=== mips_register_file_mp ===
mips_register_file_mp, metal 1:
Bar = 200 microns. Cells faint in the background.
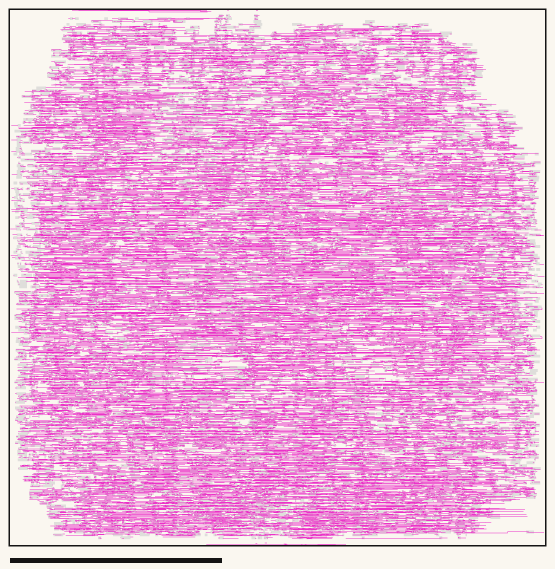
mips_register_file_mp, signal wires on met2:
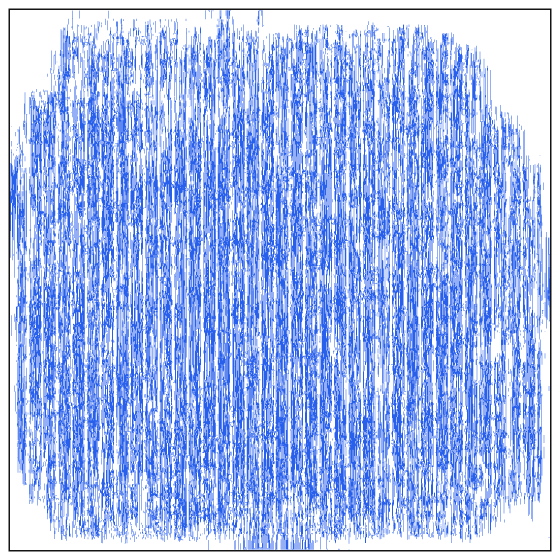
**src/rtl/mips_register_file_mp.sv**
```systemverilog
`default_nettype none
// ============================================================================
// Module      : mips_register_file_mp
// Description : Multi-port MIPS register file. N combinational read ports,
//               byte-lane writes, same-cycle write-to-read bypass, a
//               per-register pending-load scoreboard and a sequential
//               soft-clear engine. A dedicated $v0 tap exposes register 2.
// Revision    : 1.0 - initial release
// ============================================================================
module mips_register_file_mp #(
  parameter int DATA_WIDTH     = 32,
  parameter int ADDR_WIDTH     = 5,
  parameter int NUM_READ_PORTS = 2,
  parameter int BYPASS         = 1,
  parameter int ZERO_REG       = 1
) (
  input  logic                                 clk,
  input  logic                                 reset,
  input  logic                                 write_enable,
  input  logic [ADDR_WIDTH-1:0]                write_reg,
  input  logic [DATA_WIDTH-1:0]                write_data,
  input  logic [DATA_WIDTH/8-1:0]              write_byte_en,
  input  logic [NUM_READ_PORTS*ADDR_WIDTH-1:0] read_reg,
  output logic [NUM_READ_PORTS*DATA_WIDTH-1:0] read_data,
  output logic [NUM_READ_PORTS-1:0]            read_busy,
  output logic [DATA_WIDTH-1:0]                read_data_v0,
  input  logic                                 pend_set,
  input  logic [ADDR_WIDTH-1:0]                pend_reg,
  input  logic                                 clear_start,
  output logic                                 clear_busy
);

  localparam int DEPTH     = 1 << ADDR_WIDTH;
  localparam int NUM_LANES = DATA_WIDTH / 8;

  typedef enum logic [0:0] {
    ST_IDLE  = 1'b0,
    ST_CLEAR = 1'b1
  } state_t;

  state_t                  state;
  logic [ADDR_WIDTH-1:0]   clr_cnt;
  logic [DATA_WIDTH-1:0]   regs [DEPTH];
  logic [DEPTH-1:0]        busy;

  logic                    write_ok;
  logic                    pend_ok;
  logic [DATA_WIDTH-1:0]   lane_mask;
  logic [DATA_WIDTH-1:0]   merged;

  // Gating on reset keeps the bypass path from forwarding data while reset is held
  assign write_ok = reset && write_enable && (state == ST_IDLE) &&
                    !((ZERO_REG != 0) && (write_reg == '0));
  assign pend_ok  = pend_set && (state == ST_IDLE) &&
                    !((ZERO_REG != 0) && (pend_reg == '0));

  // Expand byte enables to a bit mask and merge new lanes over stored data
  always_comb begin
    lane_mask = '0;
    for (int k = 0; k < NUM_LANES; k++) begin
      lane_mask[8*k +: 8] = {8{write_byte_en[k]}};
    end
    merged = (write_data & lane_mask) | (regs[write_reg] & ~lane_mask);
  end

  // Register storage: soft clear has priority, writes only land in IDLE
  always_ff @(posedge clk or negedge reset) begin
    if (!reset) begin
      for (int i = 0; i < DEPTH; i++) begin
        regs[i] <= '0;
      end
    end else if (state == ST_CLEAR) begin
      regs[clr_cnt] <= '0;
    end else if (write_ok) begin
      regs[write_reg] <= merged;
    end
  end

  // Pending-load scoreboard: a new load on the same edge as its writeback wins
  always_ff @(posedge clk or negedge reset) begin
    if (!reset) begin
      busy <= '0;
    end else if (state == ST_CLEAR) begin
      busy[clr_cnt] <= 1'b0;
    end else begin
      if (write_ok) busy[write_reg] <= 1'b0;
      if (pend_ok)  busy[pend_reg]  <= 1'b1;
    end
  end

  // Soft-clear sequencer: walks every index once, DEPTH cycles in total
  always_ff @(posedge clk or negedge reset) begin
    if (!reset) begin
      state   <= ST_IDLE;
      clr_cnt <= '0;
    end else begin
      case (state)
        ST_IDLE: begin
          clr_cnt <= '0;
          if (clear_start) state <= ST_CLEAR;
        end
        ST_CLEAR: begin
          if (clr_cnt == {ADDR_WIDTH{1'b1}}) begin
            state   <= ST_IDLE;
            clr_cnt <= '0;
          end else begin
            clr_cnt <= clr_cnt + 1'b1;
          end
        end
        default: begin
          state   <= ST_IDLE;
          clr_cnt <= '0;
        end
      endcase
    end
  end

  assign clear_busy   = (state == ST_CLEAR);
  assign read_data_v0 = regs[2];

  generate
    for (genvar p = 0; p < NUM_READ_PORTS; p++) begin : g_read
      logic [ADDR_WIDTH-1:0] idx;
      logic                  is_zero;
      logic                  hit;
      assign idx     = read_reg[p*ADDR_WIDTH +: ADDR_WIDTH];
      assign is_zero = (ZERO_REG != 0) && (idx == '0);
      assign hit     = (BYPASS != 0) && write_ok && (idx == write_reg);
      // Zero register dominates, then same-cycle forwarding, then storage
      always_comb begin
        if (is_zero) begin
          read_data[p*DATA_WIDTH +: DATA_WIDTH] = '0;
          read_busy[p]                          = 1'b0;
        end else if (hit) begin
          read_data[p*DATA_WIDTH +: DATA_WIDTH] = merged;
          read_busy[p]                          = 1'b0;
        end else begin
          read_data[p*DATA_WIDTH +: DATA_WIDTH] = regs[idx];
          read_busy[p]                          = busy[idx];
        end
      end
    end
  endgenerate

endmodule
`default_nettype wire

```
**config.mk**
```make
export PLATFORM = sky130hd
export DESIGN_NAME = mips_register_file_mp
export DESIGN_NICKNAME = d
export VERILOG_FILES = /design/src/rtl/mips_register_file_mp.sv
export SDC_FILE = /design/constraint.sdc
export NUM_CORES = 2
export LEC_CHECK = 0
export ABC_AREA = 1
export CORE_MARGIN = 3
export CORE_UTILIZATION = 30
export DETAILED_ROUTE_END_ITERATION = 10
export PLACE_DENSITY = 0.42
export SLEW_MARGIN = 0
export SYNTH_ARGS = -nofsm -noshare
export SYNTH_HDL_FRONTEND = slang
export SYNTH_SLANG_ARGS = --single-unit
```
**constraint.sdc**
```tcl
create_clock -name clk -period 2 [get_ports clk]
set_input_delay 0.3 -clock clk [delete_from_list [all_inputs] [get_ports clk]]
set_output_delay 0.3 -clock clk [all_outputs]
set_load 0.01 [all_outputs]
```
==> results.cfg <==
; generated from flow reports
[grt]
grt_use_met3_pct = 10.6
antenna_found_initial = 48
grt_pass1_wl_mm = 767
grt_max_degree = 139
grt_pass1_vias = 90429
overflow = 0

[synthesis]
logic_family = simple AND/OR/NAND/NOR gates
ys_seq_share_pct = 35.6
top_area_share_pct = 35.6
postSynthAreaPerCell_sq_um = 6.55
syn_area_sq_um = 74600
yosys_warnings = 0
simple_gate_share_pct = 27.6
ys_sh_xor_pct = 0.106
top_area_cell = dfrtp_1

[final_timing]
fin_skew_ns = 0.0334
drv_slew = 0
setup_viol = 1286
fin_worst_hold_slack_ns = 0.164
rsz0062_at_grt = true
setup_slack_ns = -1.39

[cts]
cts_setup_buffers = 24
postCtsHoldBufs = 1
clock-root-buffer = clkbuf_16
cts_sinks = 1062
cts_max_path_buffers = 3
cts_tree = yes
cts_buffers = 149

[drt]
ant_nets = 0
wl_met2_mm = 239
wirelength_mm = 575
wl_met1_mm = 211

[placement]
port_buffers = 159
placed_cells = 15944
gp_congestion = 1.05
post-dp-hpwl_mm = 407

[final_layout]
n_all_buffers = 2375
ff_latch_area_sq_um = 26600
design_area_sq_um = 104000
multi_input_comb_cells = 8399
areaGrowthSynthToFinish_pct = 40.1
n_antenna_cell = 20
buf_share_pct = 23.3
clk_share_pct = 4.61
largest_class = combinational gates
layout_top_cell = nand2_1
nClkBuffers = 233
inv_count = 860

[power_and_ir_drop]
clockPowerShare_pct = 29.6
pwr-share-comb_pct = 40.4
power_leader = combinational logic
powerClk_w = 0.0275
p_seq_share_pct = 30.1
switching_share_pct = 41.2
finalPower_w = 0.0930

[min_path]
holdPathEnd = busy[30]$_DFF_PN0_
hp-class = in2reg

[worst_setup_path]
r2r_slack_ns = -0.63
critical_path_class = reg2out
crit_start = clear_busy$_DFF_PN0_
cpPeakStageDelay_ns = 0.46
crit_end = read_data[50]
crit_arrival_ns = 3.09

[outcome]
violations = negative setup slack
status = complete, but fails checks

[floorplanning]
taps = 3312
die_h_microns = 505
die_w_microns = 505
About 'metal 1' of mips_register_file_mp:
The longest straight run is 146 microns. The layer carries 211 mm of wire. The layer holds 37% of the routed length. 11,980 nets have wire on it. The wires run mostly horizontal.

About 'signal wires on met2' of mips_register_file_mp:
The longest straight run is 202 microns. 9,824 nets have wire on it. The layer carries 239 mm of wire. The wires run mostly vertical. The layer holds 41% of the routed length.

==> critical path, delay by kind of cell (launching register included) <==
| kind | cells | cell delay [ns] |
|---|---|---|
| and+or+nand+nor | 7 | 0.91 |
| DFF | 1 | 0.46 |
| buffers and inverters | 6 | 0.85 |
==> synth_stat cells (all sizes together) <==
master,instances
a21oi,1211
a31oi,289
nor3,36
xnor2,3
clkinv,4
o211ai,166
nor3b,1
nor2,562
a2bb2oi,1
dfrtp,1062
nor4,1
xor2,6
o31ai,1
nand2,2801
nand3,1455
clkbuf,614
nand4,7
o22ai,577
buf,452
o21ai,1274
inv,856
ha,5
or2,1
o32ai,1

=== uart_req_arb ===
uart_req_arb, metal 1:
Bar = 20 microns. Cells faint in the background.
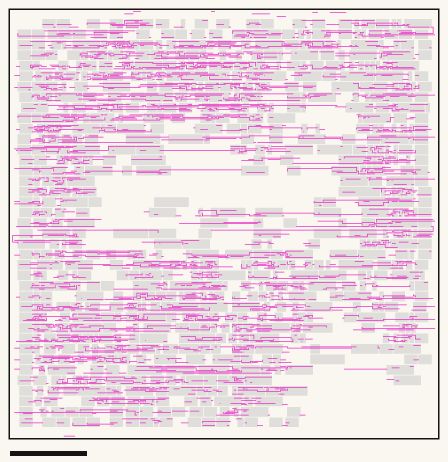
uart_req_arb, signal wires on met2:
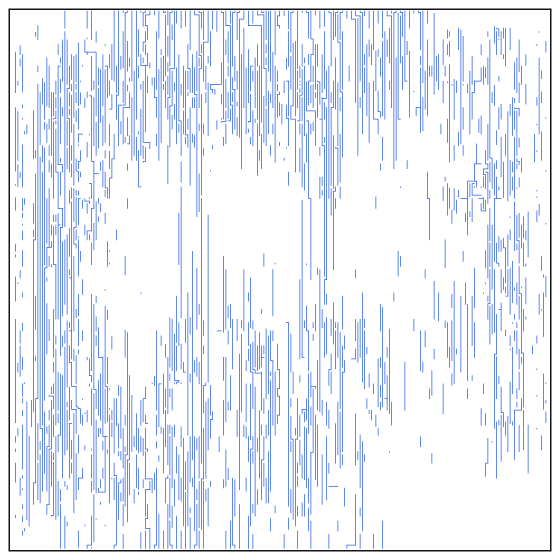
## src/rtl/uart_req_arb.sv

```systemverilog
// Round-robin arbiter granting NREQ requesters one 32-bit UART transaction at a time.
// Optional XFER watchdog enabled by defining UART_ARB_TIMEOUT_EN.
module uart_req_arb #(
  parameter int unsigned NREQ      = 4,
  parameter int unsigned TIMEOUT   = 50000,
  parameter int unsigned CLOSE_CYC = 2
) (
  input  logic                      clk,
  input  logic                      rst,
  input  logic [NREQ-1:0]           req_valid,
  input  logic [NREQ-1:0]           req_dir,
  input  logic [NREQ*32-1:0]        req_wdata,
  output logic [NREQ-1:0]           req_ready,
  output logic [NREQ-1:0]           rsp_valid,
  output logic [31:0]               rsp_rdata,
  output logic                      rsp_err,
  output logic                      busy,
  output logic [$clog2(NREQ)-1:0]   grant_id,
  output logic [2:0]                UaUc_wr_sel,
  output logic [31:0]               UaUc_data_in,
  output logic                      UaUc_data_in_en,
  input  logic                      UcUa_txd_valid,
  input  logic                      UcUa_rxd_ready,
  input  logic [31:0]               UcUa_data_out
);

  localparam int unsigned GW = $clog2(NREQ);

  typedef enum logic [2:0] {IDLE, OPEN, XFER, CLOSE, DONE} state_t;

  state_t          state_q, state_d;
  logic [GW-1:0]   last_q, last_d, win;
  logic            dir_q, dir_d;
  logic [3:0]      ccnt_q, ccnt_d;
  logic            err_q, err_d;
  logic            tx_s1, tx_s2, rx_s1, rx_s2, prev_q;
  logic            flag, done, tout;

  logic [NREQ-1:0] req_ready_d, rsp_valid_d;
  logic [31:0]     rsp_rdata_d, data_in_d;
  logic            rsp_err_d, busy_d, data_in_en_d;
  logic [GW-1:0]   grant_d;
  logic [2:0]      wr_sel_d;

  // prev_q is forced high outside XFER so a flag already high on entry never reads as an edge
  assign flag = dir_q ? tx_s2 : rx_s2;
  assign done = (state_q == XFER) && flag && !prev_q;

`ifdef UART_ARB_TIMEOUT_EN
  logic [15:0] tcnt_q;
  always_ff @(posedge clk) begin
    if (rst || state_q != XFER) tcnt_q <= '0;
    else                        tcnt_q <= tcnt_q + 16'd1;
  end
  assign tout = (state_q == XFER) && (tcnt_q == 16'(TIMEOUT - 1));
`else
  assign tout = 1'b0;
`endif

  always_comb begin
    logic          found;
    logic [GW-1:0] sel;
    win   = '0;
    found = 1'b0;
    for (int unsigned k = 1; k <= NREQ; k++) begin
      sel = GW'((32'(last_q) + k) % NREQ);
      if (!found && req_valid[sel]) begin
        found = 1'b1;
        win   = sel;
      end
    end
  end

  always_comb begin
    state_d      = state_q;
    last_d       = last_q;
    dir_d        = dir_q;
    ccnt_d       = ccnt_q;
    err_d        = err_q;
    req_ready_d  = '0;
    rsp_valid_d  = '0;
    rsp_rdata_d  = rsp_rdata;
    rsp_err_d    = 1'b0;
    grant_d      = grant_id;
    wr_sel_d     = 3'b000;
    data_in_d    = UaUc_data_in;
    data_in_en_d = 1'b0;
    case (state_q)
      IDLE: if (|req_valid) begin
        state_d          = OPEN;
        req_ready_d[win] = 1'b1;
        grant_d          = win;
        dir_d            = req_dir[win];
        data_in_d        = req_wdata[32*win +: 32];
        wr_sel_d         = req_dir[win] ? 3'b100 : 3'b010;
        err_d            = 1'b0;
      end
      OPEN: begin
        state_d      = XFER;
        data_in_en_d = dir_q;
      end
      XFER: begin
        data_in_en_d = dir_q;
        if (done || tout) begin
          state_d      = CLOSE;
          data_in_en_d = 1'b0;
          wr_sel_d     = 3'b001;
          ccnt_d       = 4'(CLOSE_CYC - 1);
          if (done) begin
            if (!dir_q) rsp_rdata_d = UcUa_data_out;
          end else begin
            err_d       = 1'b1;
            rsp_rdata_d = '0;
          end
        end
      end
      CLOSE: begin
        if (ccnt_q == 4'd0) begin
          state_d               = DONE;
          rsp_valid_d[grant_id] = 1'b1;
          rsp_err_d             = err_q;
        end else begin
          ccnt_d   = ccnt_q - 4'd1;
          wr_sel_d = 3'b001;
        end
      end
      DONE: begin
        last_d  = grant_id;
        state_d = IDLE;
      end
      default: state_d = IDLE;
    endcase
    busy_d = (state_d != IDLE);
  end

  always_ff @(posedge clk) begin
    if (rst) begin
      state_q         <= IDLE;
      last_q          <= GW'(NREQ - 1);
      dir_q           <= 1'b0;
      ccnt_q          <= '0;
      err_q           <= 1'b0;
      tx_s1           <= 1'b0;
      tx_s2           <= 1'b0;
      rx_s1           <= 1'b0;
      rx_s2           <= 1'b0;
      prev_q          <= 1'b0;
      req_ready       <= '0;
      rsp_valid       <= '0;
      rsp_rdata       <= '0;
      rsp_err         <= 1'b0;
      busy            <= 1'b0;
      grant_id        <= '0;
      UaUc_wr_sel     <= 3'b000;
      UaUc_data_in    <= '0;
      UaUc_data_in_en <= 1'b0;
    end else begin
      state_q         <= state_d;
      last_q          <= last_d;
      dir_q           <= dir_d;
      ccnt_q          <= ccnt_d;
      err_q           <= err_d;
      tx_s1           <= UcUa_txd_valid;
      tx_s2           <= tx_s1;
      rx_s1           <= UcUa_rxd_ready;
      rx_s2           <= rx_s1;
      prev_q          <= (state_q == XFER) ? flag : 1'b1;
      req_ready       <= req_ready_d;
      rsp_valid       <= rsp_valid_d;
      rsp_rdata       <= rsp_rdata_d;
      rsp_err         <= rsp_err_d;
      busy            <= busy_d;
      grant_id        <= grant_d;
      UaUc_wr_sel     <= wr_sel_d;
      UaUc_data_in    <= data_in_d;
      UaUc_data_in_en <= data_in_en_d;
    end
  end

endmodule

```

## config.mk

```make
export PLATFORM = sky130hd
export DESIGN_NAME = uart_req_arb
export DESIGN_NICKNAME = d
export VERILOG_FILES = /design/src/rtl/uart_req_arb.sv
export SDC_FILE = /design/constraint.sdc
export NUM_CORES = 1
export LEC_CHECK = 0
export ABC_CLOCK_PERIOD_IN_PS = 2200
export CORE_MARGIN = 1.5
export CORE_UTILIZATION = 39
export CTS_CLUSTER_SIZE = 20
export DETAILED_ROUTE_END_ITERATION = 8
export PLACE_DENSITY = 0.93
export SLEW_MARGIN = 20
export SYNTH_ARGS = -nofsm -noshare
export SYNTH_HDL_FRONTEND = slang
export SYNTH_SLANG_ARGS = --single-unit
```

## constraint.sdc

```tcl
create_clock -name clk -period 2.2 [get_ports clk]
set_input_delay 0.55 -clock clk [delete_from_list [all_inputs] [get_ports clk]]
set_output_delay 0.55 -clock clk [all_outputs]
set_load 0.01 [all_outputs]
```

==> results.cfg <==
; generated from flow reports
[power_and_ir_drop]
p_seq_share_pct = 37.7
peakVddDrop_mv = 0.472
intPower_w = 0.00367
leakage_nw = 2.88
p_per_area_nw_per_um2 = 665
pwr-share-comb_pct = 31.8

[final_timing]
rsz0062_at_grt = false
relSlewSlack_pct = 66.2
tightestPinTransition_ns = 0.503
fin_worst_hold_slack_ns = 0.450

[cts]
htree_levels = 3
cts_tree = yes
cts_max_path_buffers = 2
cts_setup_buffers = 0

[min_path]
hp-start = rx_s1$_SDFF_PP0_
hp-class = reg2reg

[synthesis]
ys_types = 56
ff_type = dfxtp_1
edf_count = 0
area_leaders = dfxtp_1, nand2_1, a221oi_1, a211oi_1, a21oi_1
top_area_cell = dfxtp_1
syn_nets = 722
top_cells_by_count = dfxtp_1, nand2_1, nor2_1
synthCells = 548
synth-adder-area-share_pct = 0.550
ys_sh_xor_pct = 0.385

[grt]
grt_pass1_vias = 5143
grt_use_met3_pct = 6.72
overflow = 0
grt_max_degree = 44

[drt]
drc = 0
wl_met3_mm = 1.34
first_pass_iters = 5
wl_met1_mm = 6.45
highest_layer = met4
via_per_inst = 5.54
drt_iter0_markers = 404

[final_layout]
layout_top_cell = clkdlybuf4s50_1
final_cell_mix = clkdlybuf4s50_1, dfxtp_1, nand2_1
fillers = 864
layout-drive-gt1-share_pct = 9.63

[worst_setup_path]
worst_ep_required_time_ns = 2.44
reg2reg_from = last_q[1]$_SDFFE_PP1N_
critPathCaptureType = register
crit_start = req_valid[0]
cp_slowest_cell = clkdlybuf4s50_1
crit_arrival_ns = 2.37

[placement]
post_dp_cell_area_sq_um = 7400
port_buffers = 250
gp_congestion = 0.848

[floorplanning]
fp_util_pct = 39.8
dieArea_sq_um = 12300

[outcome]
status = complete, no violations
## Picture notes: 'metal 1' of uart_req_arb
The layer holds 39% of the routed length. The longest straight run is 51.5 microns. The layer carries 6,450 microns of wire.

## Picture notes: 'signal wires on met2' of uart_req_arb
The longest straight run is 64.6 microns. The wires run mostly vertical. 814 nets have wire on it.

-- metrics by stage --
| step | util, % | power, W |
|---|---|---|
| after CTS | 67.4 | 0.00515 |
| after detailed placement | 64.8 | 0.00357 |
| after global placement | 64.8 | 0.00353 |
| final | 68.5 | 0.00520 |
| after floorplan | - | 0.00271 |
| after global routing | 68.5 | 0.00543 |
-- area by class of cell --
type                    instances  area (sq um)  share of cell area, %
clock buffers                  10           229                   2.93
clock inverters                 6          71.3                  0.912
inverters                       3          11.3                  0.144
multi-input cells             397          2450                   31.3
flip-flops and latches         94          1880                   24.1
well taps                     143           179                   2.29
repair buffers                290          3000                   38.4

=== q2_sequencer ===
### config.mk
export PLATFORM = sky130hd
export DESIGN_NAME = q2_sequencer
export DESIGN_NICKNAME = d
export VERILOG_FILES = /design/src/rtl/q2_sequencer.sv
export SDC_FILE = /design/constraint.sdc
export NUM_CORES = 1
export LEC_CHECK = 0
export ABC_CLOCK_PERIOD_IN_PS = 1650
export CORE_AREA = 4 4 41 43
export DETAILED_ROUTE_END_ITERATION = 8
export DIE_AREA = 0 0 45 47
export PLACE_DENSITY = 0.78
export REMOVE_ABC_BUFFERS = 1
export SLEW_MARGIN = 20
export SYNTH_ARGS = -nofsm -noshare
export SYNTH_HDL_FRONTEND = slang
export SYNTH_SLANG_ARGS = --single-unit
### constraint.sdc
create_clock -name clk -period 1.65 [get_ports clk]
set_input_delay 0.33 -clock clk [delete_from_list [all_inputs] [get_ports clk]]
set_output_delay 0.33 -clock clk [all_outputs]
set_load 0.05 [all_outputs]
### src/rtl/q2_sequencer.sv
// Instruction-cycle sequencer: two-phase states (ws marks phase 1), a bit-serial
// ALU window of 8 write strobes, and run/step control evaluated only at FETCH phase 0.
module q2_sequencer (
   input  logic clk,
   input  logic rst,
   input  logic run,
   input  logic step,
   input  logic deref,
   input  logic o0,
   input  logic o1,
   input  logic o2,
   output logic s0,
   output logic s1,
   output logic s2,
   output logic s3,
   output logic ws,
   output logic running
);

   typedef enum logic [3:0] {
      ST_FETCH    = 4'b0000,
      ST_DEREF    = 4'b0001,
      ST_LOAD     = 4'b0010,
      ST_EXEC     = 4'b0011,
      ST_ALU      = 4'b0100,
      ST_ALU_LAST = 4'b1100
   } state_t;

   state_t     r_state;
   state_t     w_state_next;
   logic       r_phase;
   logic       w_phase_next;
   logic [2:0] r_cnt;
   logic [2:0] w_cnt_next;
   logic       r_pend;
   logic       w_pend_next;
   logic       r_deref;
   logic [2:0] r_op;
   logic       w_sample;
   logic       w_unused_op;

   always_ff @(posedge clk or posedge rst) begin
      if (rst) begin
         r_state <= ST_FETCH;
         r_phase <= 1'b0;
         r_cnt   <= 3'd0;
         r_pend  <= 1'b0;
         r_deref <= 1'b0;
         r_op    <= 3'd0;
      end else begin
         r_state <= w_state_next;
         r_phase <= w_phase_next;
         r_cnt   <= w_cnt_next;
         r_pend  <= w_pend_next;
         if (w_sample) begin
            r_deref <= deref;
            r_op    <= {o2, o1, o0};
         end
      end
   end

   // Only the ALU/non-ALU selector steers sequencing; o0/o1 ride along with the sample.
   assign w_unused_op = ^r_op[1:0];

   always_comb begin
      w_state_next = r_state;
      w_phase_next = r_phase;
      w_cnt_next   = r_cnt;
      w_pend_next  = r_pend | step;
      w_sample     = 1'b0;
      case (r_state)
         ST_FETCH: begin
            if (!r_phase) begin
               // A step arriving on the same edge as the clear merges with the one consumed.
               if (run || r_pend) begin
                  w_phase_next = 1'b1;
                  w_pend_next  = 1'b0;
               end
            end else begin
               w_phase_next = 1'b0;
               w_sample     = 1'b1;
               if (deref)
                  w_state_next = ST_DEREF;
               else if (!o2)
                  w_state_next = ST_LOAD;
               else
                  w_state_next = ST_EXEC;
            end
         end
         ST_DEREF: begin
            w_phase_next = ~r_phase;
            if (r_phase)
               w_state_next = r_op[2] ? ST_EXEC : ST_LOAD;
         end
         ST_LOAD: begin
            w_phase_next = ~r_phase;
            if (r_phase) begin
               w_state_next = ST_ALU;
               w_cnt_next   = 3'd0;
            end
         end
         ST_ALU: begin
            w_phase_next = ~r_phase;
            if (r_phase) begin
               w_cnt_next = r_cnt + 3'd1;
               if (r_cnt == 3'd6)
                  w_state_next = ST_ALU_LAST;
            end
         end
         ST_ALU_LAST: begin
            w_phase_next = ~r_phase;
            if (r_phase)
               w_state_next = ST_EXEC;
         end
         ST_EXEC: begin
            w_phase_next = ~r_phase;
            if (r_phase)
               w_state_next = ST_FETCH;
         end
         default: begin
            w_state_next = ST_FETCH;
            w_phase_next = 1'b0;
         end
      endcase
   end

   assign {s3, s2, s1, s0} = r_state;
   assign ws               = r_phase;
   // Reset forces running low even if run is held high.
   assign running = ~rst & (run | r_phase | (r_state != ST_FETCH));

endmodule

q2_sequencer, metal 1:
Bar = 10 microns. Cells faint in the background.
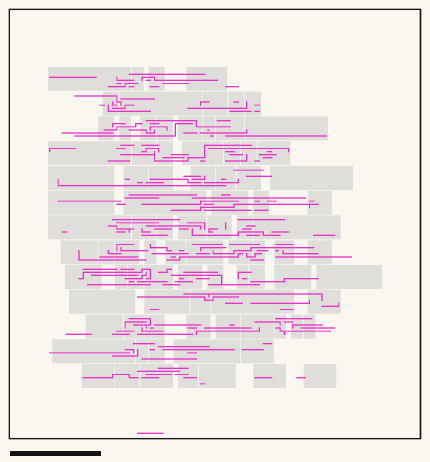
89 nets have wire on it. The wires run mostly horizontal. The layer carries 668 microns of wire. The layer holds 42% of the routed length.
met1 Track Usage GR: 20.5%
drt total wl: 1.61 mm

==> results.cfg <==
; generated from flow reports
[worst_setup_path]
reg2reg_depth = 5
path_cells = nor2_4 > nand2_2 > nor3_2 > nor2_1 > buf_6
path_max_fanout = 2
critPathCaptureType = output pin
reg2reg_from = r_state[1]$_DFFE_PP0P_
critical_path_class = reg2out
r2r-end = r_state[1]$_DFFE_PP0P_

[final_layout]
fin_nets = 100
top_register = r_state
n_antenna_cell = 0
fillers = 99

[drt]
wl_per_cell_microns = 15.4
num_vias = 610
drc = 0
drt_iter0_markers = 16

[synthesis]
ys_seq_share_pct = 43.1
syn_area_sq_um = 581
edf_count = 0
postSynthAreaPerCell_sq_um = 9.07
synthCells = 64
top_area_cell = dfrtp_1
area_leaders = dfrtp_1, a21oi_1, ha_1, mux2_1, o32a_1
simple_gate_share_pct = 20.5
yosys_warnings = 0
synthArstFlopShare_pct = 100

[power_and_ir_drop]
finalPower_w = 0.00191
switchingPower_w = 0.000836
intPower_w = 0.00108
powerSeq_w = 0.000453
powerClk_w = 0.000235
clockPowerShare_pct = 12.3
pg_comb_w = 0.00123

[final_timing]
setup_slack_ns = 0.0117
tightestPinTransition_ns = 0.398
finalCriticalPeriod_ns = 1.64

[cts]
clock-root-buffer = clkbuf_4
cts_buffers = 3
worstSkewPairLatency_ns = 0.28
cts_sinks = 10
postCtsHoldBufs = 0
htree_levels = 1

[placement]
placed_cells = 95
post-dp-hpwl_microns = 951
port_buffers = 11

[grt]
grt_pass1_vias = 591
grt.busiest_layer = met2
antenna_found_initial = 0
grt_pass1_wl_mm = 2.70
overflow = 0
grt_use_met3_pct = 7.28

[floorplanning]
core-area_sq_um = 1300
rows = 13
dieArea_sq_um = 2120

[outcome]
status = complete, no violations

[job]
cap_violations = 0
final cells by class:
type / instances / area, sq um / share of cell area (%)
inverters: 4 / 15.0 / 1.67
repair buffers: 23 / 251 / 28.0
flip-flops and latches: 10 / 251 / 28.0
multi-input cells: 48 / 324 / 36.1
clock buffers: 4 / 36.3 / 4.04
well taps: 15 / 18.8 / 2.09
placed cells by master (no fill, tap or decap), types with 3 or more instances in the layout:
cell type / n
buf_4: 12
a21oi_1: 10
dfrtp_1: 9
clkdlybuf4s50_1: 5
buf_12: 5
nor2_1: 4
inv_1: 4
o21ai_0: 3
nand2_1: 3
clkbuf_4: 3

=== flopr_pipe ===
flopr_pipe, metal 1:
Bar = 20 microns. Cells faint in the background.
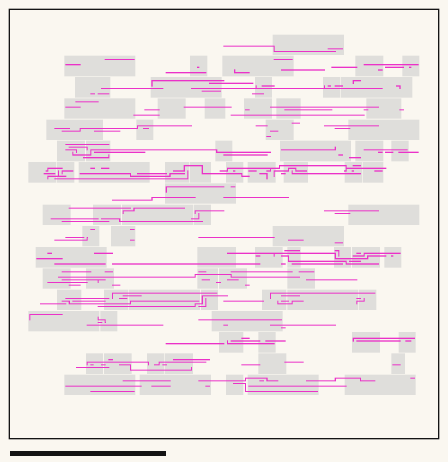
flopr_pipe, signal wires on met2:
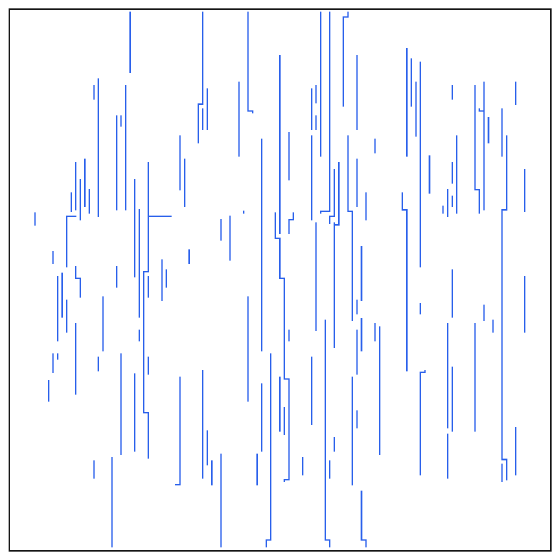
File: config.mk
export PLATFORM = sky130hd
export DESIGN_NAME = flopr_pipe
export DESIGN_NICKNAME = d
export VERILOG_FILES = /design/src/rtl/pipe_pkg.sv /design/src/rtl/flopr_pipe_stage.sv /design/src/rtl/flopr_pipe.sv
export SDC_FILE = /design/constraint.sdc
export NUM_CORES = 1
export LEC_CHECK = 0
export CORE_MARGIN = 2
export CORE_UTILIZATION = 40
export DETAILED_ROUTE_END_ITERATION = 7
export DONT_BUFFER_PORTS = 1
export PLACE_DENSITY = 0.5
export SLEW_MARGIN = 20
export SYNTH_ARGS = -nofsm -noshare
export SYNTH_HDL_FRONTEND = slang
export SYNTH_SLANG_ARGS = --single-unit
File: constraint.sdc
create_clock -name clk -period 1.4 [get_ports clk]
set_input_delay 0.35 -clock clk [delete_from_list [all_inputs] [get_ports clk]]
set_output_delay 0.35 -clock clk [all_outputs]
set_load 0.01 [all_outputs]
File: src/rtl/pipe_pkg.sv
// Shared definitions for the flopr_pipe pipeline register family.
package pipe_pkg;

   // Default geometry: one 9-bit datapath boundary, two stages deep.
   localparam int DEF_WIDTH = 9;
   localparam int DEF_DEPTH = 2;

   // Width of a counter able to hold 0..depth inclusive.
   function automatic int occ_width(input int depth);
      return $clog2(depth + 1);
   endfunction

endpackage : pipe_pkg

File: src/rtl/flopr_pipe_stage.sv
// One pipeline stage: data plus valid flag, with load, synchronous flush
// and asynchronous reset.
module flopr_pipe_stage
   import pipe_pkg::*;
#(
   parameter int             WIDTH      = DEF_WIDTH,
   parameter logic [WIDTH-1:0] RST_VAL  = '0,
   parameter bit             FLUSH_DATA = 1'b1
) (
   input  logic             clk,
   input  logic             reset_n,
   input  logic             load_i,
   input  logic             flush_i,
   input  logic [WIDTH-1:0] data_i,
   input  logic             valid_i,
   output logic [WIDTH-1:0] data_o,
   output logic             valid_o
);

   logic [WIDTH-1:0] data_q, data_d;
   logic             valid_q, valid_d;

   // Next-state selection: flush beats load, otherwise hold.
   always_comb begin
      // NOTE: defaulting every output of a combinational block to its held value
      // first means no path leaves it unassigned, so no latch is inferred.
      data_d  = data_q;
      valid_d = valid_q;
      if (flush_i) begin
         valid_d = 1'b0;
         if (FLUSH_DATA) data_d = RST_VAL;
      end else if (load_i) begin
         valid_d = valid_i;
         data_d  = data_i;
      end
   end

   // Stage register with asynchronous reset to an empty, RST_VAL-filled stage.
   always_ff @(posedge clk or negedge reset_n) begin
      // NOTE: state is updated with non-blocking assignments so every flop
      // samples pre-edge values and stage ordering cannot create a race.
      if (!reset_n) begin
         data_q  <= RST_VAL;
         valid_q <= 1'b0;
      end else begin
         data_q  <= data_d;
         valid_q <= valid_d;
      end
   end

   assign data_o  = data_q;
   assign valid_o = valid_q;

endmodule : flopr_pipe_stage

File: src/rtl/flopr_pipe.sv
// Multi-stage pipeline register with per-stage valid, flush, back-pressure,
// optional bubble collapse and a registered occupancy count.
module flopr_pipe
   import pipe_pkg::*;
#(
   parameter int               WIDTH      = DEF_WIDTH,
   parameter int               DEPTH      = DEF_DEPTH,
   parameter logic [WIDTH-1:0] RST_VAL    = '0,
   parameter bit               COLLAPSE   = 1'b0,
   parameter bit               FLUSH_DATA = 1'b1
) (
   input  logic                          clk,
   input  logic                          reset_n,
   input  logic                          enable_half,
   input  logic                          stall,
   input  logic                          flush,
   input  logic [WIDTH-1:0]              d,
   input  logic                          d_valid,
   output logic                          d_ready,
   output logic [WIDTH-1:0]              q,
   output logic                          q_valid,
   output logic [occ_width(DEPTH)-1:0]   occupancy
);

   localparam int OCC_W = occ_width(DEPTH);

   typedef struct packed {
      logic             valid;
      logic [WIDTH-1:0] data;
   } pipe_stage_t;

   pipe_stage_t      stage_w [DEPTH];
   logic [DEPTH-1:0] move;
   logic [DEPTH-1:0] valid_d;
   logic [OCC_W-1:0] occ_q, occ_d;
   logic             hold;

   assign hold = enable_half;

   // Per-stage load enables. In collapse mode a stage may load when it is
   // empty or when its own contents leave this cycle, so bubbles are filled
   // and an empty output stage never blocks.
   always_comb begin
      logic go;
      move = '0;
      if (COLLAPSE) begin
         go = !hold && (!stall || !stage_w[DEPTH-1].valid);
         move[DEPTH-1] = go;
         for (int i = DEPTH - 2; i >= 0; i--) begin
            go      = !hold && (!stage_w[i].valid || go);
            move[i] = go;
         end
      end else begin
         go   = !stall && !hold;
         move = {DEPTH{go}};
      end
   end

   // Next valid pattern, mirrored here so occupancy updates on the same edge.
   always_comb begin
      valid_d = '0;
      if (!flush) begin
         valid_d[0] = move[0] ? d_valid : stage_w[0].valid;
         for (int i = 1; i < DEPTH; i++) begin
            valid_d[i] = move[i] ? stage_w[i-1].valid : stage_w[i].valid;
         end
      end
   end

   // Popcount of the next valid pattern.
   always_comb begin
      occ_d = '0;
      for (int i = 0; i < DEPTH; i++) begin
         occ_d = occ_d + OCC_W'(valid_d[i]);
      end
   end

   // Registered occupancy, cleared by reset together with the valid flags.
   always_ff @(posedge clk or negedge reset_n) begin
      if (!reset_n) occ_q <= '0;
      else          occ_q <= occ_d;
   end

   for (genvar g = 0; g < DEPTH; g++) begin : g_stage
      logic [WIDTH-1:0] up_data;
      logic             up_valid;
      logic [WIDTH-1:0] st_data;
      logic             st_valid;

      if (g == 0) begin : g_head
         assign up_data  = d;
         assign up_valid = d_valid;
      end else begin : g_body
         assign up_data  = stage_w[g-1].data;
         assign up_valid = stage_w[g-1].valid;
      end

      flopr_pipe_stage #(
         .WIDTH      (WIDTH),
         .RST_VAL    (RST_VAL),
         .FLUSH_DATA (FLUSH_DATA)
      ) u_stage (
         .clk     (clk),
         .reset_n (reset_n),
         .load_i  (move[g]),
         .flush_i (flush),
         .data_i  (up_data),
         .valid_i (up_valid),
         .data_o  (st_data),
         .valid_o (st_valid)
      );

      assign stage_w[g] = '{valid: st_valid, data: st_data};
   end

   // Input is refused during reset and flush; otherwise stage 0 decides.
   assign d_ready   = move[0] && !flush && reset_n;
   assign q         = stage_w[DEPTH-1].data;
   assign q_valid   = stage_w[DEPTH-1].valid;
   assign occupancy = occ_q;

endmodule : flopr_pipe

==> results.cfg <==
; generated from flow reports
[outcome]
status = complete, but fails checks
violations = negative hold slack

[grt]
grt_pass1_wl_mm = 2.92
grt.busiest_layer = met2
overflow = 0
grt_pass1_vias = 635

[floorplanning]
fp_util_pct = 42.0
die_h_microns = 54.8
io_pins = 28
die_w_microns = 54.8

[synthesis]
ys_types = 14
synthArstFlopShare_pct = 100
synthCells = 83
ff_type = dfrtp_1
postSynthAreaPerCell_sq_um = 12.4
edf_count = 0
syn_nets = 99
ys_chip_area_sq_um = 1030
ys_cells = 83
top_area_cell = dfrtp_1
synth_flops = 22

[final_timing]
hold_viol_final = 21
fin_skew_ns = 0.00835
setup-tns-final_ns = 0
finalCritPeriodShare_pct = 89.8
finalCriticalPeriod_ns = 1.26
fin_worst_hold_slack_ns = -0.0118
setup_slack_ns = 0.142

[min_path]
hp-class = in2async

[power_and_ir_drop]
clockPowerShare_pct = 32.1
pwr-share-comb_pct = 7.7
power_leader = registers
p_per_area_nw_per_um2 = 1000
p_seq_share_pct = 60.2
powerSeq_w = 0.000665

[cts]
worstSkewPairLatency_ns = 0.31
cts_resized = 0
cts_sinks = 22
clock-root-buffer = clkbuf_4

[drt]
drt_iter0_markers = 1
ant_nets = 0
wl_met1_microns = 905
drc = 0
wl_met2_microns = 856

[final_layout]
buf_share_pct = 2.95
multi_input_comb_cells = 54
n_all_buffers = 3
comb_share_pct = 40.5
inv_count = 0
seq_cells = 22
fin_nets = 100
seq_share_pct = 49.9

[worst_setup_path]
critPathCaptureType = output pin
reg2reg_from = g_stage[1].u_stage.valid_o$_DFF_PN0_
path_max_fanout = 12

[placement]
gp_congestion = 0.699
port_buffers = 0
About 'metal 1' of flopr_pipe:
The layer holds 48% of the routed length. The longest straight run is 24.4 microns.
drt total wl: 1.88 mm
DR vias: 600
met1 Track Usage GR: 18.5%

About 'signal wires on met2' of flopr_pipe:
The layer carries 856 microns of wire. The longest straight run is 25.3 microns. The wires run mostly vertical.

sequential cells by signal, summed over array words and instances, names as in the netlist:
signal                   flops
g_stage.u_stage.data_o      18
occupancy                    2
g_stage.u_stage.valid_o      2
logic make-up (layout without fill, tap and decap cells):
logic type                 Yosys count  in the layout  share of synthesized area [%]
and+or+nand+nor                     33             33                           23.8
DFF                                 22             22                           53.4
muxes                               10             10                           9.71
buffers and inverters                7              7                           3.76
adders and majority gates            1              1                           1.21
AOI/OAI and AO/OA                   10             10                           8.13

=== micro_sequencer ===
[config.mk]
export PLATFORM = sky130hd
export DESIGN_NAME = micro_sequencer
export DESIGN_NICKNAME = d
export VERILOG_FILES = /design/src/rtl/micro_sequencer.sv
export SDC_FILE = /design/constraint.sdc
export NUM_CORES = 1
export LEC_CHECK = 0
export CAP_MARGIN = 20
export CORE_ASPECT_RATIO = 1.1
export CORE_UTILIZATION = 56
export CTS_CLUSTER_DIAMETER = 30
export DETAILED_ROUTE_END_ITERATION = 6
export PLACE_DENSITY = 0.86
export SLEW_MARGIN = 10
export SYNTH_ARGS = -nofsm -noshare
export SYNTH_HDL_FRONTEND = slang
export SYNTH_SLANG_ARGS = --single-unit
export TNS_END_PERCENT = 30
[constraint.sdc]
create_clock -name clk -period 4.7 [get_ports clk]
set_input_delay 0.705 -clock clk [delete_from_list [all_inputs] [get_ports clk]]
set_output_delay 0.705 -clock clk [all_outputs]
set_load 0.005 [all_outputs]
[src/rtl/micro_sequencer.sv]
// micro_sequencer: next-microinstruction address selection for the
// microprogrammed control unit, with condition mux and return stack.
module micro_sequencer #(
    parameter int unsigned SW         = 7,
    parameter int unsigned NCOND      = 4,
    parameter int unsigned CSW        = 2,
    parameter int unsigned DEPTH      = 4,
    parameter int unsigned FETCH_ADDR = 1,
    parameter int unsigned RESET_ADDR = 0
) (
    input  logic                     clk,
    input  logic                     reset,
    input  logic                     hold,
    input  logic [NCOND-1:0]         cond,
    input  logic [SW-1:0]            enc_addr,
    input  logic [SW-1:0]            cr,
    input  logic [CSW-1:0]           sel,
    input  logic                     inv,
    input  logic [2:0]               n,
    output logic [SW-1:0]            next_addr,
    output logic [SW-1:0]            upc,
    output logic                     cond_val,
    output logic [$clog2(DEPTH):0]   sp,
    output logic                     stack_full,
    output logic                     stack_empty,
    output logic                     ustack_err
);

    localparam int unsigned SPW = $clog2(DEPTH) + 1;

    localparam logic [2:0] OP_DECODE = 3'd0;
    localparam logic [2:0] OP_FETCH  = 3'd1;
    localparam logic [2:0] OP_JUMP   = 3'd2;
    localparam logic [2:0] OP_INC    = 3'd3;
    localparam logic [2:0] OP_CJMP   = 3'd4;
    localparam logic [2:0] OP_CWAIT  = 3'd5;
    localparam logic [2:0] OP_CALL   = 3'd6;
    localparam logic [2:0] OP_RET    = 3'd7;

    logic [SW-1:0]  upc_q, upc_d;
    logic [SPW-1:0] sp_q, sp_d;
    logic           err_q, err_d;
    logic [SW-1:0]  stk_q [DEPTH];

    logic [SW-1:0]  inc;
    logic [SW-1:0]  top;
    logic           push, pop;
    logic           full, empty;

    assign inc   = upc_q + SW'(1);
    assign full  = (sp_q == SPW'(DEPTH));
    assign empty = (sp_q == '0);

    // Condition mux; out-of-range selects behave as a constant-0 condition.
    always_comb begin
        cond_val = inv;
        for (int unsigned i = 0; i < NCOND; i++) begin
            if (CSW'(i) == sel) cond_val = cond[i] ^ inv;
        end
    end

    // Stack top is the entry just below the occupancy pointer.
    always_comb begin
        top = '0;
        for (int unsigned i = 0; i < DEPTH; i++) begin
            if (SPW'(i + 1) == sp_q) top = stk_q[i];
        end
    end

    // Next-address selection and stack push/pop/error decisions.
    always_comb begin
        next_addr = inc;
        push      = 1'b0;
        pop       = 1'b0;
        err_d     = err_q;
        case (n)
            OP_DECODE: next_addr = enc_addr;
            OP_FETCH:  next_addr = SW'(FETCH_ADDR);
            OP_JUMP:   next_addr = cr;
            OP_INC:    next_addr = inc;
            OP_CJMP:   next_addr = cond_val ? cr : inc;
            OP_CWAIT:  next_addr = cond_val ? inc : upc_q;
            OP_CALL: begin
                next_addr = cr;
                if (full) err_d = 1'b1;
                else      push  = 1'b1;
            end
            OP_RET: begin
                if (empty) begin
                    next_addr = SW'(FETCH_ADDR);
                    err_d     = 1'b1;
                end else begin
                    next_addr = top;
                    pop       = 1'b1;
                end
            end
            default: next_addr = inc;
        endcase
    end

    // Occupancy and upc next-state.
    always_comb begin
        upc_d = next_addr;
        sp_d  = sp_q;
        if (push)     sp_d = sp_q + SPW'(1);
        else if (pop) sp_d = sp_q - SPW'(1);
    end

    // State registers; reset wins over hold, hold freezes everything.
    always_ff @(posedge clk) begin
        if (reset) begin
            upc_q <= SW'(RESET_ADDR);
            sp_q  <= '0;
            err_q <= 1'b0;
        end else if (!hold) begin
            upc_q <= upc_d;
            sp_q  <= sp_d;
            err_q <= err_d;
        end
    end

    // Stack storage, written at the current pointer on an accepted push.
    always_ff @(posedge clk) begin
        if (!reset && !hold && push) begin
            for (int unsigned i = 0; i < DEPTH; i++) begin
                if (SPW'(i) == sp_q) stk_q[i] <= inc;
            end
        end
    end

    assign upc         = upc_q;
    assign sp          = sp_q;
    assign stack_full  = full;
    assign stack_empty = empty;
    assign ustack_err  = err_q;

endmodule
micro_sequencer, metal 1:
Bar = 20 microns. Cells faint in the background.
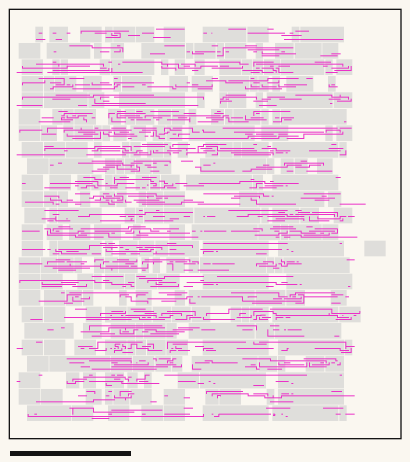
The longest straight run is 29.0 microns. 276 nets have wire on it. The wires run mostly horizontal. The layer holds 41% of the routed length.
met1 Track Usage GR: 34.5%
drt total wl: 6.06 mm
DR vias: 2,173

==> results.cfg <==
; generated from flow reports
[worst_setup_path]
reg2reg_from = sp[0]$_SDFFE_PP0P_
critPathCaptureType = output pin
cp_num_buf_inv = 3
startpoint_type = input pin
path_depth = 8
cp_slowest_cell = mux4_2

[outcome]
status = complete, no violations

[synthesis]
edf_count = 28
synthCells = 242
postSynthAreaPerCell_sq_um = 9.92
ys_sh_xor_pct = 4.80
simple_gate_share_pct = 18.9
ys_cells = 242
ys_sh_mux_pct = 2.66
area_leaders = edfxtp_1, dfxtp_1, nand2_1, ha_1, a221oi_1
syn_area_sq_um = 2400

[cts]
cts_sinks = 39
postCtsHoldBufs = 0
cts_buffers = 5

[final_timing]
rsz0062_at_grt = false
finalCriticalPeriod_ns = 4.16
finalCritPeriodShare_pct = 88.6
fin_skew_ns = 0.00818

[grt]
overflow = 0
grt_use_met2_pct = 46.4
grt_pass1_wl_mm = 9.72

[floorplanning]
die_w_microns = 64.4
dieArea_sq_um = 4550

[final_layout]
layout.area.comb_sq_um = 1220
n_antenna_cell = 0
seq_cells = 39

[placement]
pre_cts_slack_ns = 0.597
port_buffers = 47

[drt]
wl_met2_mm = 2.96
wl_per_cell_microns = 17.9

[min_path]
worst_hold_path.num_cells = 2

[power_and_ir_drop]
power_leader = registers
switchingPower_w = 0.000214
pwr-share-comb_pct = 21.4
how the worst max path moves through the flow:
| stage | start | end |
|---|---|---|
| after floorplan | sel[0] | next_addr[6] |
| after global placement | sel[0] | next_addr[5] |
| after detailed placement | sel[0] | next_addr[5] |
| after CTS | sp[0]$_SDFFE_PP0P_ | next_addr[6] |
| after global routing | sp[0]$_SDFFE_PP0P_ | next_addr[6] |
| final | sel[0] | next_addr[3] |
registers in the layout (all words and copies together), names as in the netlist:
register    count
stk_q          28
upc             7
sp              3
ustack_err      1

=== mood_monitor ===
mood_monitor, metal 1:
Bar = 20 microns. Cells faint in the background.
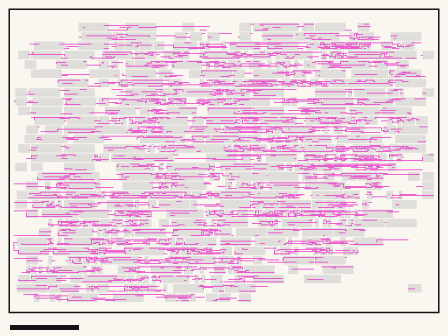
[src/rtl/mood_pkg.sv]
// mood_pkg: encodings shared with the mood chip (state codes, event kinds)
// and the rule that turns the asleep/dying flags into a physical state.
package mood_pkg;

  localparam logic [1:0] AWAKE  = 2'b00;
  localparam logic [1:0] ASLEEP = 2'b01;
  localparam logic [1:0] DYING  = 2'b10;
  localparam logic [1:0] DEAD   = 2'b11;

  typedef enum logic [1:0] {
    ST_AWAKE  = AWAKE,
    ST_ASLEEP = ASLEEP,
    ST_DYING  = DYING,
    ST_DEAD   = DEAD
  } mood_state_e;

  localparam logic [1:0] EVT_EMOTION = 2'd0;
  localparam logic [1:0] EVT_STATE   = 2'd1;
  localparam logic [1:0] EVT_HB_LOST = 2'd2;

  // kind + payload byte
  localparam int EVT_W = 10;

  // dying outranks asleep; neither flag means awake
  function automatic mood_state_e infer_state(input logic asleep, input logic dying);
    mood_state_e s;
    s = ST_AWAKE;
    if (dying) s = ST_DYING;
    else if (asleep) s = ST_ASLEEP;
    return s;
  endfunction

endpackage

[src/rtl/event_fifo.sv]
// event_fifo: small shift-style synchronous FIFO. Entry 0 is always the
// head, so the head output comes straight from a flop and holds steady
// while the consumer stalls.
module event_fifo #(
  parameter int WIDTH = 10,
  parameter int DEPTH = 4
) (
  input  logic             clk,
  input  logic             rst_n,
  input  logic             push,
  input  logic [WIDTH-1:0] push_data,
  input  logic             pop,
  output logic [WIDTH-1:0] head,
  output logic             full,
  output logic             empty
);

  localparam int AW = (DEPTH > 1) ? $clog2(DEPTH) : 1;
  localparam int CW = $clog2(DEPTH + 1);

  logic [WIDTH-1:0] mem [DEPTH];
  logic [CW-1:0]    count;
  logic             do_pop;
  logic             do_push;
  logic [AW-1:0]    wr_idx;

  assign empty   = (count == '0);
  assign full    = (count == CW'(DEPTH));
  assign do_pop  = pop && !empty;
  // a full FIFO still accepts a push when the head leaves in the same cycle
  assign do_push = push && (!full || do_pop);
  assign wr_idx  = do_pop ? AW'(count - CW'(1)) : AW'(count);
  assign head    = mem[0];

  // storage shifts toward the head on pop; new entry lands behind the last valid one
  always_ff @(posedge clk or negedge rst_n) begin
    if (!rst_n) begin
      count <= '0;
      for (int i = 0; i < DEPTH; i++) mem[i] <= '0;
    end else begin
      if (do_pop) begin
        for (int i = 0; i < DEPTH - 1; i++) mem[i] <= mem[i+1];
      end
      if (do_push) mem[wr_idx] <= push_data;
      case ({do_push, do_pop})
        2'b10:   count <= count + CW'(1);
        2'b01:   count <= count - CW'(1);
        default: count <= count;
      endcase
    end
  end

endmodule

[src/rtl/mood_monitor.sv]
// mood_monitor: host-side receiver for the mood chip. Synchronises the chip
// outputs, debounces the emotion bus, infers the physical state (including
// DEAD on heartbeat loss), measures the heartbeat period and queues change
// events for the host.
// Optional build macro MOOD_MONITOR_TS_EN adds a 16-bit wrapping timestamp
// to each queued event, presented on evt_ts.
//
// state  | meaning
// AWAKE  | heartbeat alive, no flags set
// ASLEEP | heartbeat alive, asleep flag set
// DYING  | heartbeat alive, dying flag set (wins over asleep)
// DEAD   | reset, or no heartbeat edge for HB_TIMEOUT cycles; left on next edge
module mood_monitor
  import mood_pkg::*;
#(
  parameter int STABLE_CNT = 3,
  parameter int HB_TIMEOUT = 4096,
  parameter int PERIOD_W   = 16,
  parameter int FIFO_DEPTH = 4
) (
  input  logic                clk,
  input  logic                rst_n,
  input  logic [7:0]          emotion_in,
  input  logic                asleep_in,
  input  logic                dying_in,
  input  logic                heartbeat_in,
  output logic                evt_valid,
  input  logic                evt_ready,
  output logic [1:0]          evt_kind,
  output logic [7:0]          evt_data,
  output logic [1:0]          state,
  output logic [7:0]          emotion,
  output logic [PERIOD_W-1:0] hb_period,
  output logic                hb_period_valid,
  output logic                overflow,
`ifdef MOOD_MONITOR_TS_EN
  output logic [15:0]         evt_ts,
`endif
  input  logic                clr_overflow
);

  localparam int TO_W  = $clog2(HB_TIMEOUT + 1);
  localparam int CNT_W = 4;
`ifdef MOOD_MONITOR_TS_EN
  localparam int ENTRY_W = EVT_W + 16;
`else
  localparam int ENTRY_W = EVT_W;
`endif

  logic [7:0]          emo_s1, emo_s2;
  logic [2:0]          ctl_s1, ctl_s2;  // {heartbeat, dying, asleep}
  logic                hb_prev, hb_edge, hb_seen;
  logic [7:0]          cand, emotion_q;
  logic [CNT_W-1:0]    stable_cnt;
  logic                emo_accept;
  logic [PERIOD_W-1:0] per_cnt;
  logic [TO_W-1:0]     to_cnt;
  logic                timeout;
  mood_state_e         state_q, state_d;
  logic                lost_pend, state_pend, emo_pend;
  logic                sel_lost, sel_state, sel_emo;
  logic                push, drop, fifo_full, fifo_empty;
  logic [1:0]          push_kind;
  logic [7:0]          push_data;
  logic [ENTRY_W-1:0]  push_entry, head_entry;

  // two-flop synchronisers on every chip output
  always_ff @(posedge clk or negedge rst_n) begin
    if (!rst_n) begin
      emo_s1  <= '0;
      emo_s2  <= '0;
      ctl_s1  <= '0;
      ctl_s2  <= '0;
      hb_prev <= 1'b0;
    end else begin
      emo_s1  <= emotion_in;
      emo_s2  <= emo_s1;
      ctl_s1  <= {heartbeat_in, dying_in, asleep_in};
      ctl_s2  <= ctl_s1;
      hb_prev <= ctl_s2[2];
    end
  end

  assign hb_edge    = ctl_s2[2] && !hb_prev;
  assign emo_accept = (stable_cnt >= CNT_W'(STABLE_CNT)) && (cand != emotion_q);

  // emotion debounce: a value must repeat STABLE_CNT samples before it is taken
  always_ff @(posedge clk or negedge rst_n) begin
    if (!rst_n) begin
      cand       <= '0;
      stable_cnt <= '0;
      emotion_q  <= '0;
    end else begin
      if (emo_s2 != cand) begin
        cand       <= emo_s2;
        stable_cnt <= CNT_W'(1);
      end else if (stable_cnt != '1) begin
        stable_cnt <= stable_cnt + CNT_W'(1);
      end
      if (emo_accept) emotion_q <= cand;
    end
  end

  // heartbeat period: the first edge after reset or DEAD only arms the measurement
  always_ff @(posedge clk or negedge rst_n) begin
    if (!rst_n) begin
      per_cnt         <= '0;
      hb_period       <= '0;
      hb_period_valid <= 1'b0;
      hb_seen         <= 1'b0;
    end else begin
      hb_period_valid <= 1'b0;
      if (hb_edge) begin
        per_cnt <= '0;
        hb_seen <= 1'b1;
        if (hb_seen) begin
          hb_period       <= (&per_cnt) ? per_cnt : per_cnt + PERIOD_W'(1);
          hb_period_valid <= 1'b1;
        end
      end else begin
        if (!(&per_cnt)) per_cnt <= per_cnt + PERIOD_W'(1);
        if (timeout) hb_seen <= 1'b0;
      end
    end
  end

  // HB_TIMEOUT edge-free cycles while alive declare the chip dead
  assign timeout = (state_q != ST_DEAD) && !hb_edge && (to_cnt == TO_W'(HB_TIMEOUT - 1));

  // heartbeat loss timer; frozen while DEAD
  always_ff @(posedge clk or negedge rst_n) begin
    if (!rst_n) to_cnt <= '0;
    else if (hb_edge) to_cnt <= '0;
    else if (state_q != ST_DEAD) to_cnt <= to_cnt + TO_W'(1);
  end

  // state register
  always_ff @(posedge clk or negedge rst_n) begin
    if (!rst_n) state_q <= ST_DEAD;
    else state_q <= state_d;
  end

  // next state: DEAD sticks until a heartbeat edge, otherwise follow the flags
  always_comb begin
    state_d = state_q;
    if (timeout) state_d = ST_DEAD;
    else if (state_q != ST_DEAD || hb_edge) state_d = infer_state(ctl_s2[0], ctl_s2[1]);
  end

  // one event per cycle; payload is whatever is current when it is pushed
  always_comb begin
    push      = 1'b0;
    push_kind = EVT_EMOTION;
    push_data = emotion_q;
    sel_lost  = 1'b0;
    sel_state = 1'b0;
    sel_emo   = 1'b0;
    if (lost_pend) begin
      push      = 1'b1;
      sel_lost  = 1'b1;
      push_kind = EVT_HB_LOST;
      push_data = {6'b0, state_q};
    end else if (state_pend) begin
      push      = 1'b1;
      sel_state = 1'b1;
      push_kind = EVT_STATE;
      push_data = {6'b0, state_q};
    end else if (emo_pend) begin
      push      = 1'b1;
      sel_emo   = 1'b1;
    end
  end

  // pending flags clear once their event is offered to the FIFO, kept or dropped
  always_ff @(posedge clk or negedge rst_n) begin
    if (!rst_n) begin
      lost_pend  <= 1'b0;
      state_pend <= 1'b0;
      emo_pend   <= 1'b0;
    end else begin
      lost_pend  <= (lost_pend && !sel_lost) || timeout;
      state_pend <= (state_pend && !sel_state) || (state_d != state_q);
      emo_pend   <= (emo_pend && !sel_emo) || emo_accept;
    end
  end

  assign drop = push && fifo_full && !evt_ready;

  // sticky overflow; a drop in the clearing cycle keeps it set
  always_ff @(posedge clk or negedge rst_n) begin
    if (!rst_n) overflow <= 1'b0;
    else if (drop) overflow <= 1'b1;
    else if (clr_overflow) overflow <= 1'b0;
  end

`ifdef MOOD_MONITOR_TS_EN
  logic [15:0] ts_cnt;

  // free-running wrapping timestamp
  always_ff @(posedge clk or negedge rst_n) begin
    if (!rst_n) ts_cnt <= '0;
    else ts_cnt <= ts_cnt + 16'd1;
  end

  assign push_entry = {ts_cnt, push_kind, push_data};
  assign evt_ts     = head_entry[ENTRY_W-1 -: 16];
`else
  assign push_entry = {push_kind, push_data};
`endif

  event_fifo #(
    .WIDTH(ENTRY_W),
    .DEPTH(FIFO_DEPTH)
  ) u_fifo (
    .clk      (clk),
    .rst_n    (rst_n),
    .push     (push),
    .push_data(push_entry),
    .pop      (evt_ready),
    .head     (head_entry),
    .full     (fifo_full),
    .empty    (fifo_empty)
  );

  assign evt_valid = !fifo_empty;
  assign evt_kind  = head_entry[9:8];
  assign evt_data  = head_entry[7:0];
  assign state     = state_q;
  assign emotion   = emotion_q;

endmodule
[config.mk]
export PLATFORM = sky130hd
export DESIGN_NAME = mood_monitor
export DESIGN_NICKNAME = d
export VERILOG_FILES = /design/src/rtl/mood_pkg.sv /design/src/rtl/event_fifo.sv /design/src/rtl/mood_monitor.sv
export SDC_FILE = /design/constraint.sdc
export NUM_CORES = 1
export LEC_CHECK = 0
export CORE_ASPECT_RATIO = 0.7
export CORE_UTILIZATION = 57
export CTS_CLUSTER_DIAMETER = 50
export DETAILED_ROUTE_END_ITERATION = 8
export PLACE_DENSITY = 0.81
export SYNTH_ARGS = -nofsm -noshare
export SYNTH_HDL_FRONTEND = slang
export SYNTH_SLANG_ARGS = --single-unit
[constraint.sdc]
create_clock -name clk -period 2.7 [get_ports clk]
set_input_delay 0.54 -clock clk [delete_from_list [all_inputs] [get_ports clk]]
set_output_delay 0.54 -clock clk [all_outputs]
set_load 0.01 [all_outputs]
==> results.cfg <==
; generated from flow reports
[outcome]
status = complete, but fails checks
violations = design-rule violations

[floorplanning]
dieArea_sq_um = 11000
die_w_microns = 125
core-area_sq_um = 9980
die_h_microns = 88.0

[placement]
placed_cells = 693
port_buffers = 53

[cts]
cts_max_path_buffers = 2
clock-root-buffer = clkbuf_16

[synthesis]
ys_seq_share_pct = 57.9
top_area_share_pct = 57.0
ys_types = 41
simple_gate_share_pct = 13.3
ys_sh_aoi_pct = 8.26
synthArstFlopShare_pct = 100
edf_count = 0
ys_sh_xor_pct = 5.53

[final_layout]
largest_class = registers
fillers = 656
seq_share_pct = 48.3
layout-drive-gt1-share_pct = 13.4
nClkBuffers = 20
final_cell_mix = dfrtp_1, nand2_1, o21ai_0
multi_input_comb_cells = 352
stdcell_count = 725
clk_share_pct = 8.46

[worst_setup_path]
crit_family = buffers and inverters
cp_num_buf_inv = 2
crit_end = evt_valid
cpPeakStageDelay_ns = 0.57
path_max_fanout = 10
r2r-end = hb_period[5]$_DFFE_PN0P_
path_depth = 4
crit_start = u_fifo.count[0]$_DFFE_PN0P_
r2r_slack_ns = 0.24
cp_slowest_cell = clkdlybuf4s50_1

[grt]
overflow = 0
grt_max_degree = 75

[final_timing]
tightestPinTransition_ns = 0.863
finalCritPeriodShare_pct = 94.1
rsz0062_at_grt = false

[power_and_ir_drop]
intPower_w = 0.00463
switching_share_pct = 29.5
leakage_nw = 3.28

[drt]
wl_per_cell_microns = 16.7
num_vias = 4188
drt_iter0_markers = 325
highest_layer = met4
drc = 7

[job]
warnings = 28
## Picture notes: 'metal 1' of mood_monitor
The longest straight run is 24.4 microns. 549 nets have wire on it. The layer holds 46% of the routed length.

registers in the layout, indices dropped and copies added (netlist names), 3 cells and up, named ones only:
signal,count
u_fifo.mem,20
cand,8
hb_period,16
emotion,8
per_cnt,16
to_cnt,13
ctl_s1,3
emo_s2,8
u_fifo.count,3
stable_cnt,4
u_fifo.head,10
emo_s1,8
ctl_s2,3
what timing repair did:
| item | 4_1_cts | 5_1_grt |
|---|---|---|
| buffers inserted | 0 | 0 |
| endpoints found under the setup margin | 0 | 1 |
| resized | 0 | 1 |

=== mem_master_flat ===
mem_master_flat, metal 1:
Bar = 20 microns. Cells faint in the background.
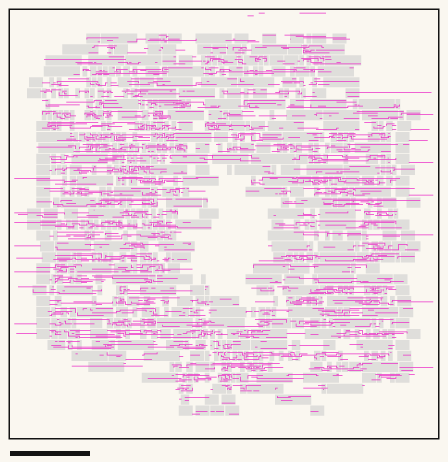
mem_master_flat, signal wires on met2:
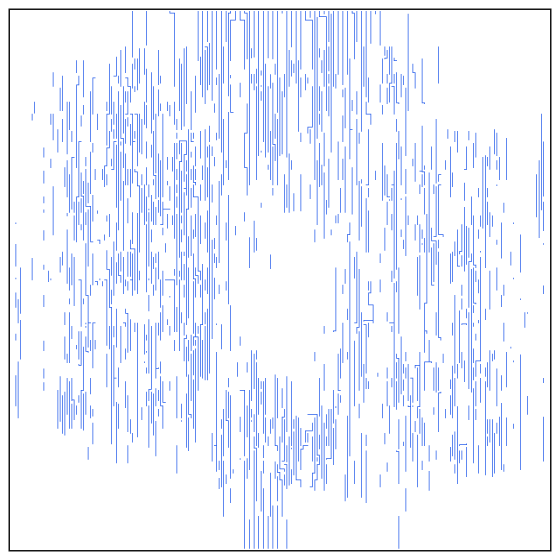
`config.mk`:
```
export PLATFORM = sky130hd
export DESIGN_NAME = mem_master_flat
export DESIGN_NICKNAME = d
export VERILOG_FILES = /design/src/rtl/mem_master_pkg.sv /design/src/rtl/mem_master_if.sv /design/src/rtl/mem_master_rd_skid_buf.sv /design/src/rtl/mem_master.sv /design/src/flat_wrapper.sv
export SDC_FILE = /design/constraint.sdc
export NUM_CORES = 1
export LEC_CHECK = 0
export ABC_AREA = 1
export CORE_MARGIN = 4
export CORE_UTILIZATION = 50
export CTS_BUF_LIST = sky130_fd_sc_hd__clkbuf_8
export CTS_CLUSTER_SIZE = 40
export DETAILED_ROUTE_END_ITERATION = 12
export HOLD_SLACK_MARGIN = 0.1
export PLACE_DENSITY = 0.88
export SYNTH_ARGS = -nofsm -noshare
export SYNTH_HDL_FRONTEND = slang
export SYNTH_HIERARCHICAL = 1
export SYNTH_SLANG_ARGS = --single-unit
```
`constraint.sdc`:
```
create_clock -name clk -period 5.76 [get_ports clk]
set_input_delay 0.576 -clock clk [delete_from_list [all_inputs] [get_ports clk]]
set_output_delay 0.576 -clock clk [all_outputs]
set_load 0.05 [all_outputs]
```
`src/rtl/mem_master_pkg.sv`:
```
// Shared constants for the RAM initiator: FSM state encoding, default bus widths,
// and the read-buffer admission rule used when issuing read beats.
package mem_master_pkg;

  localparam int DEF_DATA_W = 16;
  localparam int DEF_ADDR_W = 16;
  localparam int DEF_LEN_W  = 4;

  typedef logic [1:0] state_t;

  localparam state_t ST_IDLE  = 2'd0;
  localparam state_t ST_WRITE = 2'd1;
  localparam state_t ST_READ  = 2'd2;

  // A read may be issued only if, after this edge's pop, the buffered plus
  // in-flight beats leave room for the word that lands one cycle later.
  function automatic logic buf_has_room(input logic [1:0] count,
                                        input logic       inflight,
                                        input logic       pop);
    logic [2:0] occ;
    occ = {1'b0, count} + {2'b00, inflight} - {2'b00, pop};
    return occ < 3'd2;
  endfunction

endpackage

```
`src/rtl/mem_master_if.sv`:
```
// Command, write-stream, read-stream and RAM-side signals of the RAM initiator,
// seen from the initiator (master) and from its environment (slave).
interface mem_master_if
  import mem_master_pkg::*;
#(
  parameter int DATA_W = DEF_DATA_W,
  parameter int ADDR_W = DEF_ADDR_W,
  parameter int LEN_W  = DEF_LEN_W
);

  logic              cmd_valid;
  logic              cmd_ready;
  logic              cmd_write;
  logic [ADDR_W-1:0] cmd_addr;
  logic [LEN_W-1:0]  cmd_len;

  logic              wr_valid;
  logic              wr_ready;
  logic [DATA_W-1:0] wr_data;

  logic              rd_valid;
  logic              rd_ready;
  logic [DATA_W-1:0] rd_data;
  logic              rd_last;

  logic              busy;

  logic              mem_we;
  logic [ADDR_W-1:0] mem_addr;
  logic [DATA_W-1:0] mem_wdata;
  logic [DATA_W-1:0] mem_rdata;

  modport master (
    input  cmd_valid, cmd_write, cmd_addr, cmd_len,
    input  wr_valid, wr_data,
    input  rd_ready,
    input  mem_rdata,
    output cmd_ready, wr_ready,
    output rd_valid, rd_data, rd_last,
    output busy,
    output mem_we, mem_addr, mem_wdata
  );

  modport slave (
    output cmd_valid, cmd_write, cmd_addr, cmd_len,
    output wr_valid, wr_data,
    output rd_ready,
    output mem_rdata,
    input  cmd_ready, wr_ready,
    input  rd_valid, rd_data, rd_last,
    input  busy,
    input  mem_we, mem_addr, mem_wdata
  );

endinterface

```
`src/rtl/mem_master_rd_skid_buf.sv`:
```
// Two-entry FIFO of {last, data} between the RAM read port and the read stream;
// a push and a pop in the same cycle are both honoured.
module mem_master_rd_skid_buf #(
  parameter int DATA_W = 16
) (
  input  logic              clk,
  input  logic              rst,
  input  logic              push_i,
  input  logic [DATA_W-1:0] push_data_i,
  input  logic              push_last_i,
  input  logic              pop_i,
  output logic [DATA_W-1:0] head_data_o,
  output logic              head_last_o,
  output logic [1:0]        count_o
);

  logic [DATA_W-1:0] data_q [2];
  logic              last_q [2];
  logic              wr_ptr_q;
  logic              rd_ptr_q;
  logic [1:0]        count_q;

  // NOTE: the storage is reset too, because the head drives rd_data directly
  // and rd_data must read zero while in reset.
  always_ff @(posedge clk or posedge rst) begin
    if (rst) begin
      for (int i = 0; i < 2; i++) begin
        data_q[i] <= '0;
        last_q[i] <= 1'b0;
      end
      wr_ptr_q <= 1'b0;
      rd_ptr_q <= 1'b0;
      count_q  <= 2'd0;
    end else begin
      if (push_i) begin
        data_q[wr_ptr_q] <= push_data_i;
        last_q[wr_ptr_q] <= push_last_i;
        wr_ptr_q         <= ~wr_ptr_q;
      end
      if (pop_i) begin
        rd_ptr_q <= ~rd_ptr_q;
      end
      case ({push_i, pop_i})
        2'b10:   count_q <= count_q + 2'd1;
        2'b01:   count_q <= count_q - 2'd1;
        default: count_q <= count_q;
      endcase
    end
  end

  assign head_data_o = data_q[rd_ptr_q];
  assign head_last_o = last_q[rd_ptr_q];
  assign count_o     = count_q;

endmodule

```
`src/rtl/mem_master.sv`:
```
// RAM initiator: accepts single/burst commands, drives registered RAM controls,
// and returns read beats through a 2-entry skid buffer under valid/ready.
module mem_master
  import mem_master_pkg::*;
#(
  parameter int DATA_W = DEF_DATA_W,
  parameter int ADDR_W = DEF_ADDR_W,
  parameter int LEN_W  = DEF_LEN_W
) (
  input logic          clk,
  input logic          rst,
  mem_master_if.master bus
);

  localparam logic [ADDR_W-1:0] ADDR_ONE = {{(ADDR_W-1){1'b0}}, 1'b1};
  localparam logic [LEN_W:0]    BEAT_ONE = {{LEN_W{1'b0}}, 1'b1};

  state_t            state_q,         state_d;
  logic [ADDR_W-1:0] addr_q,          addr_d;
  logic [LEN_W:0]    beats_q,         beats_d;
  logic              mem_we_q,        mem_we_d;
  logic [ADDR_W-1:0] mem_addr_q,      mem_addr_d;
  logic [DATA_W-1:0] mem_wdata_q,     mem_wdata_d;
  logic              inflight_q,      inflight_d;
  logic              inflight_last_q, inflight_last_d;

  logic [DATA_W-1:0] head_data;
  logic              head_last;
  logic [1:0]        buf_count;
  logic              rd_valid;
  logic              pop;
  logic              issue;

  // A word issued at one edge is captured by the RAM on the negedge and
  // is pushed here, tagged with its last flag, at the following edge.
  mem_master_rd_skid_buf #(
    .DATA_W (DATA_W)
  ) u_skid (
    .clk         (clk),
    .rst         (rst),
    .push_i      (inflight_q),
    .push_data_i (bus.mem_rdata),
    .push_last_i (inflight_last_q),
    .pop_i       (pop),
    .head_data_o (head_data),
    .head_last_o (head_last),
    .count_o     (buf_count)
  );

  assign rd_valid = (buf_count != 2'd0);
  assign pop      = rd_valid & bus.rd_ready;
  assign issue    = (state_q == ST_READ) && (beats_q != '0) &&
                    buf_has_room(buf_count, inflight_q, pop);

  // NOTE: every variable gets a default before the case so no path leaves one
  // unassigned, which would otherwise infer a latch.
  always_comb begin
    state_d         = state_q;
    addr_d          = addr_q;
    beats_d         = beats_q;
    mem_we_d        = 1'b0;
    mem_addr_d      = mem_addr_q;
    mem_wdata_d     = mem_wdata_q;
    inflight_d      = 1'b0;
    inflight_last_d = 1'b0;

    case (state_q)
      ST_IDLE: begin
        if (bus.cmd_valid) begin
          addr_d  = bus.cmd_addr;
          beats_d = {1'b0, bus.cmd_len} + BEAT_ONE;
          state_d = bus.cmd_write ? ST_WRITE : ST_READ;
        end
      end

      ST_WRITE: begin
        if (bus.wr_valid) begin
          mem_we_d    = 1'b1;
          mem_addr_d  = addr_q;
          mem_wdata_d = bus.wr_data;
          addr_d      = addr_q + ADDR_ONE;
          beats_d     = beats_q - BEAT_ONE;
          if (beats_q == BEAT_ONE) begin
            state_d = ST_IDLE;
          end
        end
      end

      ST_READ: begin
        if (issue) begin
          mem_addr_d      = addr_q;
          addr_d          = addr_q + ADDR_ONE;
          beats_d         = beats_q - BEAT_ONE;
          inflight_d      = 1'b1;
          inflight_last_d = (beats_q == BEAT_ONE);
        end
        if (pop && head_last) begin
          state_d = ST_IDLE;
        end
      end

      default: state_d = ST_IDLE;
    endcase
  end

  // NOTE: sequential state uses non-blocking assignments so every register
  // samples pre-edge values regardless of statement order.
  always_ff @(posedge clk or posedge rst) begin
    if (rst) begin
      state_q         <= ST_IDLE;
      addr_q          <= '0;
      beats_q         <= '0;
      mem_we_q        <= 1'b0;
      mem_addr_q      <= '0;
      mem_wdata_q     <= '0;
      inflight_q      <= 1'b0;
      inflight_last_q <= 1'b0;
    end else begin
      state_q         <= state_d;
      addr_q          <= addr_d;
      beats_q         <= beats_d;
      mem_we_q        <= mem_we_d;
      mem_addr_q      <= mem_addr_d;
      mem_wdata_q     <= mem_wdata_d;
      inflight_q      <= inflight_d;
      inflight_last_q <= inflight_last_d;
    end
  end

  assign bus.cmd_ready = (state_q == ST_IDLE);
  assign bus.busy      = (state_q != ST_IDLE);
  assign bus.wr_ready  = (state_q == ST_WRITE);
  assign bus.rd_valid  = rd_valid;
  assign bus.rd_data   = head_data;
  assign bus.rd_last   = head_last;
  assign bus.mem_we    = mem_we_q;
  assign bus.mem_addr  = mem_addr_q;
  assign bus.mem_wdata = mem_wdata_q;

endmodule

```
`src/flat_wrapper.sv`:
```
// flat-port wrapper written by rule: the top's interface ports become plain ports
module mem_master_flat import mem_master_pkg::*;
#(
  parameter int DATA_W = DEF_DATA_W,
  parameter int ADDR_W = DEF_ADDR_W,
  parameter int LEN_W  = DEF_LEN_W
)
  (clk, rst, bus_cmd_valid, bus_cmd_write, bus_cmd_addr, bus_cmd_len, bus_wr_valid, bus_wr_data, bus_rd_ready, bus_mem_rdata, bus_cmd_ready, bus_wr_ready, bus_rd_valid, bus_rd_data, bus_rd_last, bus_busy, bus_mem_we, bus_mem_addr, bus_mem_wdata);
  mem_master_if #(.DATA_W(DATA_W), .ADDR_W(ADDR_W), .LEN_W(LEN_W)) bus_i ();
  input logic clk;
  input logic rst;
  input wire logic [$bits(bus_i.cmd_valid)-1:0] bus_cmd_valid;
  input wire logic [$bits(bus_i.cmd_write)-1:0] bus_cmd_write;
  input wire logic [$bits(bus_i.cmd_addr)-1:0] bus_cmd_addr;
  input wire logic [$bits(bus_i.cmd_len)-1:0] bus_cmd_len;
  input wire logic [$bits(bus_i.wr_valid)-1:0] bus_wr_valid;
  input wire logic [$bits(bus_i.wr_data)-1:0] bus_wr_data;
  input wire logic [$bits(bus_i.rd_ready)-1:0] bus_rd_ready;
  input wire logic [$bits(bus_i.mem_rdata)-1:0] bus_mem_rdata;
  output wire logic [$bits(bus_i.cmd_ready)-1:0] bus_cmd_ready;
  output wire logic [$bits(bus_i.wr_ready)-1:0] bus_wr_ready;
  output wire logic [$bits(bus_i.rd_valid)-1:0] bus_rd_valid;
  output wire logic [$bits(bus_i.rd_data)-1:0] bus_rd_data;
  output wire logic [$bits(bus_i.rd_last)-1:0] bus_rd_last;
  output wire logic [$bits(bus_i.busy)-1:0] bus_busy;
  output wire logic [$bits(bus_i.mem_we)-1:0] bus_mem_we;
  output wire logic [$bits(bus_i.mem_addr)-1:0] bus_mem_addr;
  output wire logic [$bits(bus_i.mem_wdata)-1:0] bus_mem_wdata;
  assign bus_i.cmd_valid = bus_cmd_valid;
  assign bus_i.cmd_write = bus_cmd_write;
  assign bus_i.cmd_addr = bus_cmd_addr;
  assign bus_i.cmd_len = bus_cmd_len;
  assign bus_i.wr_valid = bus_wr_valid;
  assign bus_i.wr_data = bus_wr_data;
  assign bus_i.rd_ready = bus_rd_ready;
  assign bus_i.mem_rdata = bus_mem_rdata;
  assign bus_cmd_ready = bus_i.cmd_ready;
  assign bus_wr_ready = bus_i.wr_ready;
  assign bus_rd_valid = bus_i.rd_valid;
  assign bus_rd_data = bus_i.rd_data;
  assign bus_rd_last = bus_i.rd_last;
  assign bus_busy = bus_i.busy;
  assign bus_mem_we = bus_i.mem_we;
  assign bus_mem_addr = bus_i.mem_addr;
  assign bus_mem_wdata = bus_i.mem_wdata;
  mem_master #(.DATA_W(DATA_W), .ADDR_W(ADDR_W), .LEN_W(LEN_W)) u_core (.clk(clk), .rst(rst), .bus(bus_i));
endmodule
```
==> results.cfg <==
; generated from flow reports
[outcome]
status = complete, no violations

[grt]
grt.busiest_layer = met2
antenna_found_initial = 0
grt_pass1_wl_mm = 18.9

[cts]
cts_resized = 0
cts_buffers = 9

[final_layout]
seq_share_pct = 38.9
design_area_sq_um = 6170
fin_nets = 787
buf_share_pct = 18.4

[worst_setup_path]
crit_end = bus_rd_last
critPathCaptureType = output pin
critical_path_class = reg2out

[floorplanning]
die_h_microns = 106

[power_and_ir_drop]
finalPower_w = 0.00405

[drt]
first_pass_iters = 5

[synthesis]
edf_count = 0
syn_nets = 685
synth_flops = 96

[final_timing]
setup-tns-final_ns = 0
fin_skew_ns = 0.00992
About 'metal 1' of mem_master_flat:
The wires run mostly horizontal. The layer holds 42% of the routed length. The longest straight run is 27.6 microns. The layer carries 4,790 microns of wire.
drt total wl: 11.5 mm
DR vias: 4,250

About 'signal wires on met2' of mem_master_flat:
The layer holds 50% of the routed length. The layer carries 5,790 microns of wire. The wires run mostly vertical. The longest straight run is 44.9 microns. 637 nets have wire on it.

==> flip-flops by register name (all words and copies together), names as in the netlist <==
register / count
u_core/state_q: 2
u_core/inflight_last_q: 1
u_core/u_skid/count_o: 2
u_core/bus.mem_wdata: 16
u_core/u_skid/wr_ptr_q: 1
u_core/beats_q: 5
u_core/bus.mem_we: 1
u_core/inflight_q: 1
u_core/addr_q: 16
u_core/u_skid/last_q: 2
u_core/u_skid/rd_ptr_q: 1
u_core/bus.mem_addr: 16
u_core/u_skid/data_q: 32

=== dcache_write_buffer ===
dcache_write_buffer, signal wires on met2:
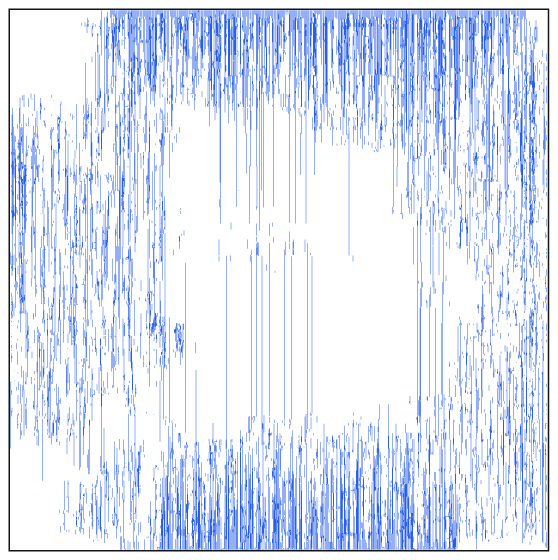
dcache_write_buffer, metal 1:
Bar = 100 microns. Cells faint in the background.
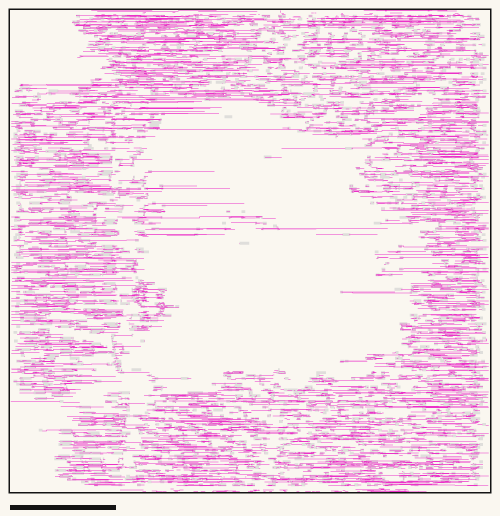
`config.mk`:
```
export PLATFORM = sky130hd
export DESIGN_NAME = dcache_write_buffer
export DESIGN_NICKNAME = d
export VERILOG_FILES = /design/src/rtl/dcache_pkg.sv /design/src/rtl/wb_fifo.sv /design/src/rtl/dcache_write_buffer.sv
export SDC_FILE = /design/constraint.sdc
export NUM_CORES = 1
export LEC_CHECK = 0
export ABC_AREA = 1
export CORE_AREA = 3 3 451 453
export CTS_CLUSTER_DIAMETER = 150
export CTS_CLUSTER_SIZE = 24
export DETAILED_ROUTE_END_ITERATION = 12
export DIE_AREA = 0 0 454 456
export PLACE_DENSITY_LB_ADDON = 0.12
export SETUP_SLACK_MARGIN = 0.15
export SLEW_MARGIN = 25
export SYNTH_ARGS = -nofsm -noshare
export SYNTH_HDL_FRONTEND = slang
export SYNTH_SLANG_ARGS = --single-unit
```
`constraint.sdc`:
```
create_clock -name clk -period 5 [get_ports clk]
set_input_delay 1 -clock clk [delete_from_list [all_inputs] [get_ports clk]]
set_output_delay 1 -clock clk [all_outputs]
set_load 0.01 [all_outputs]
```
`src/rtl/dcache_pkg.sv`:
```
// Shared types and constants for the data-cache write buffer.
package dcache_pkg;

    localparam int DEF_ADDR_W     = 16;
    localparam int DEF_DATA_W     = 32;
    localparam int DEF_LINE_WORDS = 16;

    // Clears the byte offset within a cache line (16 words x 4 bytes = 64 bytes).
    localparam logic [DEF_ADDR_W-1:0] LINE_OFF_MASK =
        ~(DEF_ADDR_W'(DEF_LINE_WORDS * (DEF_DATA_W / 8) - 1));

    typedef struct packed {
        logic [DEF_ADDR_W-1:0] addr;
        logic [DEF_DATA_W-1:0] data;
    } wb_entry_t;

    typedef enum logic [2:0] {
        IDLE,
        WRITE,
        DRAIN,
        READ,
        RESP
    } wb_state_e;

endpackage

```
`src/rtl/wb_fifo.sv`:
```
// Circular store buffer: head/tail pointers wrap modulo DEPTH, count has one
// extra bit so full and empty are distinguishable. The youngest entry can be
// read and have its data overwritten in place (used for store merging).
module wb_fifo
    import dcache_pkg::*;
#(
    parameter int DEPTH = 4
) (
    input  logic                    clk,
    input  logic                    rst,
    input  logic                    push,
    input  wb_entry_t               push_entry,
    input  logic                    pop,
    input  logic                    ovr,
    input  logic [DEF_DATA_W-1:0]   ovr_data,
    output wb_entry_t               head_entry,
    output wb_entry_t               young_entry,
    output logic [$clog2(DEPTH):0]  count,
    output logic                    full,
    output logic                    empty
);

    localparam int PTR_W = $clog2(DEPTH);
    localparam int CNT_W = PTR_W + 1;

    wb_entry_t          mem [DEPTH];
    logic [PTR_W-1:0]   head;
    logic [PTR_W-1:0]   tail;
    logic [PTR_W-1:0]   young;

    assign young       = tail - 1'b1;
    assign head_entry  = mem[head];
    assign young_entry = mem[young];
    assign full        = (count == CNT_W'(DEPTH));
    assign empty       = (count == '0);

    // Storage: new entries land at tail; a merge rewrites the youngest data.
    always_ff @(posedge clk) begin
        if (push)
            mem[tail] <= push_entry;
        if (ovr)
            mem[young].data <= ovr_data;
    end

    // Pointers and occupancy; simultaneous push/pop leaves count unchanged.
    always_ff @(posedge clk) begin
        if (!rst) begin
            head  <= '0;
            tail  <= '0;
            count <= '0;
        end else begin
            if (push)
                tail <= tail + 1'b1;
            if (pop)
                head <= head + 1'b1;
            count <= count + CNT_W'(push) - CNT_W'(pop);
        end
    end

endmodule

```
`src/rtl/dcache_write_buffer.sv`:
```
// Data-cache write buffer: queues word stores, drains them to DM one at a
// time and orders line refills behind the stores pending at request time.
// Optional store merging into the youngest entry: define DCACHE_WB_MERGE_EN.
module dcache_write_buffer
    import dcache_pkg::*;
#(
    parameter int DEPTH      = 4,
    parameter int ADDR_W     = DEF_ADDR_W,
    parameter int DATA_W     = DEF_DATA_W,
    parameter int LINE_WORDS = DEF_LINE_WORDS
) (
    input  logic                         clk,
    input  logic                         rst,
    input  logic                         wb_write_i,
    input  logic [ADDR_W-1:0]            wb_address_i,
    input  logic [DATA_W-1:0]            wb_data_i,
    output logic                         wb_full_o,
    input  logic                         line_read_i,
    input  logic [ADDR_W-1:0]            line_address_i,
    output logic [LINE_WORDS*DATA_W-1:0] line_data_o,
    output logic                         line_valid_o,
    output logic                         dm_write_o,
    output logic                         dm_read_o,
    output logic [ADDR_W-1:0]            dm_address_o,
    output logic [DATA_W-1:0]            dm_data_o,
    input  logic [LINE_WORDS*DATA_W-1:0] dm_data_i,
    input  logic                         dm_ready_i
);

    localparam int CNT_W = $clog2(DEPTH) + 1;

    wb_state_e          state, state_nx;
    logic [CNT_W-1:0]   drain_left, drain_left_nx;
    logic [CNT_W-1:0]   count;
    logic               fifo_full, fifo_empty;
    logic               push, pop, merge_hit;
    wb_entry_t          head_entry, young_entry, push_entry;

    assign wb_full_o  = fifo_full;
    assign push_entry = '{addr: DEF_ADDR_W'(wb_address_i), data: DEF_DATA_W'(wb_data_i)};

`ifdef DCACHE_WB_MERGE_EN
    logic head_busy;
    // The head is on the DM bus in WRITE/DRAIN; when it is also the youngest
    // entry its data must not change under the pending DM write.
    assign head_busy = ((state == WRITE) || (state == DRAIN)) && (count == CNT_W'(1));
    assign merge_hit = wb_write_i && !fifo_empty && !head_busy &&
                       (young_entry.addr == DEF_ADDR_W'(wb_address_i));
`else
    logic young_unused;
    // Without merging the youngest-entry view has no consumer.
    assign young_unused = ^young_entry;
    assign merge_hit    = 1'b0;
`endif

    // A merge absorbs the store even when full; otherwise full drops it.
    assign push = wb_write_i && !merge_hit && !fifo_full;

    wb_fifo #(.DEPTH(DEPTH)) u_fifo (
        .clk         (clk),
        .rst         (rst),
        .push        (push),
        .push_entry  (push_entry),
        .pop         (pop),
        .ovr         (merge_hit),
        .ovr_data    (DEF_DATA_W'(wb_data_i)),
        .head_entry  (head_entry),
        .young_entry (young_entry),
        .count       (count),
        .full        (fifo_full),
        .empty       (fifo_empty)
    );

    // State, drain budget and the captured refill line.
    always_ff @(posedge clk) begin
        if (!rst) begin
            state       <= IDLE;
            drain_left  <= '0;
            line_data_o <= '0;
        end else begin
            state      <= state_nx;
            drain_left <= drain_left_nx;
            if (state == READ && dm_ready_i)
                line_data_o <= dm_data_i;
        end
    end

    // Next state and DM handshake; at most one DM request is driven at a time.
    always_comb begin
        state_nx      = state;
        drain_left_nx = drain_left;
        pop           = 1'b0;
        dm_write_o    = 1'b0;
        dm_read_o     = 1'b0;
        dm_address_o  = '0;
        dm_data_o     = '0;
        line_valid_o  = 1'b0;
        case (state)
            IDLE: begin
                if (line_read_i && !fifo_empty) begin
                    // Only stores already queued precede this refill.
                    state_nx      = DRAIN;
                    drain_left_nx = count;
                end else if (line_read_i) begin
                    state_nx = READ;
                end else if (!fifo_empty) begin
                    state_nx = WRITE;
                end
            end
            WRITE: begin
                dm_write_o   = 1'b1;
                dm_address_o = ADDR_W'(head_entry.addr);
                dm_data_o    = DATA_W'(head_entry.data);
                if (dm_ready_i) begin
                    pop      = 1'b1;
                    state_nx = (count > CNT_W'(1) && !line_read_i) ? WRITE : IDLE;
                end
            end
            DRAIN: begin
                dm_write_o   = 1'b1;
                dm_address_o = ADDR_W'(head_entry.addr);
                dm_data_o    = DATA_W'(head_entry.data);
                if (dm_ready_i) begin
                    pop           = 1'b1;
                    drain_left_nx = drain_left - 1'b1;
                    if (drain_left == CNT_W'(1))
                        state_nx = READ;
                end
            end
            READ: begin
                dm_read_o    = 1'b1;
                dm_address_o = line_address_i & ADDR_W'(LINE_OFF_MASK);
                if (dm_ready_i)
                    state_nx = RESP;
            end
            RESP: begin
                line_valid_o = 1'b1;
                state_nx     = IDLE;
            end
            default: state_nx = IDLE;
        endcase
    end

    a_no_write_when_full: assert property (@(posedge clk) disable iff (!rst)
        !(wb_write_i && fifo_full && !merge_hit));

    a_read_held: assert property (@(posedge clk) disable iff (!rst)
        ((state == DRAIN) || (state == READ)) |-> line_read_i);

    a_one_dm_req: assert property (@(posedge clk) disable iff (!rst)
        !(dm_write_o && dm_read_o));

endmodule

```
==> results.cfg <==
; generated from flow reports
[floorplanning]
fp_util_pct = 14.7
die_h_microns = 456
core-area_sq_um = 200000

[power_and_ir_drop]
clockPowerShare_pct = 25.7
switching_share_pct = 34.2
p_seq_share_pct = 45.2
pwr-share-comb_pct = 29.1
peakVddDrop_mv = 0.228
finalPower_w = 0.0146
power_leader = registers

[placement]
port_buffers = 1138
gp_congestion = 0.800
post-dp-hpwl_mm = 113
pre_cts_slack_ns = 1.21

[synthesis]
top_area_share_pct = 35.9
ys_types = 24
ys_cells = 2998
top_area_cell = dfxtp_1
synthCells = 2998
yosys_warnings = 0

[cts]
cts_max_path_buffers = 3
cts_resized = 0
cts_buffers = 38
worstSkewPairLatency_ns = 0.65
postCtsHoldBufs = 0
clock-root-buffer = clkbuf_16
clk_pin_slew_ns = 0.11
htree_levels = 2

[worst_setup_path]
startpoint_type = register
reg2reg_from = state[1]$_SDFFE_PN0P_
cpPeakStageDelay_ns = 0.82
path_max_fanout = 62
crit_end = dm_address_o[3]
cp_common_cell = nor2_1
cp_num_buf_inv = 2
path_cells = buf_4 > nor2_1 > nor2_1 > o21ai_0 > a21oi_1 > clkdlybuf4s50_1
critical_path_class = reg2out
r2r_slack_ns = 1.96

[drt]
via_per_inst = 3.75
wl_met3_mm = 11.0
drt_iter0_markers = 1246
drc = 0
ant_nets = 0

[min_path]
hp-start = line_data_o[49]$_SDFFE_PN0P_
hp-class = reg2reg

[final_layout]
largest_class = registers
final_cell_mix = clkdlybuf4s50_1, nand2_1, dfxtp_1
seq_share_pct = 37.1
clk_share_pct = 2.55
stdcell_count = 6645
layout_top_cell = clkdlybuf4s50_1

[final_timing]
finalCriticalPeriod_ns = 4.36
fmax_ghz = 0.230
setup_viol = 0
setup-tns-final_ns = 0
drv_slew = 0
relSlewSlack_pct = 37.1
tightestPinTransition_ns = 0.944

[job]
cap_violations = 0

[outcome]
status = complete, no violations

[grt]
overflow = 0
grt_use_met2_pct = 25.4
## Picture notes: 'signal wires on met2' of dcache_write_buffer
3,606 nets have wire on it. The layer holds 51% of the routed length. The layer carries 78.5 mm of wire.

## Picture notes: 'metal 1' of dcache_write_buffer
4,160 nets have wire on it. The layer carries 63.3 mm of wire. The longest straight run is 135 microns.
met1 Track Usage GR: 16.9%
drt total wl: 155 mm

kinds of logic (layout without fill, tap and decap cells):
logic type	count (synthesis)	count (layout)	share of synthesized area, %
adders and majority gates	11	11	0.494
other	0	14	0
DFF	719	719	55.6
xor gates and xnor gates	1	1	0.0298
buffers and inverters	295	1272	6.71
AOI/OAI and AO/OA	647	647	11.8
and+or+nand+nor	1325	1325	25.5
cell usage after synthesis, drive strengths merged:
cell      n
a21oi   561
buf     194
clkbuf   71
dfxtp   527
edfxtp  192
fa        1
ha       10
inv      30
nand2   603
nand3   549
nor2    173
o211ai    1
o21ai    85
xor2      1

=== blaster_pulse_scheduler ===
blaster_pulse_scheduler, M3 wires:
Bar = 20 microns.
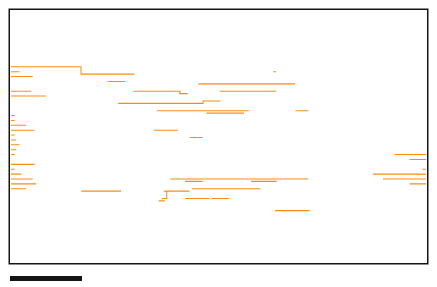
blaster_pulse_scheduler, the clock network:
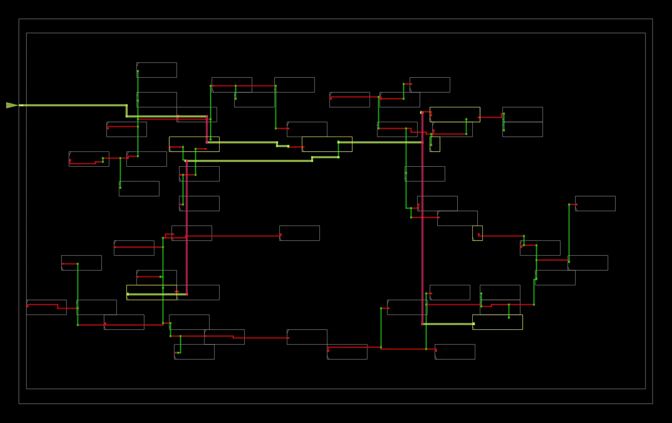
## src/rtl/blaster_pulse_scheduler.sv

```systemverilog
// Round-robin scheduler that shares one stretched pulse output among N_CH requesters.
// Each pulse is followed by a forced low gap so pulses from different channels never merge.
module blaster_pulse_scheduler #(
    parameter int unsigned N_CH      = 4,
    parameter int unsigned BIT_WIDTH = 6,
    parameter int unsigned GAP       = 2
) (
    input  logic                      i_clk,
    input  logic                      i_rst,
    input  logic [N_CH-1:0]           i_req,
    input  logic [N_CH*BIT_WIDTH-1:0] i_len,
    input  logic                      i_clr_ovr,
    output logic                      o_pulse,
    output logic [N_CH-1:0]           o_grant,
    output logic [N_CH-1:0]           o_pending,
    output logic [N_CH-1:0]           o_overrun,
    output logic                      o_busy
);

    localparam int unsigned GapW = $clog2(GAP + 1);
    localparam int unsigned CntW = (BIT_WIDTH > GapW) ? BIT_WIDTH : GapW;
    localparam int unsigned PtrW = $clog2(N_CH);

    typedef enum logic [1:0] {StIdle, StPulse, StGap} state_e;

    state_e               state_q, state_d;
    logic [CntW-1:0]      cnt_q, cnt_d;
    logic [PtrW-1:0]      ptr_q, ptr_d;
    logic [N_CH-1:0]      pending_q, pending_d;
    logic [N_CH-1:0]      overrun_q, overrun_d;
    logic [N_CH-1:0]      grant_q, grant_d;
    logic [BIT_WIDTH-1:0] len_q [N_CH];
    logic [BIT_WIDTH-1:0] len_d [N_CH];

    logic                 found;
    logic [PtrW-1:0]      win;
    logic                 grant_now;
    logic [N_CH-1:0]      win_oh;

    // Search pending from the pointer upward, wrapping explicitly at N_CH-1.
    always_comb begin : arb
        int unsigned idx;
        found = 1'b0;
        win   = '0;
        idx   = 0;
        for (int unsigned i = 0; i < N_CH; i++) begin
            idx = 32'(ptr_q) + i;
            if (idx >= N_CH) begin
                idx = idx - N_CH;
            end
            if (!found && pending_q[PtrW'(idx)]) begin
                found = 1'b1;
                win   = PtrW'(idx);
            end
        end
    end

    assign grant_now = (state_q == StIdle) && found;
    assign win_oh    = grant_now ? (N_CH'(1) << win) : '0;

    // A strobe on the edge that grants its own channel re-arms it instead of overrunning.
    always_comb begin
        pending_d = pending_q;
        overrun_d = i_clr_ovr ? '0 : overrun_q;
        len_d     = len_q;
        for (int unsigned k = 0; k < N_CH; k++) begin
            if (i_req[k]) begin
                if (!pending_q[k] || win_oh[k]) begin
                    pending_d[k] = 1'b1;
                    len_d[k]     = i_len[k*BIT_WIDTH +: BIT_WIDTH];
                end else begin
                    overrun_d[k] = 1'b1;
                end
            end else if (win_oh[k]) begin
                pending_d[k] = 1'b0;
            end
        end
    end

    always_ff @(posedge i_clk) begin
        if (i_rst) begin
            state_q   <= StIdle;
            cnt_q     <= '0;
            ptr_q     <= '0;
            pending_q <= '0;
            overrun_q <= '0;
            grant_q   <= '0;
            for (int unsigned k = 0; k < N_CH; k++) begin
                len_q[k] <= '0;
            end
        end else begin
            state_q   <= state_d;
            cnt_q     <= cnt_d;
            ptr_q     <= ptr_d;
            pending_q <= pending_d;
            overrun_q <= overrun_d;
            grant_q   <= grant_d;
            len_q     <= len_d;
        end
    end

    always_comb begin
        state_d = state_q;
        cnt_d   = cnt_q;
        ptr_d   = ptr_q;
        grant_d = grant_q;
        unique case (state_q)
            StIdle: begin
                if (grant_now) begin
                    state_d = StPulse;
                    cnt_d   = CntW'(len_q[win]);
                    grant_d = win_oh;
                    ptr_d   = (win == PtrW'(N_CH - 1)) ? '0 : win + PtrW'(1);
                end
            end
            StPulse: begin
                if (cnt_q != '0) begin
                    cnt_d = cnt_q - CntW'(1);
                end else begin
                    grant_d = '0;
                    if (GAP == 0) begin
                        state_d = StIdle;
                    end else begin
                        state_d = StGap;
                        cnt_d   = CntW'(GAP - 1);
                    end
                end
            end
            StGap: begin
                if (cnt_q != '0) begin
                    cnt_d = cnt_q - CntW'(1);
                end else begin
                    state_d = StIdle;
                end
            end
            default: state_d = StIdle;
        endcase
    end

    always_comb begin
        o_pulse   = (state_q == StPulse);
        o_busy    = (state_q != StIdle);
        o_grant   = grant_q;
        o_pending = pending_q;
        o_overrun = overrun_q;
    end

endmodule

```

## config.mk

```make
export PLATFORM = sky130hd
export DESIGN_NAME = blaster_pulse_scheduler
export DESIGN_NICKNAME = d
export VERILOG_FILES = /design/src/rtl/blaster_pulse_scheduler.sv
export SDC_FILE = /design/constraint.sdc
export NUM_CORES = 1
export LEC_CHECK = 0
export ABC_AREA = 1
export CAP_MARGIN = 20
export CORE_ASPECT_RATIO = 0.6
export CORE_UTILIZATION = 33
export DETAILED_ROUTE_END_ITERATION = 10
export GPL_TIMING_DRIVEN = 0
export PLACE_DENSITY = 0.66
export SLEW_MARGIN = 0
export SYNTH_ARGS = -nofsm -noshare
export SYNTH_HDL_FRONTEND = slang
export SYNTH_SLANG_ARGS = --single-unit
```

## constraint.sdc

```tcl
create_clock -name i_clk -period 2.87 [get_ports i_clk]
set_clock_uncertainty 0.2 [all_clocks]
set_input_delay 0.574 -clock i_clk [delete_from_list [all_inputs] [get_ports i_clk]]
set_output_delay 0.574 -clock i_clk [all_outputs]
set_load 0.02 [all_outputs]
```

==> results.cfg <==
; generated from flow reports
[grt]
grt_pass1_wl_mm = 11.1

[final_layout]
layout.area.comb_sq_um = 1500
fin_nets = 442
buf_share_pct = 14.4
stdcell_count = 506
layout-drive-gt1-share_pct = 18.7
n_antenna_cell = 0
fillers = 771
layout_top_cell = nand2_1
inv_count = 29
n_all_buffers = 53
ff_latch_area_sq_um = 922
nClkBuffers = 5
seq_share_pct = 28.2

[min_path]
hp-class = reg2reg
worst_hold_path.num_cells = 2

[cts]
htree_levels = 2
clk_pin_slew_ns = 0.06
cts_sinks = 46
cts_max_path_buffers = 2
worstSkewPairLatency_ns = 0.29

[power_and_ir_drop]
powerSeq_w = 0.000916
p_per_area_nw_per_um2 = 1190
pg_comb_w = 0.00242
switchingPower_w = 0.00193
leakage_nw = 1.35

[outcome]
status = complete, no violations

[floorplanning]
fp_util_pct = 34.9
rows = 24
die_h_microns = 70.6
die_w_microns = 116

[final_timing]
fmax_ghz = 0.377
setup_slack_ns = 0.219
tightestPinTransition_ns = 0.706
hold_viol_final = 0

[worst_setup_path]
path_depth = 14
critical_path_class = reg2reg
crit_end = len_q[22]$_SDFFE_PP0P_
crit_start = ptr_q[0]$_SDFFE_PP0P_
crit_arrival_ns = 2.63

[synthesis]
synthArstFlopShare_pct = 0
synthCells = 354
synth.most_common_cell = nand2_1
top_area_share_pct = 35.6
top_area_cell = dfxtp_1
ys_sh_mux_pct = 0
postSynthAreaPerCell_sq_um = 7.31

[drt]
ant_nets = 0
drt_iter0_markers = 143
wirelength_mm = 6.65
first_pass_iters = 5
via_per_inst = 4.90
wl_met1_mm = 3.62
drc = 0

[placement]
post-dp-hpwl_mm = 5.29
pre_cts_slack_ns = 0.120
post_dp_cell_area_sq_um = 3130

[job]
cap_violations = 0
Notes on 'M3 wires' of blaster_pulse_scheduler above:
The layer holds 6.0% of the routed length. The wires run mostly horizontal. The longest straight run is 38.2 microns. The layer carries 397 microns of wire.

Notes on 'the clock network' of blaster_pulse_scheduler above:
FFs & Latches: 46
CTS Buf Count: 5

[flip-flops by register name, summed over array words and instances (netlist names)]
signal and cells:
ptr_q 2, state_q 2, cnt_q 6, o_grant 4, o_pending 4, len_q 24, o_overrun 4
[through the flow]
step | hold WS (ns) | utilization [%]
after CTS | 0.271 | 44.0
after global placement | 0.260 | 42.2
after global routing | 0.285 | 44.1
final | 0.269 | 44.1
after detailed placement | 0.261 | 42.2
after floorplan | 0.245 | -

=== lsu_mem_issuer ===
### src/rtl/lsu_pkg.sv
// Shared load/store-unit definitions: issue FSM states, queue entry layout and
// the memory widths used by the data memory and the reservation stations.
package lsu_pkg;

    localparam int ADDR_W = 9;
    localparam int DATA_W = 32;
    localparam int TAG_W  = 4;
    localparam int DEPTH  = 4;

    typedef enum logic [2:0] {
        IDLE,
        ST_WR,
        ST_WAIT,
        LD_RD,
        LD_BC
    } state_e;

    typedef struct packed {
        logic              is_store;
        logic [TAG_W-1:0]  tag;
        logic [ADDR_W-1:0] addr;
        logic [DATA_W-1:0] data;
    } entry_t;

endpackage

### src/rtl/lsq_fifo.sv
// Synchronous FIFO holding pending load/store entries; the head entry is
// visible combinationally so the issuer can act on it without an extra cycle.
module lsq_fifo #(
    parameter int DEPTH = 4,
    parameter int W     = 46
) (
    input  logic                     clk,
    input  logic                     rst,
    input  logic                     push,
    input  logic [W-1:0]             push_data,
    input  logic                     pop,
    output logic [W-1:0]             head,
    output logic [$clog2(DEPTH):0]   count,
    output logic                     full,
    output logic                     empty
);
    localparam int PW = $clog2(DEPTH);
    localparam int CW = PW + 1;

    logic [W-1:0]  mem_q [DEPTH];
    logic [PW-1:0] wr_ptr_q, wr_ptr_d;
    logic [PW-1:0] rd_ptr_q, rd_ptr_d;
    logic [CW-1:0] count_q, count_d;

    // Pointers are exactly log2(DEPTH) bits, so increments wrap modulo DEPTH.
    always_comb begin
        wr_ptr_d = wr_ptr_q + PW'(push);
        rd_ptr_d = rd_ptr_q + PW'(pop);
        count_d  = count_q + CW'(push) - CW'(pop);
    end

    always_ff @(posedge clk or posedge rst) begin
        if (rst) begin
            wr_ptr_q <= '0;
            rd_ptr_q <= '0;
            count_q  <= '0;
        end else begin
            wr_ptr_q <= wr_ptr_d;
            rd_ptr_q <= rd_ptr_d;
            count_q  <= count_d;
        end
    end

    always_ff @(posedge clk) begin
        if (push) begin
            mem_q[wr_ptr_q] <= push_data;
        end
    end

    assign head  = mem_q[rd_ptr_q];
    assign count = count_q;
    assign full  = (count_q == CW'(DEPTH));
    assign empty = (count_q == '0);

endmodule

### src/rtl/lsu_mem_issuer.sv
// In-order load/store issuer: drains the entry queue head-first into the data
// memory port and broadcasts load results on the CDB.
module lsu_mem_issuer #(
    parameter int DEPTH  = lsu_pkg::DEPTH,
    parameter int TAG_W  = lsu_pkg::TAG_W,
    parameter int ADDR_W = lsu_pkg::ADDR_W,
    parameter int DATA_W = lsu_pkg::DATA_W
) (
    input  logic              clk,
    input  logic              rst,
    input  logic              in_valid,
    output logic              in_ready,
    input  logic              in_is_store,
    input  logic [TAG_W-1:0]  in_tag,
    input  logic [ADDR_W-1:0] in_addr,
    input  logic [DATA_W-1:0] in_data,
    output logic              mem_wena,
    output logic [ADDR_W-1:0] mem_addrL,
    output logic [ADDR_W-1:0] mem_addrS,
    output logic [DATA_W-1:0] mem_data_in,
    input  logic              mem_fns,
    input  logic [DATA_W-1:0] mem_data_out,
    output logic              cdb_valid,
    input  logic              cdb_ready,
    output logic [TAG_W-1:0]  cdb_tag,
    output logic [DATA_W-1:0] cdb_data,
    output logic              busy
);
    import lsu_pkg::*;

    localparam int EW = 1 + TAG_W + ADDR_W + DATA_W;
    localparam int CW = $clog2(DEPTH) + 1;

    logic [EW-1:0]     push_entry, head_entry;
    logic [CW-1:0]     fifo_count;
    logic              fifo_full, fifo_empty, push, pop;
    logic              head_is_store;
    logic [TAG_W-1:0]  head_tag;
    logic [ADDR_W-1:0] head_addr;
    logic [DATA_W-1:0] head_data;

    state_e            state_q, state_d;
    logic              mem_wena_q, mem_wena_d;
    logic [ADDR_W-1:0] mem_addrL_q, mem_addrL_d;
    logic [ADDR_W-1:0] mem_addrS_q, mem_addrS_d;
    logic [DATA_W-1:0] mem_data_in_q, mem_data_in_d;
    logic              cdb_valid_q, cdb_valid_d;
    logic [TAG_W-1:0]  cdb_tag_q, cdb_tag_d;
    logic [DATA_W-1:0] cdb_data_q, cdb_data_d;

    assign push       = in_valid && in_ready;
    assign push_entry = {in_is_store, in_tag, in_addr, in_data};

    lsq_fifo #(
        .DEPTH (DEPTH),
        .W     (EW)
    ) u_fifo (
        .clk       (clk),
        .rst       (rst),
        .push      (push),
        .push_data (push_entry),
        .pop       (pop),
        .head      (head_entry),
        .count     (fifo_count),
        .full      (fifo_full),
        .empty     (fifo_empty)
    );

    assign head_is_store = head_entry[EW-1];
    assign head_tag      = head_entry[ADDR_W+DATA_W +: TAG_W];
    assign head_addr     = head_entry[DATA_W +: ADDR_W];
    assign head_data     = head_entry[DATA_W-1:0];

    // Memory-port outputs are computed one state ahead so that they are
    // registered and valid for exactly the cycle spent in the issuing state.
    always_comb begin
        state_d       = state_q;
        pop           = 1'b0;
        mem_wena_d    = 1'b0;
        mem_addrS_d   = '0;
        mem_data_in_d = '0;
        mem_addrL_d   = '0;
        cdb_valid_d   = cdb_valid_q;
        cdb_tag_d     = cdb_tag_q;
        cdb_data_d    = cdb_data_q;
        case (state_q)
            IDLE: begin
                if (!fifo_empty) begin
                    if (head_is_store) begin
                        state_d       = ST_WR;
                        mem_wena_d    = 1'b1;
                        mem_addrS_d   = head_addr;
                        mem_data_in_d = head_data;
                    end else begin
                        state_d     = LD_RD;
                        mem_addrL_d = head_addr;
                    end
                end
            end
            ST_WR: state_d = ST_WAIT;
            ST_WAIT: begin
                if (mem_fns) begin
                    pop     = 1'b1;
                    state_d = IDLE;
                end
            end
            LD_RD: begin
                cdb_valid_d = 1'b1;
                cdb_tag_d   = head_tag;
                cdb_data_d  = mem_data_out;
                state_d     = LD_BC;
            end
            LD_BC: begin
                if (cdb_ready) begin
                    pop         = 1'b1;
                    cdb_valid_d = 1'b0;
                    state_d     = IDLE;
                end
            end
            default: state_d = IDLE;
        endcase
    end

    always_ff @(posedge clk or posedge rst) begin
        if (rst) begin
            state_q       <= IDLE;
            mem_wena_q    <= 1'b0;
            mem_addrL_q   <= '0;
            mem_addrS_q   <= '0;
            mem_data_in_q <= '0;
            cdb_valid_q   <= 1'b0;
            cdb_tag_q     <= '0;
            cdb_data_q    <= '0;
        end else begin
            state_q       <= state_d;
            mem_wena_q    <= mem_wena_d;
            mem_addrL_q   <= mem_addrL_d;
            mem_addrS_q   <= mem_addrS_d;
            mem_data_in_q <= mem_data_in_d;
            cdb_valid_q   <= cdb_valid_d;
            cdb_tag_q     <= cdb_tag_d;
            cdb_data_q    <= cdb_data_d;
        end
    end

    assign in_ready    = !fifo_full;
    assign busy        = (fifo_count != '0) || (state_q != IDLE);
    assign mem_wena    = mem_wena_q;
    assign mem_addrL   = mem_addrL_q;
    assign mem_addrS   = mem_addrS_q;
    assign mem_data_in = mem_data_in_q;
    assign cdb_valid   = cdb_valid_q;
    assign cdb_tag     = cdb_tag_q;
    assign cdb_data    = cdb_data_q;

endmodule

### config.mk
export PLATFORM = sky130hd
export DESIGN_NAME = lsu_mem_issuer
export DESIGN_NICKNAME = d
export VERILOG_FILES = /design/src/rtl/lsu_pkg.sv /design/src/rtl/lsq_fifo.sv /design/src/rtl/lsu_mem_issuer.sv
export SDC_FILE = /design/constraint.sdc
export NUM_CORES = 1
export LEC_CHECK = 0
export ABC_AREA = 1
export ABC_CLOCK_PERIOD_IN_PS = 7100
export CELL_PAD_IN_SITES_DETAIL_PLACEMENT = 0
export CELL_PAD_IN_SITES_GLOBAL_PLACEMENT = 1
export CORE_MARGIN = 2
export CORE_UTILIZATION = 45
export DETAILED_ROUTE_END_ITERATION = 8
export PLACE_DENSITY = 0.92
export REMOVE_ABC_BUFFERS = 1
export SYNTH_ARGS = -nofsm -noshare
export SYNTH_HDL_FRONTEND = slang
export SYNTH_HIERARCHICAL = 1
export SYNTH_SLANG_ARGS = --single-unit
### constraint.sdc
create_clock -name clk -period 7.1 [get_ports clk]
set_input_delay 1.065 -clock clk [delete_from_list [all_inputs] [get_ports clk]]
set_output_delay 1.065 -clock clk [all_outputs]
set_load 0.005 [all_outputs]
lsu_mem_issuer, metal 1:
Bar = 50 microns. Cells faint in the background.
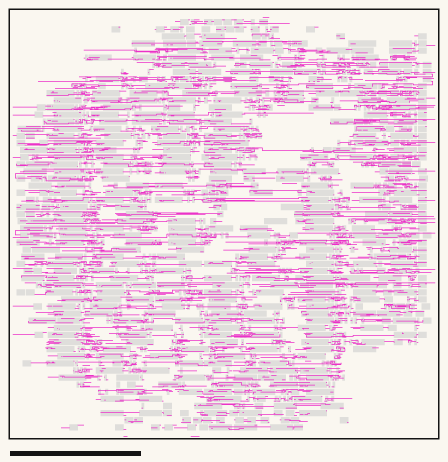
The longest straight run is 52.9 microns. 1,241 nets have wire on it.

lsu_mem_issuer, signal wires on met2:
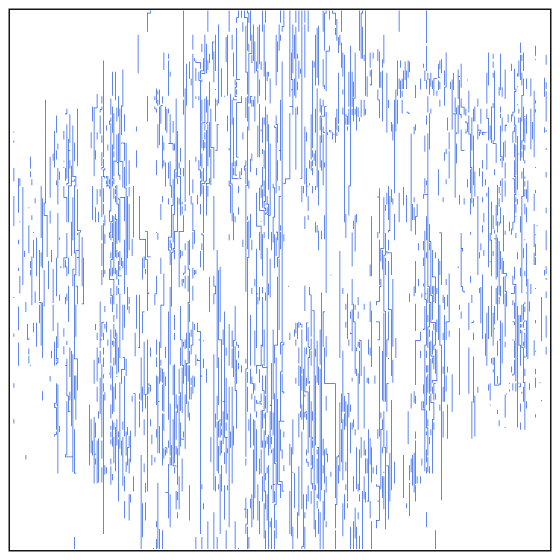
The layer carries 12,400 microns of wire. 1,012 nets have wire on it. The wires run mostly vertical. The longest straight run is 85.2 microns.
met2 Usage GRT: 32.8%
drt total wl: 24.2 mm
DR vias: 7,584

==> per-layer routing <==
metal,global-route usage (%),vias up
li1,-,3732
met1,22.3,3601
met2,32.8,223
met3,3.18,28
met4,4.23,0
met5,0,-
==> cell usage after synthesis, drive strengths merged <==
library cell and instances:
o21bai 1, nor2 47, inv 249, clkbuf 2
dfrtp 98, edfxtp 184, buf 44, nor3 16
fa 1, ha 4, nand3 136, xor2 2
nand2 315, o21ai 2
==> tightest hold or removal path: cells and delay by family (launching register included) <==
kind	cells	cell delay [ns]
and+or+nand+nor	2	0.10
DFF	1	0.34
==> results.cfg <==
; generated from flow reports
[outcome]
status = complete, no violations

[drt]
drc = 0
first_pass_iters = 5

[final_layout]
layout_top_cell = nand2_1
n_all_buffers = 186
largest_class = registers
buf_share_pct = 12.7
fin_nets = 1360
seq_share_pct = 55.5
nClkBuffers = 32
layout-drive-gt1-share_pct = 5.79

[final_timing]
rsz0062_at_grt = false
fmax_ghz = 0.307
tightestPinTransition_ns = 1.07
setup_slack_ns = 3.84
fin_skew_ns = 0.0106
hold_viol_final = 0
drv_slew = 0

[worst_setup_path]
worst_ep_required_time_ns = 6.03
cp_common_cell = nand2_1
crit_family = buffers and inverters
crit_end = busy
path_depth = 5
critPathCaptureType = output pin
path_cells = nor2_2 > nand2_1 > inv_1 > nand2_1 > clkdlybuf4s50_1

[synthesis]
top_area_cell = edfxtp_1
top_area_share_pct = 48.1
ys_sh_xor_pct = 0.152
yosys_warnings = 6
area_leaders = edfxtp_1, dfrtp_1, nand2_1, inv_1, nand3_1
logic_family = simple AND/OR/NAND/NOR gates
ys_sh_mux_pct = 0
ys_sh_aoi_pct = 0.152

[floorplanning]
core-area_sq_um = 25100
taps = 330
die_h_microns = 164
dieArea_sq_um = 26800
die_w_microns = 164

[cts]
worstSkewPairLatency_ns = 0.54
cts_buffers = 29
htree_levels = 1
postCtsHoldBufs = 0
cts_setup_buffers = 0
cts_tree = yes

[job]
warnings = 25

[grt]
grtUsageTotal_pct = 18.0
grt_pass1_wl_mm = 37.8
grt_max_degree = 95
overflow = 0
antenna_found_initial = 0

[min_path]
hp-start = cdb_tag[3]$_DFFE_PP0P_

[power_and_ir_drop]
peakVddDrop_mv = 0.255
intPower_w = 0.00397
switching_share_pct = 33.6
switchingPower_w = 0.00201

[placement]
placed_cells = 1571

=== instr_fetch_unit ===
File: config.mk
export PLATFORM = sky130hd
export DESIGN_NAME = instr_fetch_unit
export DESIGN_NICKNAME = d
export VERILOG_FILES = /design/src/rtl/instr_fetch_unit.sv
export SDC_FILE = /design/constraint.sdc
export NUM_CORES = 1
export LEC_CHECK = 0
export CORE_MARGIN = 2
export CORE_UTILIZATION = 43
export DETAILED_ROUTE_END_ITERATION = 16
export GPL_ROUTABILITY_DRIVEN = 0
export HOLD_SLACK_MARGIN = 0.15
export PLACE_DENSITY = 0.67
export SLEW_MARGIN = 20
export SYNTH_ARGS = -nofsm -noshare
export SYNTH_HDL_FRONTEND = slang
export SYNTH_SLANG_ARGS = --single-unit
File: constraint.sdc
create_clock -name clk -period 4.6 [get_ports clk]
set_input_delay 0.46 -clock clk [delete_from_list [all_inputs] [get_ports clk]]
set_output_delay 0.46 -clock clk [all_outputs]
set_load 0.01 [all_outputs]
File: src/rtl/instr_fetch_unit.sv
// Instruction fetch unit: single-outstanding memory requests feeding a small
// {pc, instr} prefetch FIFO, with redirect flush and stale-response discard.
module instr_fetch_unit #(
  parameter logic [31:0] RESET_PC = 32'h0000_0000,
  parameter int unsigned DEPTH    = 2
) (
  input  logic        clk,
  input  logic        reset,
  output logic        mem_req,
  output logic [31:0] mem_addr,
  input  logic        mem_gnt,
  input  logic        mem_rvalid,
  input  logic [31:0] mem_rdata,
  input  logic        redirect_valid,
  input  logic [31:0] redirect_pc,
  output logic        if_valid,
  output logic [31:0] if_instr,
  output logic [31:0] if_pc,
  input  logic        id_ready
);

  localparam int unsigned PTR_W = (DEPTH > 1) ? $clog2(DEPTH) : 1;
  localparam int unsigned CNT_W = PTR_W + 1;

  localparam logic [1:0] S_IDLE    = 2'd0;
  localparam logic [1:0] S_WAIT    = 2'd1;
  localparam logic [1:0] S_DISCARD = 2'd2;

  logic [1:0]       r_state;
  logic [1:0]       w_state_nxt;
  logic [31:0]      r_fetch_pc;
  logic [31:0]      r_req_pc;
  logic [PTR_W-1:0] r_wptr;
  logic [PTR_W-1:0] r_rptr;
  logic [CNT_W-1:0] r_count;
  logic [31:0]      r_pc_mem    [DEPTH];
  logic [31:0]      r_instr_mem [DEPTH];

  logic        w_req;
  logic        w_grant;
  logic        w_push;
  logic        w_pop;
  logic [31:0] w_redirect_aligned;

  assign w_redirect_aligned = redirect_pc & ~32'h0000_0003;

  // Redirect suppresses any new request, push or pop in the same cycle
  assign w_req   = (r_state == S_IDLE) && (r_count < CNT_W'(DEPTH)) &&
                   !redirect_valid && !reset;
  assign w_grant = w_req && mem_gnt;
  assign w_push  = (r_state == S_WAIT) && mem_rvalid && !redirect_valid;
  assign w_pop   = (r_count != '0) && id_ready && !redirect_valid;

  assign mem_req  = w_req;
  assign mem_addr = r_fetch_pc;
  assign if_valid = (r_count != '0) && !reset;
  assign if_instr = r_instr_mem[r_rptr];
  assign if_pc    = r_pc_mem[r_rptr];

  // Next-state logic
  always_comb begin
    w_state_nxt = r_state;
    unique case (r_state)
      S_IDLE:    if (w_grant)    w_state_nxt = S_WAIT;
      S_WAIT:    if (mem_rvalid) w_state_nxt = S_IDLE;
      S_DISCARD: if (mem_rvalid) w_state_nxt = S_IDLE;
      default:                   w_state_nxt = S_IDLE;
    endcase
    // A response arriving with the redirect is consumed now; otherwise drop it later
    if (redirect_valid && (r_state != S_IDLE) && !mem_rvalid) begin
      w_state_nxt = S_DISCARD;
    end
  end

  always_ff @(posedge clk) begin
    if (reset) r_state <= S_IDLE;
    else       r_state <= w_state_nxt;
  end

  // Fetch PC and FIFO control
  always_ff @(posedge clk) begin
    if (reset) begin
      r_fetch_pc <= RESET_PC;
      r_wptr     <= '0;
      r_rptr     <= '0;
      r_count    <= '0;
    end else if (redirect_valid) begin
      r_fetch_pc <= w_redirect_aligned;
      r_wptr     <= '0;
      r_rptr     <= '0;
      r_count    <= '0;
    end else begin
      if (w_grant) r_fetch_pc <= r_fetch_pc + 32'd4;
      if (w_push)  r_wptr     <= r_wptr + PTR_W'(1);
      if (w_pop)   r_rptr     <= r_rptr + PTR_W'(1);
      unique case ({w_push, w_pop})
        2'b10:   r_count <= r_count + CNT_W'(1);
        2'b01:   r_count <= r_count - CNT_W'(1);
        default: r_count <= r_count;
      endcase
    end
  end

  // Payload storage needs no reset; validity is tracked by r_count
  always_ff @(posedge clk) begin
    if (w_grant) r_req_pc <= r_fetch_pc;
    if (w_push) begin
      r_pc_mem[r_wptr]    <= r_req_pc;
      r_instr_mem[r_wptr] <= mem_rdata;
    end
  end

endmodule

==> results.cfg <==
; generated from flow reports
[outcome]
status = complete, no violations

[grt]
antenna_found_initial = 0
overflow = 0
grt.busiest_layer = met2
grt_use_met3_pct = 4.12
grt_use_met2_pct = 28.7
grt_max_degree = 52
use_met1_pct = 21.2

[floorplanning]
die_w_microns = 136
fp_util_pct = 43.5
io_pins = 168
die_h_microns = 136
taps = 225

[final_layout]
seq_share_pct = 54.2
n_all_buffers = 166
n_antenna_cell = 0
largest_register_ffs = 64
multi_input_comb_cells = 256
layout_top_cell = clkdlybuf4s50_1
seq_cells = 191
nClkBuffers = 21
largest_class = registers
areaGrowthSynthToFinish_pct = 33.0

[worst_setup_path]
critPathCaptureType = output pin
path_max_fanout = 35
crit_arrival_ns = 2.70
cpPeakStageDelay_ns = 0.83
path_cells = buf_4 > mux2_2 > clkdlybuf4s50_1
path_depth = 3
startpoint_type = register
cp_num_buf_inv = 2
r2r_slack_ns = 2.04
r2r-end = mem_addr[19]$_SDFFE_PP0P_
cp_slowest_cell = dfxtp_2

[job]
cap_violations = 0

[synthesis]
synthArstFlopShare_pct = 0
yosys_warnings = 0
synth-adder-area-share_pct = 0.673
synth.most_common_cell = edfxtp_1
ys_cells = 479
ys_seq_share_pct = 72.1
ff_type = edfxtp_1
ys_types = 45
area_leaders = edfxtp_1, dfxtp_1, mux2_2, xor2_1, nor2_1
ys_sh_xor_pct = 3.53

[cts]
cts_resized = 0
htree_levels = 4
clk_pin_slew_ns = 0.07
cts_setup_buffers = 0
cts_tree = yes
cts_max_path_buffers = 2

[min_path]
holdPathEnd = r_pc_mem[0][18]$_DFFE_PP_
hp-class = reg2reg

[final_timing]
fin_skew_ns = 0.00891
hold_viol_final = 0
drv_slew = 0
relSlewSlack_pct = 44.4
fin_worst_hold_slack_ns = 0.446
rsz0062_at_grt = false

[placement]
placed_cells = 848
port_buffers = 161
post-dp-hpwl_mm = 10.3

[drt]
wl_met1_mm = 6.68
==> where the power goes <==
group	leakage (nW)	internal [W]	switching [W]
Sequential	1.71	0.00191	0.0000379
Clock	0.304	0.000905	0.000604
Combinational	1.30	0.000133	0.000103
==> per-stage QoR <==
| step | total power [W] | worst slack, ns |
|---|---|---|
| after CTS | 0.00373 | 1.36 |
| after global routing | 0.00381 | 1.27 |
| after floorplan | 0.00207 | 0.391 |
| after global placement | 0.00221 | 1.35 |
| after detailed placement | 0.00222 | 1.25 |
| final | 0.00369 | 1.44 |
instr_fetch_unit, signal wires on met4:
Bar = 50 microns.
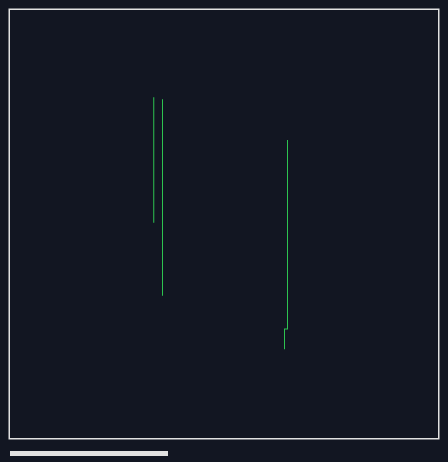
The wires run mostly vertical. 2 nets have wire on it. The layer holds 1.1% of the routed length.

instr_fetch_unit, metal 1:
Bar = 50 microns. Cells faint in the background.
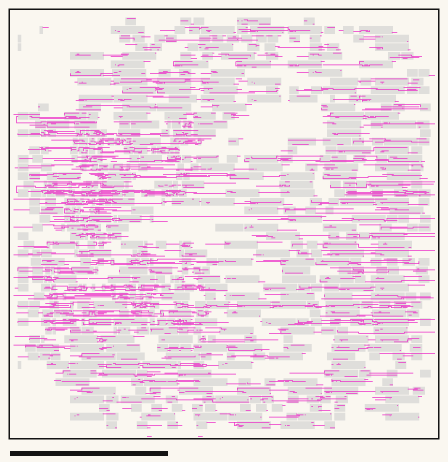
The layer carries 6,680 microns of wire. 637 nets have wire on it.


=== serial_add_sub_flat ===
**src/rtl/serial_add_sub_pkg.sv**
```systemverilog
// Shared definitions for the bit-serial adder/subtractor: FSM encoding and
// the bit-counter width helper.
package serial_add_sub_pkg;

    typedef enum logic {
        ST_IDLE = 1'b0,
        ST_RUN  = 1'b1
    } state_t;

    // Width of the bit counter for a given operand width (counts 0..width-1).
    function automatic int cnt_width(input int width);
        return (width <= 2) ? 1 : $clog2(width);
    endfunction

endpackage

```
**src/rtl/serial_add_sub_if.sv**
```systemverilog
// Request/result bundle of the bit-serial adder/subtractor.
interface serial_add_sub_if #(
    parameter int WIDTH = 8
);
    logic             start;
    logic             sub;
    logic [WIDTH-1:0] a;
    logic [WIDTH-1:0] b;
    logic             busy;
    logic             done;
    logic [WIDTH-1:0] result;
    logic             cout;
    logic             ovf;

    modport master (
        output start, sub, a, b,
        input  busy, done, result, cout, ovf
    );

    modport slave (
        input  start, sub, a, b,
        output busy, done, result, cout, ovf
    );
endinterface

```
**src/rtl/full_adder.sv**
```systemverilog
// Existing 1-bit full adder cell.
module full_adder (
    output logic sum,
    output logic carry,
    input  logic a,
    input  logic b,
    input  logic ci
);
    assign sum   = a ^ b ^ ci;
    assign carry = (a & b) | (ci & (a ^ b));
endmodule

```
**src/rtl/serial_add_sub.sv**
```systemverilog
// Bit-serial WIDTH-bit adder/subtractor. Operands are loaded in parallel on
// an accepted start and processed LSB-first through a single full adder,
// one bit per clock. Subtraction feeds ~b with a carry-in of 1.
module serial_add_sub
    import serial_add_sub_pkg::*;
#(
    parameter int WIDTH = 8
) (
    input  logic           clk,
    input  logic           rst_n,
    serial_add_sub_if.slave bus
);
    localparam int             CNT_W = cnt_width(WIDTH);
    localparam logic [CNT_W-1:0] LAST  = CNT_W'(WIDTH - 1);

    state_t           state;
    state_t           state_nxt;
    logic [WIDTH-1:0] a_sr;
    logic [WIDTH-1:0] b_sr;
    logic [WIDTH-1:0] stage;
    logic [WIDTH-1:0] result;
    logic [CNT_W-1:0] cnt;
    logic             carry;
    logic             cout;
    logic             ovf;
    logic             done;
    logic             fa_sum;
    logic             fa_co;
    logic             accept;
    logic             last;

    assign accept = (state == ST_IDLE) && bus.start;
    assign last   = (state == ST_RUN) && (cnt == LAST);

    full_adder u_fa (
        .sum   (fa_sum),
        .carry (fa_co),
        .a     (a_sr[0]),
        .b     (b_sr[0]),
        .ci    (carry)
    );

    // FSM state register.
    always_ff @(posedge clk or negedge rst_n) begin
        if (!rst_n) state <= ST_IDLE;
        else        state <= state_nxt;
    end

    // Next state: leave RUN after the last bit has been processed.
    always_comb begin
        state_nxt = state;
        case (state)
            ST_IDLE: if (bus.start) state_nxt = ST_RUN;
            ST_RUN:  if (cnt == LAST) state_nxt = ST_IDLE;
            default: state_nxt = ST_IDLE;
        endcase
    end

    // Control and visible results: carry chain, bit counter, done pulse, flags.
    always_ff @(posedge clk or negedge rst_n) begin
        if (!rst_n) begin
            carry  <= 1'b0;
            cnt    <= '0;
            done   <= 1'b0;
            result <= '0;
            cout   <= 1'b0;
            ovf    <= 1'b0;
        end else begin
            done <= 1'b0;
            if (accept) begin
                carry <= bus.sub;
                cnt   <= '0;
            end else if (state == ST_RUN) begin
                carry <= fa_co;
                cnt   <= cnt + 1'b1;
                if (last) begin
                    // carry still holds the carry into the MSB at this edge
                    result <= {fa_sum, stage[WIDTH-1:1]};
                    cout   <= fa_co;
                    ovf    <= fa_co ^ carry;
                    done   <= 1'b1;
                end
            end
        end
    end

    // Operand shift registers and result staging; pure data, no reset needed.
    always_ff @(posedge clk) begin
        if (accept) begin
            a_sr <= bus.a;
            b_sr <= bus.sub ? ~bus.b : bus.b;
        end else if (state == ST_RUN) begin
            a_sr  <= {1'b0, a_sr[WIDTH-1:1]};
            b_sr  <= {1'b0, b_sr[WIDTH-1:1]};
            stage <= {fa_sum, stage[WIDTH-1:1]};
        end
    end

    assign bus.busy   = (state == ST_RUN);
    assign bus.done   = done;
    assign bus.result = result;
    assign bus.cout   = cout;
    assign bus.ovf    = ovf;

endmodule

```
**src/flat_wrapper.sv**
```systemverilog
// flat-port wrapper written by rule: the top's interface ports become plain ports
module serial_add_sub_flat import serial_add_sub_pkg::*;
#(
    parameter int WIDTH = 8
)
  (clk, rst_n, bus_start, bus_sub, bus_a, bus_b, bus_busy, bus_done, bus_result, bus_cout, bus_ovf);
  serial_add_sub_if #(.WIDTH(WIDTH)) bus_i ();
  input  logic clk;
  input  logic rst_n;
  input wire logic [$bits(bus_i.start)-1:0] bus_start;
  input wire logic [$bits(bus_i.sub)-1:0] bus_sub;
  input wire logic [$bits(bus_i.a)-1:0] bus_a;
  input wire logic [$bits(bus_i.b)-1:0] bus_b;
  output wire logic [$bits(bus_i.busy)-1:0] bus_busy;
  output wire logic [$bits(bus_i.done)-1:0] bus_done;
  output wire logic [$bits(bus_i.result)-1:0] bus_result;
  output wire logic [$bits(bus_i.cout)-1:0] bus_cout;
  output wire logic [$bits(bus_i.ovf)-1:0] bus_ovf;
  assign bus_i.start = bus_start;
  assign bus_i.sub = bus_sub;
  assign bus_i.a = bus_a;
  assign bus_i.b = bus_b;
  assign bus_busy = bus_i.busy;
  assign bus_done = bus_i.done;
  assign bus_result = bus_i.result;
  assign bus_cout = bus_i.cout;
  assign bus_ovf = bus_i.ovf;
  serial_add_sub #(.WIDTH(WIDTH)) u_core (.clk(clk), .rst_n(rst_n), .bus(bus_i));
endmodule
```
**config.mk**
```make
export PLATFORM = sky130hd
export DESIGN_NAME = serial_add_sub_flat
export DESIGN_NICKNAME = d
export VERILOG_FILES = /design/src/rtl/serial_add_sub_pkg.sv /design/src/rtl/serial_add_sub_if.sv /design/src/rtl/full_adder.sv /design/src/rtl/serial_add_sub.sv /design/src/flat_wrapper.sv
export SDC_FILE = /design/constraint.sdc
export NUM_CORES = 1
export LEC_CHECK = 0
export CAP_MARGIN = 20
export CORE_ASPECT_RATIO = 0.9
export CORE_MARGIN = 2
export CORE_UTILIZATION = 44
export CTS_CLUSTER_DIAMETER = 100
export DETAILED_ROUTE_END_ITERATION = 7
export GPL_TIMING_DRIVEN = 0
export PLACE_DENSITY = 0.69
export SYNTH_ARGS = -nofsm -noshare
export SYNTH_HDL_FRONTEND = slang
export SYNTH_SLANG_ARGS = --single-unit
export TNS_END_PERCENT = 50
```
**constraint.sdc**
```tcl
create_clock -name clk -period 3.3 [get_ports clk]
set_input_delay 0.33 -clock clk [delete_from_list [all_inputs] [get_ports clk]]
set_output_delay 0.33 -clock clk [all_outputs]
set_load 0.05 [all_outputs]
```
serial_add_sub_flat, metal 1:
Bar = 20 microns. Cells faint in the background.
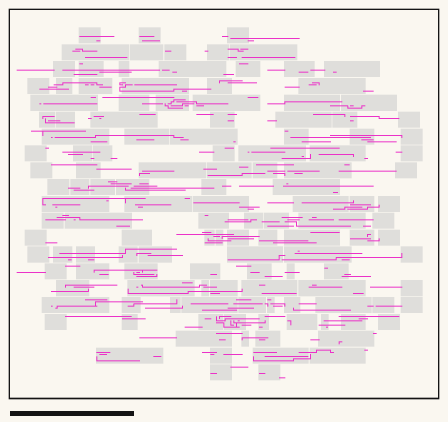
131 nets have wire on it. The layer carries 1,100 microns of wire. The wires run mostly horizontal. The layer holds 44% of the routed length.

serial_add_sub_flat, signal wires on met2:
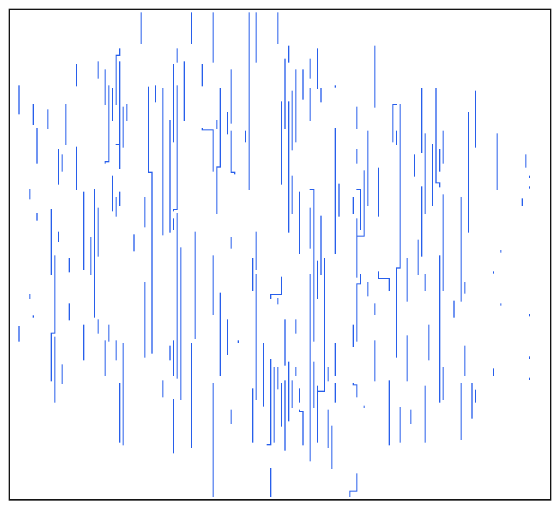
139 nets have wire on it. The layer carries 1,190 microns of wire. The longest straight run is 23.8 microns.
DR vias: 866
drt total wl: 2.49 mm
met2 Usage GRT: 18.9%

[synth_stat cells, drive strengths merged]
cell type / instances
a21oi: 1
a22o: 2
and2: 2
buf: 5
dfrtp: 16
dlygate4sd1: 1
edfxtp: 23
fa: 1
ha: 2
inv: 2
mux2: 25
mux2i: 1
nand2: 2
nor2: 1
nor2b: 1
o21ai: 1
xor2: 9
[cell families after synthesis]
group	count (synthesis)
simple gates	6
buf+inv	8
flops	39
fa+ha+maj	3
mux	26
compound gates	4
xor+xnor	9
==> results.cfg <==
; generated from flow reports
[outcome]
status = complete, no violations

[cts]
clk_pin_slew_ns = 0.07
cts_sinks = 39
postCtsHoldBufs = 0

[synthesis]
ys_chip_area_sq_um = 1680
postSynthAreaPerCell_sq_um = 17.7
syn_nets = 118
yosys_warnings = 0

[final_layout]
top_regs = u_core.a_sr (8), u_core.b_sr (8), u_core.bus.result (8)
final_util_pct = 57.7
seq_cells = 39
seq_share_pct = 51.4
layout-drive-gt1-share_pct = 31.6
ff_latch_area_sq_um = 1090
comb_share_pct = 24.3
final_cell_mix = clkdlybuf4s50_1, edfxtp_1, mux2_2

[power_and_ir_drop]
power_leader = registers
p_per_area_nw_per_um2 = 984
p_seq_share_pct = 43.5
switching_share_pct = 34.4

[floorplanning]
core-area_sq_um = 3680
io_pins = 32

[worst_setup_path]
critical_path_class = reg2out
worst_ep_required_time_ns = 2.97
cp_slowest_cell = clkdlybuf4s50_1

[final_timing]
tightestPinTransition_ns = 0.706
drv_slew = 0
finalCritPeriodShare_pct = 54.3
relSlewSlack_pct = 52.8

[min_path]
hp-start = u_core.stage[7]$_DFFE_PP_

[grt]
overflow = 0

[drt]
wl_per_cell_microns = 13.9

=== pixel_pack_writer ===
pixel_pack_writer, metal 1:
Bar = 50 microns. Cells faint in the background.
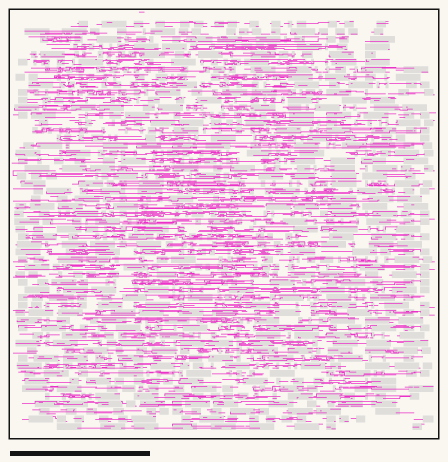
pixel_pack_writer, signal wires on met2:
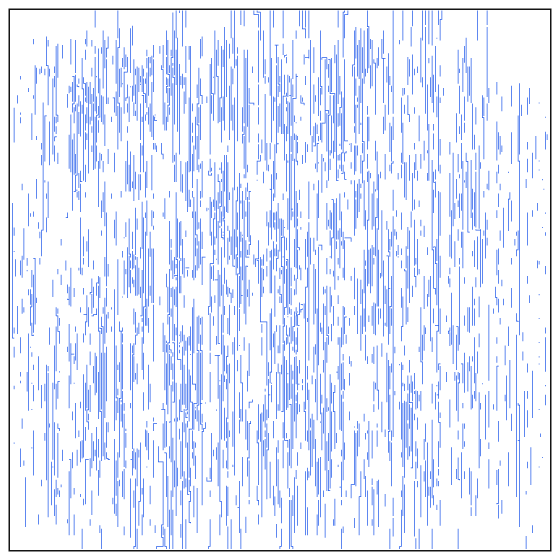
pixel_pack_writer, M3 wires:
Bar = 50 microns.
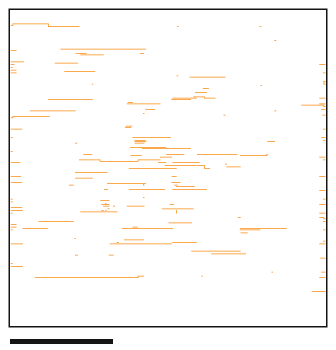
$ cat src/rtl/pixmem_pkg.sv
// Shared definitions for the 4-bit pixel memory path: the write stage
// (pixel_pack_writer) and the read stage use the same row geometry.
//   DATA_WIDTH  : SRAM word width including the spare bit
//   ROW_WIDTH   : payload bits per row (DATA_WIDTH-1)
//   ADDR_WIDTH  : SRAM address width
//   PIX_PER_ROW : 4-bit pixels per row
//   CNT_WIDTH   : width of a job's pixel count
package pixmem_pkg;

  localparam int unsigned DATA_WIDTH  = 65;
  localparam int unsigned ROW_WIDTH   = DATA_WIDTH - 1;
  localparam int unsigned ADDR_WIDTH  = 11;
  localparam int unsigned PIX_WIDTH   = 4;
  localparam int unsigned PIX_PER_ROW = ROW_WIDTH / PIX_WIDTH;
  localparam int unsigned IDX_WIDTH   = $clog2(PIX_PER_ROW);
  localparam int unsigned BIT_IDX_W   = $clog2(ROW_WIDTH);
  localparam int unsigned CNT_WIDTH   = 16;

  typedef logic [ROW_WIDTH-1:0]  row_t;
  typedef logic [PIX_WIDTH-1:0]  pix_t;
  typedef logic [IDX_WIDTH-1:0]  nib_idx_t;
  typedef logic [ADDR_WIDTH-1:0] row_addr_t;

  // Writer job sequencing.
  typedef enum logic [1:0] {
    WR_IDLE  = 2'd0,
    WR_RUN   = 2'd1,
    WR_DRAIN = 2'd2,
    WR_FIN   = 2'd3
  } wr_state_e;

  // One row waiting for (or in) an SRAM write.
  typedef struct packed {
    row_addr_t addr;
    row_t      data;
  } row_req_t;

  // Pixel k of a row lives at bits [4k+3:4k].
  function automatic pix_t nibble_get(row_t row, nib_idx_t idx);
    logic [BIT_IDX_W-1:0] lsb;
    lsb = {idx, 2'b00};
    return row[lsb +: PIX_WIDTH];
  endfunction

  function automatic row_t nibble_put(row_t row, nib_idx_t idx, pix_t pix);
    row_t                 r;
    logic [BIT_IDX_W-1:0] lsb;
    lsb = {idx, 2'b00};
    r = row;
    r[lsb +: PIX_WIDTH] = pix;
    return r;
  endfunction

endpackage

$ cat src/rtl/nibble_packer.sv
// Pack buffer: collects 4-bit pixels into a row, nibble 0 first.
//   clock, rst   : clock, async active-high reset
//   clear_i      : restart with an empty row at nibble 0
//   wr_en_i      : write pix_i at the current nibble index
//   pix_i        : pixel value
//   last_i       : this write closes the row even if not full
//   row_c        : current row with pix_i merged in (handoff data)
//   row_done_c   : the write this cycle completes a row
//   idx_next_c   : nibble index after this cycle
// A completed row leaves on the same edge it completes; the buffer is
// then zero again, so a short final row is zero-padded for free.
module nibble_packer
  import pixmem_pkg::*;
(
  input  logic     clock,
  input  logic     rst,
  input  logic     clear_i,
  input  logic     wr_en_i,
  input  pix_t     pix_i,
  input  logic     last_i,
  output row_t     row_c,
  output logic     row_done_c,
  output nib_idx_t idx_next_c
);

  row_t     row_q, row_d;
  nib_idx_t idx_q, idx_d;

  // Merge, wrap and clear.
  always_comb begin
    row_d      = row_q;
    idx_d      = idx_q;
    row_c      = nibble_put(row_q, idx_q, pix_i);
    row_done_c = wr_en_i && ((idx_q == nib_idx_t'(PIX_PER_ROW - 1)) || last_i);
    if (clear_i || row_done_c) begin
      row_d = '0;
      idx_d = '0;
    end else if (wr_en_i) begin
      row_d = row_c;
      idx_d = idx_q + nib_idx_t'(1);
    end
    idx_next_c = idx_d;
  end

  always_ff @(posedge clock or posedge rst) begin
    if (rst) begin
      row_q <= '0;
      idx_q <= '0;
    end else begin
      row_q <= row_d;
      idx_q <= idx_d;
    end
  end

endmodule

$ cat src/rtl/pixel_pack_writer.sv
// Write stage of the 4-bit pixel fetch path: packs 16 pixels per 64-bit
// row and writes consecutive rows to SRAM starting at base_addr.
//   clock, rst            : clock, async active-high reset
//   start                 : job start pulse (IDLE only)
//   base_addr, pixel_count: job parameters, latched on start
//   pix_valid/pix_data    : pixel stream in; pix_ready accepts
//   busy, done            : job status, done is a one-cycle pulse
//   data_ready_mem        : SRAM write acknowledge
//   csb, we, addr, din    : SRAM write port (csb/we active low)
// Build option PARTIAL_FLUSH_EN: write a zero-padded final partial row.
// Without it the job is truncated to whole rows.
module pixel_pack_writer
  import pixmem_pkg::*;
(
  input  logic                  clock,
  input  logic                  rst,
  input  logic                  start,
  input  logic [ADDR_WIDTH-1:0] base_addr,
  input  logic [CNT_WIDTH-1:0]  pixel_count,
  input  logic                  pix_valid,
  input  logic [3:0]            pix_data,
  output logic                  pix_ready,
  output logic                  busy,
  output logic                  done,
  input  logic                  data_ready_mem,
  output logic                  csb,
  output logic                  we,
  output logic [ADDR_WIDTH-1:0] addr,
  output logic [DATA_WIDTH-2:0] din
);

  wr_state_e            state_q, state_d;
  logic [CNT_WIDTH-1:0] remain_q, remain_d;
  row_addr_t            fill_addr_q, fill_addr_d;
  row_req_t             hold_q, hold_d;
  logic                 hold_vld_q, hold_vld_d;
  logic                 csb_q, csb_d;
  logic                 we_q, we_d;
  row_addr_t            addr_q, addr_d;
  row_t                 din_q, din_d;
  logic                 pix_ready_q, pix_ready_d;
  logic                 busy_q, busy_d;
  logic                 done_q, done_d;

  logic [CNT_WIDTH-1:0] eff_cnt;
  logic                 accept;
  logic                 last_pix;
  logic                 pack_last;
  logic                 wr_issue;
  logic                 wr_ack;
  logic                 near_full;
  row_t                 pack_row;
  logic                 pack_done;
  nib_idx_t             idx_next;

`ifdef PARTIAL_FLUSH_EN
  assign eff_cnt   = pixel_count;
  assign pack_last = last_pix;
`else
  assign eff_cnt   = pixel_count & ~CNT_WIDTH'(PIX_PER_ROW - 1);
  assign pack_last = 1'b0;
`endif

  assign accept   = (state_q == WR_RUN) && pix_valid && pix_ready_q;
  assign last_pix = accept && (remain_q == CNT_WIDTH'(1));
  // A write launches only from an idle port, which enforces the idle
  // cycle after every ack.
  assign wr_issue = csb_q && hold_vld_q;
  assign wr_ack   = !csb_q && data_ready_mem;

  nibble_packer u_packer (
    .clock      (clock),
    .rst        (rst),
    .clear_i    ((state_q == WR_IDLE) && start),
    .wr_en_i    (accept),
    .pix_i      (pix_t'(pix_data)),
    .last_i     (pack_last),
    .row_c      (pack_row),
    .row_done_c (pack_done),
    .idx_next_c (idx_next)
  );

  // Job sequencing, hold buffer, SRAM handshake and status outputs.
  always_comb begin
    state_d     = state_q;
    remain_d    = remain_q;
    fill_addr_d = fill_addr_q;
    hold_d      = hold_q;
    hold_vld_d  = hold_vld_q;
    csb_d       = csb_q;
    we_d        = we_q;
    addr_d      = addr_q;
    din_d       = din_q;
    near_full   = 1'b0;

    case (state_q)
      WR_IDLE: begin
        if (start) begin
          fill_addr_d = base_addr;
          remain_d    = eff_cnt;
          state_d     = (eff_cnt == '0) ? WR_FIN : WR_RUN;
        end
      end
      WR_RUN: begin
        if (accept) begin
          remain_d = remain_q - CNT_WIDTH'(1);
        end
        if (last_pix) begin
          state_d = WR_DRAIN;
        end
      end
      // Only the final row can be outstanding here, so its ack ends the job.
      WR_DRAIN: begin
        if (wr_ack) begin
          state_d = WR_FIN;
        end
      end
      WR_FIN: begin
        state_d = WR_IDLE;
      end
      default: begin
        state_d = WR_IDLE;
      end
    endcase

    // Ack frees the hold; a handoff on the same edge refills it.
    if (wr_ack) begin
      hold_vld_d = 1'b0;
    end
    if (pack_done) begin
      hold_d.addr = fill_addr_q;
      hold_d.data = pack_row;
      hold_vld_d  = 1'b1;
      fill_addr_d = fill_addr_q + ADDR_WIDTH'(1);
    end

    if (wr_issue) begin
      csb_d  = 1'b0;
      we_d   = 1'b0;
      addr_d = hold_q.addr;
      din_d  = hold_q.data;
    end else if (wr_ack) begin
      csb_d = 1'b1;
      we_d  = 1'b1;
    end

    // Stall before the pixel that would complete a row while the hold is
    // still occupied.
    near_full = (idx_next == nib_idx_t'(PIX_PER_ROW - 1));
`ifdef PARTIAL_FLUSH_EN
    near_full = near_full || (remain_d == CNT_WIDTH'(1));
`endif
    pix_ready_d = (state_d == WR_RUN) && !(hold_vld_d && near_full);
    busy_d      = (state_d == WR_RUN) || (state_d == WR_DRAIN);
    done_d      = (state_d == WR_FIN);
  end

  always_ff @(posedge clock or posedge rst) begin
    if (rst) begin
      state_q     <= WR_IDLE;
      remain_q    <= '0;
      fill_addr_q <= '0;
      hold_q      <= '0;
      hold_vld_q  <= 1'b0;
      csb_q       <= 1'b1;
      we_q        <= 1'b1;
      addr_q      <= '0;
      din_q       <= '0;
      pix_ready_q <= 1'b0;
      busy_q      <= 1'b0;
      done_q      <= 1'b0;
    end else begin
      state_q     <= state_d;
      remain_q    <= remain_d;
      fill_addr_q <= fill_addr_d;
      hold_q      <= hold_d;
      hold_vld_q  <= hold_vld_d;
      csb_q       <= csb_d;
      we_q        <= we_d;
      addr_q      <= addr_d;
      din_q       <= din_d;
      pix_ready_q <= pix_ready_d;
      busy_q      <= busy_d;
      done_q      <= done_d;
    end
  end

  assign pix_ready = pix_ready_q;
  assign busy      = busy_q;
  assign done      = done_q;
  assign csb       = csb_q;
  assign we        = we_q;
  assign addr      = addr_q;
  assign din       = din_q;

endmodule

$ cat config.mk
export PLATFORM = sky130hd
export DESIGN_NAME = pixel_pack_writer
export DESIGN_NICKNAME = d
export VERILOG_FILES = /design/src/rtl/pixmem_pkg.sv /design/src/rtl/nibble_packer.sv /design/src/rtl/pixel_pack_writer.sv
export SDC_FILE = /design/constraint.sdc
export NUM_CORES = 1
export LEC_CHECK = 0
export ABC_CLOCK_PERIOD_IN_PS = 14520
export CELL_PAD_IN_SITES_DETAIL_PLACEMENT = 1
export CELL_PAD_IN_SITES_GLOBAL_PLACEMENT = 1
export CORE_UTILIZATION = 49
export DETAILED_ROUTE_END_ITERATION = 8
export PLACE_DENSITY_LB_ADDON = 0.15
export SLEW_MARGIN = 15
export SYNTH_ARGS = -nofsm -noshare
export SYNTH_HDL_FRONTEND = slang
export SYNTH_SLANG_ARGS = --single-unit
export TNS_END_PERCENT = 10
$ cat constraint.sdc
create_clock -name clock -period 14.52 [get_ports clock]
set_input_delay 3.63 -clock clock [delete_from_list [all_inputs] [get_ports clock]]
set_output_delay 3.63 -clock clock [all_outputs]
set_load 0.02 [all_outputs]
==> results.cfg <==
; generated from flow reports
[grt]
grt_pass1_wl_mm = 47.0
use_met1_pct = 34.4
grt_max_degree = 135

[drt]
wl_met3_mm = 1.06
ant_nets = 0
drt_iter0_markers = 428
wl_per_cell_microns = 19.9
num_vias = 8567
drc = 0

[final_layout]
n_all_buffers = 125
comb_share_pct = 33.4
fin_nets = 1176
n_antenna_cell = 0
buf_share_pct = 9.10
stdcell_count = 1429
top_register = hold_q
seq_cells = 252
clk_share_pct = 6.46

[synthesis]
syn_area_sq_um = 11200
yosys_warnings = 0
ys_chip_area_sq_um = 11200
edf_count = 0
area_leaders = dfrtp_1, mux2_2, nand2_1, a22o_1, o21ai_0
syn_nets = 1092
logic_family = AND-OR/OR-AND gates
synthArstFlopShare_pct = 100
top_cells_by_count = dfrtp_1, nand2_1, mux2_2

[worst_setup_path]
path_depth = 5
crit_end = u_packer.row_q[56]$_DFFE_PP0P_
r2r_slack_ns = 11.47
crit_family = simple AND/OR/NAND/NOR gates
worst_ep_required_time_ns = 14.94
cp_slowest_cell = nand2_1
critical_path_class = in2reg

[power_and_ir_drop]
pwr-share-comb_pct = 25.0
powerSeq_w = 0.000917
p_per_area_nw_per_um2 = 157
leakage_nw = 6.06
p_seq_share_pct = 43.6

[cts]
cts_setup_buffers = 0

[outcome]
status = complete, no violations

[floorplanning]
die_w_microns = 153
die_h_microns = 153
taps = 280
io_pins = 116

[final_timing]
hold_viol_final = 0
drv_slew = 0
finalCriticalPeriod_ns = 5.76
setup-tns-final_ns = 0

[placement]
gp_congestion = 0.805
port_buffers = 111

[job]
cap_violations = 0

[min_path]
worst_hold_path.num_cells = 2
hp-class = reg2reg
About 'metal 1' of pixel_pack_writer:
The longest straight run is 57.0 microns. The layer carries 13,100 microns of wire.

About 'signal wires on met2' of pixel_pack_writer:
The layer carries 13,600 microns of wire. The layer holds 48% of the routed length. The wires run mostly vertical. The longest straight run is 62.6 microns.

About 'M3 wires' of pixel_pack_writer:
101 nets have wire on it. The layer carries 1,060 microns of wire. The longest straight run is 49.9 microns.

==> stage by stage <==
step | utilization, % | setup slack, ns | hold slack, ns | area, sq um | power [W]
after global routing | 60.3 | 8.63 | 0.496 | 13400 | 0.00221
after floorplan | - | 3.96 | 0.435 | 11200 | 0.00128
after global placement | 56.4 | 8.28 | 0.447 | 12500 | 0.00143
after CTS | 60.3 | 8.77 | 0.471 | 13400 | 0.00212
final | 60.3 | 8.76 | 0.465 | 13400 | 0.00210
after detailed placement | 56.4 | 8.23 | 0.458 | 12500 | 0.00145

=== alu_wb_stage ===
alu_wb_stage, signal wires on met2:
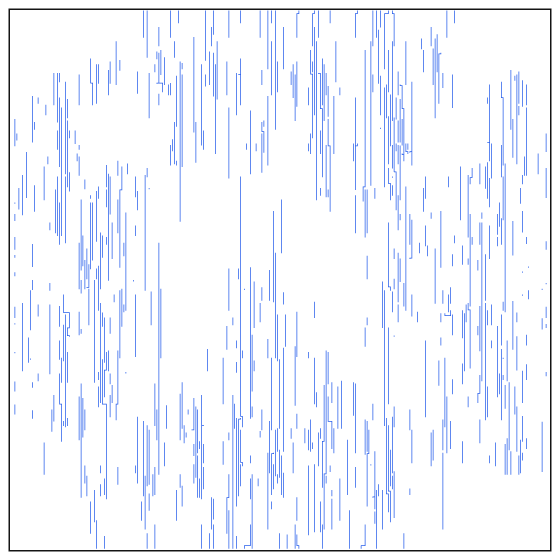
<file path="src/rtl/alu_wb_stage.sv">
// alu_wb_stage: 2-entry in-order writeback buffer behind the ALU.
// Drains to the regfile port, tracks arch flags and resolves branches.
module alu_wb_stage #(
   parameter int DATA_W  = 32,
   parameter int RADDR_W = 5
) (
   input  logic               clk,
   input  logic               rst,
   input  logic               in_valid,
   output logic               in_ready,
   input  logic [DATA_W-1:0]  in_result,
   input  logic               in_carry,
   input  logic               in_zero,
   input  logic               in_sign,
   input  logic [RADDR_W-1:0] in_rd,
   input  logic               in_reg_we,
   input  logic               in_flag_we,
   input  logic [2:0]         in_br_cond,
   output logic               wb_valid,
   input  logic               wb_ready,
   output logic [RADDR_W-1:0] wb_addr,
   output logic [DATA_W-1:0]  wb_data,
   output logic               wb_we,
   output logic [2:0]         flags_q,
   output logic               br_taken,
   output logic [1:0]         occupancy
);

   typedef struct packed {
      logic [DATA_W-1:0]  result;
      logic               carry;
      logic               zero;
      logic               sign;
      logic [RADDR_W-1:0] rd;
      logic               reg_we;
      logic               flag_we;
      logic [2:0]         br_cond;
   } entry_t;

   entry_t     slot_q [2];
   entry_t     slot_d [2];
   entry_t     head;
   entry_t     in_entry;
   logic       wr_ptr_q, wr_ptr_d;
   logic       rd_ptr_q, rd_ptr_d;
   logic [1:0] count_q, count_d;
   logic [2:0] flags_d;
   logic       br_taken_q, br_taken_d;
   logic       push, pop;

   function automatic logic cond_eval(
      input logic [2:0] c,
      input logic       cf,
      input logic       zf,
      input logic       sf
   );
      logic r;
      r = 1'b0;
      case (c)
         3'b001:  r = zf;
         3'b010:  r = ~zf;
         3'b011:  r = sf;
         3'b100:  r = ~sf;
         3'b101:  r = cf;
         3'b110:  r = ~cf;
         3'b111:  r = 1'b1;
         default: r = 1'b0;
      endcase
      return r;
   endfunction

   assign head      = slot_q[rd_ptr_q];
   assign in_ready  = ~rst & (count_q != 2'd2);
   assign wb_valid  = (count_q != 2'd0);
   assign wb_addr   = head.rd;
   assign wb_data   = head.result;
   assign wb_we     = head.reg_we & (head.rd != '0);
   assign br_taken  = br_taken_q;
   assign occupancy = count_q;
   assign push      = in_valid & in_ready;
   assign pop       = wb_valid & wb_ready;

   // Pack the incoming ALU entry
   always_comb begin
      in_entry         = '0;
      in_entry.result  = in_result;
      in_entry.carry   = in_carry;
      in_entry.zero    = in_zero;
      in_entry.sign    = in_sign;
      in_entry.rd      = in_rd;
      in_entry.reg_we  = in_reg_we;
      in_entry.flag_we = in_flag_we;
      in_entry.br_cond = in_br_cond;
   end

   // Next-state: buffer push/pop, flag update and branch resolve
   always_comb begin
      slot_d     = slot_q;
      wr_ptr_d   = wr_ptr_q;
      rd_ptr_d   = rd_ptr_q;
      count_d    = count_q;
      flags_d    = flags_q;
      br_taken_d = 1'b0;
      if (push) begin
         slot_d[wr_ptr_q] = in_entry;
         wr_ptr_d         = ~wr_ptr_q;
      end
      if (pop) begin
         rd_ptr_d   = ~rd_ptr_q;
         br_taken_d = cond_eval(head.br_cond, head.carry,
                                head.zero, head.sign);
         if (head.flag_we)
            flags_d = {head.carry, head.zero, head.sign};
      end
      case ({push, pop})
         2'b10:   count_d = count_q + 2'd1;
         2'b01:   count_d = count_q - 2'd1;
         default: count_d = count_q;
      endcase
   end

   // State registers
   always_ff @(posedge clk or posedge rst) begin
      if (rst) begin
         for (int i = 0; i < 2; i++)
            slot_q[i] <= '0;
         wr_ptr_q   <= 1'b0;
         rd_ptr_q   <= 1'b0;
         count_q    <= 2'd0;
         flags_q    <= 3'b000;
         br_taken_q <= 1'b0;
      end else begin
         slot_q     <= slot_d;
         wr_ptr_q   <= wr_ptr_d;
         rd_ptr_q   <= rd_ptr_d;
         count_q    <= count_d;
         flags_q    <= flags_d;
         br_taken_q <= br_taken_d;
      end
   end

endmodule

</file>
<file path="config.mk">
export PLATFORM = sky130hd
export DESIGN_NAME = alu_wb_stage
export DESIGN_NICKNAME = d
export VERILOG_FILES = /design/src/rtl/alu_wb_stage.sv
export SDC_FILE = /design/constraint.sdc
export NUM_CORES = 1
export LEC_CHECK = 0
export CELL_PAD_IN_SITES_DETAIL_PLACEMENT = 1
export CELL_PAD_IN_SITES_GLOBAL_PLACEMENT = 2
export CORE_UTILIZATION = 30
export CTS_CLUSTER_DIAMETER = 80
export DETAILED_ROUTE_END_ITERATION = 8
export PLACE_DENSITY = 0.73
export SYNTH_ARGS = -nofsm -noshare
export SYNTH_HDL_FRONTEND = slang
export SYNTH_SLANG_ARGS = --single-unit
export TNS_END_PERCENT = 30
</file>
<file path="constraint.sdc">
create_clock -name clk -period 9.95 [get_ports clk]
set_clock_uncertainty 0.1 [all_clocks]
set_input_delay 1.99 -clock clk [delete_from_list [all_inputs] [get_ports clk]]
set_output_delay 1.99 -clock clk [all_outputs]
set_load 0.005 [all_outputs]
</file>
==> results.cfg <==
; generated from flow reports
[synthesis]
ys_cells = 317
ys_types = 23
synthCells = 317
ys_sh_xor_pct = 0.924
area_leaders = dfrtp_1, mux2_2, mux2_4, buf_4, mux2i_1
simple_gate_share_pct = 1.64
yosys_warnings = 0
ys_sh_mux_pct = 36.0
ys_sh_aoi_pct = 1.14
syn_area_sq_um = 4740

[floorplanning]
rows = 45
die_w_microns = 128
fp_util_pct = 30.9

[drt]
first_pass_iters = 3
wl_met1_mm = 4.36
drc = 0
drt_iter0_markers = 74
wl_met2_mm = 4.95
wl_met3_microns = 393

[worst_setup_path]
cpPeakStageDelay_ns = 0.52
path_max_fanout = 41
cp_common_cell = clkdlybuf4s50_1
crit_end = in_ready
worst_ep_required_time_ns = 7.86
crit_family = buffers and inverters

[grt]
grtUsageTotal_pct = 13.7

[cts]
cts_max_path_buffers = 2
worstSkewPairLatency_ns = 0.35
cts_tree = yes
cts_setup_buffers = 0
htree_levels = 3

[final_timing]
finalCritPeriodShare_pct = 57.6
drv_slew = 0
finalCriticalPeriod_ns = 5.73
fmax_ghz = 0.174
setup-tns-final_ns = 0

[final_layout]
seq_share_pct = 41.4
areaGrowthSynthToFinish_pct = 25.1
largest_register_ffs = 90
layout.area.comb_sq_um = 1890
fin_nets = 425
ff_latch_area_sq_um = 2450
largest_class = registers

[min_path]
holdPathEnd = slot_q[9]$_DFFE_PP0P_
hp-class = reg2reg

[power_and_ir_drop]
switching_share_pct = 27.7
clockPowerShare_pct = 19.9
pg_comb_w = 0.000898
peakVddDrop_mv = 0.109
p_per_area_nw_per_um2 = 342
powerSeq_w = 0.000723
p_seq_share_pct = 35.7
power_leader = combinational logic

[job]
cap_violations = 0

[outcome]
status = complete, no violations
About 'signal wires on met2' of alu_wb_stage:
406 nets have wire on it. The wires run mostly vertical. The longest straight run is 56.6 microns. The layer holds 50% of the routed length. The layer carries 4,950 microns of wire.

==> stage by stage <==
stage / cells / cell area (sq um) / worst slack (ns) / total power, W
final: 590 / 5930 / 4.22 / 0.00203
after global routing: 590 / 5930 / 4.08 / 0.00217
after CTS: 590 / 5930 / 4.16 / 0.00207
after detailed placement: 575 / 5590 / 4.15 / 0.00165
after global placement: 575 / 5590 / 4.19 / 0.00161
after floorplan: 317 / 4740 / 3.44 / 0.00140
==> per-layer routing <==
metal | vias up | GRT usage [%]
met5 | - | 0
met1 | 1360 | 16.8
met3 | 12 | 3.09
li1 | 1186 | -
met4 | 0 | 6.85
met2 | 63 | 22.6

=== round_scorekeeper ===
`src/rtl/round_scorekeeper_pkg.sv`:
```
// Shared state and winner encodings for the two-player number game sequencer.
package round_scorekeeper_pkg;

    typedef enum logic [2:0] {
        IDLE      = 3'd0,
        P1_ENTRY  = 3'd1,
        P2_ENTRY  = 3'd2,
        COMPARE   = 3'd3,
        AWARD     = 3'd4,
        GAME_OVER = 3'd5
    } state_t;

    typedef enum logic [1:0] {
        WIN_NONE = 2'b00,
        WIN_P1   = 2'b01,
        WIN_P2   = 2'b10
    } winner_t;

endpackage

```
`src/rtl/round_scorekeeper_rise_pulse.sv`:
```
// Registered rising-edge detector: one-cycle pulse the cycle after a level first reads 1.
module rise_pulse (
    input  logic clk,
    input  logic reset,
    input  logic level,
    output logic pulse
);

    logic level_q;

    always_ff @(posedge clk or posedge reset) begin
        if (reset) begin
            level_q <= 1'b0;
            pulse   <= 1'b0;
        end else begin
            level_q <= level;
            pulse   <= level & ~level_q;
        end
    end

endmodule

```
`src/rtl/round_scorekeeper.sv`:
```
// Round sequencer: latches both players' entries, compares them, keeps scores and
// forfeits a round when the active player stalls for TIMEOUT_CYC cycles.
module round_scorekeeper
    import round_scorekeeper_pkg::*;
#(
    parameter int NUM_W       = 8,
    parameter int SCORE_W     = 2,
    parameter int WIN_SCORE   = 2,
    parameter int TIMEOUT_CYC = 500000
) (
    input  logic               clk,
    input  logic               reset,
    input  logic               btn_p1,
    input  logic               btn_p2,
    input  logic               btn_mid,
    input  logic [NUM_W-1:0]   sw_number,
    output logic [NUM_W-1:0]   p1_number,
    output logic [NUM_W-1:0]   p2_number,
    output logic [SCORE_W-1:0] p1_score,
    output logic [SCORE_W-1:0] p2_score,
    output logic [2:0]         phase,
    output logic               round_done,
    output logic               tie,
    output logic [1:0]         round_winner,
    output logic               game_over
);

    localparam int TMR_W = $clog2(TIMEOUT_CYC);

    function automatic logic [SCORE_W-1:0] sat_inc(input logic [SCORE_W-1:0] s);
        return (s >= SCORE_W'(WIN_SCORE)) ? s : s + SCORE_W'(1);
    endfunction

    state_t             state_q, state_d;
    winner_t            pend_win_q, pend_d, round_winner_q;
    logic [TMR_W-1:0]   timer_q;
    logic [NUM_W-1:0]   p1_number_q, p2_number_q;
    logic [SCORE_W-1:0] p1_score_q, p2_score_q, award_score;
    logic               p1_press, p2_press, mid_press, timeout;
    logic               latch_p1, latch_p2, load_pend, award, do_tie, clear;
    logic               round_done_q, tie_q;

    rise_pulse u_rise_p1  (.clk(clk), .reset(reset), .level(btn_p1),  .pulse(p1_press));
    rise_pulse u_rise_p2  (.clk(clk), .reset(reset), .level(btn_p2),  .pulse(p2_press));
    rise_pulse u_rise_mid (.clk(clk), .reset(reset), .level(btn_mid), .pulse(mid_press));

    assign timeout     = (timer_q == TMR_W'(TIMEOUT_CYC - 1));
    assign award_score = (pend_win_q == WIN_P1) ? sat_inc(p1_score_q) : sat_inc(p2_score_q);

    always_ff @(posedge clk or posedge reset) begin
        if (reset) state_q <= IDLE;
        else       state_q <= state_d;
    end

    // Presses not matching the current state are simply dropped; a press beats a timeout.
    always_comb begin
        state_d   = state_q;
        latch_p1  = 1'b0;
        latch_p2  = 1'b0;
        load_pend = 1'b0;
        pend_d    = WIN_NONE;
        award     = 1'b0;
        do_tie    = 1'b0;
        clear     = 1'b0;
        case (state_q)
            IDLE: if (mid_press) state_d = P1_ENTRY;
            P1_ENTRY: begin
                if (p1_press) begin
                    latch_p1 = 1'b1;
                    state_d  = P2_ENTRY;
                end else if (timeout) begin
                    load_pend = 1'b1;
                    pend_d    = WIN_P2;
                    state_d   = AWARD;
                end
            end
            P2_ENTRY: begin
                if (p2_press) begin
                    latch_p2 = 1'b1;
                    state_d  = COMPARE;
                end else if (timeout) begin
                    load_pend = 1'b1;
                    pend_d    = WIN_P1;
                    state_d   = AWARD;
                end
            end
            COMPARE: begin
                if (p1_number_q > p2_number_q) begin
                    load_pend = 1'b1;
                    pend_d    = WIN_P1;
                    state_d   = AWARD;
                end else if (p1_number_q < p2_number_q) begin
                    load_pend = 1'b1;
                    pend_d    = WIN_P2;
                    state_d   = AWARD;
                end else begin
                    do_tie  = 1'b1;
                    state_d = P1_ENTRY;
                end
            end
            AWARD: begin
                award   = 1'b1;
                state_d = (award_score == SCORE_W'(WIN_SCORE)) ? GAME_OVER : P1_ENTRY;
            end
            GAME_OVER: begin
                if (mid_press) begin
                    clear   = 1'b1;
                    state_d = IDLE;
                end
            end
            default: state_d = IDLE;
        endcase
    end

    always_ff @(posedge clk or posedge reset) begin
        if (reset) begin
            timer_q        <= '0;
            p1_number_q    <= '0;
            p2_number_q    <= '0;
            p1_score_q     <= '0;
            p2_score_q     <= '0;
            pend_win_q     <= WIN_NONE;
            round_winner_q <= WIN_NONE;
            round_done_q   <= 1'b0;
            tie_q          <= 1'b0;
        end else begin
            round_done_q <= award;
            tie_q        <= do_tie;
            // Timer restarts on every state change so each entry state gets a full window.
            if (state_d != state_q)
                timer_q <= '0;
            else if (state_q == P1_ENTRY || state_q == P2_ENTRY)
                timer_q <= timer_q + TMR_W'(1);
            if (clear) begin
                p1_number_q    <= '0;
                p2_number_q    <= '0;
                p1_score_q     <= '0;
                p2_score_q     <= '0;
                pend_win_q     <= WIN_NONE;
                round_winner_q <= WIN_NONE;
            end else begin
                if (latch_p1)  p1_number_q <= sw_number;
                if (latch_p2)  p2_number_q <= sw_number;
                if (load_pend) pend_win_q  <= pend_d;
                if (award) begin
                    round_winner_q <= pend_win_q;
                    if (pend_win_q == WIN_P1)      p1_score_q <= award_score;
                    else if (pend_win_q == WIN_P2) p2_score_q <= award_score;
                end
            end
        end
    end

    assign p1_number    = p1_number_q;
    assign p2_number    = p2_number_q;
    assign p1_score     = p1_score_q;
    assign p2_score     = p2_score_q;
    assign phase        = state_q;
    assign round_done   = round_done_q;
    assign tie          = tie_q;
    assign round_winner = round_winner_q;
    assign game_over    = (state_q == GAME_OVER);

endmodule

```
`config.mk`:
```
export PLATFORM = sky130hd
export DESIGN_NAME = round_scorekeeper
export DESIGN_NICKNAME = d
export VERILOG_FILES = /design/src/rtl/round_scorekeeper_pkg.sv /design/src/rtl/round_scorekeeper_rise_pulse.sv /design/src/rtl/round_scorekeeper.sv
export SDC_FILE = /design/constraint.sdc
export NUM_CORES = 1
export LEC_CHECK = 0
export CORE_MARGIN = 3
export CORE_UTILIZATION = 54
export DETAILED_ROUTE_END_ITERATION = 12
export HOLD_SLACK_MARGIN = 0.05
export PLACE_DENSITY = 0.75
export SLEW_MARGIN = 10
export SYNTH_ARGS = -nofsm -noshare
export SYNTH_HDL_FRONTEND = slang
export SYNTH_SLANG_ARGS = --single-unit
```
`constraint.sdc`:
```
create_clock -name clk -period 2.6 [get_ports clk]
set_clock_uncertainty 0.05 [all_clocks]
set_input_delay 0.26 -clock clk [delete_from_list [all_inputs] [get_ports clk]]
set_output_delay 0.26 -clock clk [all_outputs]
set_load 0.02 [all_outputs]
```
round_scorekeeper, metal 1:
Bar = 20 microns. Cells faint in the background.
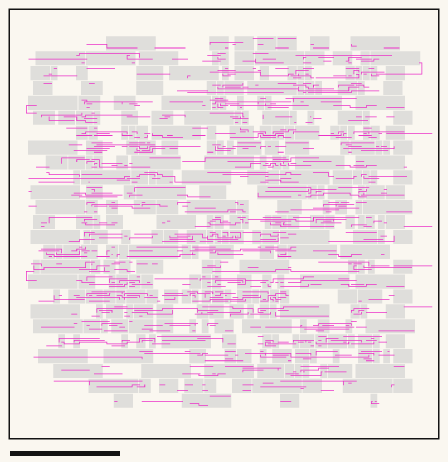
The layer holds 44% of the routed length. The longest straight run is 19.8 microns.

round_scorekeeper, signal wires on met2:
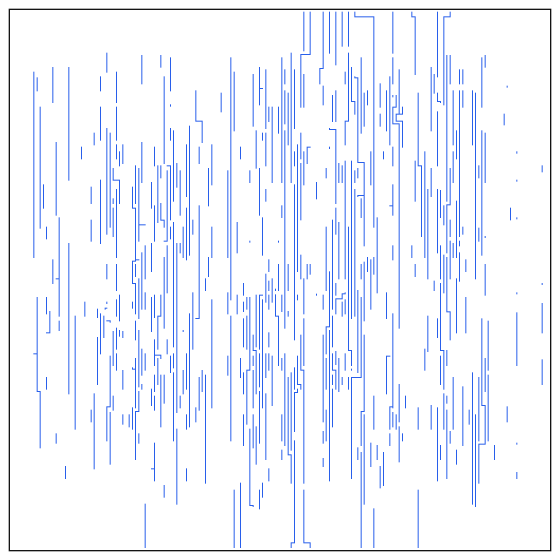
The longest straight run is 35.0 microns. The wires run mostly vertical. 292 nets have wire on it. The layer holds 50% of the routed length. The layer carries 2,770 microns of wire.

round_scorekeeper, M3 wires:
Bar = 20 microns.
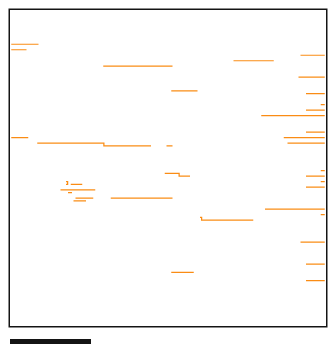
The layer carries 236 microns of wire. The longest straight run is 16.8 microns. 30 nets have wire on it.
drt total wl: 5.54 mm
met3 layer usage reported by global route: 4.24%
DR vias: 2,147

==> results.cfg <==
; generated from flow reports
[worst_setup_path]
critical_path_class = reg2out
crit_family = buffers and inverters
cp_num_buf_inv = 2
crit_arrival_ns = 2.10
path_max_fanout = 11
critPathCaptureType = output pin

[final_timing]
finalCritPeriodShare_pct = 92.7
finalCriticalPeriod_ns = 2.41
relSlewSlack_pct = 67.1
rsz0062_at_grt = false

[power_and_ir_drop]
leakage_nw = 1.47
finalPower_w = 0.00343
intPower_w = 0.00204
switchingPower_w = 0.00139

[grt]
grt_pass1_wl_mm = 9.81
antenna_found_initial = 0
grt_use_met2_pct = 35.0

[synthesis]
synth.most_common_cell = dfrtp_1
logic_family = simple AND/OR/NAND/NOR gates
ys_cells = 296
area_leaders = dfrtp_1, nand2_1, ha_1, xor2_1, a21oi_1

[final_layout]
largest_class = registers
inv_count = 16
n_antenna_cell = 0
buf_share_pct = 13.7

[outcome]
status = complete, no violations

[cts]
cts_setup_buffers = 0

[drt]
first_pass_iters = 5
wl_met2_mm = 2.77
[sequential cells by signal (all words and copies together) (netlist names), 2 cells and up]
name	flops
timer_q	19
p1_number	8
p2_number	8
phase	3
p1_score	2
p2_score	2
pend_win_q	2
round_winner	2
[metrics by stage]
step | cell area, sq um | util [%]
2_1_floorplan | 2810 | -
3_3_place_gp | 3290 | 67.5
3_5_place_dp | 3290 | 67.5
4_1_cts | 3390 | 69.4
5_1_grt | 3390 | 69.4
6_report | 3390 | 69.4

=== led_blinker ===
led_blinker, metal 1:
Bar = 20 microns. Cells faint in the background.
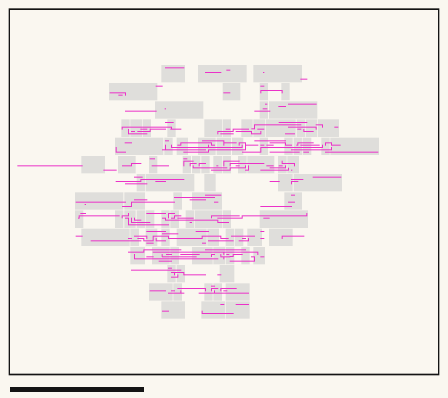
led_blinker, signal wires on met2:
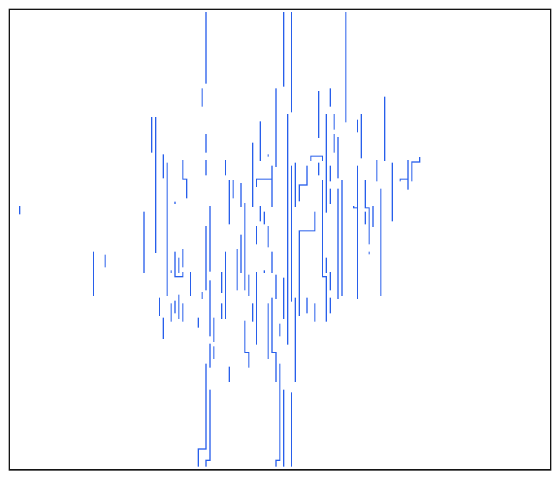
--- src/rtl/phase_timer.sv ---
`default_nettype none
// ============================================================================
//  Module   : phase_timer
//  Purpose  : Free-running phase counter that flags the last cycle of a
//             2^sel_log-cycle phase.
//  Revision : 1.0  initial release
// ============================================================================
module phase_timer #(
    parameter int WIDTH     = 4,
    parameter int SEL_WIDTH = $clog2(WIDTH + 1)
) (
    input  logic                 clock,
    input  logic                 clear,
    input  logic [SEL_WIDTH-1:0] sel_log,
    output logic                 done
);

    logic [WIDTH-1:0] r_count;
    logic [WIDTH-1:0] w_limit;

    always_ff @(posedge clock) begin
        if (clear) begin
            r_count <= '0;
        end else begin
            r_count <= r_count + WIDTH'(1);
        end
    end

    // When sel_log == WIDTH the shift overflows to zero and the subtraction
    // yields all ones, which is still the correct terminal value.
    assign w_limit = (WIDTH'(1) << sel_log) - WIDTH'(1);
    assign done    = (r_count == w_limit);

endmodule
`default_nettype wire

--- src/rtl/led_blinker.sv ---
`default_nettype none
// ============================================================================
//  Module   : led_blinker
//  Purpose  : Turns a pulse-count command into N fixed-length LED blinks
//             followed by a mandatory dark gap.
//  Revision : 1.0  initial release
// ============================================================================
module led_blinker #(
    parameter int   ON_LOG      = 2,
    parameter int   OFF_LOG     = 2,
    parameter int   GAP_LOG     = 4,
    parameter int   COUNT_WIDTH = 4,
    parameter logic LED_ACTIVE  = 1'b1
) (
    input  logic                   clock,
    input  logic                   resetn,
    input  logic                   cmd_valid,
    input  logic [COUNT_WIDTH-1:0] cmd_count,
    output logic                   cmd_ready,
    output logic                   busy,
    output logic                   led_pin
);

    localparam int c_MAX_LOG0    = (ON_LOG > OFF_LOG) ? ON_LOG : OFF_LOG;
    localparam int c_MAX_LOG     = (c_MAX_LOG0 > GAP_LOG) ? c_MAX_LOG0 : GAP_LOG;
    localparam int c_TIMER_WIDTH = (c_MAX_LOG > 0) ? c_MAX_LOG : 1;
    localparam int c_SEL_WIDTH   = $clog2(c_TIMER_WIDTH + 1);

    localparam logic [c_SEL_WIDTH-1:0] c_ON_SEL  = c_SEL_WIDTH'(ON_LOG);
    localparam logic [c_SEL_WIDTH-1:0] c_OFF_SEL = c_SEL_WIDTH'(OFF_LOG);
    localparam logic [c_SEL_WIDTH-1:0] c_GAP_SEL = c_SEL_WIDTH'(GAP_LOG);

    localparam int               c_STATE_W = 2;
    localparam [c_STATE_W-1:0]   c_IDLE    = 2'd0;
    localparam [c_STATE_W-1:0]   c_ON      = 2'd1;
    localparam [c_STATE_W-1:0]   c_OFF     = 2'd2;
    localparam [c_STATE_W-1:0]   c_GAP     = 2'd3;

    logic [c_STATE_W-1:0]   r_state;
    logic [c_STATE_W-1:0]   w_next_state;
    logic [COUNT_WIDTH-1:0] r_remaining;
    logic                   r_led;
    logic [c_SEL_WIDTH-1:0] w_sel;
    logic                   w_done;
    logic                   w_clear;

    phase_timer #(
        .WIDTH     (c_TIMER_WIDTH),
        .SEL_WIDTH (c_SEL_WIDTH)
    ) u_phase_timer (
        .clock   (clock),
        .clear   (w_clear),
        .sel_log (w_sel),
        .done    (w_done)
    );

    always_comb begin
        w_next_state = r_state;
        w_sel        = c_ON_SEL;
        case (r_state)
            c_IDLE: begin
                // A zero count completes the handshake but starts nothing.
                if (cmd_valid && (cmd_count != '0)) begin
                    w_next_state = c_ON;
                end
            end
            c_ON: begin
                w_sel = c_ON_SEL;
                if (w_done) begin
                    w_next_state = (r_remaining == COUNT_WIDTH'(1)) ? c_GAP : c_OFF;
                end
            end
            c_OFF: begin
                w_sel = c_OFF_SEL;
                if (w_done) begin
                    w_next_state = c_ON;
                end
            end
            c_GAP: begin
                w_sel = c_GAP_SEL;
                if (w_done) begin
                    w_next_state = c_IDLE;
                end
            end
            default: begin
                w_next_state = c_IDLE;
            end
        endcase
    end

    // Timer restarts on every state entry and is parked at zero while idle.
    assign w_clear = !resetn || (r_state == c_IDLE) || (w_next_state != r_state);

    always_ff @(posedge clock) begin
        if (!resetn) begin
            r_state     <= c_IDLE;
            r_remaining <= '0;
            r_led       <= ~LED_ACTIVE;
        end else begin
            r_state <= w_next_state;
            r_led   <= (w_next_state == c_ON) ? LED_ACTIVE : ~LED_ACTIVE;
            if ((r_state == c_IDLE) && cmd_valid) begin
                r_remaining <= cmd_count;
            end else if ((r_state == c_ON) && w_done) begin
                r_remaining <= r_remaining - COUNT_WIDTH'(1);
            end
        end
    end

    assign cmd_ready = (r_state == c_IDLE);
    assign busy      = (r_state != c_IDLE);
    assign led_pin   = r_led;

endmodule
`default_nettype wire
--- config.mk ---
export PLATFORM = sky130hd
export DESIGN_NAME = led_blinker
export DESIGN_NICKNAME = d
export VERILOG_FILES = /design/src/rtl/phase_timer.sv /design/src/rtl/led_blinker.sv
export SDC_FILE = /design/constraint.sdc
export NUM_CORES = 1
export LEC_CHECK = 0
export ABC_AREA = 1
export CAP_MARGIN = 20
export CORE_ASPECT_RATIO = 0.8
export CORE_MARGIN = 8
export CORE_UTILIZATION = 32
export DETAILED_ROUTE_END_ITERATION = 8
export SLEW_MARGIN = 20
export SYNTH_ARGS = -nofsm -noshare
export SYNTH_HDL_FRONTEND = slang
export SYNTH_SLANG_ARGS = --single-unit
--- constraint.sdc ---
create_clock -name clock -period 2 [get_ports clock]
set_input_delay 0.5 -clock clock [delete_from_list [all_inputs] [get_ports clock]]
set_output_delay 0.5 -clock clock [all_outputs]
set_load 0.05 [all_outputs]
==> results.cfg <==
; generated from flow reports
[outcome]
status = complete, no violations

[floorplanning]
die_w_microns = 64.0

[final_layout]
nClkBuffers = 4
buf_share_pct = 13.1
n_all_buffers = 9

[placement]
placed_cells = 116
post_dp_cell_area_sq_um = 717

[final_timing]
drv_slew = 0
tightestPinTransition_ns = 0.494

[synthesis]
postSynthAreaPerCell_sq_um = 7.10

[worst_setup_path]
path_cells = clkdlybuf4s50_1
cp_slowest_cell = clkdlybuf4s50_1
reg2reg_depth = 8
startpoint_type = register
crit_family = buffers and inverters

[power_and_ir_drop]
p_per_area_nw_per_um2 = 656

[grt]
grt_max_degree = 7
overflow = 0

[cts]
clk_pin_slew_ns = 0.07
htree_levels = 1

[drt]
wl_met3_microns = 45

[min_path]
hp-class = reg2reg
## Picture notes: 'metal 1' of led_blinker
The layer carries 517 microns of wire. The wires run mostly horizontal. The longest straight run is 15.6 microns. 97 nets have wire on it.
met1 Track Usage GR: 7.96%
drt total wl: 1.15 mm
DR vias: 535

## Picture notes: 'signal wires on met2' of led_blinker
The wires run mostly vertical. The layer carries 576 microns of wire. 83 nets have wire on it. The layer holds 50% of the routed length.

==> cells in the mapped netlist (all sizes together) <==
cell     n  area share (%)
nand2   20              13
nor2    14              12
inv     13             8.3
dfxtp   11              37
nand3    9             8.5
a21oi    4             3.4
ha       3             6.4
a31oi    2             2.1
xor2     2             3.0
a22oi    1             1.3
nand3b   1             1.3
o21ai    1            0.85
or2      1             1.1
xnor2    1             1.5
==> sequential cells by signal, indices dropped and copies added, names as in the netlist <==
| register | flops |
|---|---|
| u_phase_timer.r_count | 4 |
| r_state | 2 |
| led_pin | 1 |
| r_remaining | 4 |

=== mux_rr_pipe_flat ===
mux_rr_pipe_flat, metal 1:
Bar = 20 microns. Cells faint in the background.
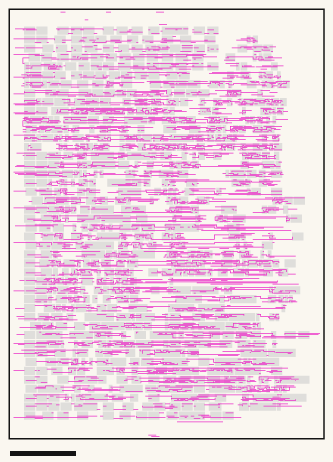
mux_rr_pipe_flat, signal wires on met2:
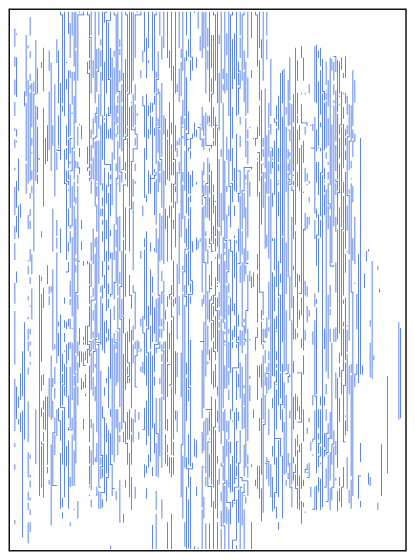
==> src/rtl/mux_rr_pipe_if.sv <==
// Channel-side and consumer-side bundle for mux_rr_pipe.
// slave faces the mux; master faces producers and the consumer.
interface mux_rr_pipe_if #(
    parameter int WIDTH    = 8,
    parameter int CHANNELS = 16
);
    localparam int SEL_W = $clog2(CHANNELS);

    logic [CHANNELS*WIDTH-1:0] in_data;
    logic [CHANNELS-1:0]       in_valid;
    logic [CHANNELS-1:0]       in_ready;
    logic [SEL_W-1:0]          sel;
    logic                      mode;
    logic [WIDTH-1:0]          out_data;
    logic [SEL_W-1:0]          out_chan;
    logic                      out_valid;
    logic                      out_ready;

    modport slave (
        input  in_data,
        input  in_valid,
        input  sel,
        input  mode,
        input  out_ready,
        output in_ready,
        output out_data,
        output out_chan,
        output out_valid
    );

    modport master (
        output in_data,
        output in_valid,
        output sel,
        output mode,
        output out_ready,
        input  in_ready,
        input  out_data,
        input  out_chan,
        input  out_valid
    );
endinterface

==> src/rtl/mux_rr_pipe.sv <==
// Registered CHANNELS:1 word mux, direct or round-robin select.
// MUX_RR_PIPE_SELERR_EN adds a sticky out-of-range select flag.
module mux_rr_pipe #(
    parameter  int WIDTH    = 8,
    parameter  int CHANNELS = 16,
    localparam int SEL_W    = $clog2(CHANNELS)
) (
    input  logic            clk,
    input  logic            rst,
`ifdef MUX_RR_PIPE_SELERR_EN
    mux_rr_pipe_if.slave    bus,
    output logic            sel_err
`else
    mux_rr_pipe_if.slave    bus
`endif
);

    typedef enum logic {
        EMPTY = 1'b0,
        FULL  = 1'b1
    } state_t;

    state_t           state;
    state_t           state_nx;
    logic [SEL_W-1:0] rr_ptr;
    logic [SEL_W-1:0] scan_cand;
    logic             scan_hit;
    logic [SEL_W-1:0] cand;
    logic             cand_hit;
    logic             sel_ok;
    logic             dir_hit;
    logic             can_load;
    logic             grant;
    logic [WIDTH-1:0] data_q;
    logic [SEL_W-1:0] chan_q;

    assign sel_ok   = int'(bus.sel) < CHANNELS;
    assign dir_hit  = sel_ok && bus.in_valid[bus.sel];
    assign can_load = (state == EMPTY) || bus.out_ready;

    // First requester strictly after the last granted channel, wrapping.
    always_comb begin
        int j;
        j         = 0;
        scan_hit  = 1'b0;
        scan_cand = '0;
        for (int i = 0; i < CHANNELS; i++) begin
            j = int'(rr_ptr) + 1 + i;
            if (j >= CHANNELS) j = j - CHANNELS;
            if (!scan_hit && bus.in_valid[SEL_W'(j)]) begin
                scan_hit  = 1'b1;
                scan_cand = SEL_W'(j);
            end
        end
    end

    always_comb begin
        cand     = bus.sel;
        cand_hit = dir_hit;
        if (bus.mode) begin
            cand     = scan_cand;
            cand_hit = scan_hit;
        end
    end

    // A grant during reset would be dropped, so never offer one.
    assign grant = !rst && can_load && cand_hit;

    always_comb begin
        bus.in_ready = '0;
        if (grant) bus.in_ready[cand] = 1'b1;
    end

    always_comb begin
        state_nx = state;
        unique case (state)
            EMPTY: if (grant) state_nx = FULL;
            FULL:  if (bus.out_ready && !grant) state_nx = EMPTY;
            default: state_nx = EMPTY;
        endcase
    end

    always_ff @(posedge clk) begin
        if (rst) begin
            state <= EMPTY;
        end else begin
            state <= state_nx;
        end
    end

    always_ff @(posedge clk) begin
        if (rst) begin
            data_q <= '0;
            chan_q <= '0;
            rr_ptr <= SEL_W'(CHANNELS - 1);
        end else if (grant) begin
            data_q <= bus.in_data[int'(cand)*WIDTH +: WIDTH];
            chan_q <= cand;
            if (bus.mode) rr_ptr <= cand;
        end
    end

    assign bus.out_valid = (state == FULL);
    assign bus.out_data  = data_q;
    assign bus.out_chan  = chan_q;

`ifdef MUX_RR_PIPE_SELERR_EN
    always_ff @(posedge clk) begin
        if (rst) begin
            sel_err <= 1'b0;
        end else if (!bus.mode && !sel_ok &&
                     (|bus.in_valid) && can_load) begin
            sel_err <= 1'b1;
        end
    end
`endif

endmodule

==> src/flat_wrapper.sv <==
// flat-port wrapper written by rule: the top's interface ports become plain ports
module mux_rr_pipe_flat 
#(
    parameter  int WIDTH    = 8,
    parameter  int CHANNELS = 16,
    localparam int SEL_W    = $clog2(CHANNELS)
)
  (clk, rst, bus_in_data, bus_in_valid, bus_sel, bus_mode, bus_out_ready, bus_in_ready, bus_out_data, bus_out_chan, bus_out_valid);
  mux_rr_pipe_if #(.WIDTH(WIDTH), .CHANNELS(CHANNELS)) bus_i ();
  input  logic clk;
  input  logic rst;
  input wire logic [$bits(bus_i.in_data)-1:0] bus_in_data;
  input wire logic [$bits(bus_i.in_valid)-1:0] bus_in_valid;
  input wire logic [$bits(bus_i.sel)-1:0] bus_sel;
  input wire logic [$bits(bus_i.mode)-1:0] bus_mode;
  input wire logic [$bits(bus_i.out_ready)-1:0] bus_out_ready;
  output wire logic [$bits(bus_i.in_ready)-1:0] bus_in_ready;
  output wire logic [$bits(bus_i.out_data)-1:0] bus_out_data;
  output wire logic [$bits(bus_i.out_chan)-1:0] bus_out_chan;
  output wire logic [$bits(bus_i.out_valid)-1:0] bus_out_valid;
  assign bus_i.in_data = bus_in_data;
  assign bus_i.in_valid = bus_in_valid;
  assign bus_i.sel = bus_sel;
  assign bus_i.mode = bus_mode;
  assign bus_i.out_ready = bus_out_ready;
  assign bus_in_ready = bus_i.in_ready;
  assign bus_out_data = bus_i.out_data;
  assign bus_out_chan = bus_i.out_chan;
  assign bus_out_valid = bus_i.out_valid;
  mux_rr_pipe #(.WIDTH(WIDTH), .CHANNELS(CHANNELS)) u_core (.clk(clk), .rst(rst), .bus(bus_i));
endmodule
==> config.mk <==
export PLATFORM = sky130hd
export DESIGN_NAME = mux_rr_pipe_flat
export DESIGN_NICKNAME = d
export VERILOG_FILES = /design/src/rtl/mux_rr_pipe_if.sv /design/src/rtl/mux_rr_pipe.sv /design/src/flat_wrapper.sv
export SDC_FILE = /design/constraint.sdc
export NUM_CORES = 1
export LEC_CHECK = 0
export CAP_MARGIN = 20
export CORE_ASPECT_RATIO = 1.4
export CORE_MARGIN = 4
export CORE_UTILIZATION = 47
export DETAILED_ROUTE_END_ITERATION = 16
export PLACE_DENSITY = 0.87
export SLEW_MARGIN = 40
export SYNTH_ARGS = -nofsm -noshare
export SYNTH_HDL_FRONTEND = slang
export SYNTH_SLANG_ARGS = --single-unit
==> constraint.sdc <==
create_clock -name clk -period 16.95 [get_ports clk]
set_clock_uncertainty 0.05 [all_clocks]
set_input_delay 2.5425 -clock clk [delete_from_list [all_inputs] [get_ports clk]]
set_output_delay 2.5425 -clock clk [all_outputs]
set_load 0.02 [all_outputs]
==> results.cfg <==
; generated from flow reports
[final_layout]
buf_share_pct = 27.1
fin_nets = 926
areaGrowthSynthToFinish_pct = 37.1
final_cell_mix = clkdlybuf4s50_1, nand2_1, mux2i_1
design_area_sq_um = 6850
n_all_buffers = 187
n_antenna_cell = 0

[floorplanning]
io_pins = 181
dieArea_sq_um = 12400
die_h_microns = 130
fp_util_pct = 48.0
die_w_microns = 95.1

[drt]
drc = 0
drt_iter0_markers = 578
via_per_inst = 6.58
wirelength_mm = 20.6
wl_met3_mm = 1.46

[grt]
grt_use_met3_pct = 3.58
overflow = 0
use_met1_pct = 36.2
grt.busiest_layer = met2
antenna_found_initial = 0

[worst_setup_path]
path_max_fanout = 19
cp_slowest_cell = or4_1
worst_ep_required_time_ns = 14.36
crit_start = bus_in_valid[5]
cp_num_buf_inv = 2

[placement]
post-dp-hpwl_mm = 16.9
placed_cells = 905

[outcome]
status = complete, no violations

[job]
cap_violations = 0

[synthesis]
top_area_cell = mux2i_1
edf_count = 0
ys_types = 91
ys_chip_area_sq_um = 5000
synthCells = 625
syn_nets = 779
ys_seq_share_pct = 6.81
synth-adder-area-share_pct = 0.501
top_area_share_pct = 12.2

[cts]
cts_buffers = 3
postCtsHoldBufs = 0

[min_path]
hp-class = reg2reg

[final_timing]
finalCriticalPeriod_ns = 10.32
hold_viol_final = 0
About 'metal 1' of mux_rr_pipe_flat:
The layer holds 36% of the routed length. The layer carries 7,430 microns of wire. 857 nets have wire on it. The wires run mostly horizontal.

About 'signal wires on met2' of mux_rr_pipe_flat:
The layer holds 52% of the routed length. 809 nets have wire on it. The longest straight run is 79.9 microns. The layer carries 10,700 microns of wire.

==> final timing paths <==
check                                         to  slack (ns)
min reg2reg  u_core.bus.out_chan[0]$_SDFFE_PP0P_        0.44
max                              bus_in_ready[1]        6.63
min          u_core.bus.out_chan[0]$_SDFFE_PP0P_        0.44
max reg2reg  u_core.bus.out_data[6]$_SDFFE_PP0P_       10.27

=== prime_window_stats ===
**src/rtl/prime_window_stats.sv**
```systemverilog
// Windowed statistics over the prime detector stream.
// Emits one count/max report per WINDOW samples or per flush.
module prime_window_stats #(
    parameter int WINDOW = 8
) (
    input  logic       clk,
    input  logic       rst_n,
    input  logic       in_valid,
    output logic       in_ready,
    input  logic [3:0] in_data,
    input  logic       in_prime,
    input  logic       flush,
    output logic       out_valid,
    input  logic       out_ready,
    output logic [7:0] out_count,
    output logic [7:0] out_samples,
    output logic [3:0] out_max,
    output logic       out_any
);

    localparam logic [7:0] WIN    = 8'(WINDOW);
    localparam logic [7:0] WIN_M1 = 8'(WINDOW - 1);

    logic [7:0] sample_cnt;
    logic [7:0] hit_cnt;
    logic [3:0] max_acc;
    logic       flush_pend;

    logic       slot_free;
    logic       take;
    logic [7:0] eff_cnt;
    logic [7:0] eff_hit;
    logic [3:0] eff_max;
    logic       close_full;
    logic       close_flush;
    logic       close;
    logic       flush_nxt;

    always_comb begin
        slot_free = !out_valid || out_ready;
        // A held report blocks the sample that would need to close a window.
        in_ready  = !(!slot_free &&
                      (sample_cnt == WIN_M1 ||
                       (flush_pend && sample_cnt != 8'd0)));
        take      = in_valid && in_ready;

        eff_cnt = sample_cnt;
        eff_hit = hit_cnt;
        eff_max = max_acc;
        if (take) begin
            eff_cnt = sample_cnt + 8'd1;
            if (in_prime) begin
                eff_hit = hit_cnt + 8'd1;
                if (in_data > max_acc) begin
                    eff_max = in_data;
                end
            end
        end

        close_full  = take && (eff_cnt == WIN);
        close_flush = flush_pend && (eff_cnt != 8'd0) && slot_free;
        close       = close_full || close_flush;
        flush_nxt   = flush ||
                      (flush_pend && !close && eff_cnt != 8'd0);
    end

    always_ff @(posedge clk or negedge rst_n) begin
        if (!rst_n) begin
            sample_cnt  <= 8'd0;
            hit_cnt     <= 8'd0;
            max_acc     <= 4'd0;
            flush_pend  <= 1'b0;
            out_valid   <= 1'b0;
            out_count   <= 8'd0;
            out_samples <= 8'd0;
            out_max     <= 4'd0;
            out_any     <= 1'b0;
        end else begin
            flush_pend <= flush_nxt;
            if (close) begin
                sample_cnt  <= 8'd0;
                hit_cnt     <= 8'd0;
                max_acc     <= 4'd0;
                out_valid   <= 1'b1;
                out_count   <= eff_hit;
                out_samples <= eff_cnt;
                out_max     <= eff_max;
                out_any     <= (eff_hit != 8'd0);
            end else begin
                sample_cnt <= eff_cnt;
                hit_cnt    <= eff_hit;
                max_acc    <= eff_max;
                if (out_valid && out_ready) begin
                    out_valid <= 1'b0;
                end
            end
        end
    end

endmodule
```
**config.mk**
```make
export PLATFORM = sky130hd
export DESIGN_NAME = prime_window_stats
export DESIGN_NICKNAME = d
export VERILOG_FILES = /design/src/rtl/prime_window_stats.sv
export SDC_FILE = /design/constraint.sdc
export NUM_CORES = 1
export LEC_CHECK = 0
export ABC_AREA = 1
export CELL_PAD_IN_SITES_DETAIL_PLACEMENT = 0
export CELL_PAD_IN_SITES_GLOBAL_PLACEMENT = 1
export CORE_MARGIN = 2
export CORE_UTILIZATION = 43
export CTS_CLUSTER_DIAMETER = 30
export DETAILED_ROUTE_END_ITERATION = 7
export GPL_TIMING_DRIVEN = 0
export HOLD_SLACK_MARGIN = 0.06
export PLACE_DENSITY_LB_ADDON = 0.15
export SLEW_MARGIN = 20
export SYNTH_ARGS = -nofsm -noshare
export SYNTH_HDL_FRONTEND = slang
export SYNTH_SLANG_ARGS = --single-unit
```
**constraint.sdc**
```tcl
create_clock -name clk -period 6.4 [get_ports clk]
set_input_delay 0.96 -clock clk [delete_from_list [all_inputs] [get_ports clk]]
set_output_delay 0.96 -clock clk [all_outputs]
set_load 0.1 [all_outputs]
```
==> results.cfg <==
; generated from flow reports
[outcome]
status = complete, no violations

[worst_setup_path]
path_cells = clkdlybuf4s50_1 > inv_1 > nand2_1 > inv_1 > nand2_2 > buf_6 > clkdlybuf4s50_1
cpPeakStageDelay_ns = 1.13
worst_ep_required_time_ns = 5.44

[min_path]
hp-class = reg2reg
holdPathEnd = out_max[3]$_DFFE_PN0P_
hp-start = out_max[3]$_DFFE_PN0P_

[drt]
via_per_inst = 4.72
wl_met2_mm = 2.28
wl_per_cell_microns = 12.1

[cts]
htree_levels = 2
worstSkewPairLatency_ns = 0.30

[synthesis]
area_leaders = dfrtp_1, nand2_1, nand3_1, inv_1, nor2_2
ys_types = 23
top_area_share_pct = 43.8

[final_layout]
clk_share_pct = 3.93

[final_timing]
fmax_ghz = 0.243
setup_slack_ns = 2.28

[power_and_ir_drop]
finalPower_w = 0.00128
==> cell families (layout without fill, tap and decap cells) <==
| group | after synthesis | count (layout) | share of synthesized area (%) |
|---|---|---|---|
| xor gates and xnor gates | 7 | 7 | 2.49 |
| AOI/OAI and AO/OA | 13 | 13 | 2.65 |
| and+or+nand+nor | 201 | 201 | 36.4 |
| DFF | 43 | 43 | 43.8 |
| adders and majority gates | 7 | 7 | 3.56 |
| buffers and inverters | 58 | 98 | 11.1 |
==> power by group <==
part	leakage [nW]	switching [W]	internal, W
Clock	0.0612	0.0000940	0.000126
Sequential	0.578	0.0000424	0.000332
Combinational	0.948	0.000492	0.000191
prime_window_stats, metal 1:
Bar = 20 microns. Cells faint in the background.
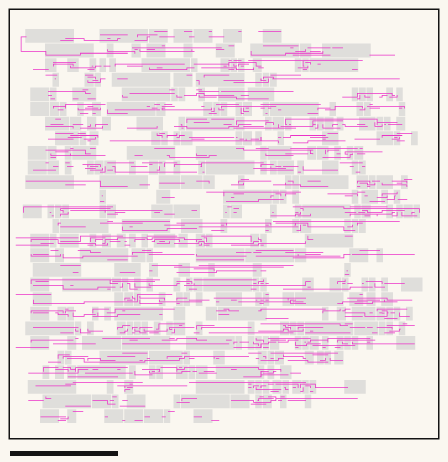
351 nets have wire on it. The layer holds 52% of the routed length. The wires run mostly horizontal. The longest straight run is 31.3 microns.

prime_window_stats, signal wires on met2:
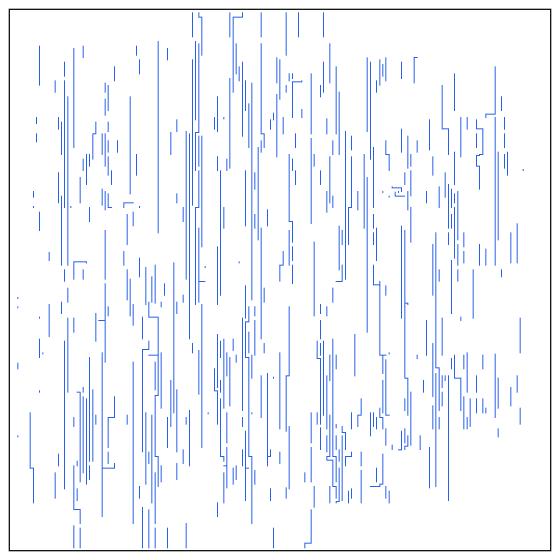
The layer holds 43% of the routed length. The wires run mostly vertical. 285 nets have wire on it.


=== mem_port_arbiter ===
[config.mk]
export PLATFORM = sky130hd
export DESIGN_NAME = mem_port_arbiter
export DESIGN_NICKNAME = d
export VERILOG_FILES = /design/src/rtl/mem_port_arbiter.sv
export SDC_FILE = /design/constraint.sdc
export NUM_CORES = 1
export LEC_CHECK = 0
export CAP_MARGIN = 20
export CELL_PAD_IN_SITES_DETAIL_PLACEMENT = 1
export CELL_PAD_IN_SITES_GLOBAL_PLACEMENT = 1
export CORE_UTILIZATION = 14
export CTS_CLUSTER_SIZE = 8
export DETAILED_ROUTE_END_ITERATION = 10
export GPL_ROUTABILITY_DRIVEN = 0
export GPL_TIMING_DRIVEN = 0
export PLACE_DENSITY_LB_ADDON = 0.1
export SLEW_MARGIN = 30
export SYNTH_ARGS = -nofsm -noshare
export SYNTH_HDL_FRONTEND = slang
export SYNTH_SLANG_ARGS = --single-unit
[constraint.sdc]
create_clock -name ACLK -period 2.3 [get_ports ACLK]
set_input_delay 0.23 -clock ACLK [delete_from_list [all_inputs] [get_ports ACLK]]
set_output_delay 0.23 -clock ACLK [all_outputs]
set_load 0.05 [all_outputs]
[src/rtl/mem_port_arbiter.sv]
// Round-robin arbiter that lets the fetch (imem) and load/store (dmem) ports
// share one SRAM-style downstream port. Only one access is in flight at a
// time. A stall watchdog aborts a transaction that stays stalled too long.
module mem_port_arbiter #(
  parameter int unsigned TIMEOUT = 64,
  parameter int unsigned TW      = 8
) (
  input  logic        ACLK,
  input  logic        ARESETn,
  // instruction-fetch requester
  input  logic [31:0] imem_addr,
  input  logic [31:0] imem_wdata,
  input  logic        imem_c_en,
  input  logic        imem_w_en,
  input  logic [3:0]  imem_b_en,
  output logic [31:0] imem_rdata,
  output logic        imem_error,
  output logic        imem_stall,
  // load/store requester
  input  logic [31:0] dmem_addr,
  input  logic [31:0] dmem_wdata,
  input  logic        dmem_c_en,
  input  logic        dmem_w_en,
  input  logic [3:0]  dmem_b_en,
  output logic [31:0] dmem_rdata,
  output logic        dmem_error,
  output logic        dmem_stall,
  // downstream port
  output logic [31:0] mem_addr,
  output logic [31:0] mem_wdata,
  output logic        mem_c_en,
  output logic        mem_w_en,
  output logic [3:0]  mem_b_en,
  input  logic [31:0] mem_rdata,
  input  logic        mem_error,
  input  logic        mem_stall,
  // status
  output logic        busy,
  output logic        timeout_flag
);

  typedef enum logic {IDLE, BUSY} state_e;

  // Watchdog count at which a still-stalled access is aborted.
  localparam logic [TW-1:0] WD_LAST = TW'(TIMEOUT - 1);

  state_e        state_q, state_d;
  logic          owner_q, owner_d;          // 0 = imem, 1 = dmem
  logic          last_grant_q, last_grant_d;
  logic [TW-1:0] wd_cnt_q, wd_cnt_d;
  logic          timeout_flag_q, timeout_flag_d;

  logic          in_busy;
  logic          abort;
  logic          own_c_en;
  logic          own_w_en;
  logic [31:0]   own_addr;
  logic [31:0]   own_wdata;
  logic [3:0]    own_b_en;

  assign busy         = in_busy;
  assign timeout_flag = timeout_flag_q;

  // Select the current owner's live request and detect the watchdog abort.
  always_comb begin
    in_busy   = (state_q == BUSY);
    own_c_en  = owner_q ? dmem_c_en  : imem_c_en;
    own_w_en  = owner_q ? dmem_w_en  : imem_w_en;
    own_addr  = owner_q ? dmem_addr  : imem_addr;
    own_wdata = owner_q ? dmem_wdata : imem_wdata;
    own_b_en  = owner_q ? dmem_b_en  : imem_b_en;
    // A dropped request is not aborted; it simply ends without an error.
    abort     = in_busy && own_c_en && mem_stall &&
                (TIMEOUT != 0) && (wd_cnt_q == WD_LAST);
  end

  // Downstream mux and per-requester responses.
  always_comb begin
    mem_addr   = '0;
    mem_wdata  = '0;
    mem_c_en   = 1'b0;
    mem_w_en   = 1'b0;
    mem_b_en   = '0;
    imem_stall = imem_c_en;
    imem_rdata = '0;
    imem_error = 1'b0;
    dmem_stall = dmem_c_en;
    dmem_rdata = '0;
    dmem_error = 1'b0;
    if (in_busy) begin
      mem_addr  = own_addr;
      mem_wdata = own_wdata;
      mem_c_en  = own_c_en & ~abort;
      mem_w_en  = own_w_en;
      mem_b_en  = own_b_en;
      if (owner_q) begin
        dmem_stall = mem_stall & ~abort;
        dmem_rdata = abort ? '0 : mem_rdata;
        dmem_error = mem_error | abort;
      end else begin
        imem_stall = mem_stall & ~abort;
        imem_rdata = abort ? '0 : mem_rdata;
        imem_error = mem_error | abort;
      end
    end
  end

  // Next-state: grant in IDLE, finish on completion/drop/abort in BUSY.
  always_comb begin
    state_d        = state_q;
    owner_d        = owner_q;
    last_grant_d   = last_grant_q;
    wd_cnt_d       = wd_cnt_q;
    timeout_flag_d = timeout_flag_q;
    unique case (state_q)
      IDLE: begin
        if (imem_c_en || dmem_c_en) begin
          state_d      = BUSY;
          owner_d      = (imem_c_en && dmem_c_en) ? ~last_grant_q : dmem_c_en;
          last_grant_d = owner_d;
          wd_cnt_d     = '0;
        end
      end
      BUSY: begin
        if (mem_stall && (wd_cnt_q != '1)) begin
          wd_cnt_d = wd_cnt_q + TW'(1);
        end
        // Completion needs mem_stall low and abort needs it high, so they
        // can never coincide; completion therefore always wins.
        if (!own_c_en || !mem_stall) begin
          state_d = IDLE;
        end else if (abort) begin
          state_d        = IDLE;
          timeout_flag_d = 1'b1;
        end
      end
      default: state_d = IDLE;
    endcase
  end

  // State registers with asynchronous active-low reset.
  always_ff @(posedge ACLK or negedge ARESETn) begin
    if (!ARESETn) begin
      state_q        <= IDLE;
      owner_q        <= 1'b0;
      last_grant_q   <= 1'b1;
      wd_cnt_q       <= '0;
      timeout_flag_q <= 1'b0;
    end else begin
      state_q        <= state_d;
      owner_q        <= owner_d;
      last_grant_q   <= last_grant_d;
      wd_cnt_q       <= wd_cnt_d;
      timeout_flag_q <= timeout_flag_d;
    end
  end

endmodule

mem_port_arbiter, metal 1:
Bar = 50 microns. Cells faint in the background.
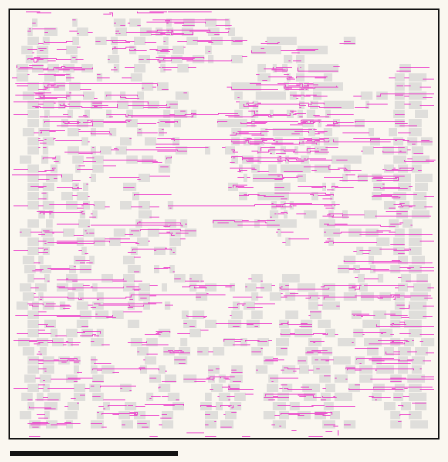
The wires run mostly horizontal. 677 nets have wire on it.

==> results.cfg <==
; generated from flow reports
[synthesis]
ys_sh_mux_pct = 32.3
top_area_share_pct = 31.8
ff_type = dfrtp_1

[floorplanning]
core-area_sq_um = 15300

[grt]
use_met1_pct = 14.5
grt_pass1_wl_mm = 20.7
grt.busiest_layer = met2

[final_layout]
layout.area.comb_sq_um = 2110
comb_share_pct = 33.8
seq_share_pct = 4.84
inv_count = 3
fillers = 1791

[final_timing]
tightestPinTransition_ns = 0.609
setup-tns-final_ns = 0
fin_worst_hold_slack_ns = 0.373
fin_skew_ns = 0.00252

[worst_setup_path]
path_cells = ha_4 > nand3b_1 > or4_4 > nor2b_4 > buf_6 > and2_4 > buf_6

[placement]
port_buffers = 315

[drt]
first_pass_iters = 4
drc = 0
wl_met3_mm = 1.68

[outcome]
status = complete, no violations
## timing repair
| item | in CTS | in global routing |
|---|---|---|
| hold buffers | 0 | 0 |
| cloned | 0 | 6 |
| pin swaps | 3 | 28 |
| gates resized | 744 | 139 |
| setup buffers | 11 | 2 |
| endpoints found under the setup margin | 138 | 120 |
## report_power, final
group / internal, W / leakage, nW / switching (W)
combinational: 0.00246 / 2.69 / 0.00424
sequential: 0.000264 / 0.158 / 0.0000389
clock: 0.000263 / 0.0442 / 0.0000966
total: 0.00298 / 2.89 / 0.00437

=== comm_ber_monitor_flat ===
### config.mk
export PLATFORM = sky130hd
export DESIGN_NAME = comm_ber_monitor_flat
export DESIGN_NICKNAME = d
export VERILOG_FILES = /design/src/rtl/comm_pkg.sv /design/src/rtl/comm_ber_monitor_if.sv /design/src/rtl/comm_ber_monitor_sat_counter.sv /design/src/rtl/comm_ber_monitor.sv /design/src/flat_wrapper.sv
export SDC_FILE = /design/constraint.sdc
export NUM_CORES = 1
export LEC_CHECK = 0
export ABC_AREA = 0
export CORE_UTILIZATION = 50
export DETAILED_ROUTE_END_ITERATION = 16
export PLACE_DENSITY = 0.89
export SETUP_SLACK_MARGIN = 0.4
export SLEW_MARGIN = 0
export SYNTH_ARGS = -nofsm -noshare
export SYNTH_HDL_FRONTEND = slang
export SYNTH_SLANG_ARGS = --single-unit
### constraint.sdc
create_clock -name CLK -period 8.8 [get_ports CLK]
set_input_delay 0.88 -clock CLK [delete_from_list [all_inputs] [get_ports CLK]]
set_output_delay 0.88 -clock CLK [all_outputs]
set_load 0.005 [all_outputs]
### src/rtl/comm_pkg.sv
// Shared definitions for the comm loopback BER monitor: FSM encoding,
// default raw-symbol width and histogram bin count.
package comm_pkg;

    typedef enum logic [1:0] {
        ST_IDLE  = 2'd0,
        ST_RUN   = 2'd1,
        ST_DRAIN = 2'd2,
        ST_DONE  = 2'd3
    } state_e;

    localparam int SYM_W_DEF = 6;
    localparam int HIST_BINS = 6;

endpackage

### src/rtl/comm_ber_monitor_if.sv
// Control, symbol-pair and result bundle of comm_ber_monitor. The monitor
// sits on the slave side; whoever drives the measurement is the master.
interface comm_ber_monitor_if
    import comm_pkg::*;
#(
    parameter int CNT_W = 32,
    parameter int SYM_W = SYM_W_DEF
);
    logic                       start;
    logic                       stop;
    logic [CNT_W-1:0]           window_len;
    logic                       valid_raw_recv;
    logic [SYM_W-1:0]           raw_send_d;
    logic [SYM_W-1:0]           raw_recv;
    logic                       busy;
    logic                       done;
    logic [CNT_W-1:0]           sym_cnt;
    logic [CNT_W-1:0]           sym_err_cnt;
    logic [CNT_W-1:0]           bit_err_cnt;
    logic [HIST_BINS*CNT_W-1:0] err_hist;

    modport master (
        output start, stop, window_len, valid_raw_recv, raw_send_d, raw_recv,
        input  busy, done, sym_cnt, sym_err_cnt, bit_err_cnt, err_hist
    );

    modport slave (
        input  start, stop, window_len, valid_raw_recv, raw_send_d, raw_recv,
        output busy, done, sym_cnt, sym_err_cnt, bit_err_cnt, err_hist
    );
endinterface

### src/rtl/comm_ber_monitor_sat_counter.sv
// Saturating accumulator: adds amt_i when en_i, sticks at all-ones instead
// of wrapping. clr_i wins over en_i.
module sat_counter #(
    parameter int W = 32
) (
    input  logic         clk_i,
    input  logic         rst_ni,
    input  logic         clr_i,
    input  logic         en_i,
    input  logic [W-1:0] amt_i,
    output logic [W-1:0] cnt_o
);
    logic [W-1:0] cnt_q;
    logic [W:0]   sum;

    assign sum   = {1'b0, cnt_q} + {1'b0, amt_i};
    assign cnt_o = cnt_q;

    always_ff @(posedge clk_i) begin
        if (!rst_ni || clr_i) begin
            cnt_q <= '0;
        end else if (en_i) begin
            cnt_q <= sum[W] ? '1 : sum[W-1:0];
        end
    end
endmodule

### src/rtl/comm_ber_monitor.sv
// Loopback BER monitor: compares aligned tx/rx raw symbols over a window and
// accumulates counts. Define COMM_BER_HIST_EN to build the error-weight histogram.
module comm_ber_monitor
    import comm_pkg::*;
#(
    parameter int CNT_W = 32,
    parameter int SYM_W = SYM_W_DEF
) (
    input  logic              CLK,
    input  logic              RST,
    comm_ber_monitor_if.slave bus
);
    localparam int WGT_W = $clog2(SYM_W + 1);

    state_e           state_q;
    logic             busy_q, done_q;
    logic [CNT_W-1:0] win_q, acc_q, acc_d;
    logic             accept, last;
    logic             vld_p1;
    logic [SYM_W-1:0] err_p1;
    logic [WGT_W-1:0] weight_p1;

    // A pair presented with start or stop is never counted.
    assign accept = (state_q == ST_RUN) && bus.valid_raw_recv && !bus.start && !bus.stop;
    assign acc_d  = acc_q + CNT_W'(1);
    assign last   = (win_q != '0) && (acc_d == win_q);

    assign bus.busy = busy_q;
    assign bus.done = done_q;

    always_ff @(posedge CLK) begin
        if (!RST) begin
            state_q <= ST_IDLE;
            busy_q  <= 1'b0;
            done_q  <= 1'b0;
            win_q   <= '0;
            acc_q   <= '0;
            vld_p1  <= 1'b0;
        end else if (bus.start) begin
            state_q <= ST_RUN;
            busy_q  <= 1'b1;
            done_q  <= 1'b0;
            win_q   <= bus.window_len;
            acc_q   <= '0;
            vld_p1  <= 1'b0;
        end else begin
            vld_p1 <= accept;
            case (state_q)
                ST_RUN: begin
                    if (bus.stop) begin
                        state_q <= ST_DRAIN;
                    end else if (accept) begin
                        if (win_q != '0) acc_q <= acc_d;
                        if (last) state_q <= ST_DRAIN;
                    end
                end
                ST_DRAIN: begin
                    state_q <= ST_DONE;
                    busy_q  <= 1'b0;
                    done_q  <= 1'b1;
                end
                default: ;
            endcase
        end
    end

    // stage 1: capture the error pattern of the accepted pair
    always_ff @(posedge CLK) begin
        err_p1 <= bus.raw_send_d ^ bus.raw_recv;
    end

    always_comb begin
        weight_p1 = '0;
        for (int i = 0; i < SYM_W; i++) begin
            weight_p1 = weight_p1 + WGT_W'(err_p1[i]);
        end
    end

    // stage 2: saturating result counters
    sat_counter #(.W(CNT_W)) u_sym_cnt (
        .clk_i(CLK), .rst_ni(RST), .clr_i(bus.start), .en_i(vld_p1),
        .amt_i(CNT_W'(1)), .cnt_o(bus.sym_cnt)
    );

    sat_counter #(.W(CNT_W)) u_sym_err_cnt (
        .clk_i(CLK), .rst_ni(RST), .clr_i(bus.start), .en_i(vld_p1 && (weight_p1 != '0)),
        .amt_i(CNT_W'(1)), .cnt_o(bus.sym_err_cnt)
    );

    sat_counter #(.W(CNT_W)) u_bit_err_cnt (
        .clk_i(CLK), .rst_ni(RST), .clr_i(bus.start), .en_i(vld_p1),
        .amt_i(CNT_W'(weight_p1)), .cnt_o(bus.bit_err_cnt)
    );

`ifdef COMM_BER_HIST_EN
    for (genvar w = 1; w <= HIST_BINS; w++) begin : g_hist
        sat_counter #(.W(CNT_W)) u_bin (
            .clk_i(CLK), .rst_ni(RST), .clr_i(bus.start),
            .en_i(vld_p1 && (weight_p1 == WGT_W'(w))),
            .amt_i(CNT_W'(1)), .cnt_o(bus.err_hist[(w-1)*CNT_W +: CNT_W])
        );
    end
`else
    assign bus.err_hist = '0;
`endif
endmodule
### src/flat_wrapper.sv
// flat-port wrapper written by rule: the top's interface ports become plain ports
module comm_ber_monitor_flat import comm_pkg::*;
#(
    parameter int CNT_W = 32,
    parameter int SYM_W = SYM_W_DEF
)
  (CLK, RST, bus_start, bus_stop, bus_window_len, bus_valid_raw_recv, bus_raw_send_d, bus_raw_recv, bus_busy, bus_done, bus_sym_cnt, bus_sym_err_cnt, bus_bit_err_cnt, bus_err_hist);
  comm_ber_monitor_if #(.CNT_W(CNT_W), .SYM_W(SYM_W)) bus_i ();
  input  logic CLK;
  input  logic RST;
  input wire logic [$bits(bus_i.start)-1:0] bus_start;
  input wire logic [$bits(bus_i.stop)-1:0] bus_stop;
  input wire logic [$bits(bus_i.window_len)-1:0] bus_window_len;
  input wire logic [$bits(bus_i.valid_raw_recv)-1:0] bus_valid_raw_recv;
  input wire logic [$bits(bus_i.raw_send_d)-1:0] bus_raw_send_d;
  input wire logic [$bits(bus_i.raw_recv)-1:0] bus_raw_recv;
  output wire logic [$bits(bus_i.busy)-1:0] bus_busy;
  output wire logic [$bits(bus_i.done)-1:0] bus_done;
  output wire logic [$bits(bus_i.sym_cnt)-1:0] bus_sym_cnt;
  output wire logic [$bits(bus_i.sym_err_cnt)-1:0] bus_sym_err_cnt;
  output wire logic [$bits(bus_i.bit_err_cnt)-1:0] bus_bit_err_cnt;
  output wire logic [$bits(bus_i.err_hist)-1:0] bus_err_hist;
  assign bus_i.start = bus_start;
  assign bus_i.stop = bus_stop;
  assign bus_i.window_len = bus_window_len;
  assign bus_i.valid_raw_recv = bus_valid_raw_recv;
  assign bus_i.raw_send_d = bus_raw_send_d;
  assign bus_i.raw_recv = bus_raw_recv;
  assign bus_busy = bus_i.busy;
  assign bus_done = bus_i.done;
  assign bus_sym_cnt = bus_i.sym_cnt;
  assign bus_sym_err_cnt = bus_i.sym_err_cnt;
  assign bus_bit_err_cnt = bus_i.bit_err_cnt;
  assign bus_err_hist = bus_i.err_hist;
  comm_ber_monitor #(.CNT_W(CNT_W), .SYM_W(SYM_W)) u_core (.CLK(CLK), .RST(RST), .bus(bus_i));
endmodule
comm_ber_monitor_flat, signal wires on met2:
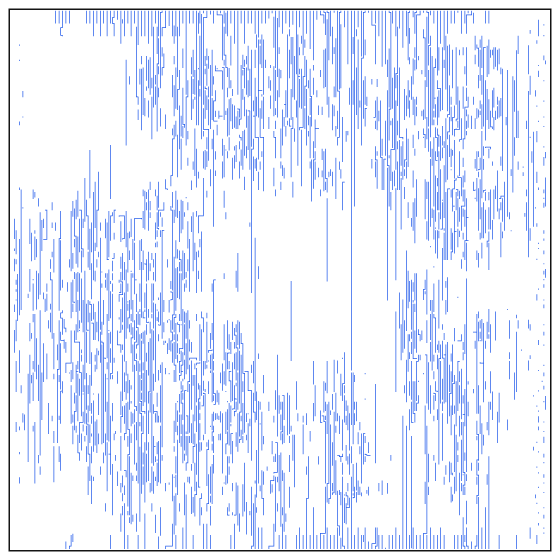
The layer carries 12,000 microns of wire. The longest straight run is 96.1 microns. 1,233 nets have wire on it. The layer holds 52% of the routed length. The wires run mostly vertical.
drt total wl: 23.3 mm
DR vias: 8,325
met2 Usage GRT: 38.4%

comm_ber_monitor_flat, the clock network:
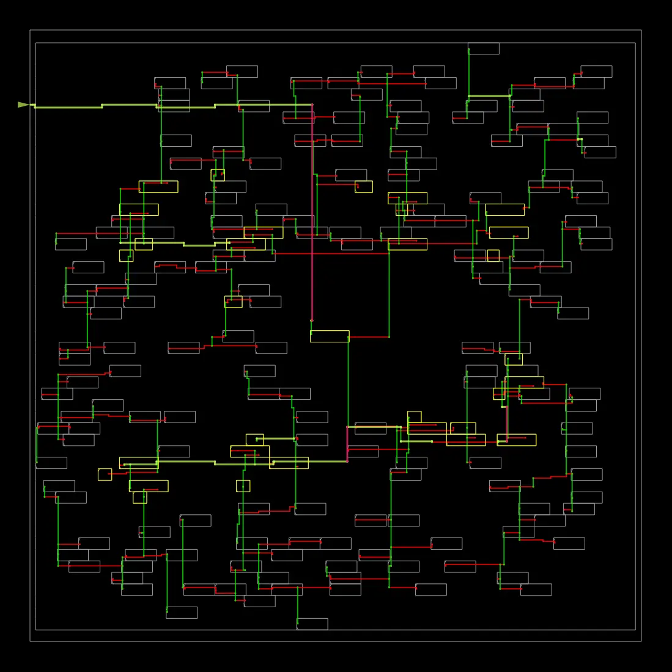
CTS Buf Count: 17
clock buf count: 17
clk_skew: 0.0157 ns

comm_ber_monitor_flat, metal 1:
Bar = 50 microns. Cells faint in the background.
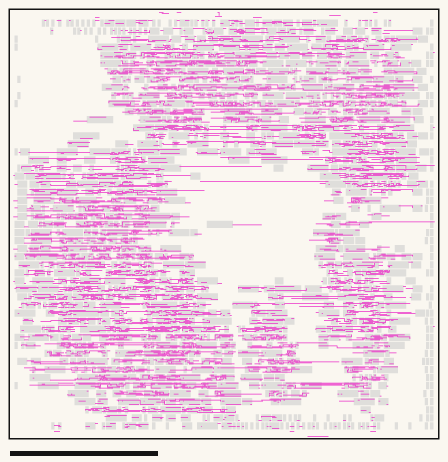
1,162 nets have wire on it. The wires run mostly horizontal. The longest straight run is 43.2 microns. The layer holds 40% of the routed length. The layer carries 9,380 microns of wire.
met1 Track Usage GR: 26.7%

==> results.cfg <==
; generated from flow reports
[final_layout]
clk_share_pct = 4.94
layout.area.comb_sq_um = 5690
n_antenna_cell = 0
layout_top_cell = conb_1
layout-drive-gt1-share_pct = 4.53
ff_latch_area_sq_um = 3420
stdcell_count = 1611
largest_class = combinational gates
final_cell_mix = conb_1, dfxtp_1, clkdlybuf4s50_1
fin_nets = 1395
seq_cells = 171
areaGrowthSynthToFinish_pct = 14.3

[floorplanning]
die_w_microns = 144
die_h_microns = 144
taps = 265
core-area_sq_um = 19700

[drt]
drt_iter0_markers = 525
first_pass_iters = 6
via_per_inst = 5.17
ant_nets = 0
wl_per_cell_microns = 14.4

[worst_setup_path]
cpPeakStageDelay_ns = 0.52
startpoint_type = register
reg2reg_from = u_core.err_p1[0]$_DFF_P_
crit_start = u_core.err_p1[0]$_DFF_P_
cp_slowest_cell = or2_2
critPathCaptureType = register
cp_num_buf_inv = 1
path_cells = ha_1 > inv_1 > fa_1 > fa_1 > fa_1 > fa_1 > nor2b_1 > o21ai_0 > nor4_1 > and4_1 > nand2b_1 > or2_2 > a21oi_1
reg2reg_depth = 13

[min_path]
hp-start = u_core.bus.done$_SDFFE_PP0P_
worst_hold_path.num_cells = 2
hp-class = reg2reg

[synthesis]
ys_sh_mux_pct = 3.86
logic_family = simple AND/OR/NAND/NOR gates
simple_gate_share_pct = 21.4
synth_flops = 171
ys_sh_aoi_pct = 9.23
ys_sh_xor_pct = 12.5
ys_seq_share_pct = 33.7
ff_type = dfxtp_1
ys_cells = 1217
synth.most_common_cell = buf_4
postSynthAreaPerCell_sq_um = 8.34
synthArstFlopShare_pct = 0

[cts]
cts_max_path_buffers = 2
cts_setup_buffers = 0
clk_pin_slew_ns = 0.07
htree_levels = 4
postCtsHoldBufs = 0
cts_tree = yes

[power_and_ir_drop]
finalPower_w = 0.00168
peakVddDrop_mv = 0.130
p_per_area_nw_per_um2 = 145

[placement]
post_dp_cell_area_sq_um = 11000
port_buffers = 146
post-dp-hpwl_mm = 17.3
gp_congestion = 0.948

[final_timing]
setup_viol = 0
relSlewSlack_pct = 26.1
setup-tns-final_ns = 0
fmax_ghz = 0.223
rsz0062_at_grt = false
hold_viol_final = 0

[grt]
grt_max_degree = 63
overflow = 0
grtUsageTotal_pct = 22.1

[outcome]
status = complete, no violations
where the power goes:
part	leakage, nW	switching [W]	internal [W]	total [W]
clock network	0.273	0.000352	0.000377	0.000729
logic	2.70	0.0000852	0.0000640	0.000149
registers	1.39	0.0000134	0.000787	0.000800
metal layers:
layer / wire [microns] / vias to the layer above / global-route usage, %
met5: 0 / - / 0
met4: 752 / 0 / 9.53
met3: 1130 / 34 / 3.77
met2: 12000 / 316 / 38.4
met1: 9380 / 3959 / 26.7
li1: - / 4016 / -

=== serial_adder ===
serial_adder, metal 1:
Bar = 20 microns. Cells faint in the background.
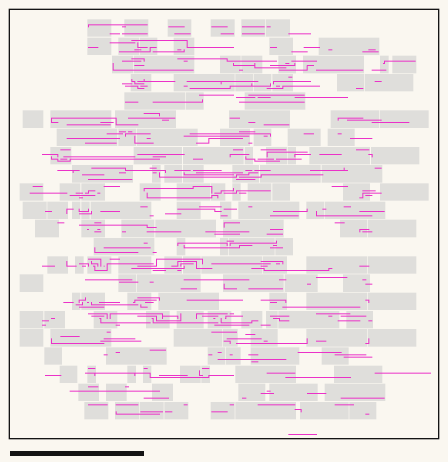
serial_adder, signal wires on met2:
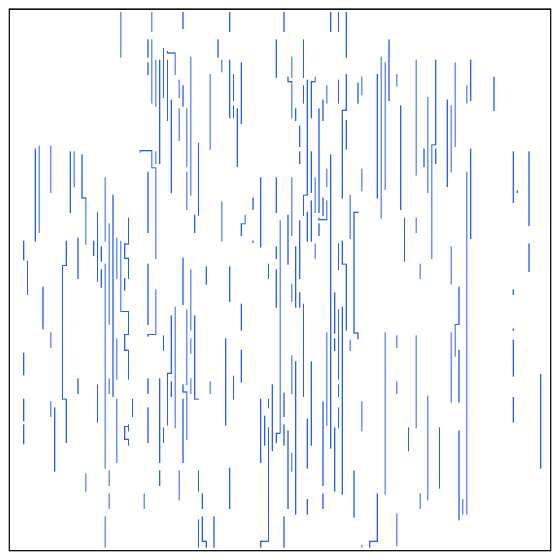
<file path="src/rtl/serial_adder.sv">
// Bit-serial add/subtract unit: one full-adder cell and a carry flop process
// WIDTH-bit operands LSB-first, with a start/ready/done handshake.
module serial_adder #(
  parameter int WIDTH = 8
) (
  input  logic             clk,
  input  logic             rst,
  input  logic             start,
  input  logic [WIDTH-1:0] a,
  input  logic [WIDTH-1:0] b,
  input  logic             cin,
  input  logic             sub,
  output logic             ready,
  output logic             done,
  output logic [WIDTH-1:0] sum,
  output logic             cout,
  output logic             overflow
);

  localparam int CW = $clog2(WIDTH + 1);
  localparam logic [CW-1:0] LAST = CW'(WIDTH - 1);

  typedef enum logic [1:0] {IDLE, RUN, DONE} state_t;

  state_t           state;
  logic [WIDTH-1:0] a_sh, b_sh;
  logic             c;
  logic [CW-1:0]    cnt;

  logic             s_bit, c_nxt;
  logic [WIDTH-1:0] sum_nxt, a_nxt, b_nxt;

  always_comb begin
    s_bit   = a_sh[0] ^ b_sh[0] ^ c;
    c_nxt   = (a_sh[0] & b_sh[0]) | (a_sh[0] & c) | (b_sh[0] & c);
    // Whole-vector shifts keep WIDTH=1 legal (no empty part-selects).
    sum_nxt = sum >> 1;
    sum_nxt[WIDTH-1] = s_bit;
    a_nxt   = a_sh >> 1;
    b_nxt   = b_sh >> 1;
  end

  always_ff @(posedge clk or posedge rst) begin
    if (rst) begin
      state    <= IDLE;
      ready    <= 1'b1;
      done     <= 1'b0;
      sum      <= '0;
      cout     <= 1'b0;
      overflow <= 1'b0;
      a_sh     <= '0;
      b_sh     <= '0;
      c        <= 1'b0;
      cnt      <= '0;
    end else begin
      case (state)
        IDLE, DONE: begin
          done <= 1'b0;
          if (start) begin
            a_sh  <= a;
            b_sh  <= sub ? ~b : b;
            c     <= cin ^ sub;
            cnt   <= '0;
            ready <= 1'b0;
            state <= RUN;
          end else begin
            state <= IDLE;
          end
        end
        RUN: begin
          a_sh <= a_nxt;
          b_sh <= b_nxt;
          sum  <= sum_nxt;
          c    <= c_nxt;
          cnt  <= cnt + CW'(1);
          if (cnt == LAST) begin
            // c is still the carry into the MSB here; c_nxt is the carry out.
            cout     <= c_nxt;
            overflow <= c ^ c_nxt;
            done     <= 1'b1;
            ready    <= 1'b1;
            state    <= DONE;
          end
        end
        default: state <= IDLE;
      endcase
    end
  end

endmodule

</file>
<file path="config.mk">
export PLATFORM = sky130hd
export DESIGN_NAME = serial_adder
export DESIGN_NICKNAME = d
export VERILOG_FILES = /design/src/rtl/serial_adder.sv
export SDC_FILE = /design/constraint.sdc
export NUM_CORES = 1
export LEC_CHECK = 0
export ABC_AREA = 0
export CELL_PAD_IN_SITES_DETAIL_PLACEMENT = 0
export CELL_PAD_IN_SITES_GLOBAL_PLACEMENT = 1
export CORE_MARGIN = 1
export CORE_UTILIZATION = 40
export DETAILED_ROUTE_END_ITERATION = 8
export PLACE_DENSITY_LB_ADDON = 0.25
export SYNTH_ARGS = -nofsm -noshare
export SYNTH_HDL_FRONTEND = slang
export SYNTH_SLANG_ARGS = --single-unit
</file>
<file path="constraint.sdc">
create_clock -name clk -period 1.6 [get_ports clk]
set_input_delay 0.48 -clock clk [delete_from_list [all_inputs] [get_ports clk]]
set_output_delay 0.48 -clock clk [all_outputs]
set_load 0.1 [all_outputs]
</file>
==> results.cfg <==
; generated from flow reports
[outcome]
status = complete, no violations

[final_layout]
seq_share_pct = 40.1
buf_share_pct = 24.7
largest_class = registers
seq_cells = 35
final_cell_mix = dfrtp_1, clkdlybuf4s50_1, buf_12
design_area_sq_um = 2190
fin_nets = 181

[worst_setup_path]
cp_num_buf_inv = 2
path_depth = 5
r2r_slack_ns = 0.15
reg2reg_depth = 4
path_max_fanout = 11
worst_ep_required_time_ns = 1.77

[synthesis]
simple_gate_share_pct = 6.69
ys_sh_aoi_pct = 15.7
synthArstFlopShare_pct = 100
syn_area_sq_um = 1530
area_leaders = dfrtp_1, mux2_2, a22o_1, a221o_1, xnor2_1
syn_nets = 139
synth.most_common_cell = dfrtp_1
ys_seq_share_pct = 57.2

[min_path]
worst_hold_path.num_cells = 1
hp-class = reg2reg

[drt]
wl_met3_microns = 105

[placement]
post-dp-hpwl_mm = 2.07
port_buffers = 32
gp_congestion = 0.744

[grt]
grt_pass1_wl_mm = 4.82
antenna_found_initial = 0

[final_timing]
fin_skew_ns = 0.00407
finalCritPeriodShare_pct = 96.2
setup-tns-final_ns = 0
setup_viol = 0

[floorplanning]
io_pins = 33

[cts]
postCtsHoldBufs = 0
Notes on 'metal 1' of serial_adder above:
The layer holds 43% of the routed length. 153 nets have wire on it.
met1 Track Usage GR: 18.9%
DR vias: 1,059
drt total wl: 2.76 mm

Notes on 'signal wires on met2' of serial_adder above:
The longest straight run is 40.5 microns. 166 nets have wire on it. The layer holds 52% of the routed length.

==> worst register-to-register path, cell delays in order, from the launching register on <==
cell and delay (ns):
dfrtp_1 0.35, and2b_4 0.34, buf_4 0.23, mux2_2 0.35, mux2i_1 0.12

=== pipe_stage_reg ===
pipe_stage_reg, metal 1:
Bar = 20 microns. Cells faint in the background.
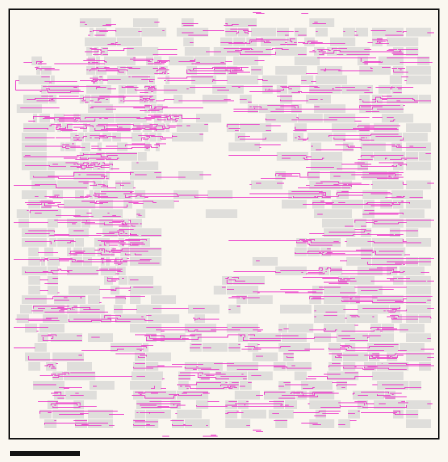
**src/rtl/pipe_stage_reg.sv**
```systemverilog
// Inter-stage pipeline register with bubble/stall/flush handling and a debug
// run/step/stop-on-EOP controller. All state updates on the falling clock edge.
module pipe_stage_reg #(
  parameter int unsigned DATA_W = 77,
  parameter int unsigned CTRL_W = 8,
  parameter int unsigned CNT_W  = 16
) (
  input  logic              clock,
  input  logic              reset,
  input  logic              debugReset,
  input  logic              debugEnable,
  input  logic              stepReq,
  input  logic              stopOnEop,
  input  logic              stall,
  input  logic              flush,
  input  logic              validIn,
  input  logic              eopIn,
  input  logic [DATA_W-1:0] dataIn,
  input  logic [CTRL_W-1:0] ctrlIn,
  output logic [DATA_W-1:0] dataOut,
  output logic [CTRL_W-1:0] ctrlOut,
  output logic              validOut,
  output logic              eopOut,
  output logic              advance,
  output logic              halted,
  output logic              eopHalted,
  output logic [CNT_W-1:0]  advCount
);

  typedef enum logic [1:0] {StHalt, StRun, StStep, StEopHalt} state_t;

  state_t              stateQ, stateD;
  logic [DATA_W-1:0]   dataQ;
  logic [CTRL_W-1:0]   ctrlQ;
  logic                validQ, eopQ, advanceQ;
  logic [CNT_W-1:0]    advCountQ;

  logic canRun, doAdvance, capEop, stopHit;

  always_comb begin
    canRun    = (stateQ == StRun) || (stateQ == StStep);
    // flush overrides stall and always yields an advance
    doAdvance = canRun && (flush || !stall);
    capEop    = eopIn && !flush;
    stopHit   = doAdvance && capEop && stopOnEop;
    stateD    = stateQ;
    unique case (stateQ)
      StHalt: begin
        if (debugEnable)  stateD = StRun;
        else if (stepReq) stateD = StStep;
      end
      StRun: begin
        if (stopHit)           stateD = StEopHalt;
        else if (!debugEnable) stateD = StHalt;
      end
      StStep: begin
        if (stopHit)        stateD = StEopHalt;
        else if (doAdvance) stateD = StHalt;
      end
      StEopHalt: stateD = StEopHalt;
      default:   stateD = StHalt;
    endcase
  end

  always_ff @(negedge clock or posedge reset) begin
    if (reset) begin
      stateQ    <= StHalt;
      dataQ     <= '0;
      ctrlQ     <= '0;
      validQ    <= 1'b0;
      eopQ      <= 1'b0;
      advanceQ  <= 1'b0;
      advCountQ <= '0;
    end else if (debugReset) begin
      stateQ    <= StHalt;
      dataQ     <= '0;
      ctrlQ     <= '0;
      validQ    <= 1'b0;
      eopQ      <= 1'b0;
      advanceQ  <= 1'b0;
      advCountQ <= '0;
    end else begin
      stateQ   <= stateD;
      advanceQ <= doAdvance;
      if (doAdvance) begin
        dataQ  <= dataIn;
        ctrlQ  <= flush ? '0 : ctrlIn;
        validQ <= validIn && !flush;
        eopQ   <= capEop;
        if (advCountQ != '1) advCountQ <= advCountQ + CNT_W'(1);
      end
    end
  end

  assign dataOut   = dataQ;
  assign ctrlOut   = ctrlQ;
  assign validOut  = validQ;
  assign eopOut    = eopQ;
  assign advance   = advanceQ;
  assign advCount  = advCountQ;
  assign halted    = (stateQ == StHalt) || (stateQ == StEopHalt);
  assign eopHalted = (stateQ == StEopHalt);

endmodule

```
**config.mk**
```make
export PLATFORM = sky130hd
export DESIGN_NAME = pipe_stage_reg
export DESIGN_NICKNAME = d
export VERILOG_FILES = /design/src/rtl/pipe_stage_reg.sv
export SDC_FILE = /design/constraint.sdc
export NUM_CORES = 1
export LEC_CHECK = 0
export CAP_MARGIN = 20
export CORE_MARGIN = 1.5
export CORE_UTILIZATION = 30
export DETAILED_ROUTE_END_ITERATION = 6
export PLACE_DENSITY_LB_ADDON = 0.12
export SLEW_MARGIN = 0
export SYNTH_ARGS = -nofsm -noshare
export SYNTH_HDL_FRONTEND = slang
export SYNTH_SLANG_ARGS = --single-unit
```
**constraint.sdc**
```tcl
create_clock -name clock -period 3.7 [get_ports clock]
set_clock_uncertainty 0.05 [all_clocks]
set_input_delay 0.555 -clock clock [delete_from_list [all_inputs] [get_ports clock]]
set_output_delay 0.555 -clock clock [all_outputs]
set_load 0.05 [all_outputs]
```
==> results.cfg <==
; generated from flow reports
[outcome]
status = complete, but fails checks
violations = negative setup slack

[worst_setup_path]
crit_arrival_ns = 3.16
critical_path_class = reg2out
crit_end = halted
path_max_fanout = 2
cp_slowest_cell = dfrtn_1
worst_ep_required_time_ns = 3.09
cp_num_buf_inv = 3
path_depth = 4

[final_layout]
seq_cells = 106
seq_share_pct = 32.6
fillers = 1063
areaGrowthSynthToFinish_pct = 91.6
inv_count = 9
n_antenna_cell = 0
clk_share_pct = 3.80
fin_nets = 641
layout-drive-gt1-share_pct = 31.9
largest_class = non-clock buffers

[power_and_ir_drop]
peakVddDrop_mv = 0.558
pg_comb_w = 0.00337
finalPower_w = 0.00615
power_leader = combinational logic
powerSeq_w = 0.00179
pwr-share-comb_pct = 54.8
p_seq_share_pct = 29.1

[grt]
grt_pass1_vias = 3642
use_met1_pct = 23.3

[final_timing]
setup_slack_ns = -0.0617
fin_worst_hold_slack_ns = 0.459
rsz0062_at_grt = true
setup-tns-final_ns = -0.0617
drv_slew = 0
setup_viol = 1

[floorplanning]
rows = 43
taps = 180
die_w_microns = 122
die_h_microns = 122
fp_util_pct = 30.7

[synthesis]
synth_flops = 106
ys_sh_mux_pct = 0.472
ff_type = dfrtn_1
ys_types = 38

[drt]
wl_met2_mm = 6.07
num_vias = 3604

[cts]
clock-root-buffer = clkbuf_16
cts_buffers = 9

[placement]
gp_congestion = 0.767

[job]
cap_violations = 0
## Picture notes: 'metal 1' of pipe_stage_reg
The wires run mostly horizontal. The layer holds 43% of the routed length. 535 nets have wire on it. The longest straight run is 35.0 microns.

sequential cells by signal (all words and copies together), names as in the netlist:
name      cells
dataOut      77
advance       1
eopOut        1
validOut      1
ctrlOut       8
stateQ        2
advCount     16
synth_stat cells (3+ instances only):
library cell,number,area [sq um]
and3_1,3,18.8
nand2b_1,5,31.3
xnor2_1,6,52.6
dfrtn_1,106,2650
clkbuf_1,9,33.8
inv_1,9,33.8
nand3_1,6,30.0
nor3_1,9,45.0
nor2_1,13,48.8
buf_2,12,60.1
nand2_1,9,33.8
a21oi_1,6,30.0
a22o_1,87,762
nor4_1,5,31.3
ha_1,6,75.1

=== mem_brush ===
mem_brush, M3 wires:
Bar = 20 microns.
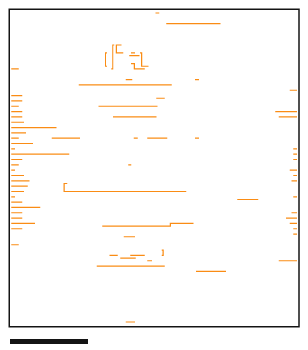
mem_brush, signal wires on met2:
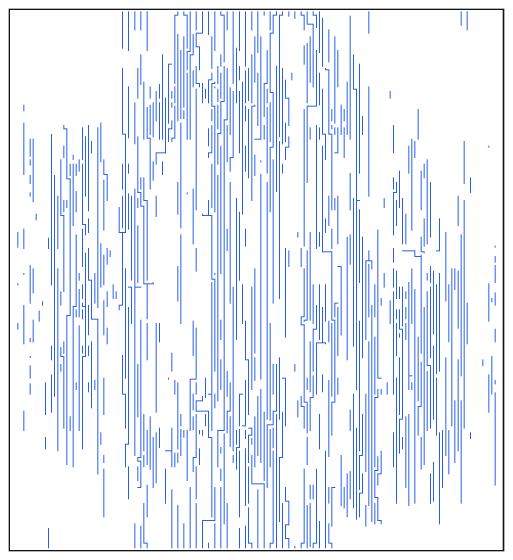
<file path="src/rtl/mem_brush.sv">
// rtl/mem_brush.sv - SDRAM burst sequencer between the ADC/filter FIFOs, addr_fetch and the SDRAM command port
//
// Arbitrates between write bursts (ADC FIFO to SDRAM) and read bursts (SDRAM to filter FIFO).
// Issues one burst command at a time. Pulses wr_addr_up/rd_addr_up only after the burst has completed.
//
// Ports:
//   clk, reset        clock; asynchronous active-low reset
//   wr_fifo_cnt       words waiting in the ADC write FIFO
//   rd_fifo_space     free words in the filter read FIFO
//   wr_addr, rd_addr  current burst addresses owned by addr_fetch
//   read_en           addr_fetch has data available to read back
//   wr_addr_up        1-cycle pulse: advance wr_addr by one burst
//   rd_addr_up        1-cycle pulse: advance rd_addr by one burst
//   frist_block       high until FIRST_N write bursts have completed
//   sd_cmd_*          burst command to the SDRAM controller (req/ack handshake, done pulse)
//   busy              sequencer not idle
//   ovf_err           sticky: write FIFO reached FULL_LVL
module mem_brush #(
    parameter int AW       = 25,
    parameter int CW       = 10,
    parameter int BURST    = 64,
    parameter int HI_WM    = 512,
    parameter int FULL_LVL = 1000,
    parameter int FIRST_N  = 4
) (
    input  logic          clk,
    input  logic          reset,
    input  logic [CW-1:0] wr_fifo_cnt,
    input  logic [CW-1:0] rd_fifo_space,
    input  logic [AW-1:0] wr_addr,
    input  logic [AW-1:0] rd_addr,
    input  logic          read_en,
    output logic          wr_addr_up,
    output logic          rd_addr_up,
    output logic          frist_block,
    output logic          sd_cmd_req,
    output logic          sd_cmd_wr,
    output logic [AW-1:0] sd_cmd_addr,
    output logic [7:0]    sd_cmd_len,
    input  logic          sd_cmd_ack,
    input  logic          sd_cmd_done,
    output logic          busy,
    output logic          ovf_err
);

    localparam int CNT_W = $clog2(FIRST_N + 1);

    localparam logic [CW-1:0]    BURST_C = CW'(BURST);
    localparam logic [CW-1:0]    HI_WM_C = CW'(HI_WM);
    localparam logic [CW-1:0]    FULL_C  = CW'(FULL_LVL);
    localparam logic [CNT_W-1:0] FIRST_C = CNT_W'(FIRST_N);
    localparam logic [CNT_W-1:0] CNT_ONE = CNT_W'(1);

    typedef enum logic [2:0] {
        IDLE    = 3'd0,
        WR_REQ  = 3'd1,
        WR_WAIT = 3'd2,
        RD_REQ  = 3'd3,
        RD_WAIT = 3'd4,
        UPD     = 3'd5
    } state_t;

    state_t              state_q, state_d;
    logic                cmd_wr_q, cmd_wr_d;
    logic [AW-1:0]       cmd_addr_q, cmd_addr_d;
    logic [CNT_W-1:0]    burst_cnt_q, burst_cnt_d;
    logic                frist_q, frist_d;
    // 1 = the last completed burst was a write
    logic                last_wr_q, last_wr_d;
    logic                ovf_q, ovf_d;

    logic                wr_ok;
    logic                rd_ok;

    assign wr_ok = (wr_fifo_cnt >= BURST_C);
    assign rd_ok = read_en & ~frist_q & (rd_fifo_space >= BURST_C);

    // State register
    always_ff @(posedge clk or negedge reset) begin
        if (!reset) begin
            state_q     <= IDLE;
            cmd_wr_q    <= 1'b0;
            cmd_addr_q  <= '0;
            burst_cnt_q <= '0;
            frist_q     <= 1'b1;
            last_wr_q   <= 1'b0;
            ovf_q       <= 1'b0;
        end else begin
            state_q     <= state_d;
            cmd_wr_q    <= cmd_wr_d;
            cmd_addr_q  <= cmd_addr_d;
            burst_cnt_q <= burst_cnt_d;
            frist_q     <= frist_d;
            last_wr_q   <= last_wr_d;
            ovf_q       <= ovf_d;
        end
    end

    // Next-state logic
    always_comb begin
        state_d     = state_q;
        cmd_wr_d    = cmd_wr_q;
        cmd_addr_d  = cmd_addr_q;
        burst_cnt_d = burst_cnt_q;
        frist_d     = frist_q;
        last_wr_d   = last_wr_q;
        ovf_d       = ovf_q | (wr_fifo_cnt >= FULL_C);

        unique case (state_q)
            IDLE: begin
                // A high write-FIFO level overrides fairness. Otherwise alternate when both sides are ready.
                if (wr_ok && (wr_fifo_cnt >= HI_WM_C)) begin
                    state_d = WR_REQ;
                end else if (wr_ok && rd_ok) begin
                    state_d = last_wr_q ? RD_REQ : WR_REQ;
                end else if (wr_ok) begin
                    state_d = WR_REQ;
                end else if (rd_ok) begin
                    state_d = RD_REQ;
                end
                // The address is captured only here, so addr_fetch updates during a burst are never seen.
                if (state_d == WR_REQ) begin
                    cmd_wr_d   = 1'b1;
                    cmd_addr_d = wr_addr;
                end else if (state_d == RD_REQ) begin
                    cmd_wr_d   = 1'b0;
                    cmd_addr_d = rd_addr;
                end
            end
            WR_REQ: begin
                if (sd_cmd_ack) begin
                    state_d = WR_WAIT;
                end
            end
            RD_REQ: begin
                if (sd_cmd_ack) begin
                    state_d = RD_WAIT;
                end
            end
            WR_WAIT, RD_WAIT: begin
                if (sd_cmd_done) begin
                    state_d = UPD;
                end
            end
            UPD: begin
                state_d   = IDLE;
                last_wr_d = cmd_wr_q;
                if (cmd_wr_q) begin
                    if (burst_cnt_q != FIRST_C) begin
                        burst_cnt_d = burst_cnt_q + CNT_ONE;
                    end
                    if (burst_cnt_q == FIRST_C - CNT_ONE) begin
                        frist_d = 1'b0;
                    end
                end
            end
            default: begin
                state_d = IDLE;
            end
        endcase
    end

    // Output decode
    always_comb begin
        sd_cmd_req  = (state_q == WR_REQ) || (state_q == RD_REQ);
        sd_cmd_wr   = cmd_wr_q;
        sd_cmd_addr = cmd_addr_q;
        sd_cmd_len  = 8'(BURST - 1);
        wr_addr_up  = (state_q == UPD) &&  cmd_wr_q;
        rd_addr_up  = (state_q == UPD) && !cmd_wr_q;
        busy        = (state_q != IDLE);
        frist_block = frist_q;
        ovf_err     = ovf_q;
    end

endmodule

</file>
<file path="config.mk">
export PLATFORM = sky130hd
export DESIGN_NAME = mem_brush
export DESIGN_NICKNAME = d
export VERILOG_FILES = /design/src/rtl/mem_brush.sv
export SDC_FILE = /design/constraint.sdc
export NUM_CORES = 1
export LEC_CHECK = 0
export CORE_ASPECT_RATIO = 1.1
export CORE_MARGIN = 1.5
export CORE_UTILIZATION = 35
export CTS_BUF_LIST = sky130_fd_sc_hd__clkbuf_4
export DETAILED_ROUTE_END_ITERATION = 10
export GPL_ROUTABILITY_DRIVEN = 1
export PLACE_DENSITY = 0.91
export SLEW_MARGIN = 5
export SYNTH_ARGS = -nofsm -noshare
export SYNTH_HDL_FRONTEND = slang
export SYNTH_SLANG_ARGS = --single-unit
</file>
<file path="constraint.sdc">
create_clock -name clk -period 1.6 [get_ports clk]
set_input_delay 0.24 -clock clk [delete_from_list [all_inputs] [get_ports clk]]
set_output_delay 0.24 -clock clk [all_outputs]
set_load 0.05 [all_outputs]
</file>
==> results.cfg <==
; generated from flow reports
[synthesis]
ys_sh_xor_pct = 0.913
top_area_share_pct = 44.3
logic_family = AND-OR/OR-AND gates
top_area_cell = dfrtp_1

[power_and_ir_drop]
powerClk_w = 0.000477
leakage_nw = 1.55
switching_share_pct = 50.2

[floorplanning]
core-area_sq_um = 5330

[final_layout]
seq_share_pct = 23.7
design_area_sq_um = 3710
buf_share_pct = 42.0
nClkBuffers = 6
largest_class = non-clock buffers
stdcell_count = 427
ff_latch_area_sq_um = 878

[grt]
grt_pass1_wl_mm = 10.8

[final_timing]
setup_viol = 30
setup_slack_ns = -0.111
fmax_ghz = 0.585

[placement]
gp_congestion = 0.874
post_dp_cell_area_sq_um = 3080
placed_cells = 388
pre_cts_slack_ns = -0.645

[outcome]
status = complete, but fails checks
violations = negative setup slack

[min_path]
worst_hold_path.num_cells = 3
hp-class = in2reg

[worst_setup_path]
reg2reg_from = state_q[1]$_DFFE_PN0P_

[drt]
wl_per_cell_microns = 18.1
## Picture notes: 'M3 wires' of mem_brush
The longest straight run is 31.1 microns. The wires run mostly horizontal.
DR vias: 2,275
met3 layer usage reported by global route: 4.52%
drt total wl: 7.74 mm

## Picture notes: 'signal wires on met2' of mem_brush
366 nets have wire on it. The layer carries 4,230 microns of wire.

what timing repair did:
item / in CTS / in global routing
buffers inserted: 13 / 11
gates cloned: 3 / 5
hold buffers: 1 / 0
hold endpoints to repair: 17 / 0
endpoints found under the setup margin: 31 / 31
pin swaps: 10 / 8
gates resized: 39 / 47
worst register-to-register path, cell delays in order (launching register included):
cell and delay (ns):
dfrtp_2 0.48, buf_6 0.14, nor3_4 0.19, buf_4 0.16, buf_6 0.08, and2_4 0.21, clkbuf_16 0.18, a31oi_4 0.07

=== mem_stage ===
## config.mk

```make
export PLATFORM = sky130hd
export DESIGN_NAME = mem_stage
export DESIGN_NICKNAME = d
export VERILOG_FILES = /design/src/rtl/mem_stage.sv
export SDC_FILE = /design/constraint.sdc
export NUM_CORES = 1
export LEC_CHECK = 0
export CORE_UTILIZATION = 38
export CTS_CLUSTER_SIZE = 28
export DETAILED_ROUTE_END_ITERATION = 10
export HOLD_SLACK_MARGIN = 0.15
export PLACE_DENSITY = 0.8
export SLEW_MARGIN = 20
export SYNTH_ARGS = -nofsm -noshare
export SYNTH_HDL_FRONTEND = slang
export SYNTH_SLANG_ARGS = --single-unit
export TNS_END_PERCENT = 20
```

## constraint.sdc

```tcl
create_clock -name clk -period 2 [get_ports clk]
set_clock_uncertainty 0.2 [all_clocks]
set_input_delay 0.5 -clock clk [delete_from_list [all_inputs] [get_ports clk]]
set_output_delay 0.5 -clock clk [all_outputs]
set_load 0.03 [all_outputs]
```

## src/rtl/mem_stage.sv

```systemverilog
// Memory stage: drives a req/ack data-memory port, stalls the pipeline while an
// access is outstanding, and holds the MEM/WB pipeline register.
module mem_stage #(
    parameter int TIMEOUT = 16
) (
    input  logic        clk,
    input  logic        clrn,
    input  logic        MEMwreg,
    input  logic        MEMm2reg,
    input  logic        MEMwmem,
    input  logic [4:0]  MEMwn,
    input  logic [31:0] MEMaluResult,
    input  logic [31:0] MEMdi,
    output logic        dm_req,
    output logic        dm_we,
    output logic [31:0] dm_addr,
    output logic [31:0] dm_wdata,
    input  logic [31:0] dm_rdata,
    input  logic        dm_ack,
    output logic        mem_stall,
    output logic        WBwreg,
    output logic        WBm2reg,
    output logic [4:0]  WBwn,
    output logic [31:0] WBaluResult,
    output logic [31:0] WBmo,
    output logic        err_misalign,
    output logic        err_timeout
);

    typedef enum logic [1:0] {S_IDLE, S_WAIT, S_DONE} state_t;

    state_t      state_q, state_d;
    logic [7:0]  cnt_q, cnt_d;
    logic        to_q, to_d;
    logic [31:0] rdata_q, rdata_d;
    logic        wreg_q, wreg_d;
    logic        m2reg_q, m2reg_d;
    logic [4:0]  wn_q, wn_d;
    logic [31:0] alu_q, alu_d;
    logic [31:0] mo_q, mo_d;
    logic        emis_q, emis_d;
    logic        eto_q, eto_d;
    logic        req_c, stall_c;
    logic        access, misaligned;

    assign access     = MEMm2reg | MEMwmem;
    assign misaligned = access & (MEMaluResult[1:0] != 2'b00);

    assign dm_addr  = MEMaluResult;
    assign dm_wdata = MEMdi;
    assign dm_we    = MEMwmem;

    // Gated by clrn so both drop the instant reset asserts, even with an access on the inputs.
    assign dm_req    = clrn & req_c;
    assign mem_stall = clrn & stall_c;

    always_comb begin
        state_d = state_q;
        cnt_d   = cnt_q;
        to_d    = to_q;
        rdata_d = rdata_q;
        wreg_d  = 1'b0;
        m2reg_d = 1'b0;
        wn_d    = MEMwn;
        alu_d   = MEMaluResult;
        mo_d    = 32'd0;
        emis_d  = 1'b0;
        eto_d   = 1'b0;
        req_c   = 1'b0;
        stall_c = 1'b0;
        case (state_q)
            S_IDLE: begin
                if (!access) begin
                    wreg_d  = MEMwreg;
                    m2reg_d = MEMm2reg;
                end else if (misaligned) begin
                    emis_d = 1'b1;
                end else begin
                    stall_c = 1'b1;
                    state_d = S_WAIT;
                    cnt_d   = 8'd0;
                end
            end
            S_WAIT: begin
                req_c   = 1'b1;
                stall_c = 1'b1;
                cnt_d   = cnt_q + 8'd1;
                // An ack on the final allowed cycle still completes the access cleanly.
                if (dm_ack) begin
                    rdata_d = dm_rdata;
                    state_d = S_DONE;
                end else if (cnt_q == 8'(TIMEOUT - 1)) begin
                    to_d    = 1'b1;
                    state_d = S_DONE;
                end
            end
            S_DONE: begin
                wreg_d  = MEMwreg & ~to_q;
                m2reg_d = MEMm2reg;
                mo_d    = MEMwmem ? 32'd0 : rdata_q;
                eto_d   = to_q;
                to_d    = 1'b0;
                state_d = S_IDLE;
            end
            default: state_d = S_IDLE;
        endcase
    end

    always_ff @(posedge clk or negedge clrn) begin
        if (!clrn) begin
            state_q <= S_IDLE;
            cnt_q   <= 8'd0;
            to_q    <= 1'b0;
            rdata_q <= 32'd0;
            wreg_q  <= 1'b0;
            m2reg_q <= 1'b0;
            wn_q    <= 5'd0;
            alu_q   <= 32'd0;
            mo_q    <= 32'd0;
            emis_q  <= 1'b0;
            eto_q   <= 1'b0;
        end else begin
            state_q <= state_d;
            cnt_q   <= cnt_d;
            to_q    <= to_d;
            rdata_q <= rdata_d;
            wreg_q  <= wreg_d;
            m2reg_q <= m2reg_d;
            wn_q    <= wn_d;
            alu_q   <= alu_d;
            mo_q    <= mo_d;
            emis_q  <= emis_d;
            eto_q   <= eto_d;
        end
    end

    assign WBwreg       = wreg_q;
    assign WBm2reg      = m2reg_q;
    assign WBwn         = wn_q;
    assign WBaluResult  = alu_q;
    assign WBmo         = mo_q;
    assign err_misalign = emis_q;
    assign err_timeout  = eto_q;

endmodule

```

mem_stage, metal 1:
Bar = 20 microns. Cells faint in the background.
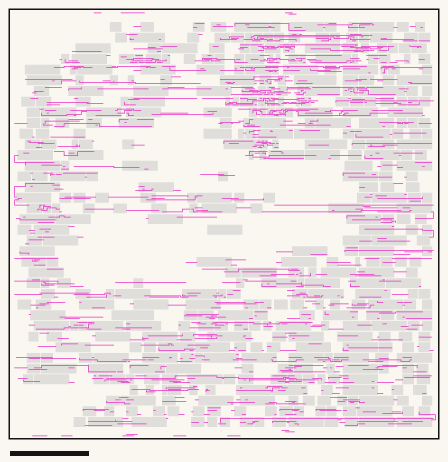
435 nets have wire on it. The layer holds 36% of the routed length.
DR vias: 2,787
met1 Track Usage GR: 17.2%
drt total wl: 9.82 mm

==> results.cfg <==
; generated from flow reports
[floorplanning]
taps = 140
core-area_sq_um = 11000
die_h_microns = 109
io_pins = 247

[final_layout]
final_util_pct = 59.3
buf_share_pct = 29.3
layout-drive-gt1-share_pct = 28.3
areaGrowthSynthToFinish_pct = 49.6
inv_count = 1
clk_share_pct = 9.09
n_antenna_cell = 0
fin_nets = 566
fillers = 879
layout_top_cell = dfrtp_1
ff_latch_area_sq_um = 2900
multi_input_comb_cells = 117

[synthesis]
ys_seq_share_pct = 66.7
ys_types = 35
edf_count = 0
top_cells_by_count = dfrtp_1, buf_4, and2_1
yosys_warnings = 0
ff_type = dfrtp_1
area_leaders = dfrtp_1, buf_4, mux2_2, and2_1, buf_6

[power_and_ir_drop]
power_leader = the clock network
switching_share_pct = 24.6
intPower_w = 0.00534
powerSeq_w = 0.00293
p_per_area_nw_per_um2 = 1090
finalPower_w = 0.00708
p_seq_share_pct = 41.4
pg_comb_w = 0.00114
pwr-share-comb_pct = 16.1
switchingPower_w = 0.00174

[final_timing]
finalCritPeriodShare_pct = 105
setup_slack_ns = -0.0981
setup-tns-final_ns = -0.102
setup_viol = 2
drv_slew = 0
tightestPinTransition_ns = 0.644
fmax_ghz = 0.477
rsz0062_at_grt = true
relSlewSlack_pct = 57.0

[cts]
htree_levels = 4
clock-root-buffer = clkbuf_16
worstSkewPairLatency_ns = 0.41
cts_tree = yes

[drt]
highest_layer = met4
wl_met2_mm = 5.05
drt_iter0_markers = 99
first_pass_iters = 5
drc = 0
wl_met3_microns = 994

[worst_setup_path]
path_max_fanout = 2
cp_slowest_cell = dlygate4sd2_1
startpoint_type = input pin
critical_path_class = in2out
worst_ep_required_time_ns = 1.30
crit_family = simple AND/OR/NAND/NOR gates
crit_arrival_ns = 1.40

[outcome]
violations = negative setup slack
status = complete, but fails checks

[grt]
grt_pass1_wl_mm = 14.7
antenna_found_initial = 0
grt_use_met3_pct = 7.95

[placement]
port_buffers = 182
post_dp_cell_area_sq_um = 5920
post-dp-hpwl_mm = 6.83
gp_congestion = 0.705

[min_path]
hp-class = in2async
## metrics by stage
step                hold WS (ns)  std cells
finish                    0.0662        610
global route               0.186        610
CTS                        0.161        609
detailed placement         0.263        572
global placement           0.255        572
floorplan                0.00441        308
## cells by family after synthesis
logic type | after synthesis | synth area share (%)
muxes | 33 | 8.54
DFF | 116 | 66.7
and+or+nand+nor | 67 | 9.31
buffers and inverters | 75 | 12.9
AOI/OAI and AO/OA | 16 | 2.30
adders and majority gates | 1 | 0.287
## what timing repair did
item                       CTS  global route
pin swaps                    5             3
buffers inserted             6             1
gates resized              102             2
hold endpoints to repair     0             0
setup endpoints to repair   75             2

=== sipo_byte_receiver ===
sipo_byte_receiver, metal 1:
Bar = 20 microns. Cells faint in the background.
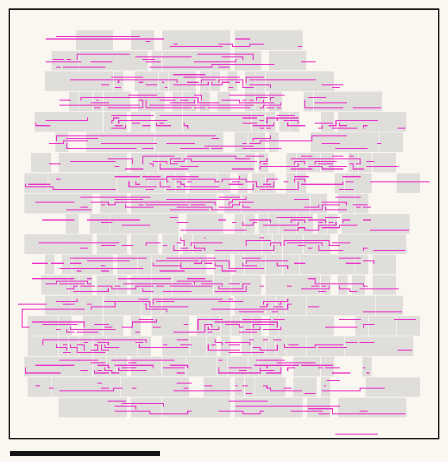
## config.mk

```make
export PLATFORM = sky130hd
export DESIGN_NAME = sipo_byte_receiver
export DESIGN_NICKNAME = d
export VERILOG_FILES = /design/src/rtl/sipo_byte_receiver.sv
export SDC_FILE = /design/constraint.sdc
export NUM_CORES = 1
export LEC_CHECK = 0
export ABC_AREA = 1
export CAP_MARGIN = 40
export CORE_MARGIN = 1.5
export CORE_UTILIZATION = 51
export CTS_BUF_LIST = sky130_fd_sc_hd__clkbuf_8
export DETAILED_ROUTE_END_ITERATION = 7
export GPL_TIMING_DRIVEN = 1
export HOLD_SLACK_MARGIN = 0.12
export PLACE_DENSITY = 0.84
export SYNTH_ARGS = -nofsm -noshare
export SYNTH_HDL_FRONTEND = slang
export SYNTH_SLANG_ARGS = --single-unit
```

## constraint.sdc

```tcl
create_clock -name clk -period 1.25 [get_ports clk]
set_input_delay 0.25 -clock clk [delete_from_list [all_inputs] [get_ports clk]]
set_output_delay 0.25 -clock clk [all_outputs]
set_load 0.01 [all_outputs]
```

## src/rtl/sipo_byte_receiver.sv

```systemverilog
// Serial-in / parallel-out byte receiver.
// A frame_sync-qualified strobe marks the first bit of a byte. Eight strobed
// bits assemble one byte, which is written into a two-entry output FIFO.
// A frame_sync in the middle of a byte aborts it and reports frame_err.
// A byte completed while the FIFO is full and not draining is dropped and
// reported through the sticky overrun flag.
module sipo_byte_receiver #(
    parameter bit MSB_FIRST  = 1'b1,
    parameter bit AUTO_REARM = 1'b0
) (
    input  logic       clk,
    input  logic       reset,
    input  logic       serial_in,
    input  logic       bit_en,
    input  logic       frame_sync,
    input  logic       clr_overrun,
    input  logic       out_ready,
    output logic [7:0] data_out,
    output logic       out_valid,
    output logic       busy,
    output logic       overrun,
    output logic       frame_err
);

    typedef enum logic [0:0] {
        IDLE = 1'b0,
        RECV = 1'b1
    } state_t;

    // Receiver FSM and assembly datapath
    state_t     state_r;
    state_t     state_nxt_s;
    logic [2:0] bit_cnt_r;
    logic [2:0] bit_cnt_nxt_s;
    logic [7:0] shift_r;
    logic [7:0] shift_nxt_s;
    logic       push_s;
    logic [7:0] push_data_s;
    logic       frame_err_nxt_s;

    // Output FIFO: head_r is always the oldest entry and drives data_out
    logic [7:0] head_r;
    logic [7:0] head_nxt_s;
    logic [7:0] tail_r;
    logic [7:0] tail_nxt_s;
    logic [1:0] count_r;
    logic [1:0] count_nxt_s;
    logic       pop_s;
    logic       drop_s;
    logic       overrun_r;
    logic       overrun_nxt_s;
    logic       frame_err_r;
    logic       out_valid_r;
    logic       busy_r;

    // Shifts one received bit into a partially assembled byte in wire order.
    function automatic logic [7:0] shift_bit(input logic [7:0] cur, input logic b);
        logic [7:0] res;
        if (MSB_FIRST) begin
            res = {cur[6:0], b};
        end else begin
            res = {b, cur[7:1]};
        end
        return res;
    endfunction

    // Next-state and bit-assembly decisions for the receiver FSM
    always_comb begin
        state_nxt_s     = state_r;
        bit_cnt_nxt_s   = bit_cnt_r;
        shift_nxt_s     = shift_r;
        push_s          = 1'b0;
        push_data_s     = shift_bit(shift_r, serial_in);
        frame_err_nxt_s = 1'b0;
        case (state_r)
            IDLE: begin
                if (bit_en && frame_sync) begin
                    shift_nxt_s   = shift_bit(8'h00, serial_in);
                    bit_cnt_nxt_s = 3'd1;
                    state_nxt_s   = RECV;
                end else begin
                    state_nxt_s = IDLE;
                end
            end
            RECV: begin
                if (bit_en) begin
                    if (frame_sync) begin
                        // Resync: the partial byte is abandoned, this bit starts a new one
                        shift_nxt_s     = shift_bit(8'h00, serial_in);
                        bit_cnt_nxt_s   = 3'd1;
                        frame_err_nxt_s = 1'b1;
                    end else if (bit_cnt_r == 3'd7) begin
                        push_s        = 1'b1;
                        bit_cnt_nxt_s = 3'd0;
                        shift_nxt_s   = 8'h00;
                        if (AUTO_REARM) begin
                            state_nxt_s = RECV;
                        end else begin
                            state_nxt_s = IDLE;
                        end
                    end else begin
                        shift_nxt_s   = push_data_s;
                        bit_cnt_nxt_s = bit_cnt_r + 3'd1;
                    end
                end else begin
                    state_nxt_s = RECV;
                end
            end
            default: begin
                state_nxt_s   = IDLE;
                bit_cnt_nxt_s = 3'd0;
                shift_nxt_s   = 8'h00;
            end
        endcase
    end

    // Receiver state, bit counter and shift register
    always_ff @(posedge clk or posedge reset) begin
        if (reset) begin
            state_r   <= IDLE;
            bit_cnt_r <= 3'd0;
            shift_r   <= 8'h00;
        end else begin
            state_r   <= state_nxt_s;
            bit_cnt_r <= bit_cnt_nxt_s;
            shift_r   <= shift_nxt_s;
        end
    end

    // FIFO update: pop first, then push; a push into a full, non-draining FIFO is dropped
    always_comb begin
        pop_s       = (count_r != 2'd0) && out_ready;
        head_nxt_s  = head_r;
        tail_nxt_s  = tail_r;
        count_nxt_s = count_r;
        drop_s      = 1'b0;
        case (count_r)
            2'd0: begin
                if (push_s) begin
                    head_nxt_s  = push_data_s;
                    count_nxt_s = 2'd1;
                end else begin
                    count_nxt_s = 2'd0;
                end
            end
            2'd1: begin
                if (push_s && pop_s) begin
                    head_nxt_s = push_data_s;
                end else if (push_s) begin
                    tail_nxt_s  = push_data_s;
                    count_nxt_s = 2'd2;
                end else if (pop_s) begin
                    // head_r keeps the last value so data_out holds while empty
                    count_nxt_s = 2'd0;
                end else begin
                    count_nxt_s = 2'd1;
                end
            end
            2'd2: begin
                if (push_s && pop_s) begin
                    head_nxt_s = tail_r;
                    tail_nxt_s = push_data_s;
                end else if (push_s) begin
                    drop_s = 1'b1;
                end else if (pop_s) begin
                    head_nxt_s  = tail_r;
                    count_nxt_s = 2'd1;
                end else begin
                    count_nxt_s = 2'd2;
                end
            end
            default: begin
                count_nxt_s = 2'd0;
            end
        endcase
    end

    // Sticky overrun: a drop on the same edge as a clear keeps the flag set
    always_comb begin
        if (drop_s) begin
            overrun_nxt_s = 1'b1;
        end else if (clr_overrun) begin
            overrun_nxt_s = 1'b0;
        end else begin
            overrun_nxt_s = overrun_r;
        end
    end

    // FIFO storage and registered status outputs
    always_ff @(posedge clk or posedge reset) begin
        if (reset) begin
            head_r      <= 8'h00;
            tail_r      <= 8'h00;
            count_r     <= 2'd0;
            overrun_r   <= 1'b0;
            frame_err_r <= 1'b0;
            out_valid_r <= 1'b0;
            busy_r      <= 1'b0;
        end else begin
            head_r      <= head_nxt_s;
            tail_r      <= tail_nxt_s;
            count_r     <= count_nxt_s;
            overrun_r   <= overrun_nxt_s;
            frame_err_r <= frame_err_nxt_s;
            out_valid_r <= (count_nxt_s != 2'd0);
            busy_r      <= (state_nxt_s == RECV);
        end
    end

    assign data_out  = head_r;
    assign out_valid = out_valid_r;
    assign busy      = busy_r;
    assign overrun   = overrun_r;
    assign frame_err = frame_err_r;

endmodule

```

==> results.cfg <==
; generated from flow reports
[outcome]
status = complete, but fails checks
violations = negative setup slack

[job]
warnings = 28
cap_violations = 0

[grt]
grt_use_met2_pct = 47.0
grt.busiest_layer = met2
overflow = 0
grt_pass1_vias = 1428
use_met1_pct = 31.3

[cts]
cts_setup_buffers = 3
cts_buffers = 5
worstSkewPairLatency_ns = 0.29
cts_max_path_buffers = 2

[final_layout]
layout.area.comb_sq_um = 805
inv_count = 19
multi_input_comb_cells = 127
layout-drive-gt1-share_pct = 33.6
stdcell_count = 254
fin_nets = 231
areaGrowthSynthToFinish_pct = 45.6
nClkBuffers = 6
comb_share_pct = 37.0
largest_class = combinational gates
clk_share_pct = 4.32

[power_and_ir_drop]
switching_share_pct = 26.0
intPower_w = 0.00162
powerSeq_w = 0.00110
switchingPower_w = 0.000571
finalPower_w = 0.00219
peakVddDrop_mv = 0.876
pwr-share-comb_pct = 11.8

[worst_setup_path]
reg2reg_from = bit_cnt_r[1]$_DFFE_PP0P_
critPathCaptureType = register
startpoint_type = register
worst_ep_required_time_ns = 1.47
reg2reg_depth = 8
path_cells = ha_2 > ha_4 > nand2_4 > nor2_4 > buf_12 > buf_8 > nand3_2 > nand2_1
crit_end = tail_r[1]$_DFFE_PP0P_

[final_timing]
setup_viol = 29
setup_slack_ns = -0.183
drv_slew = 0
rsz0062_at_grt = true
fin_skew_ns = 0.0109
fmax_ghz = 0.698
relSlewSlack_pct = 77.0

[synthesis]
synthArstFlopShare_pct = 100
top_cells_by_count = nand2_1, dfrtp_1, nand3_1
area_leaders = dfrtp_1, nand2_1, nand3_1, o21ai_0, inv_1
ys_types = 14
synthCells = 179
top_area_cell = dfrtp_1
yosys_warnings = 0
edf_count = 0
postSynthAreaPerCell_sq_um = 8.33
ys_seq_share_pct = 53.7

[placement]
post_dp_cell_area_sq_um = 1850
placed_cells = 241
port_buffers = 18

[drt]
drc = 0
wl_per_cell_microns = 16.5
ant_nets = 0
wl_met2_mm = 2.26

[floorplanning]
die_w_microns = 57.1
dieArea_sq_um = 3260

[min_path]
hp-class = in2async
Notes on 'metal 1' of sipo_byte_receiver above:
The layer carries 1,620 microns of wire. The wires run mostly horizontal. 212 nets have wire on it. The layer holds 39% of the routed length.

## logic make-up after synthesis
| family | after synthesis | synth area share (%) |
|---|---|---|
| buffers and inverters | 21 | 5.79 |
| AND/OR/NAND/NOR | 107 | 33.1 |
| AND-OR/OR-AND | 17 | 5.70 |
| adder cells (fa/ha/maj) | 2 | 1.68 |
| flip-flops | 32 | 53.7 |
## worst max-delay path, delay by kind of cell (launching register included)
family | cells | cell delay, ns
flops | 1 | 0.37
simple gates | 4 | 0.33
buf+inv | 2 | 0.29
fa+ha+maj | 2 | 0.36


==> screenshots <==
Cell sizes after repair.
shot_01.png
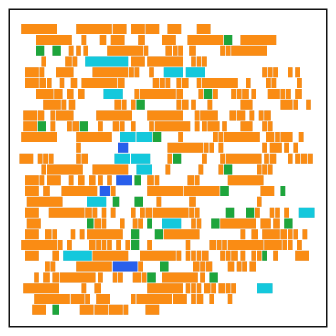
shot_02.png
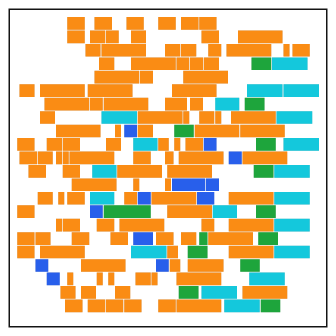
shot_03.png
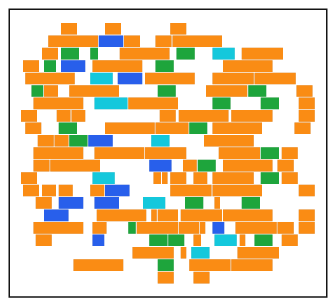
shot_04.png
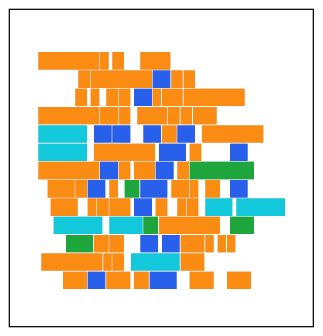
shot_05.png
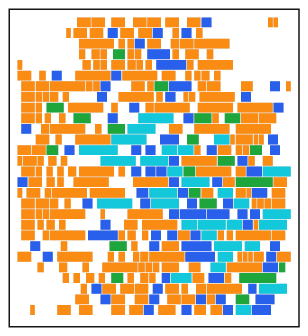
shot_06.png
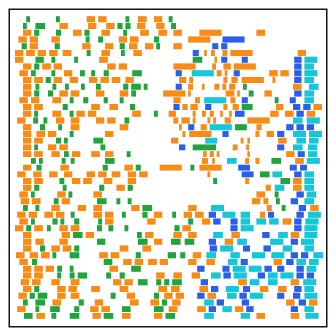
For serial_adder, see shot_02.png.
For prime_window_stats, see shot_01.png.
For q2_sequencer, see shot_04.png.
For mem_brush, see shot_05.png.
For serial_add_sub_flat, see shot_03.png.
For mem_port_arbiter, see shot_06.png.
- most cells: shot_06.png
- fewest cells: shot_04.png

Key to shot_03.png:
Key: _6 and larger = cyan [cells 8, share 6.0%]; _3 and _4 cells = blue [cells 11, share 8.3%]; _2 cells = green [cells 23, share 17%]; _0 and _1 cells = orange [cells 91, share 68%]


==> layout pictures side by side <==
The clock network.
(a)
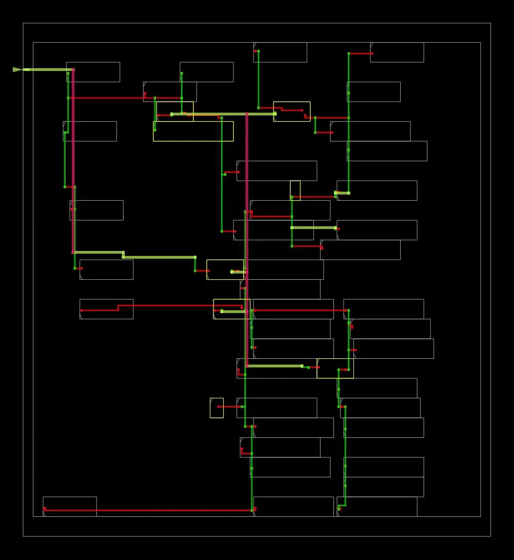
(b)
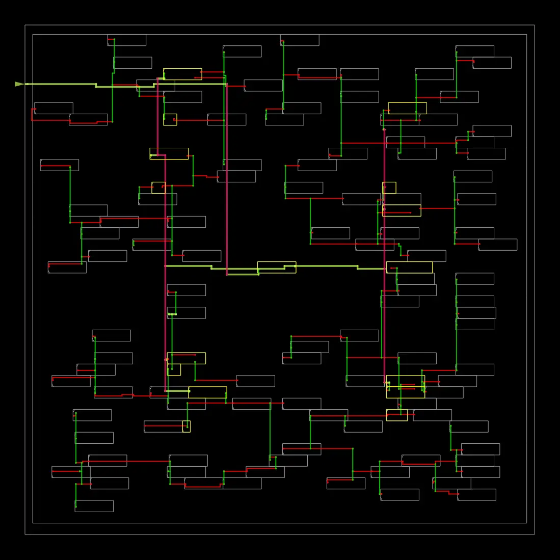
(c)
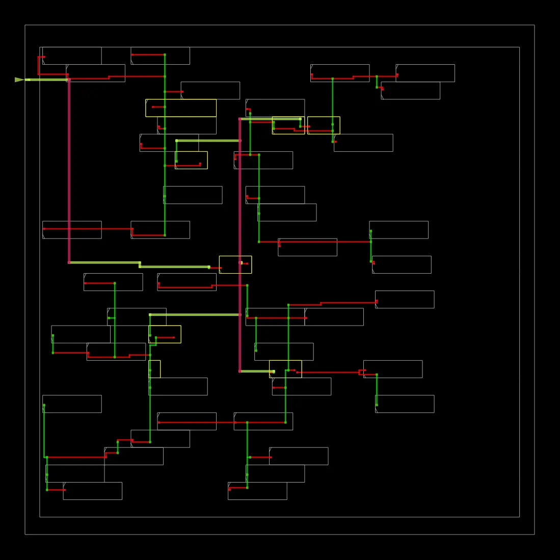
(d)
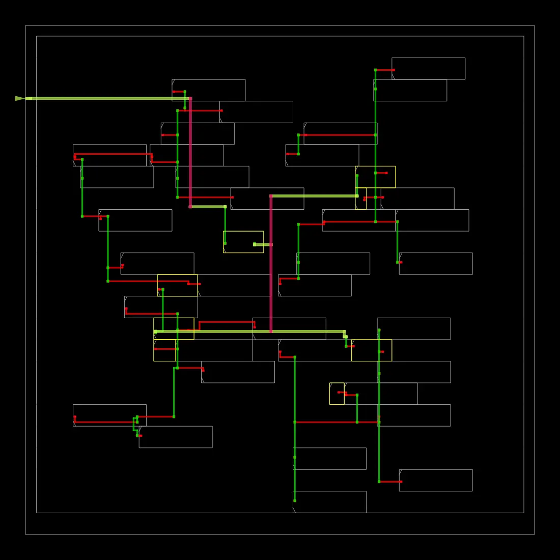
(e)
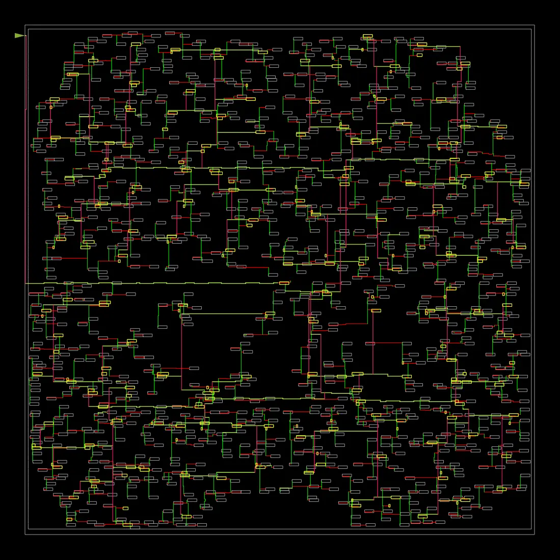
(f)
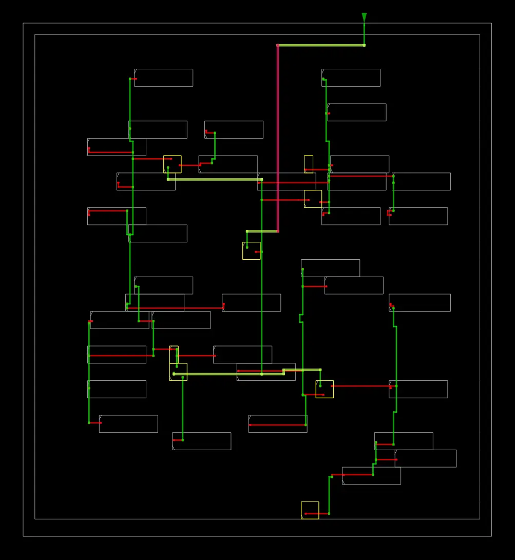
For serial_adder, see (d).
For prime_window_stats, see (c).
For mips_register_file_mp, see (e).
For micro_sequencer, see (a).
For mem_brush, see (f).
For pipe_stage_reg, see (b).
The one with the most clock buffers is (e).

Power is estimated from default activity; no workload was simulated.
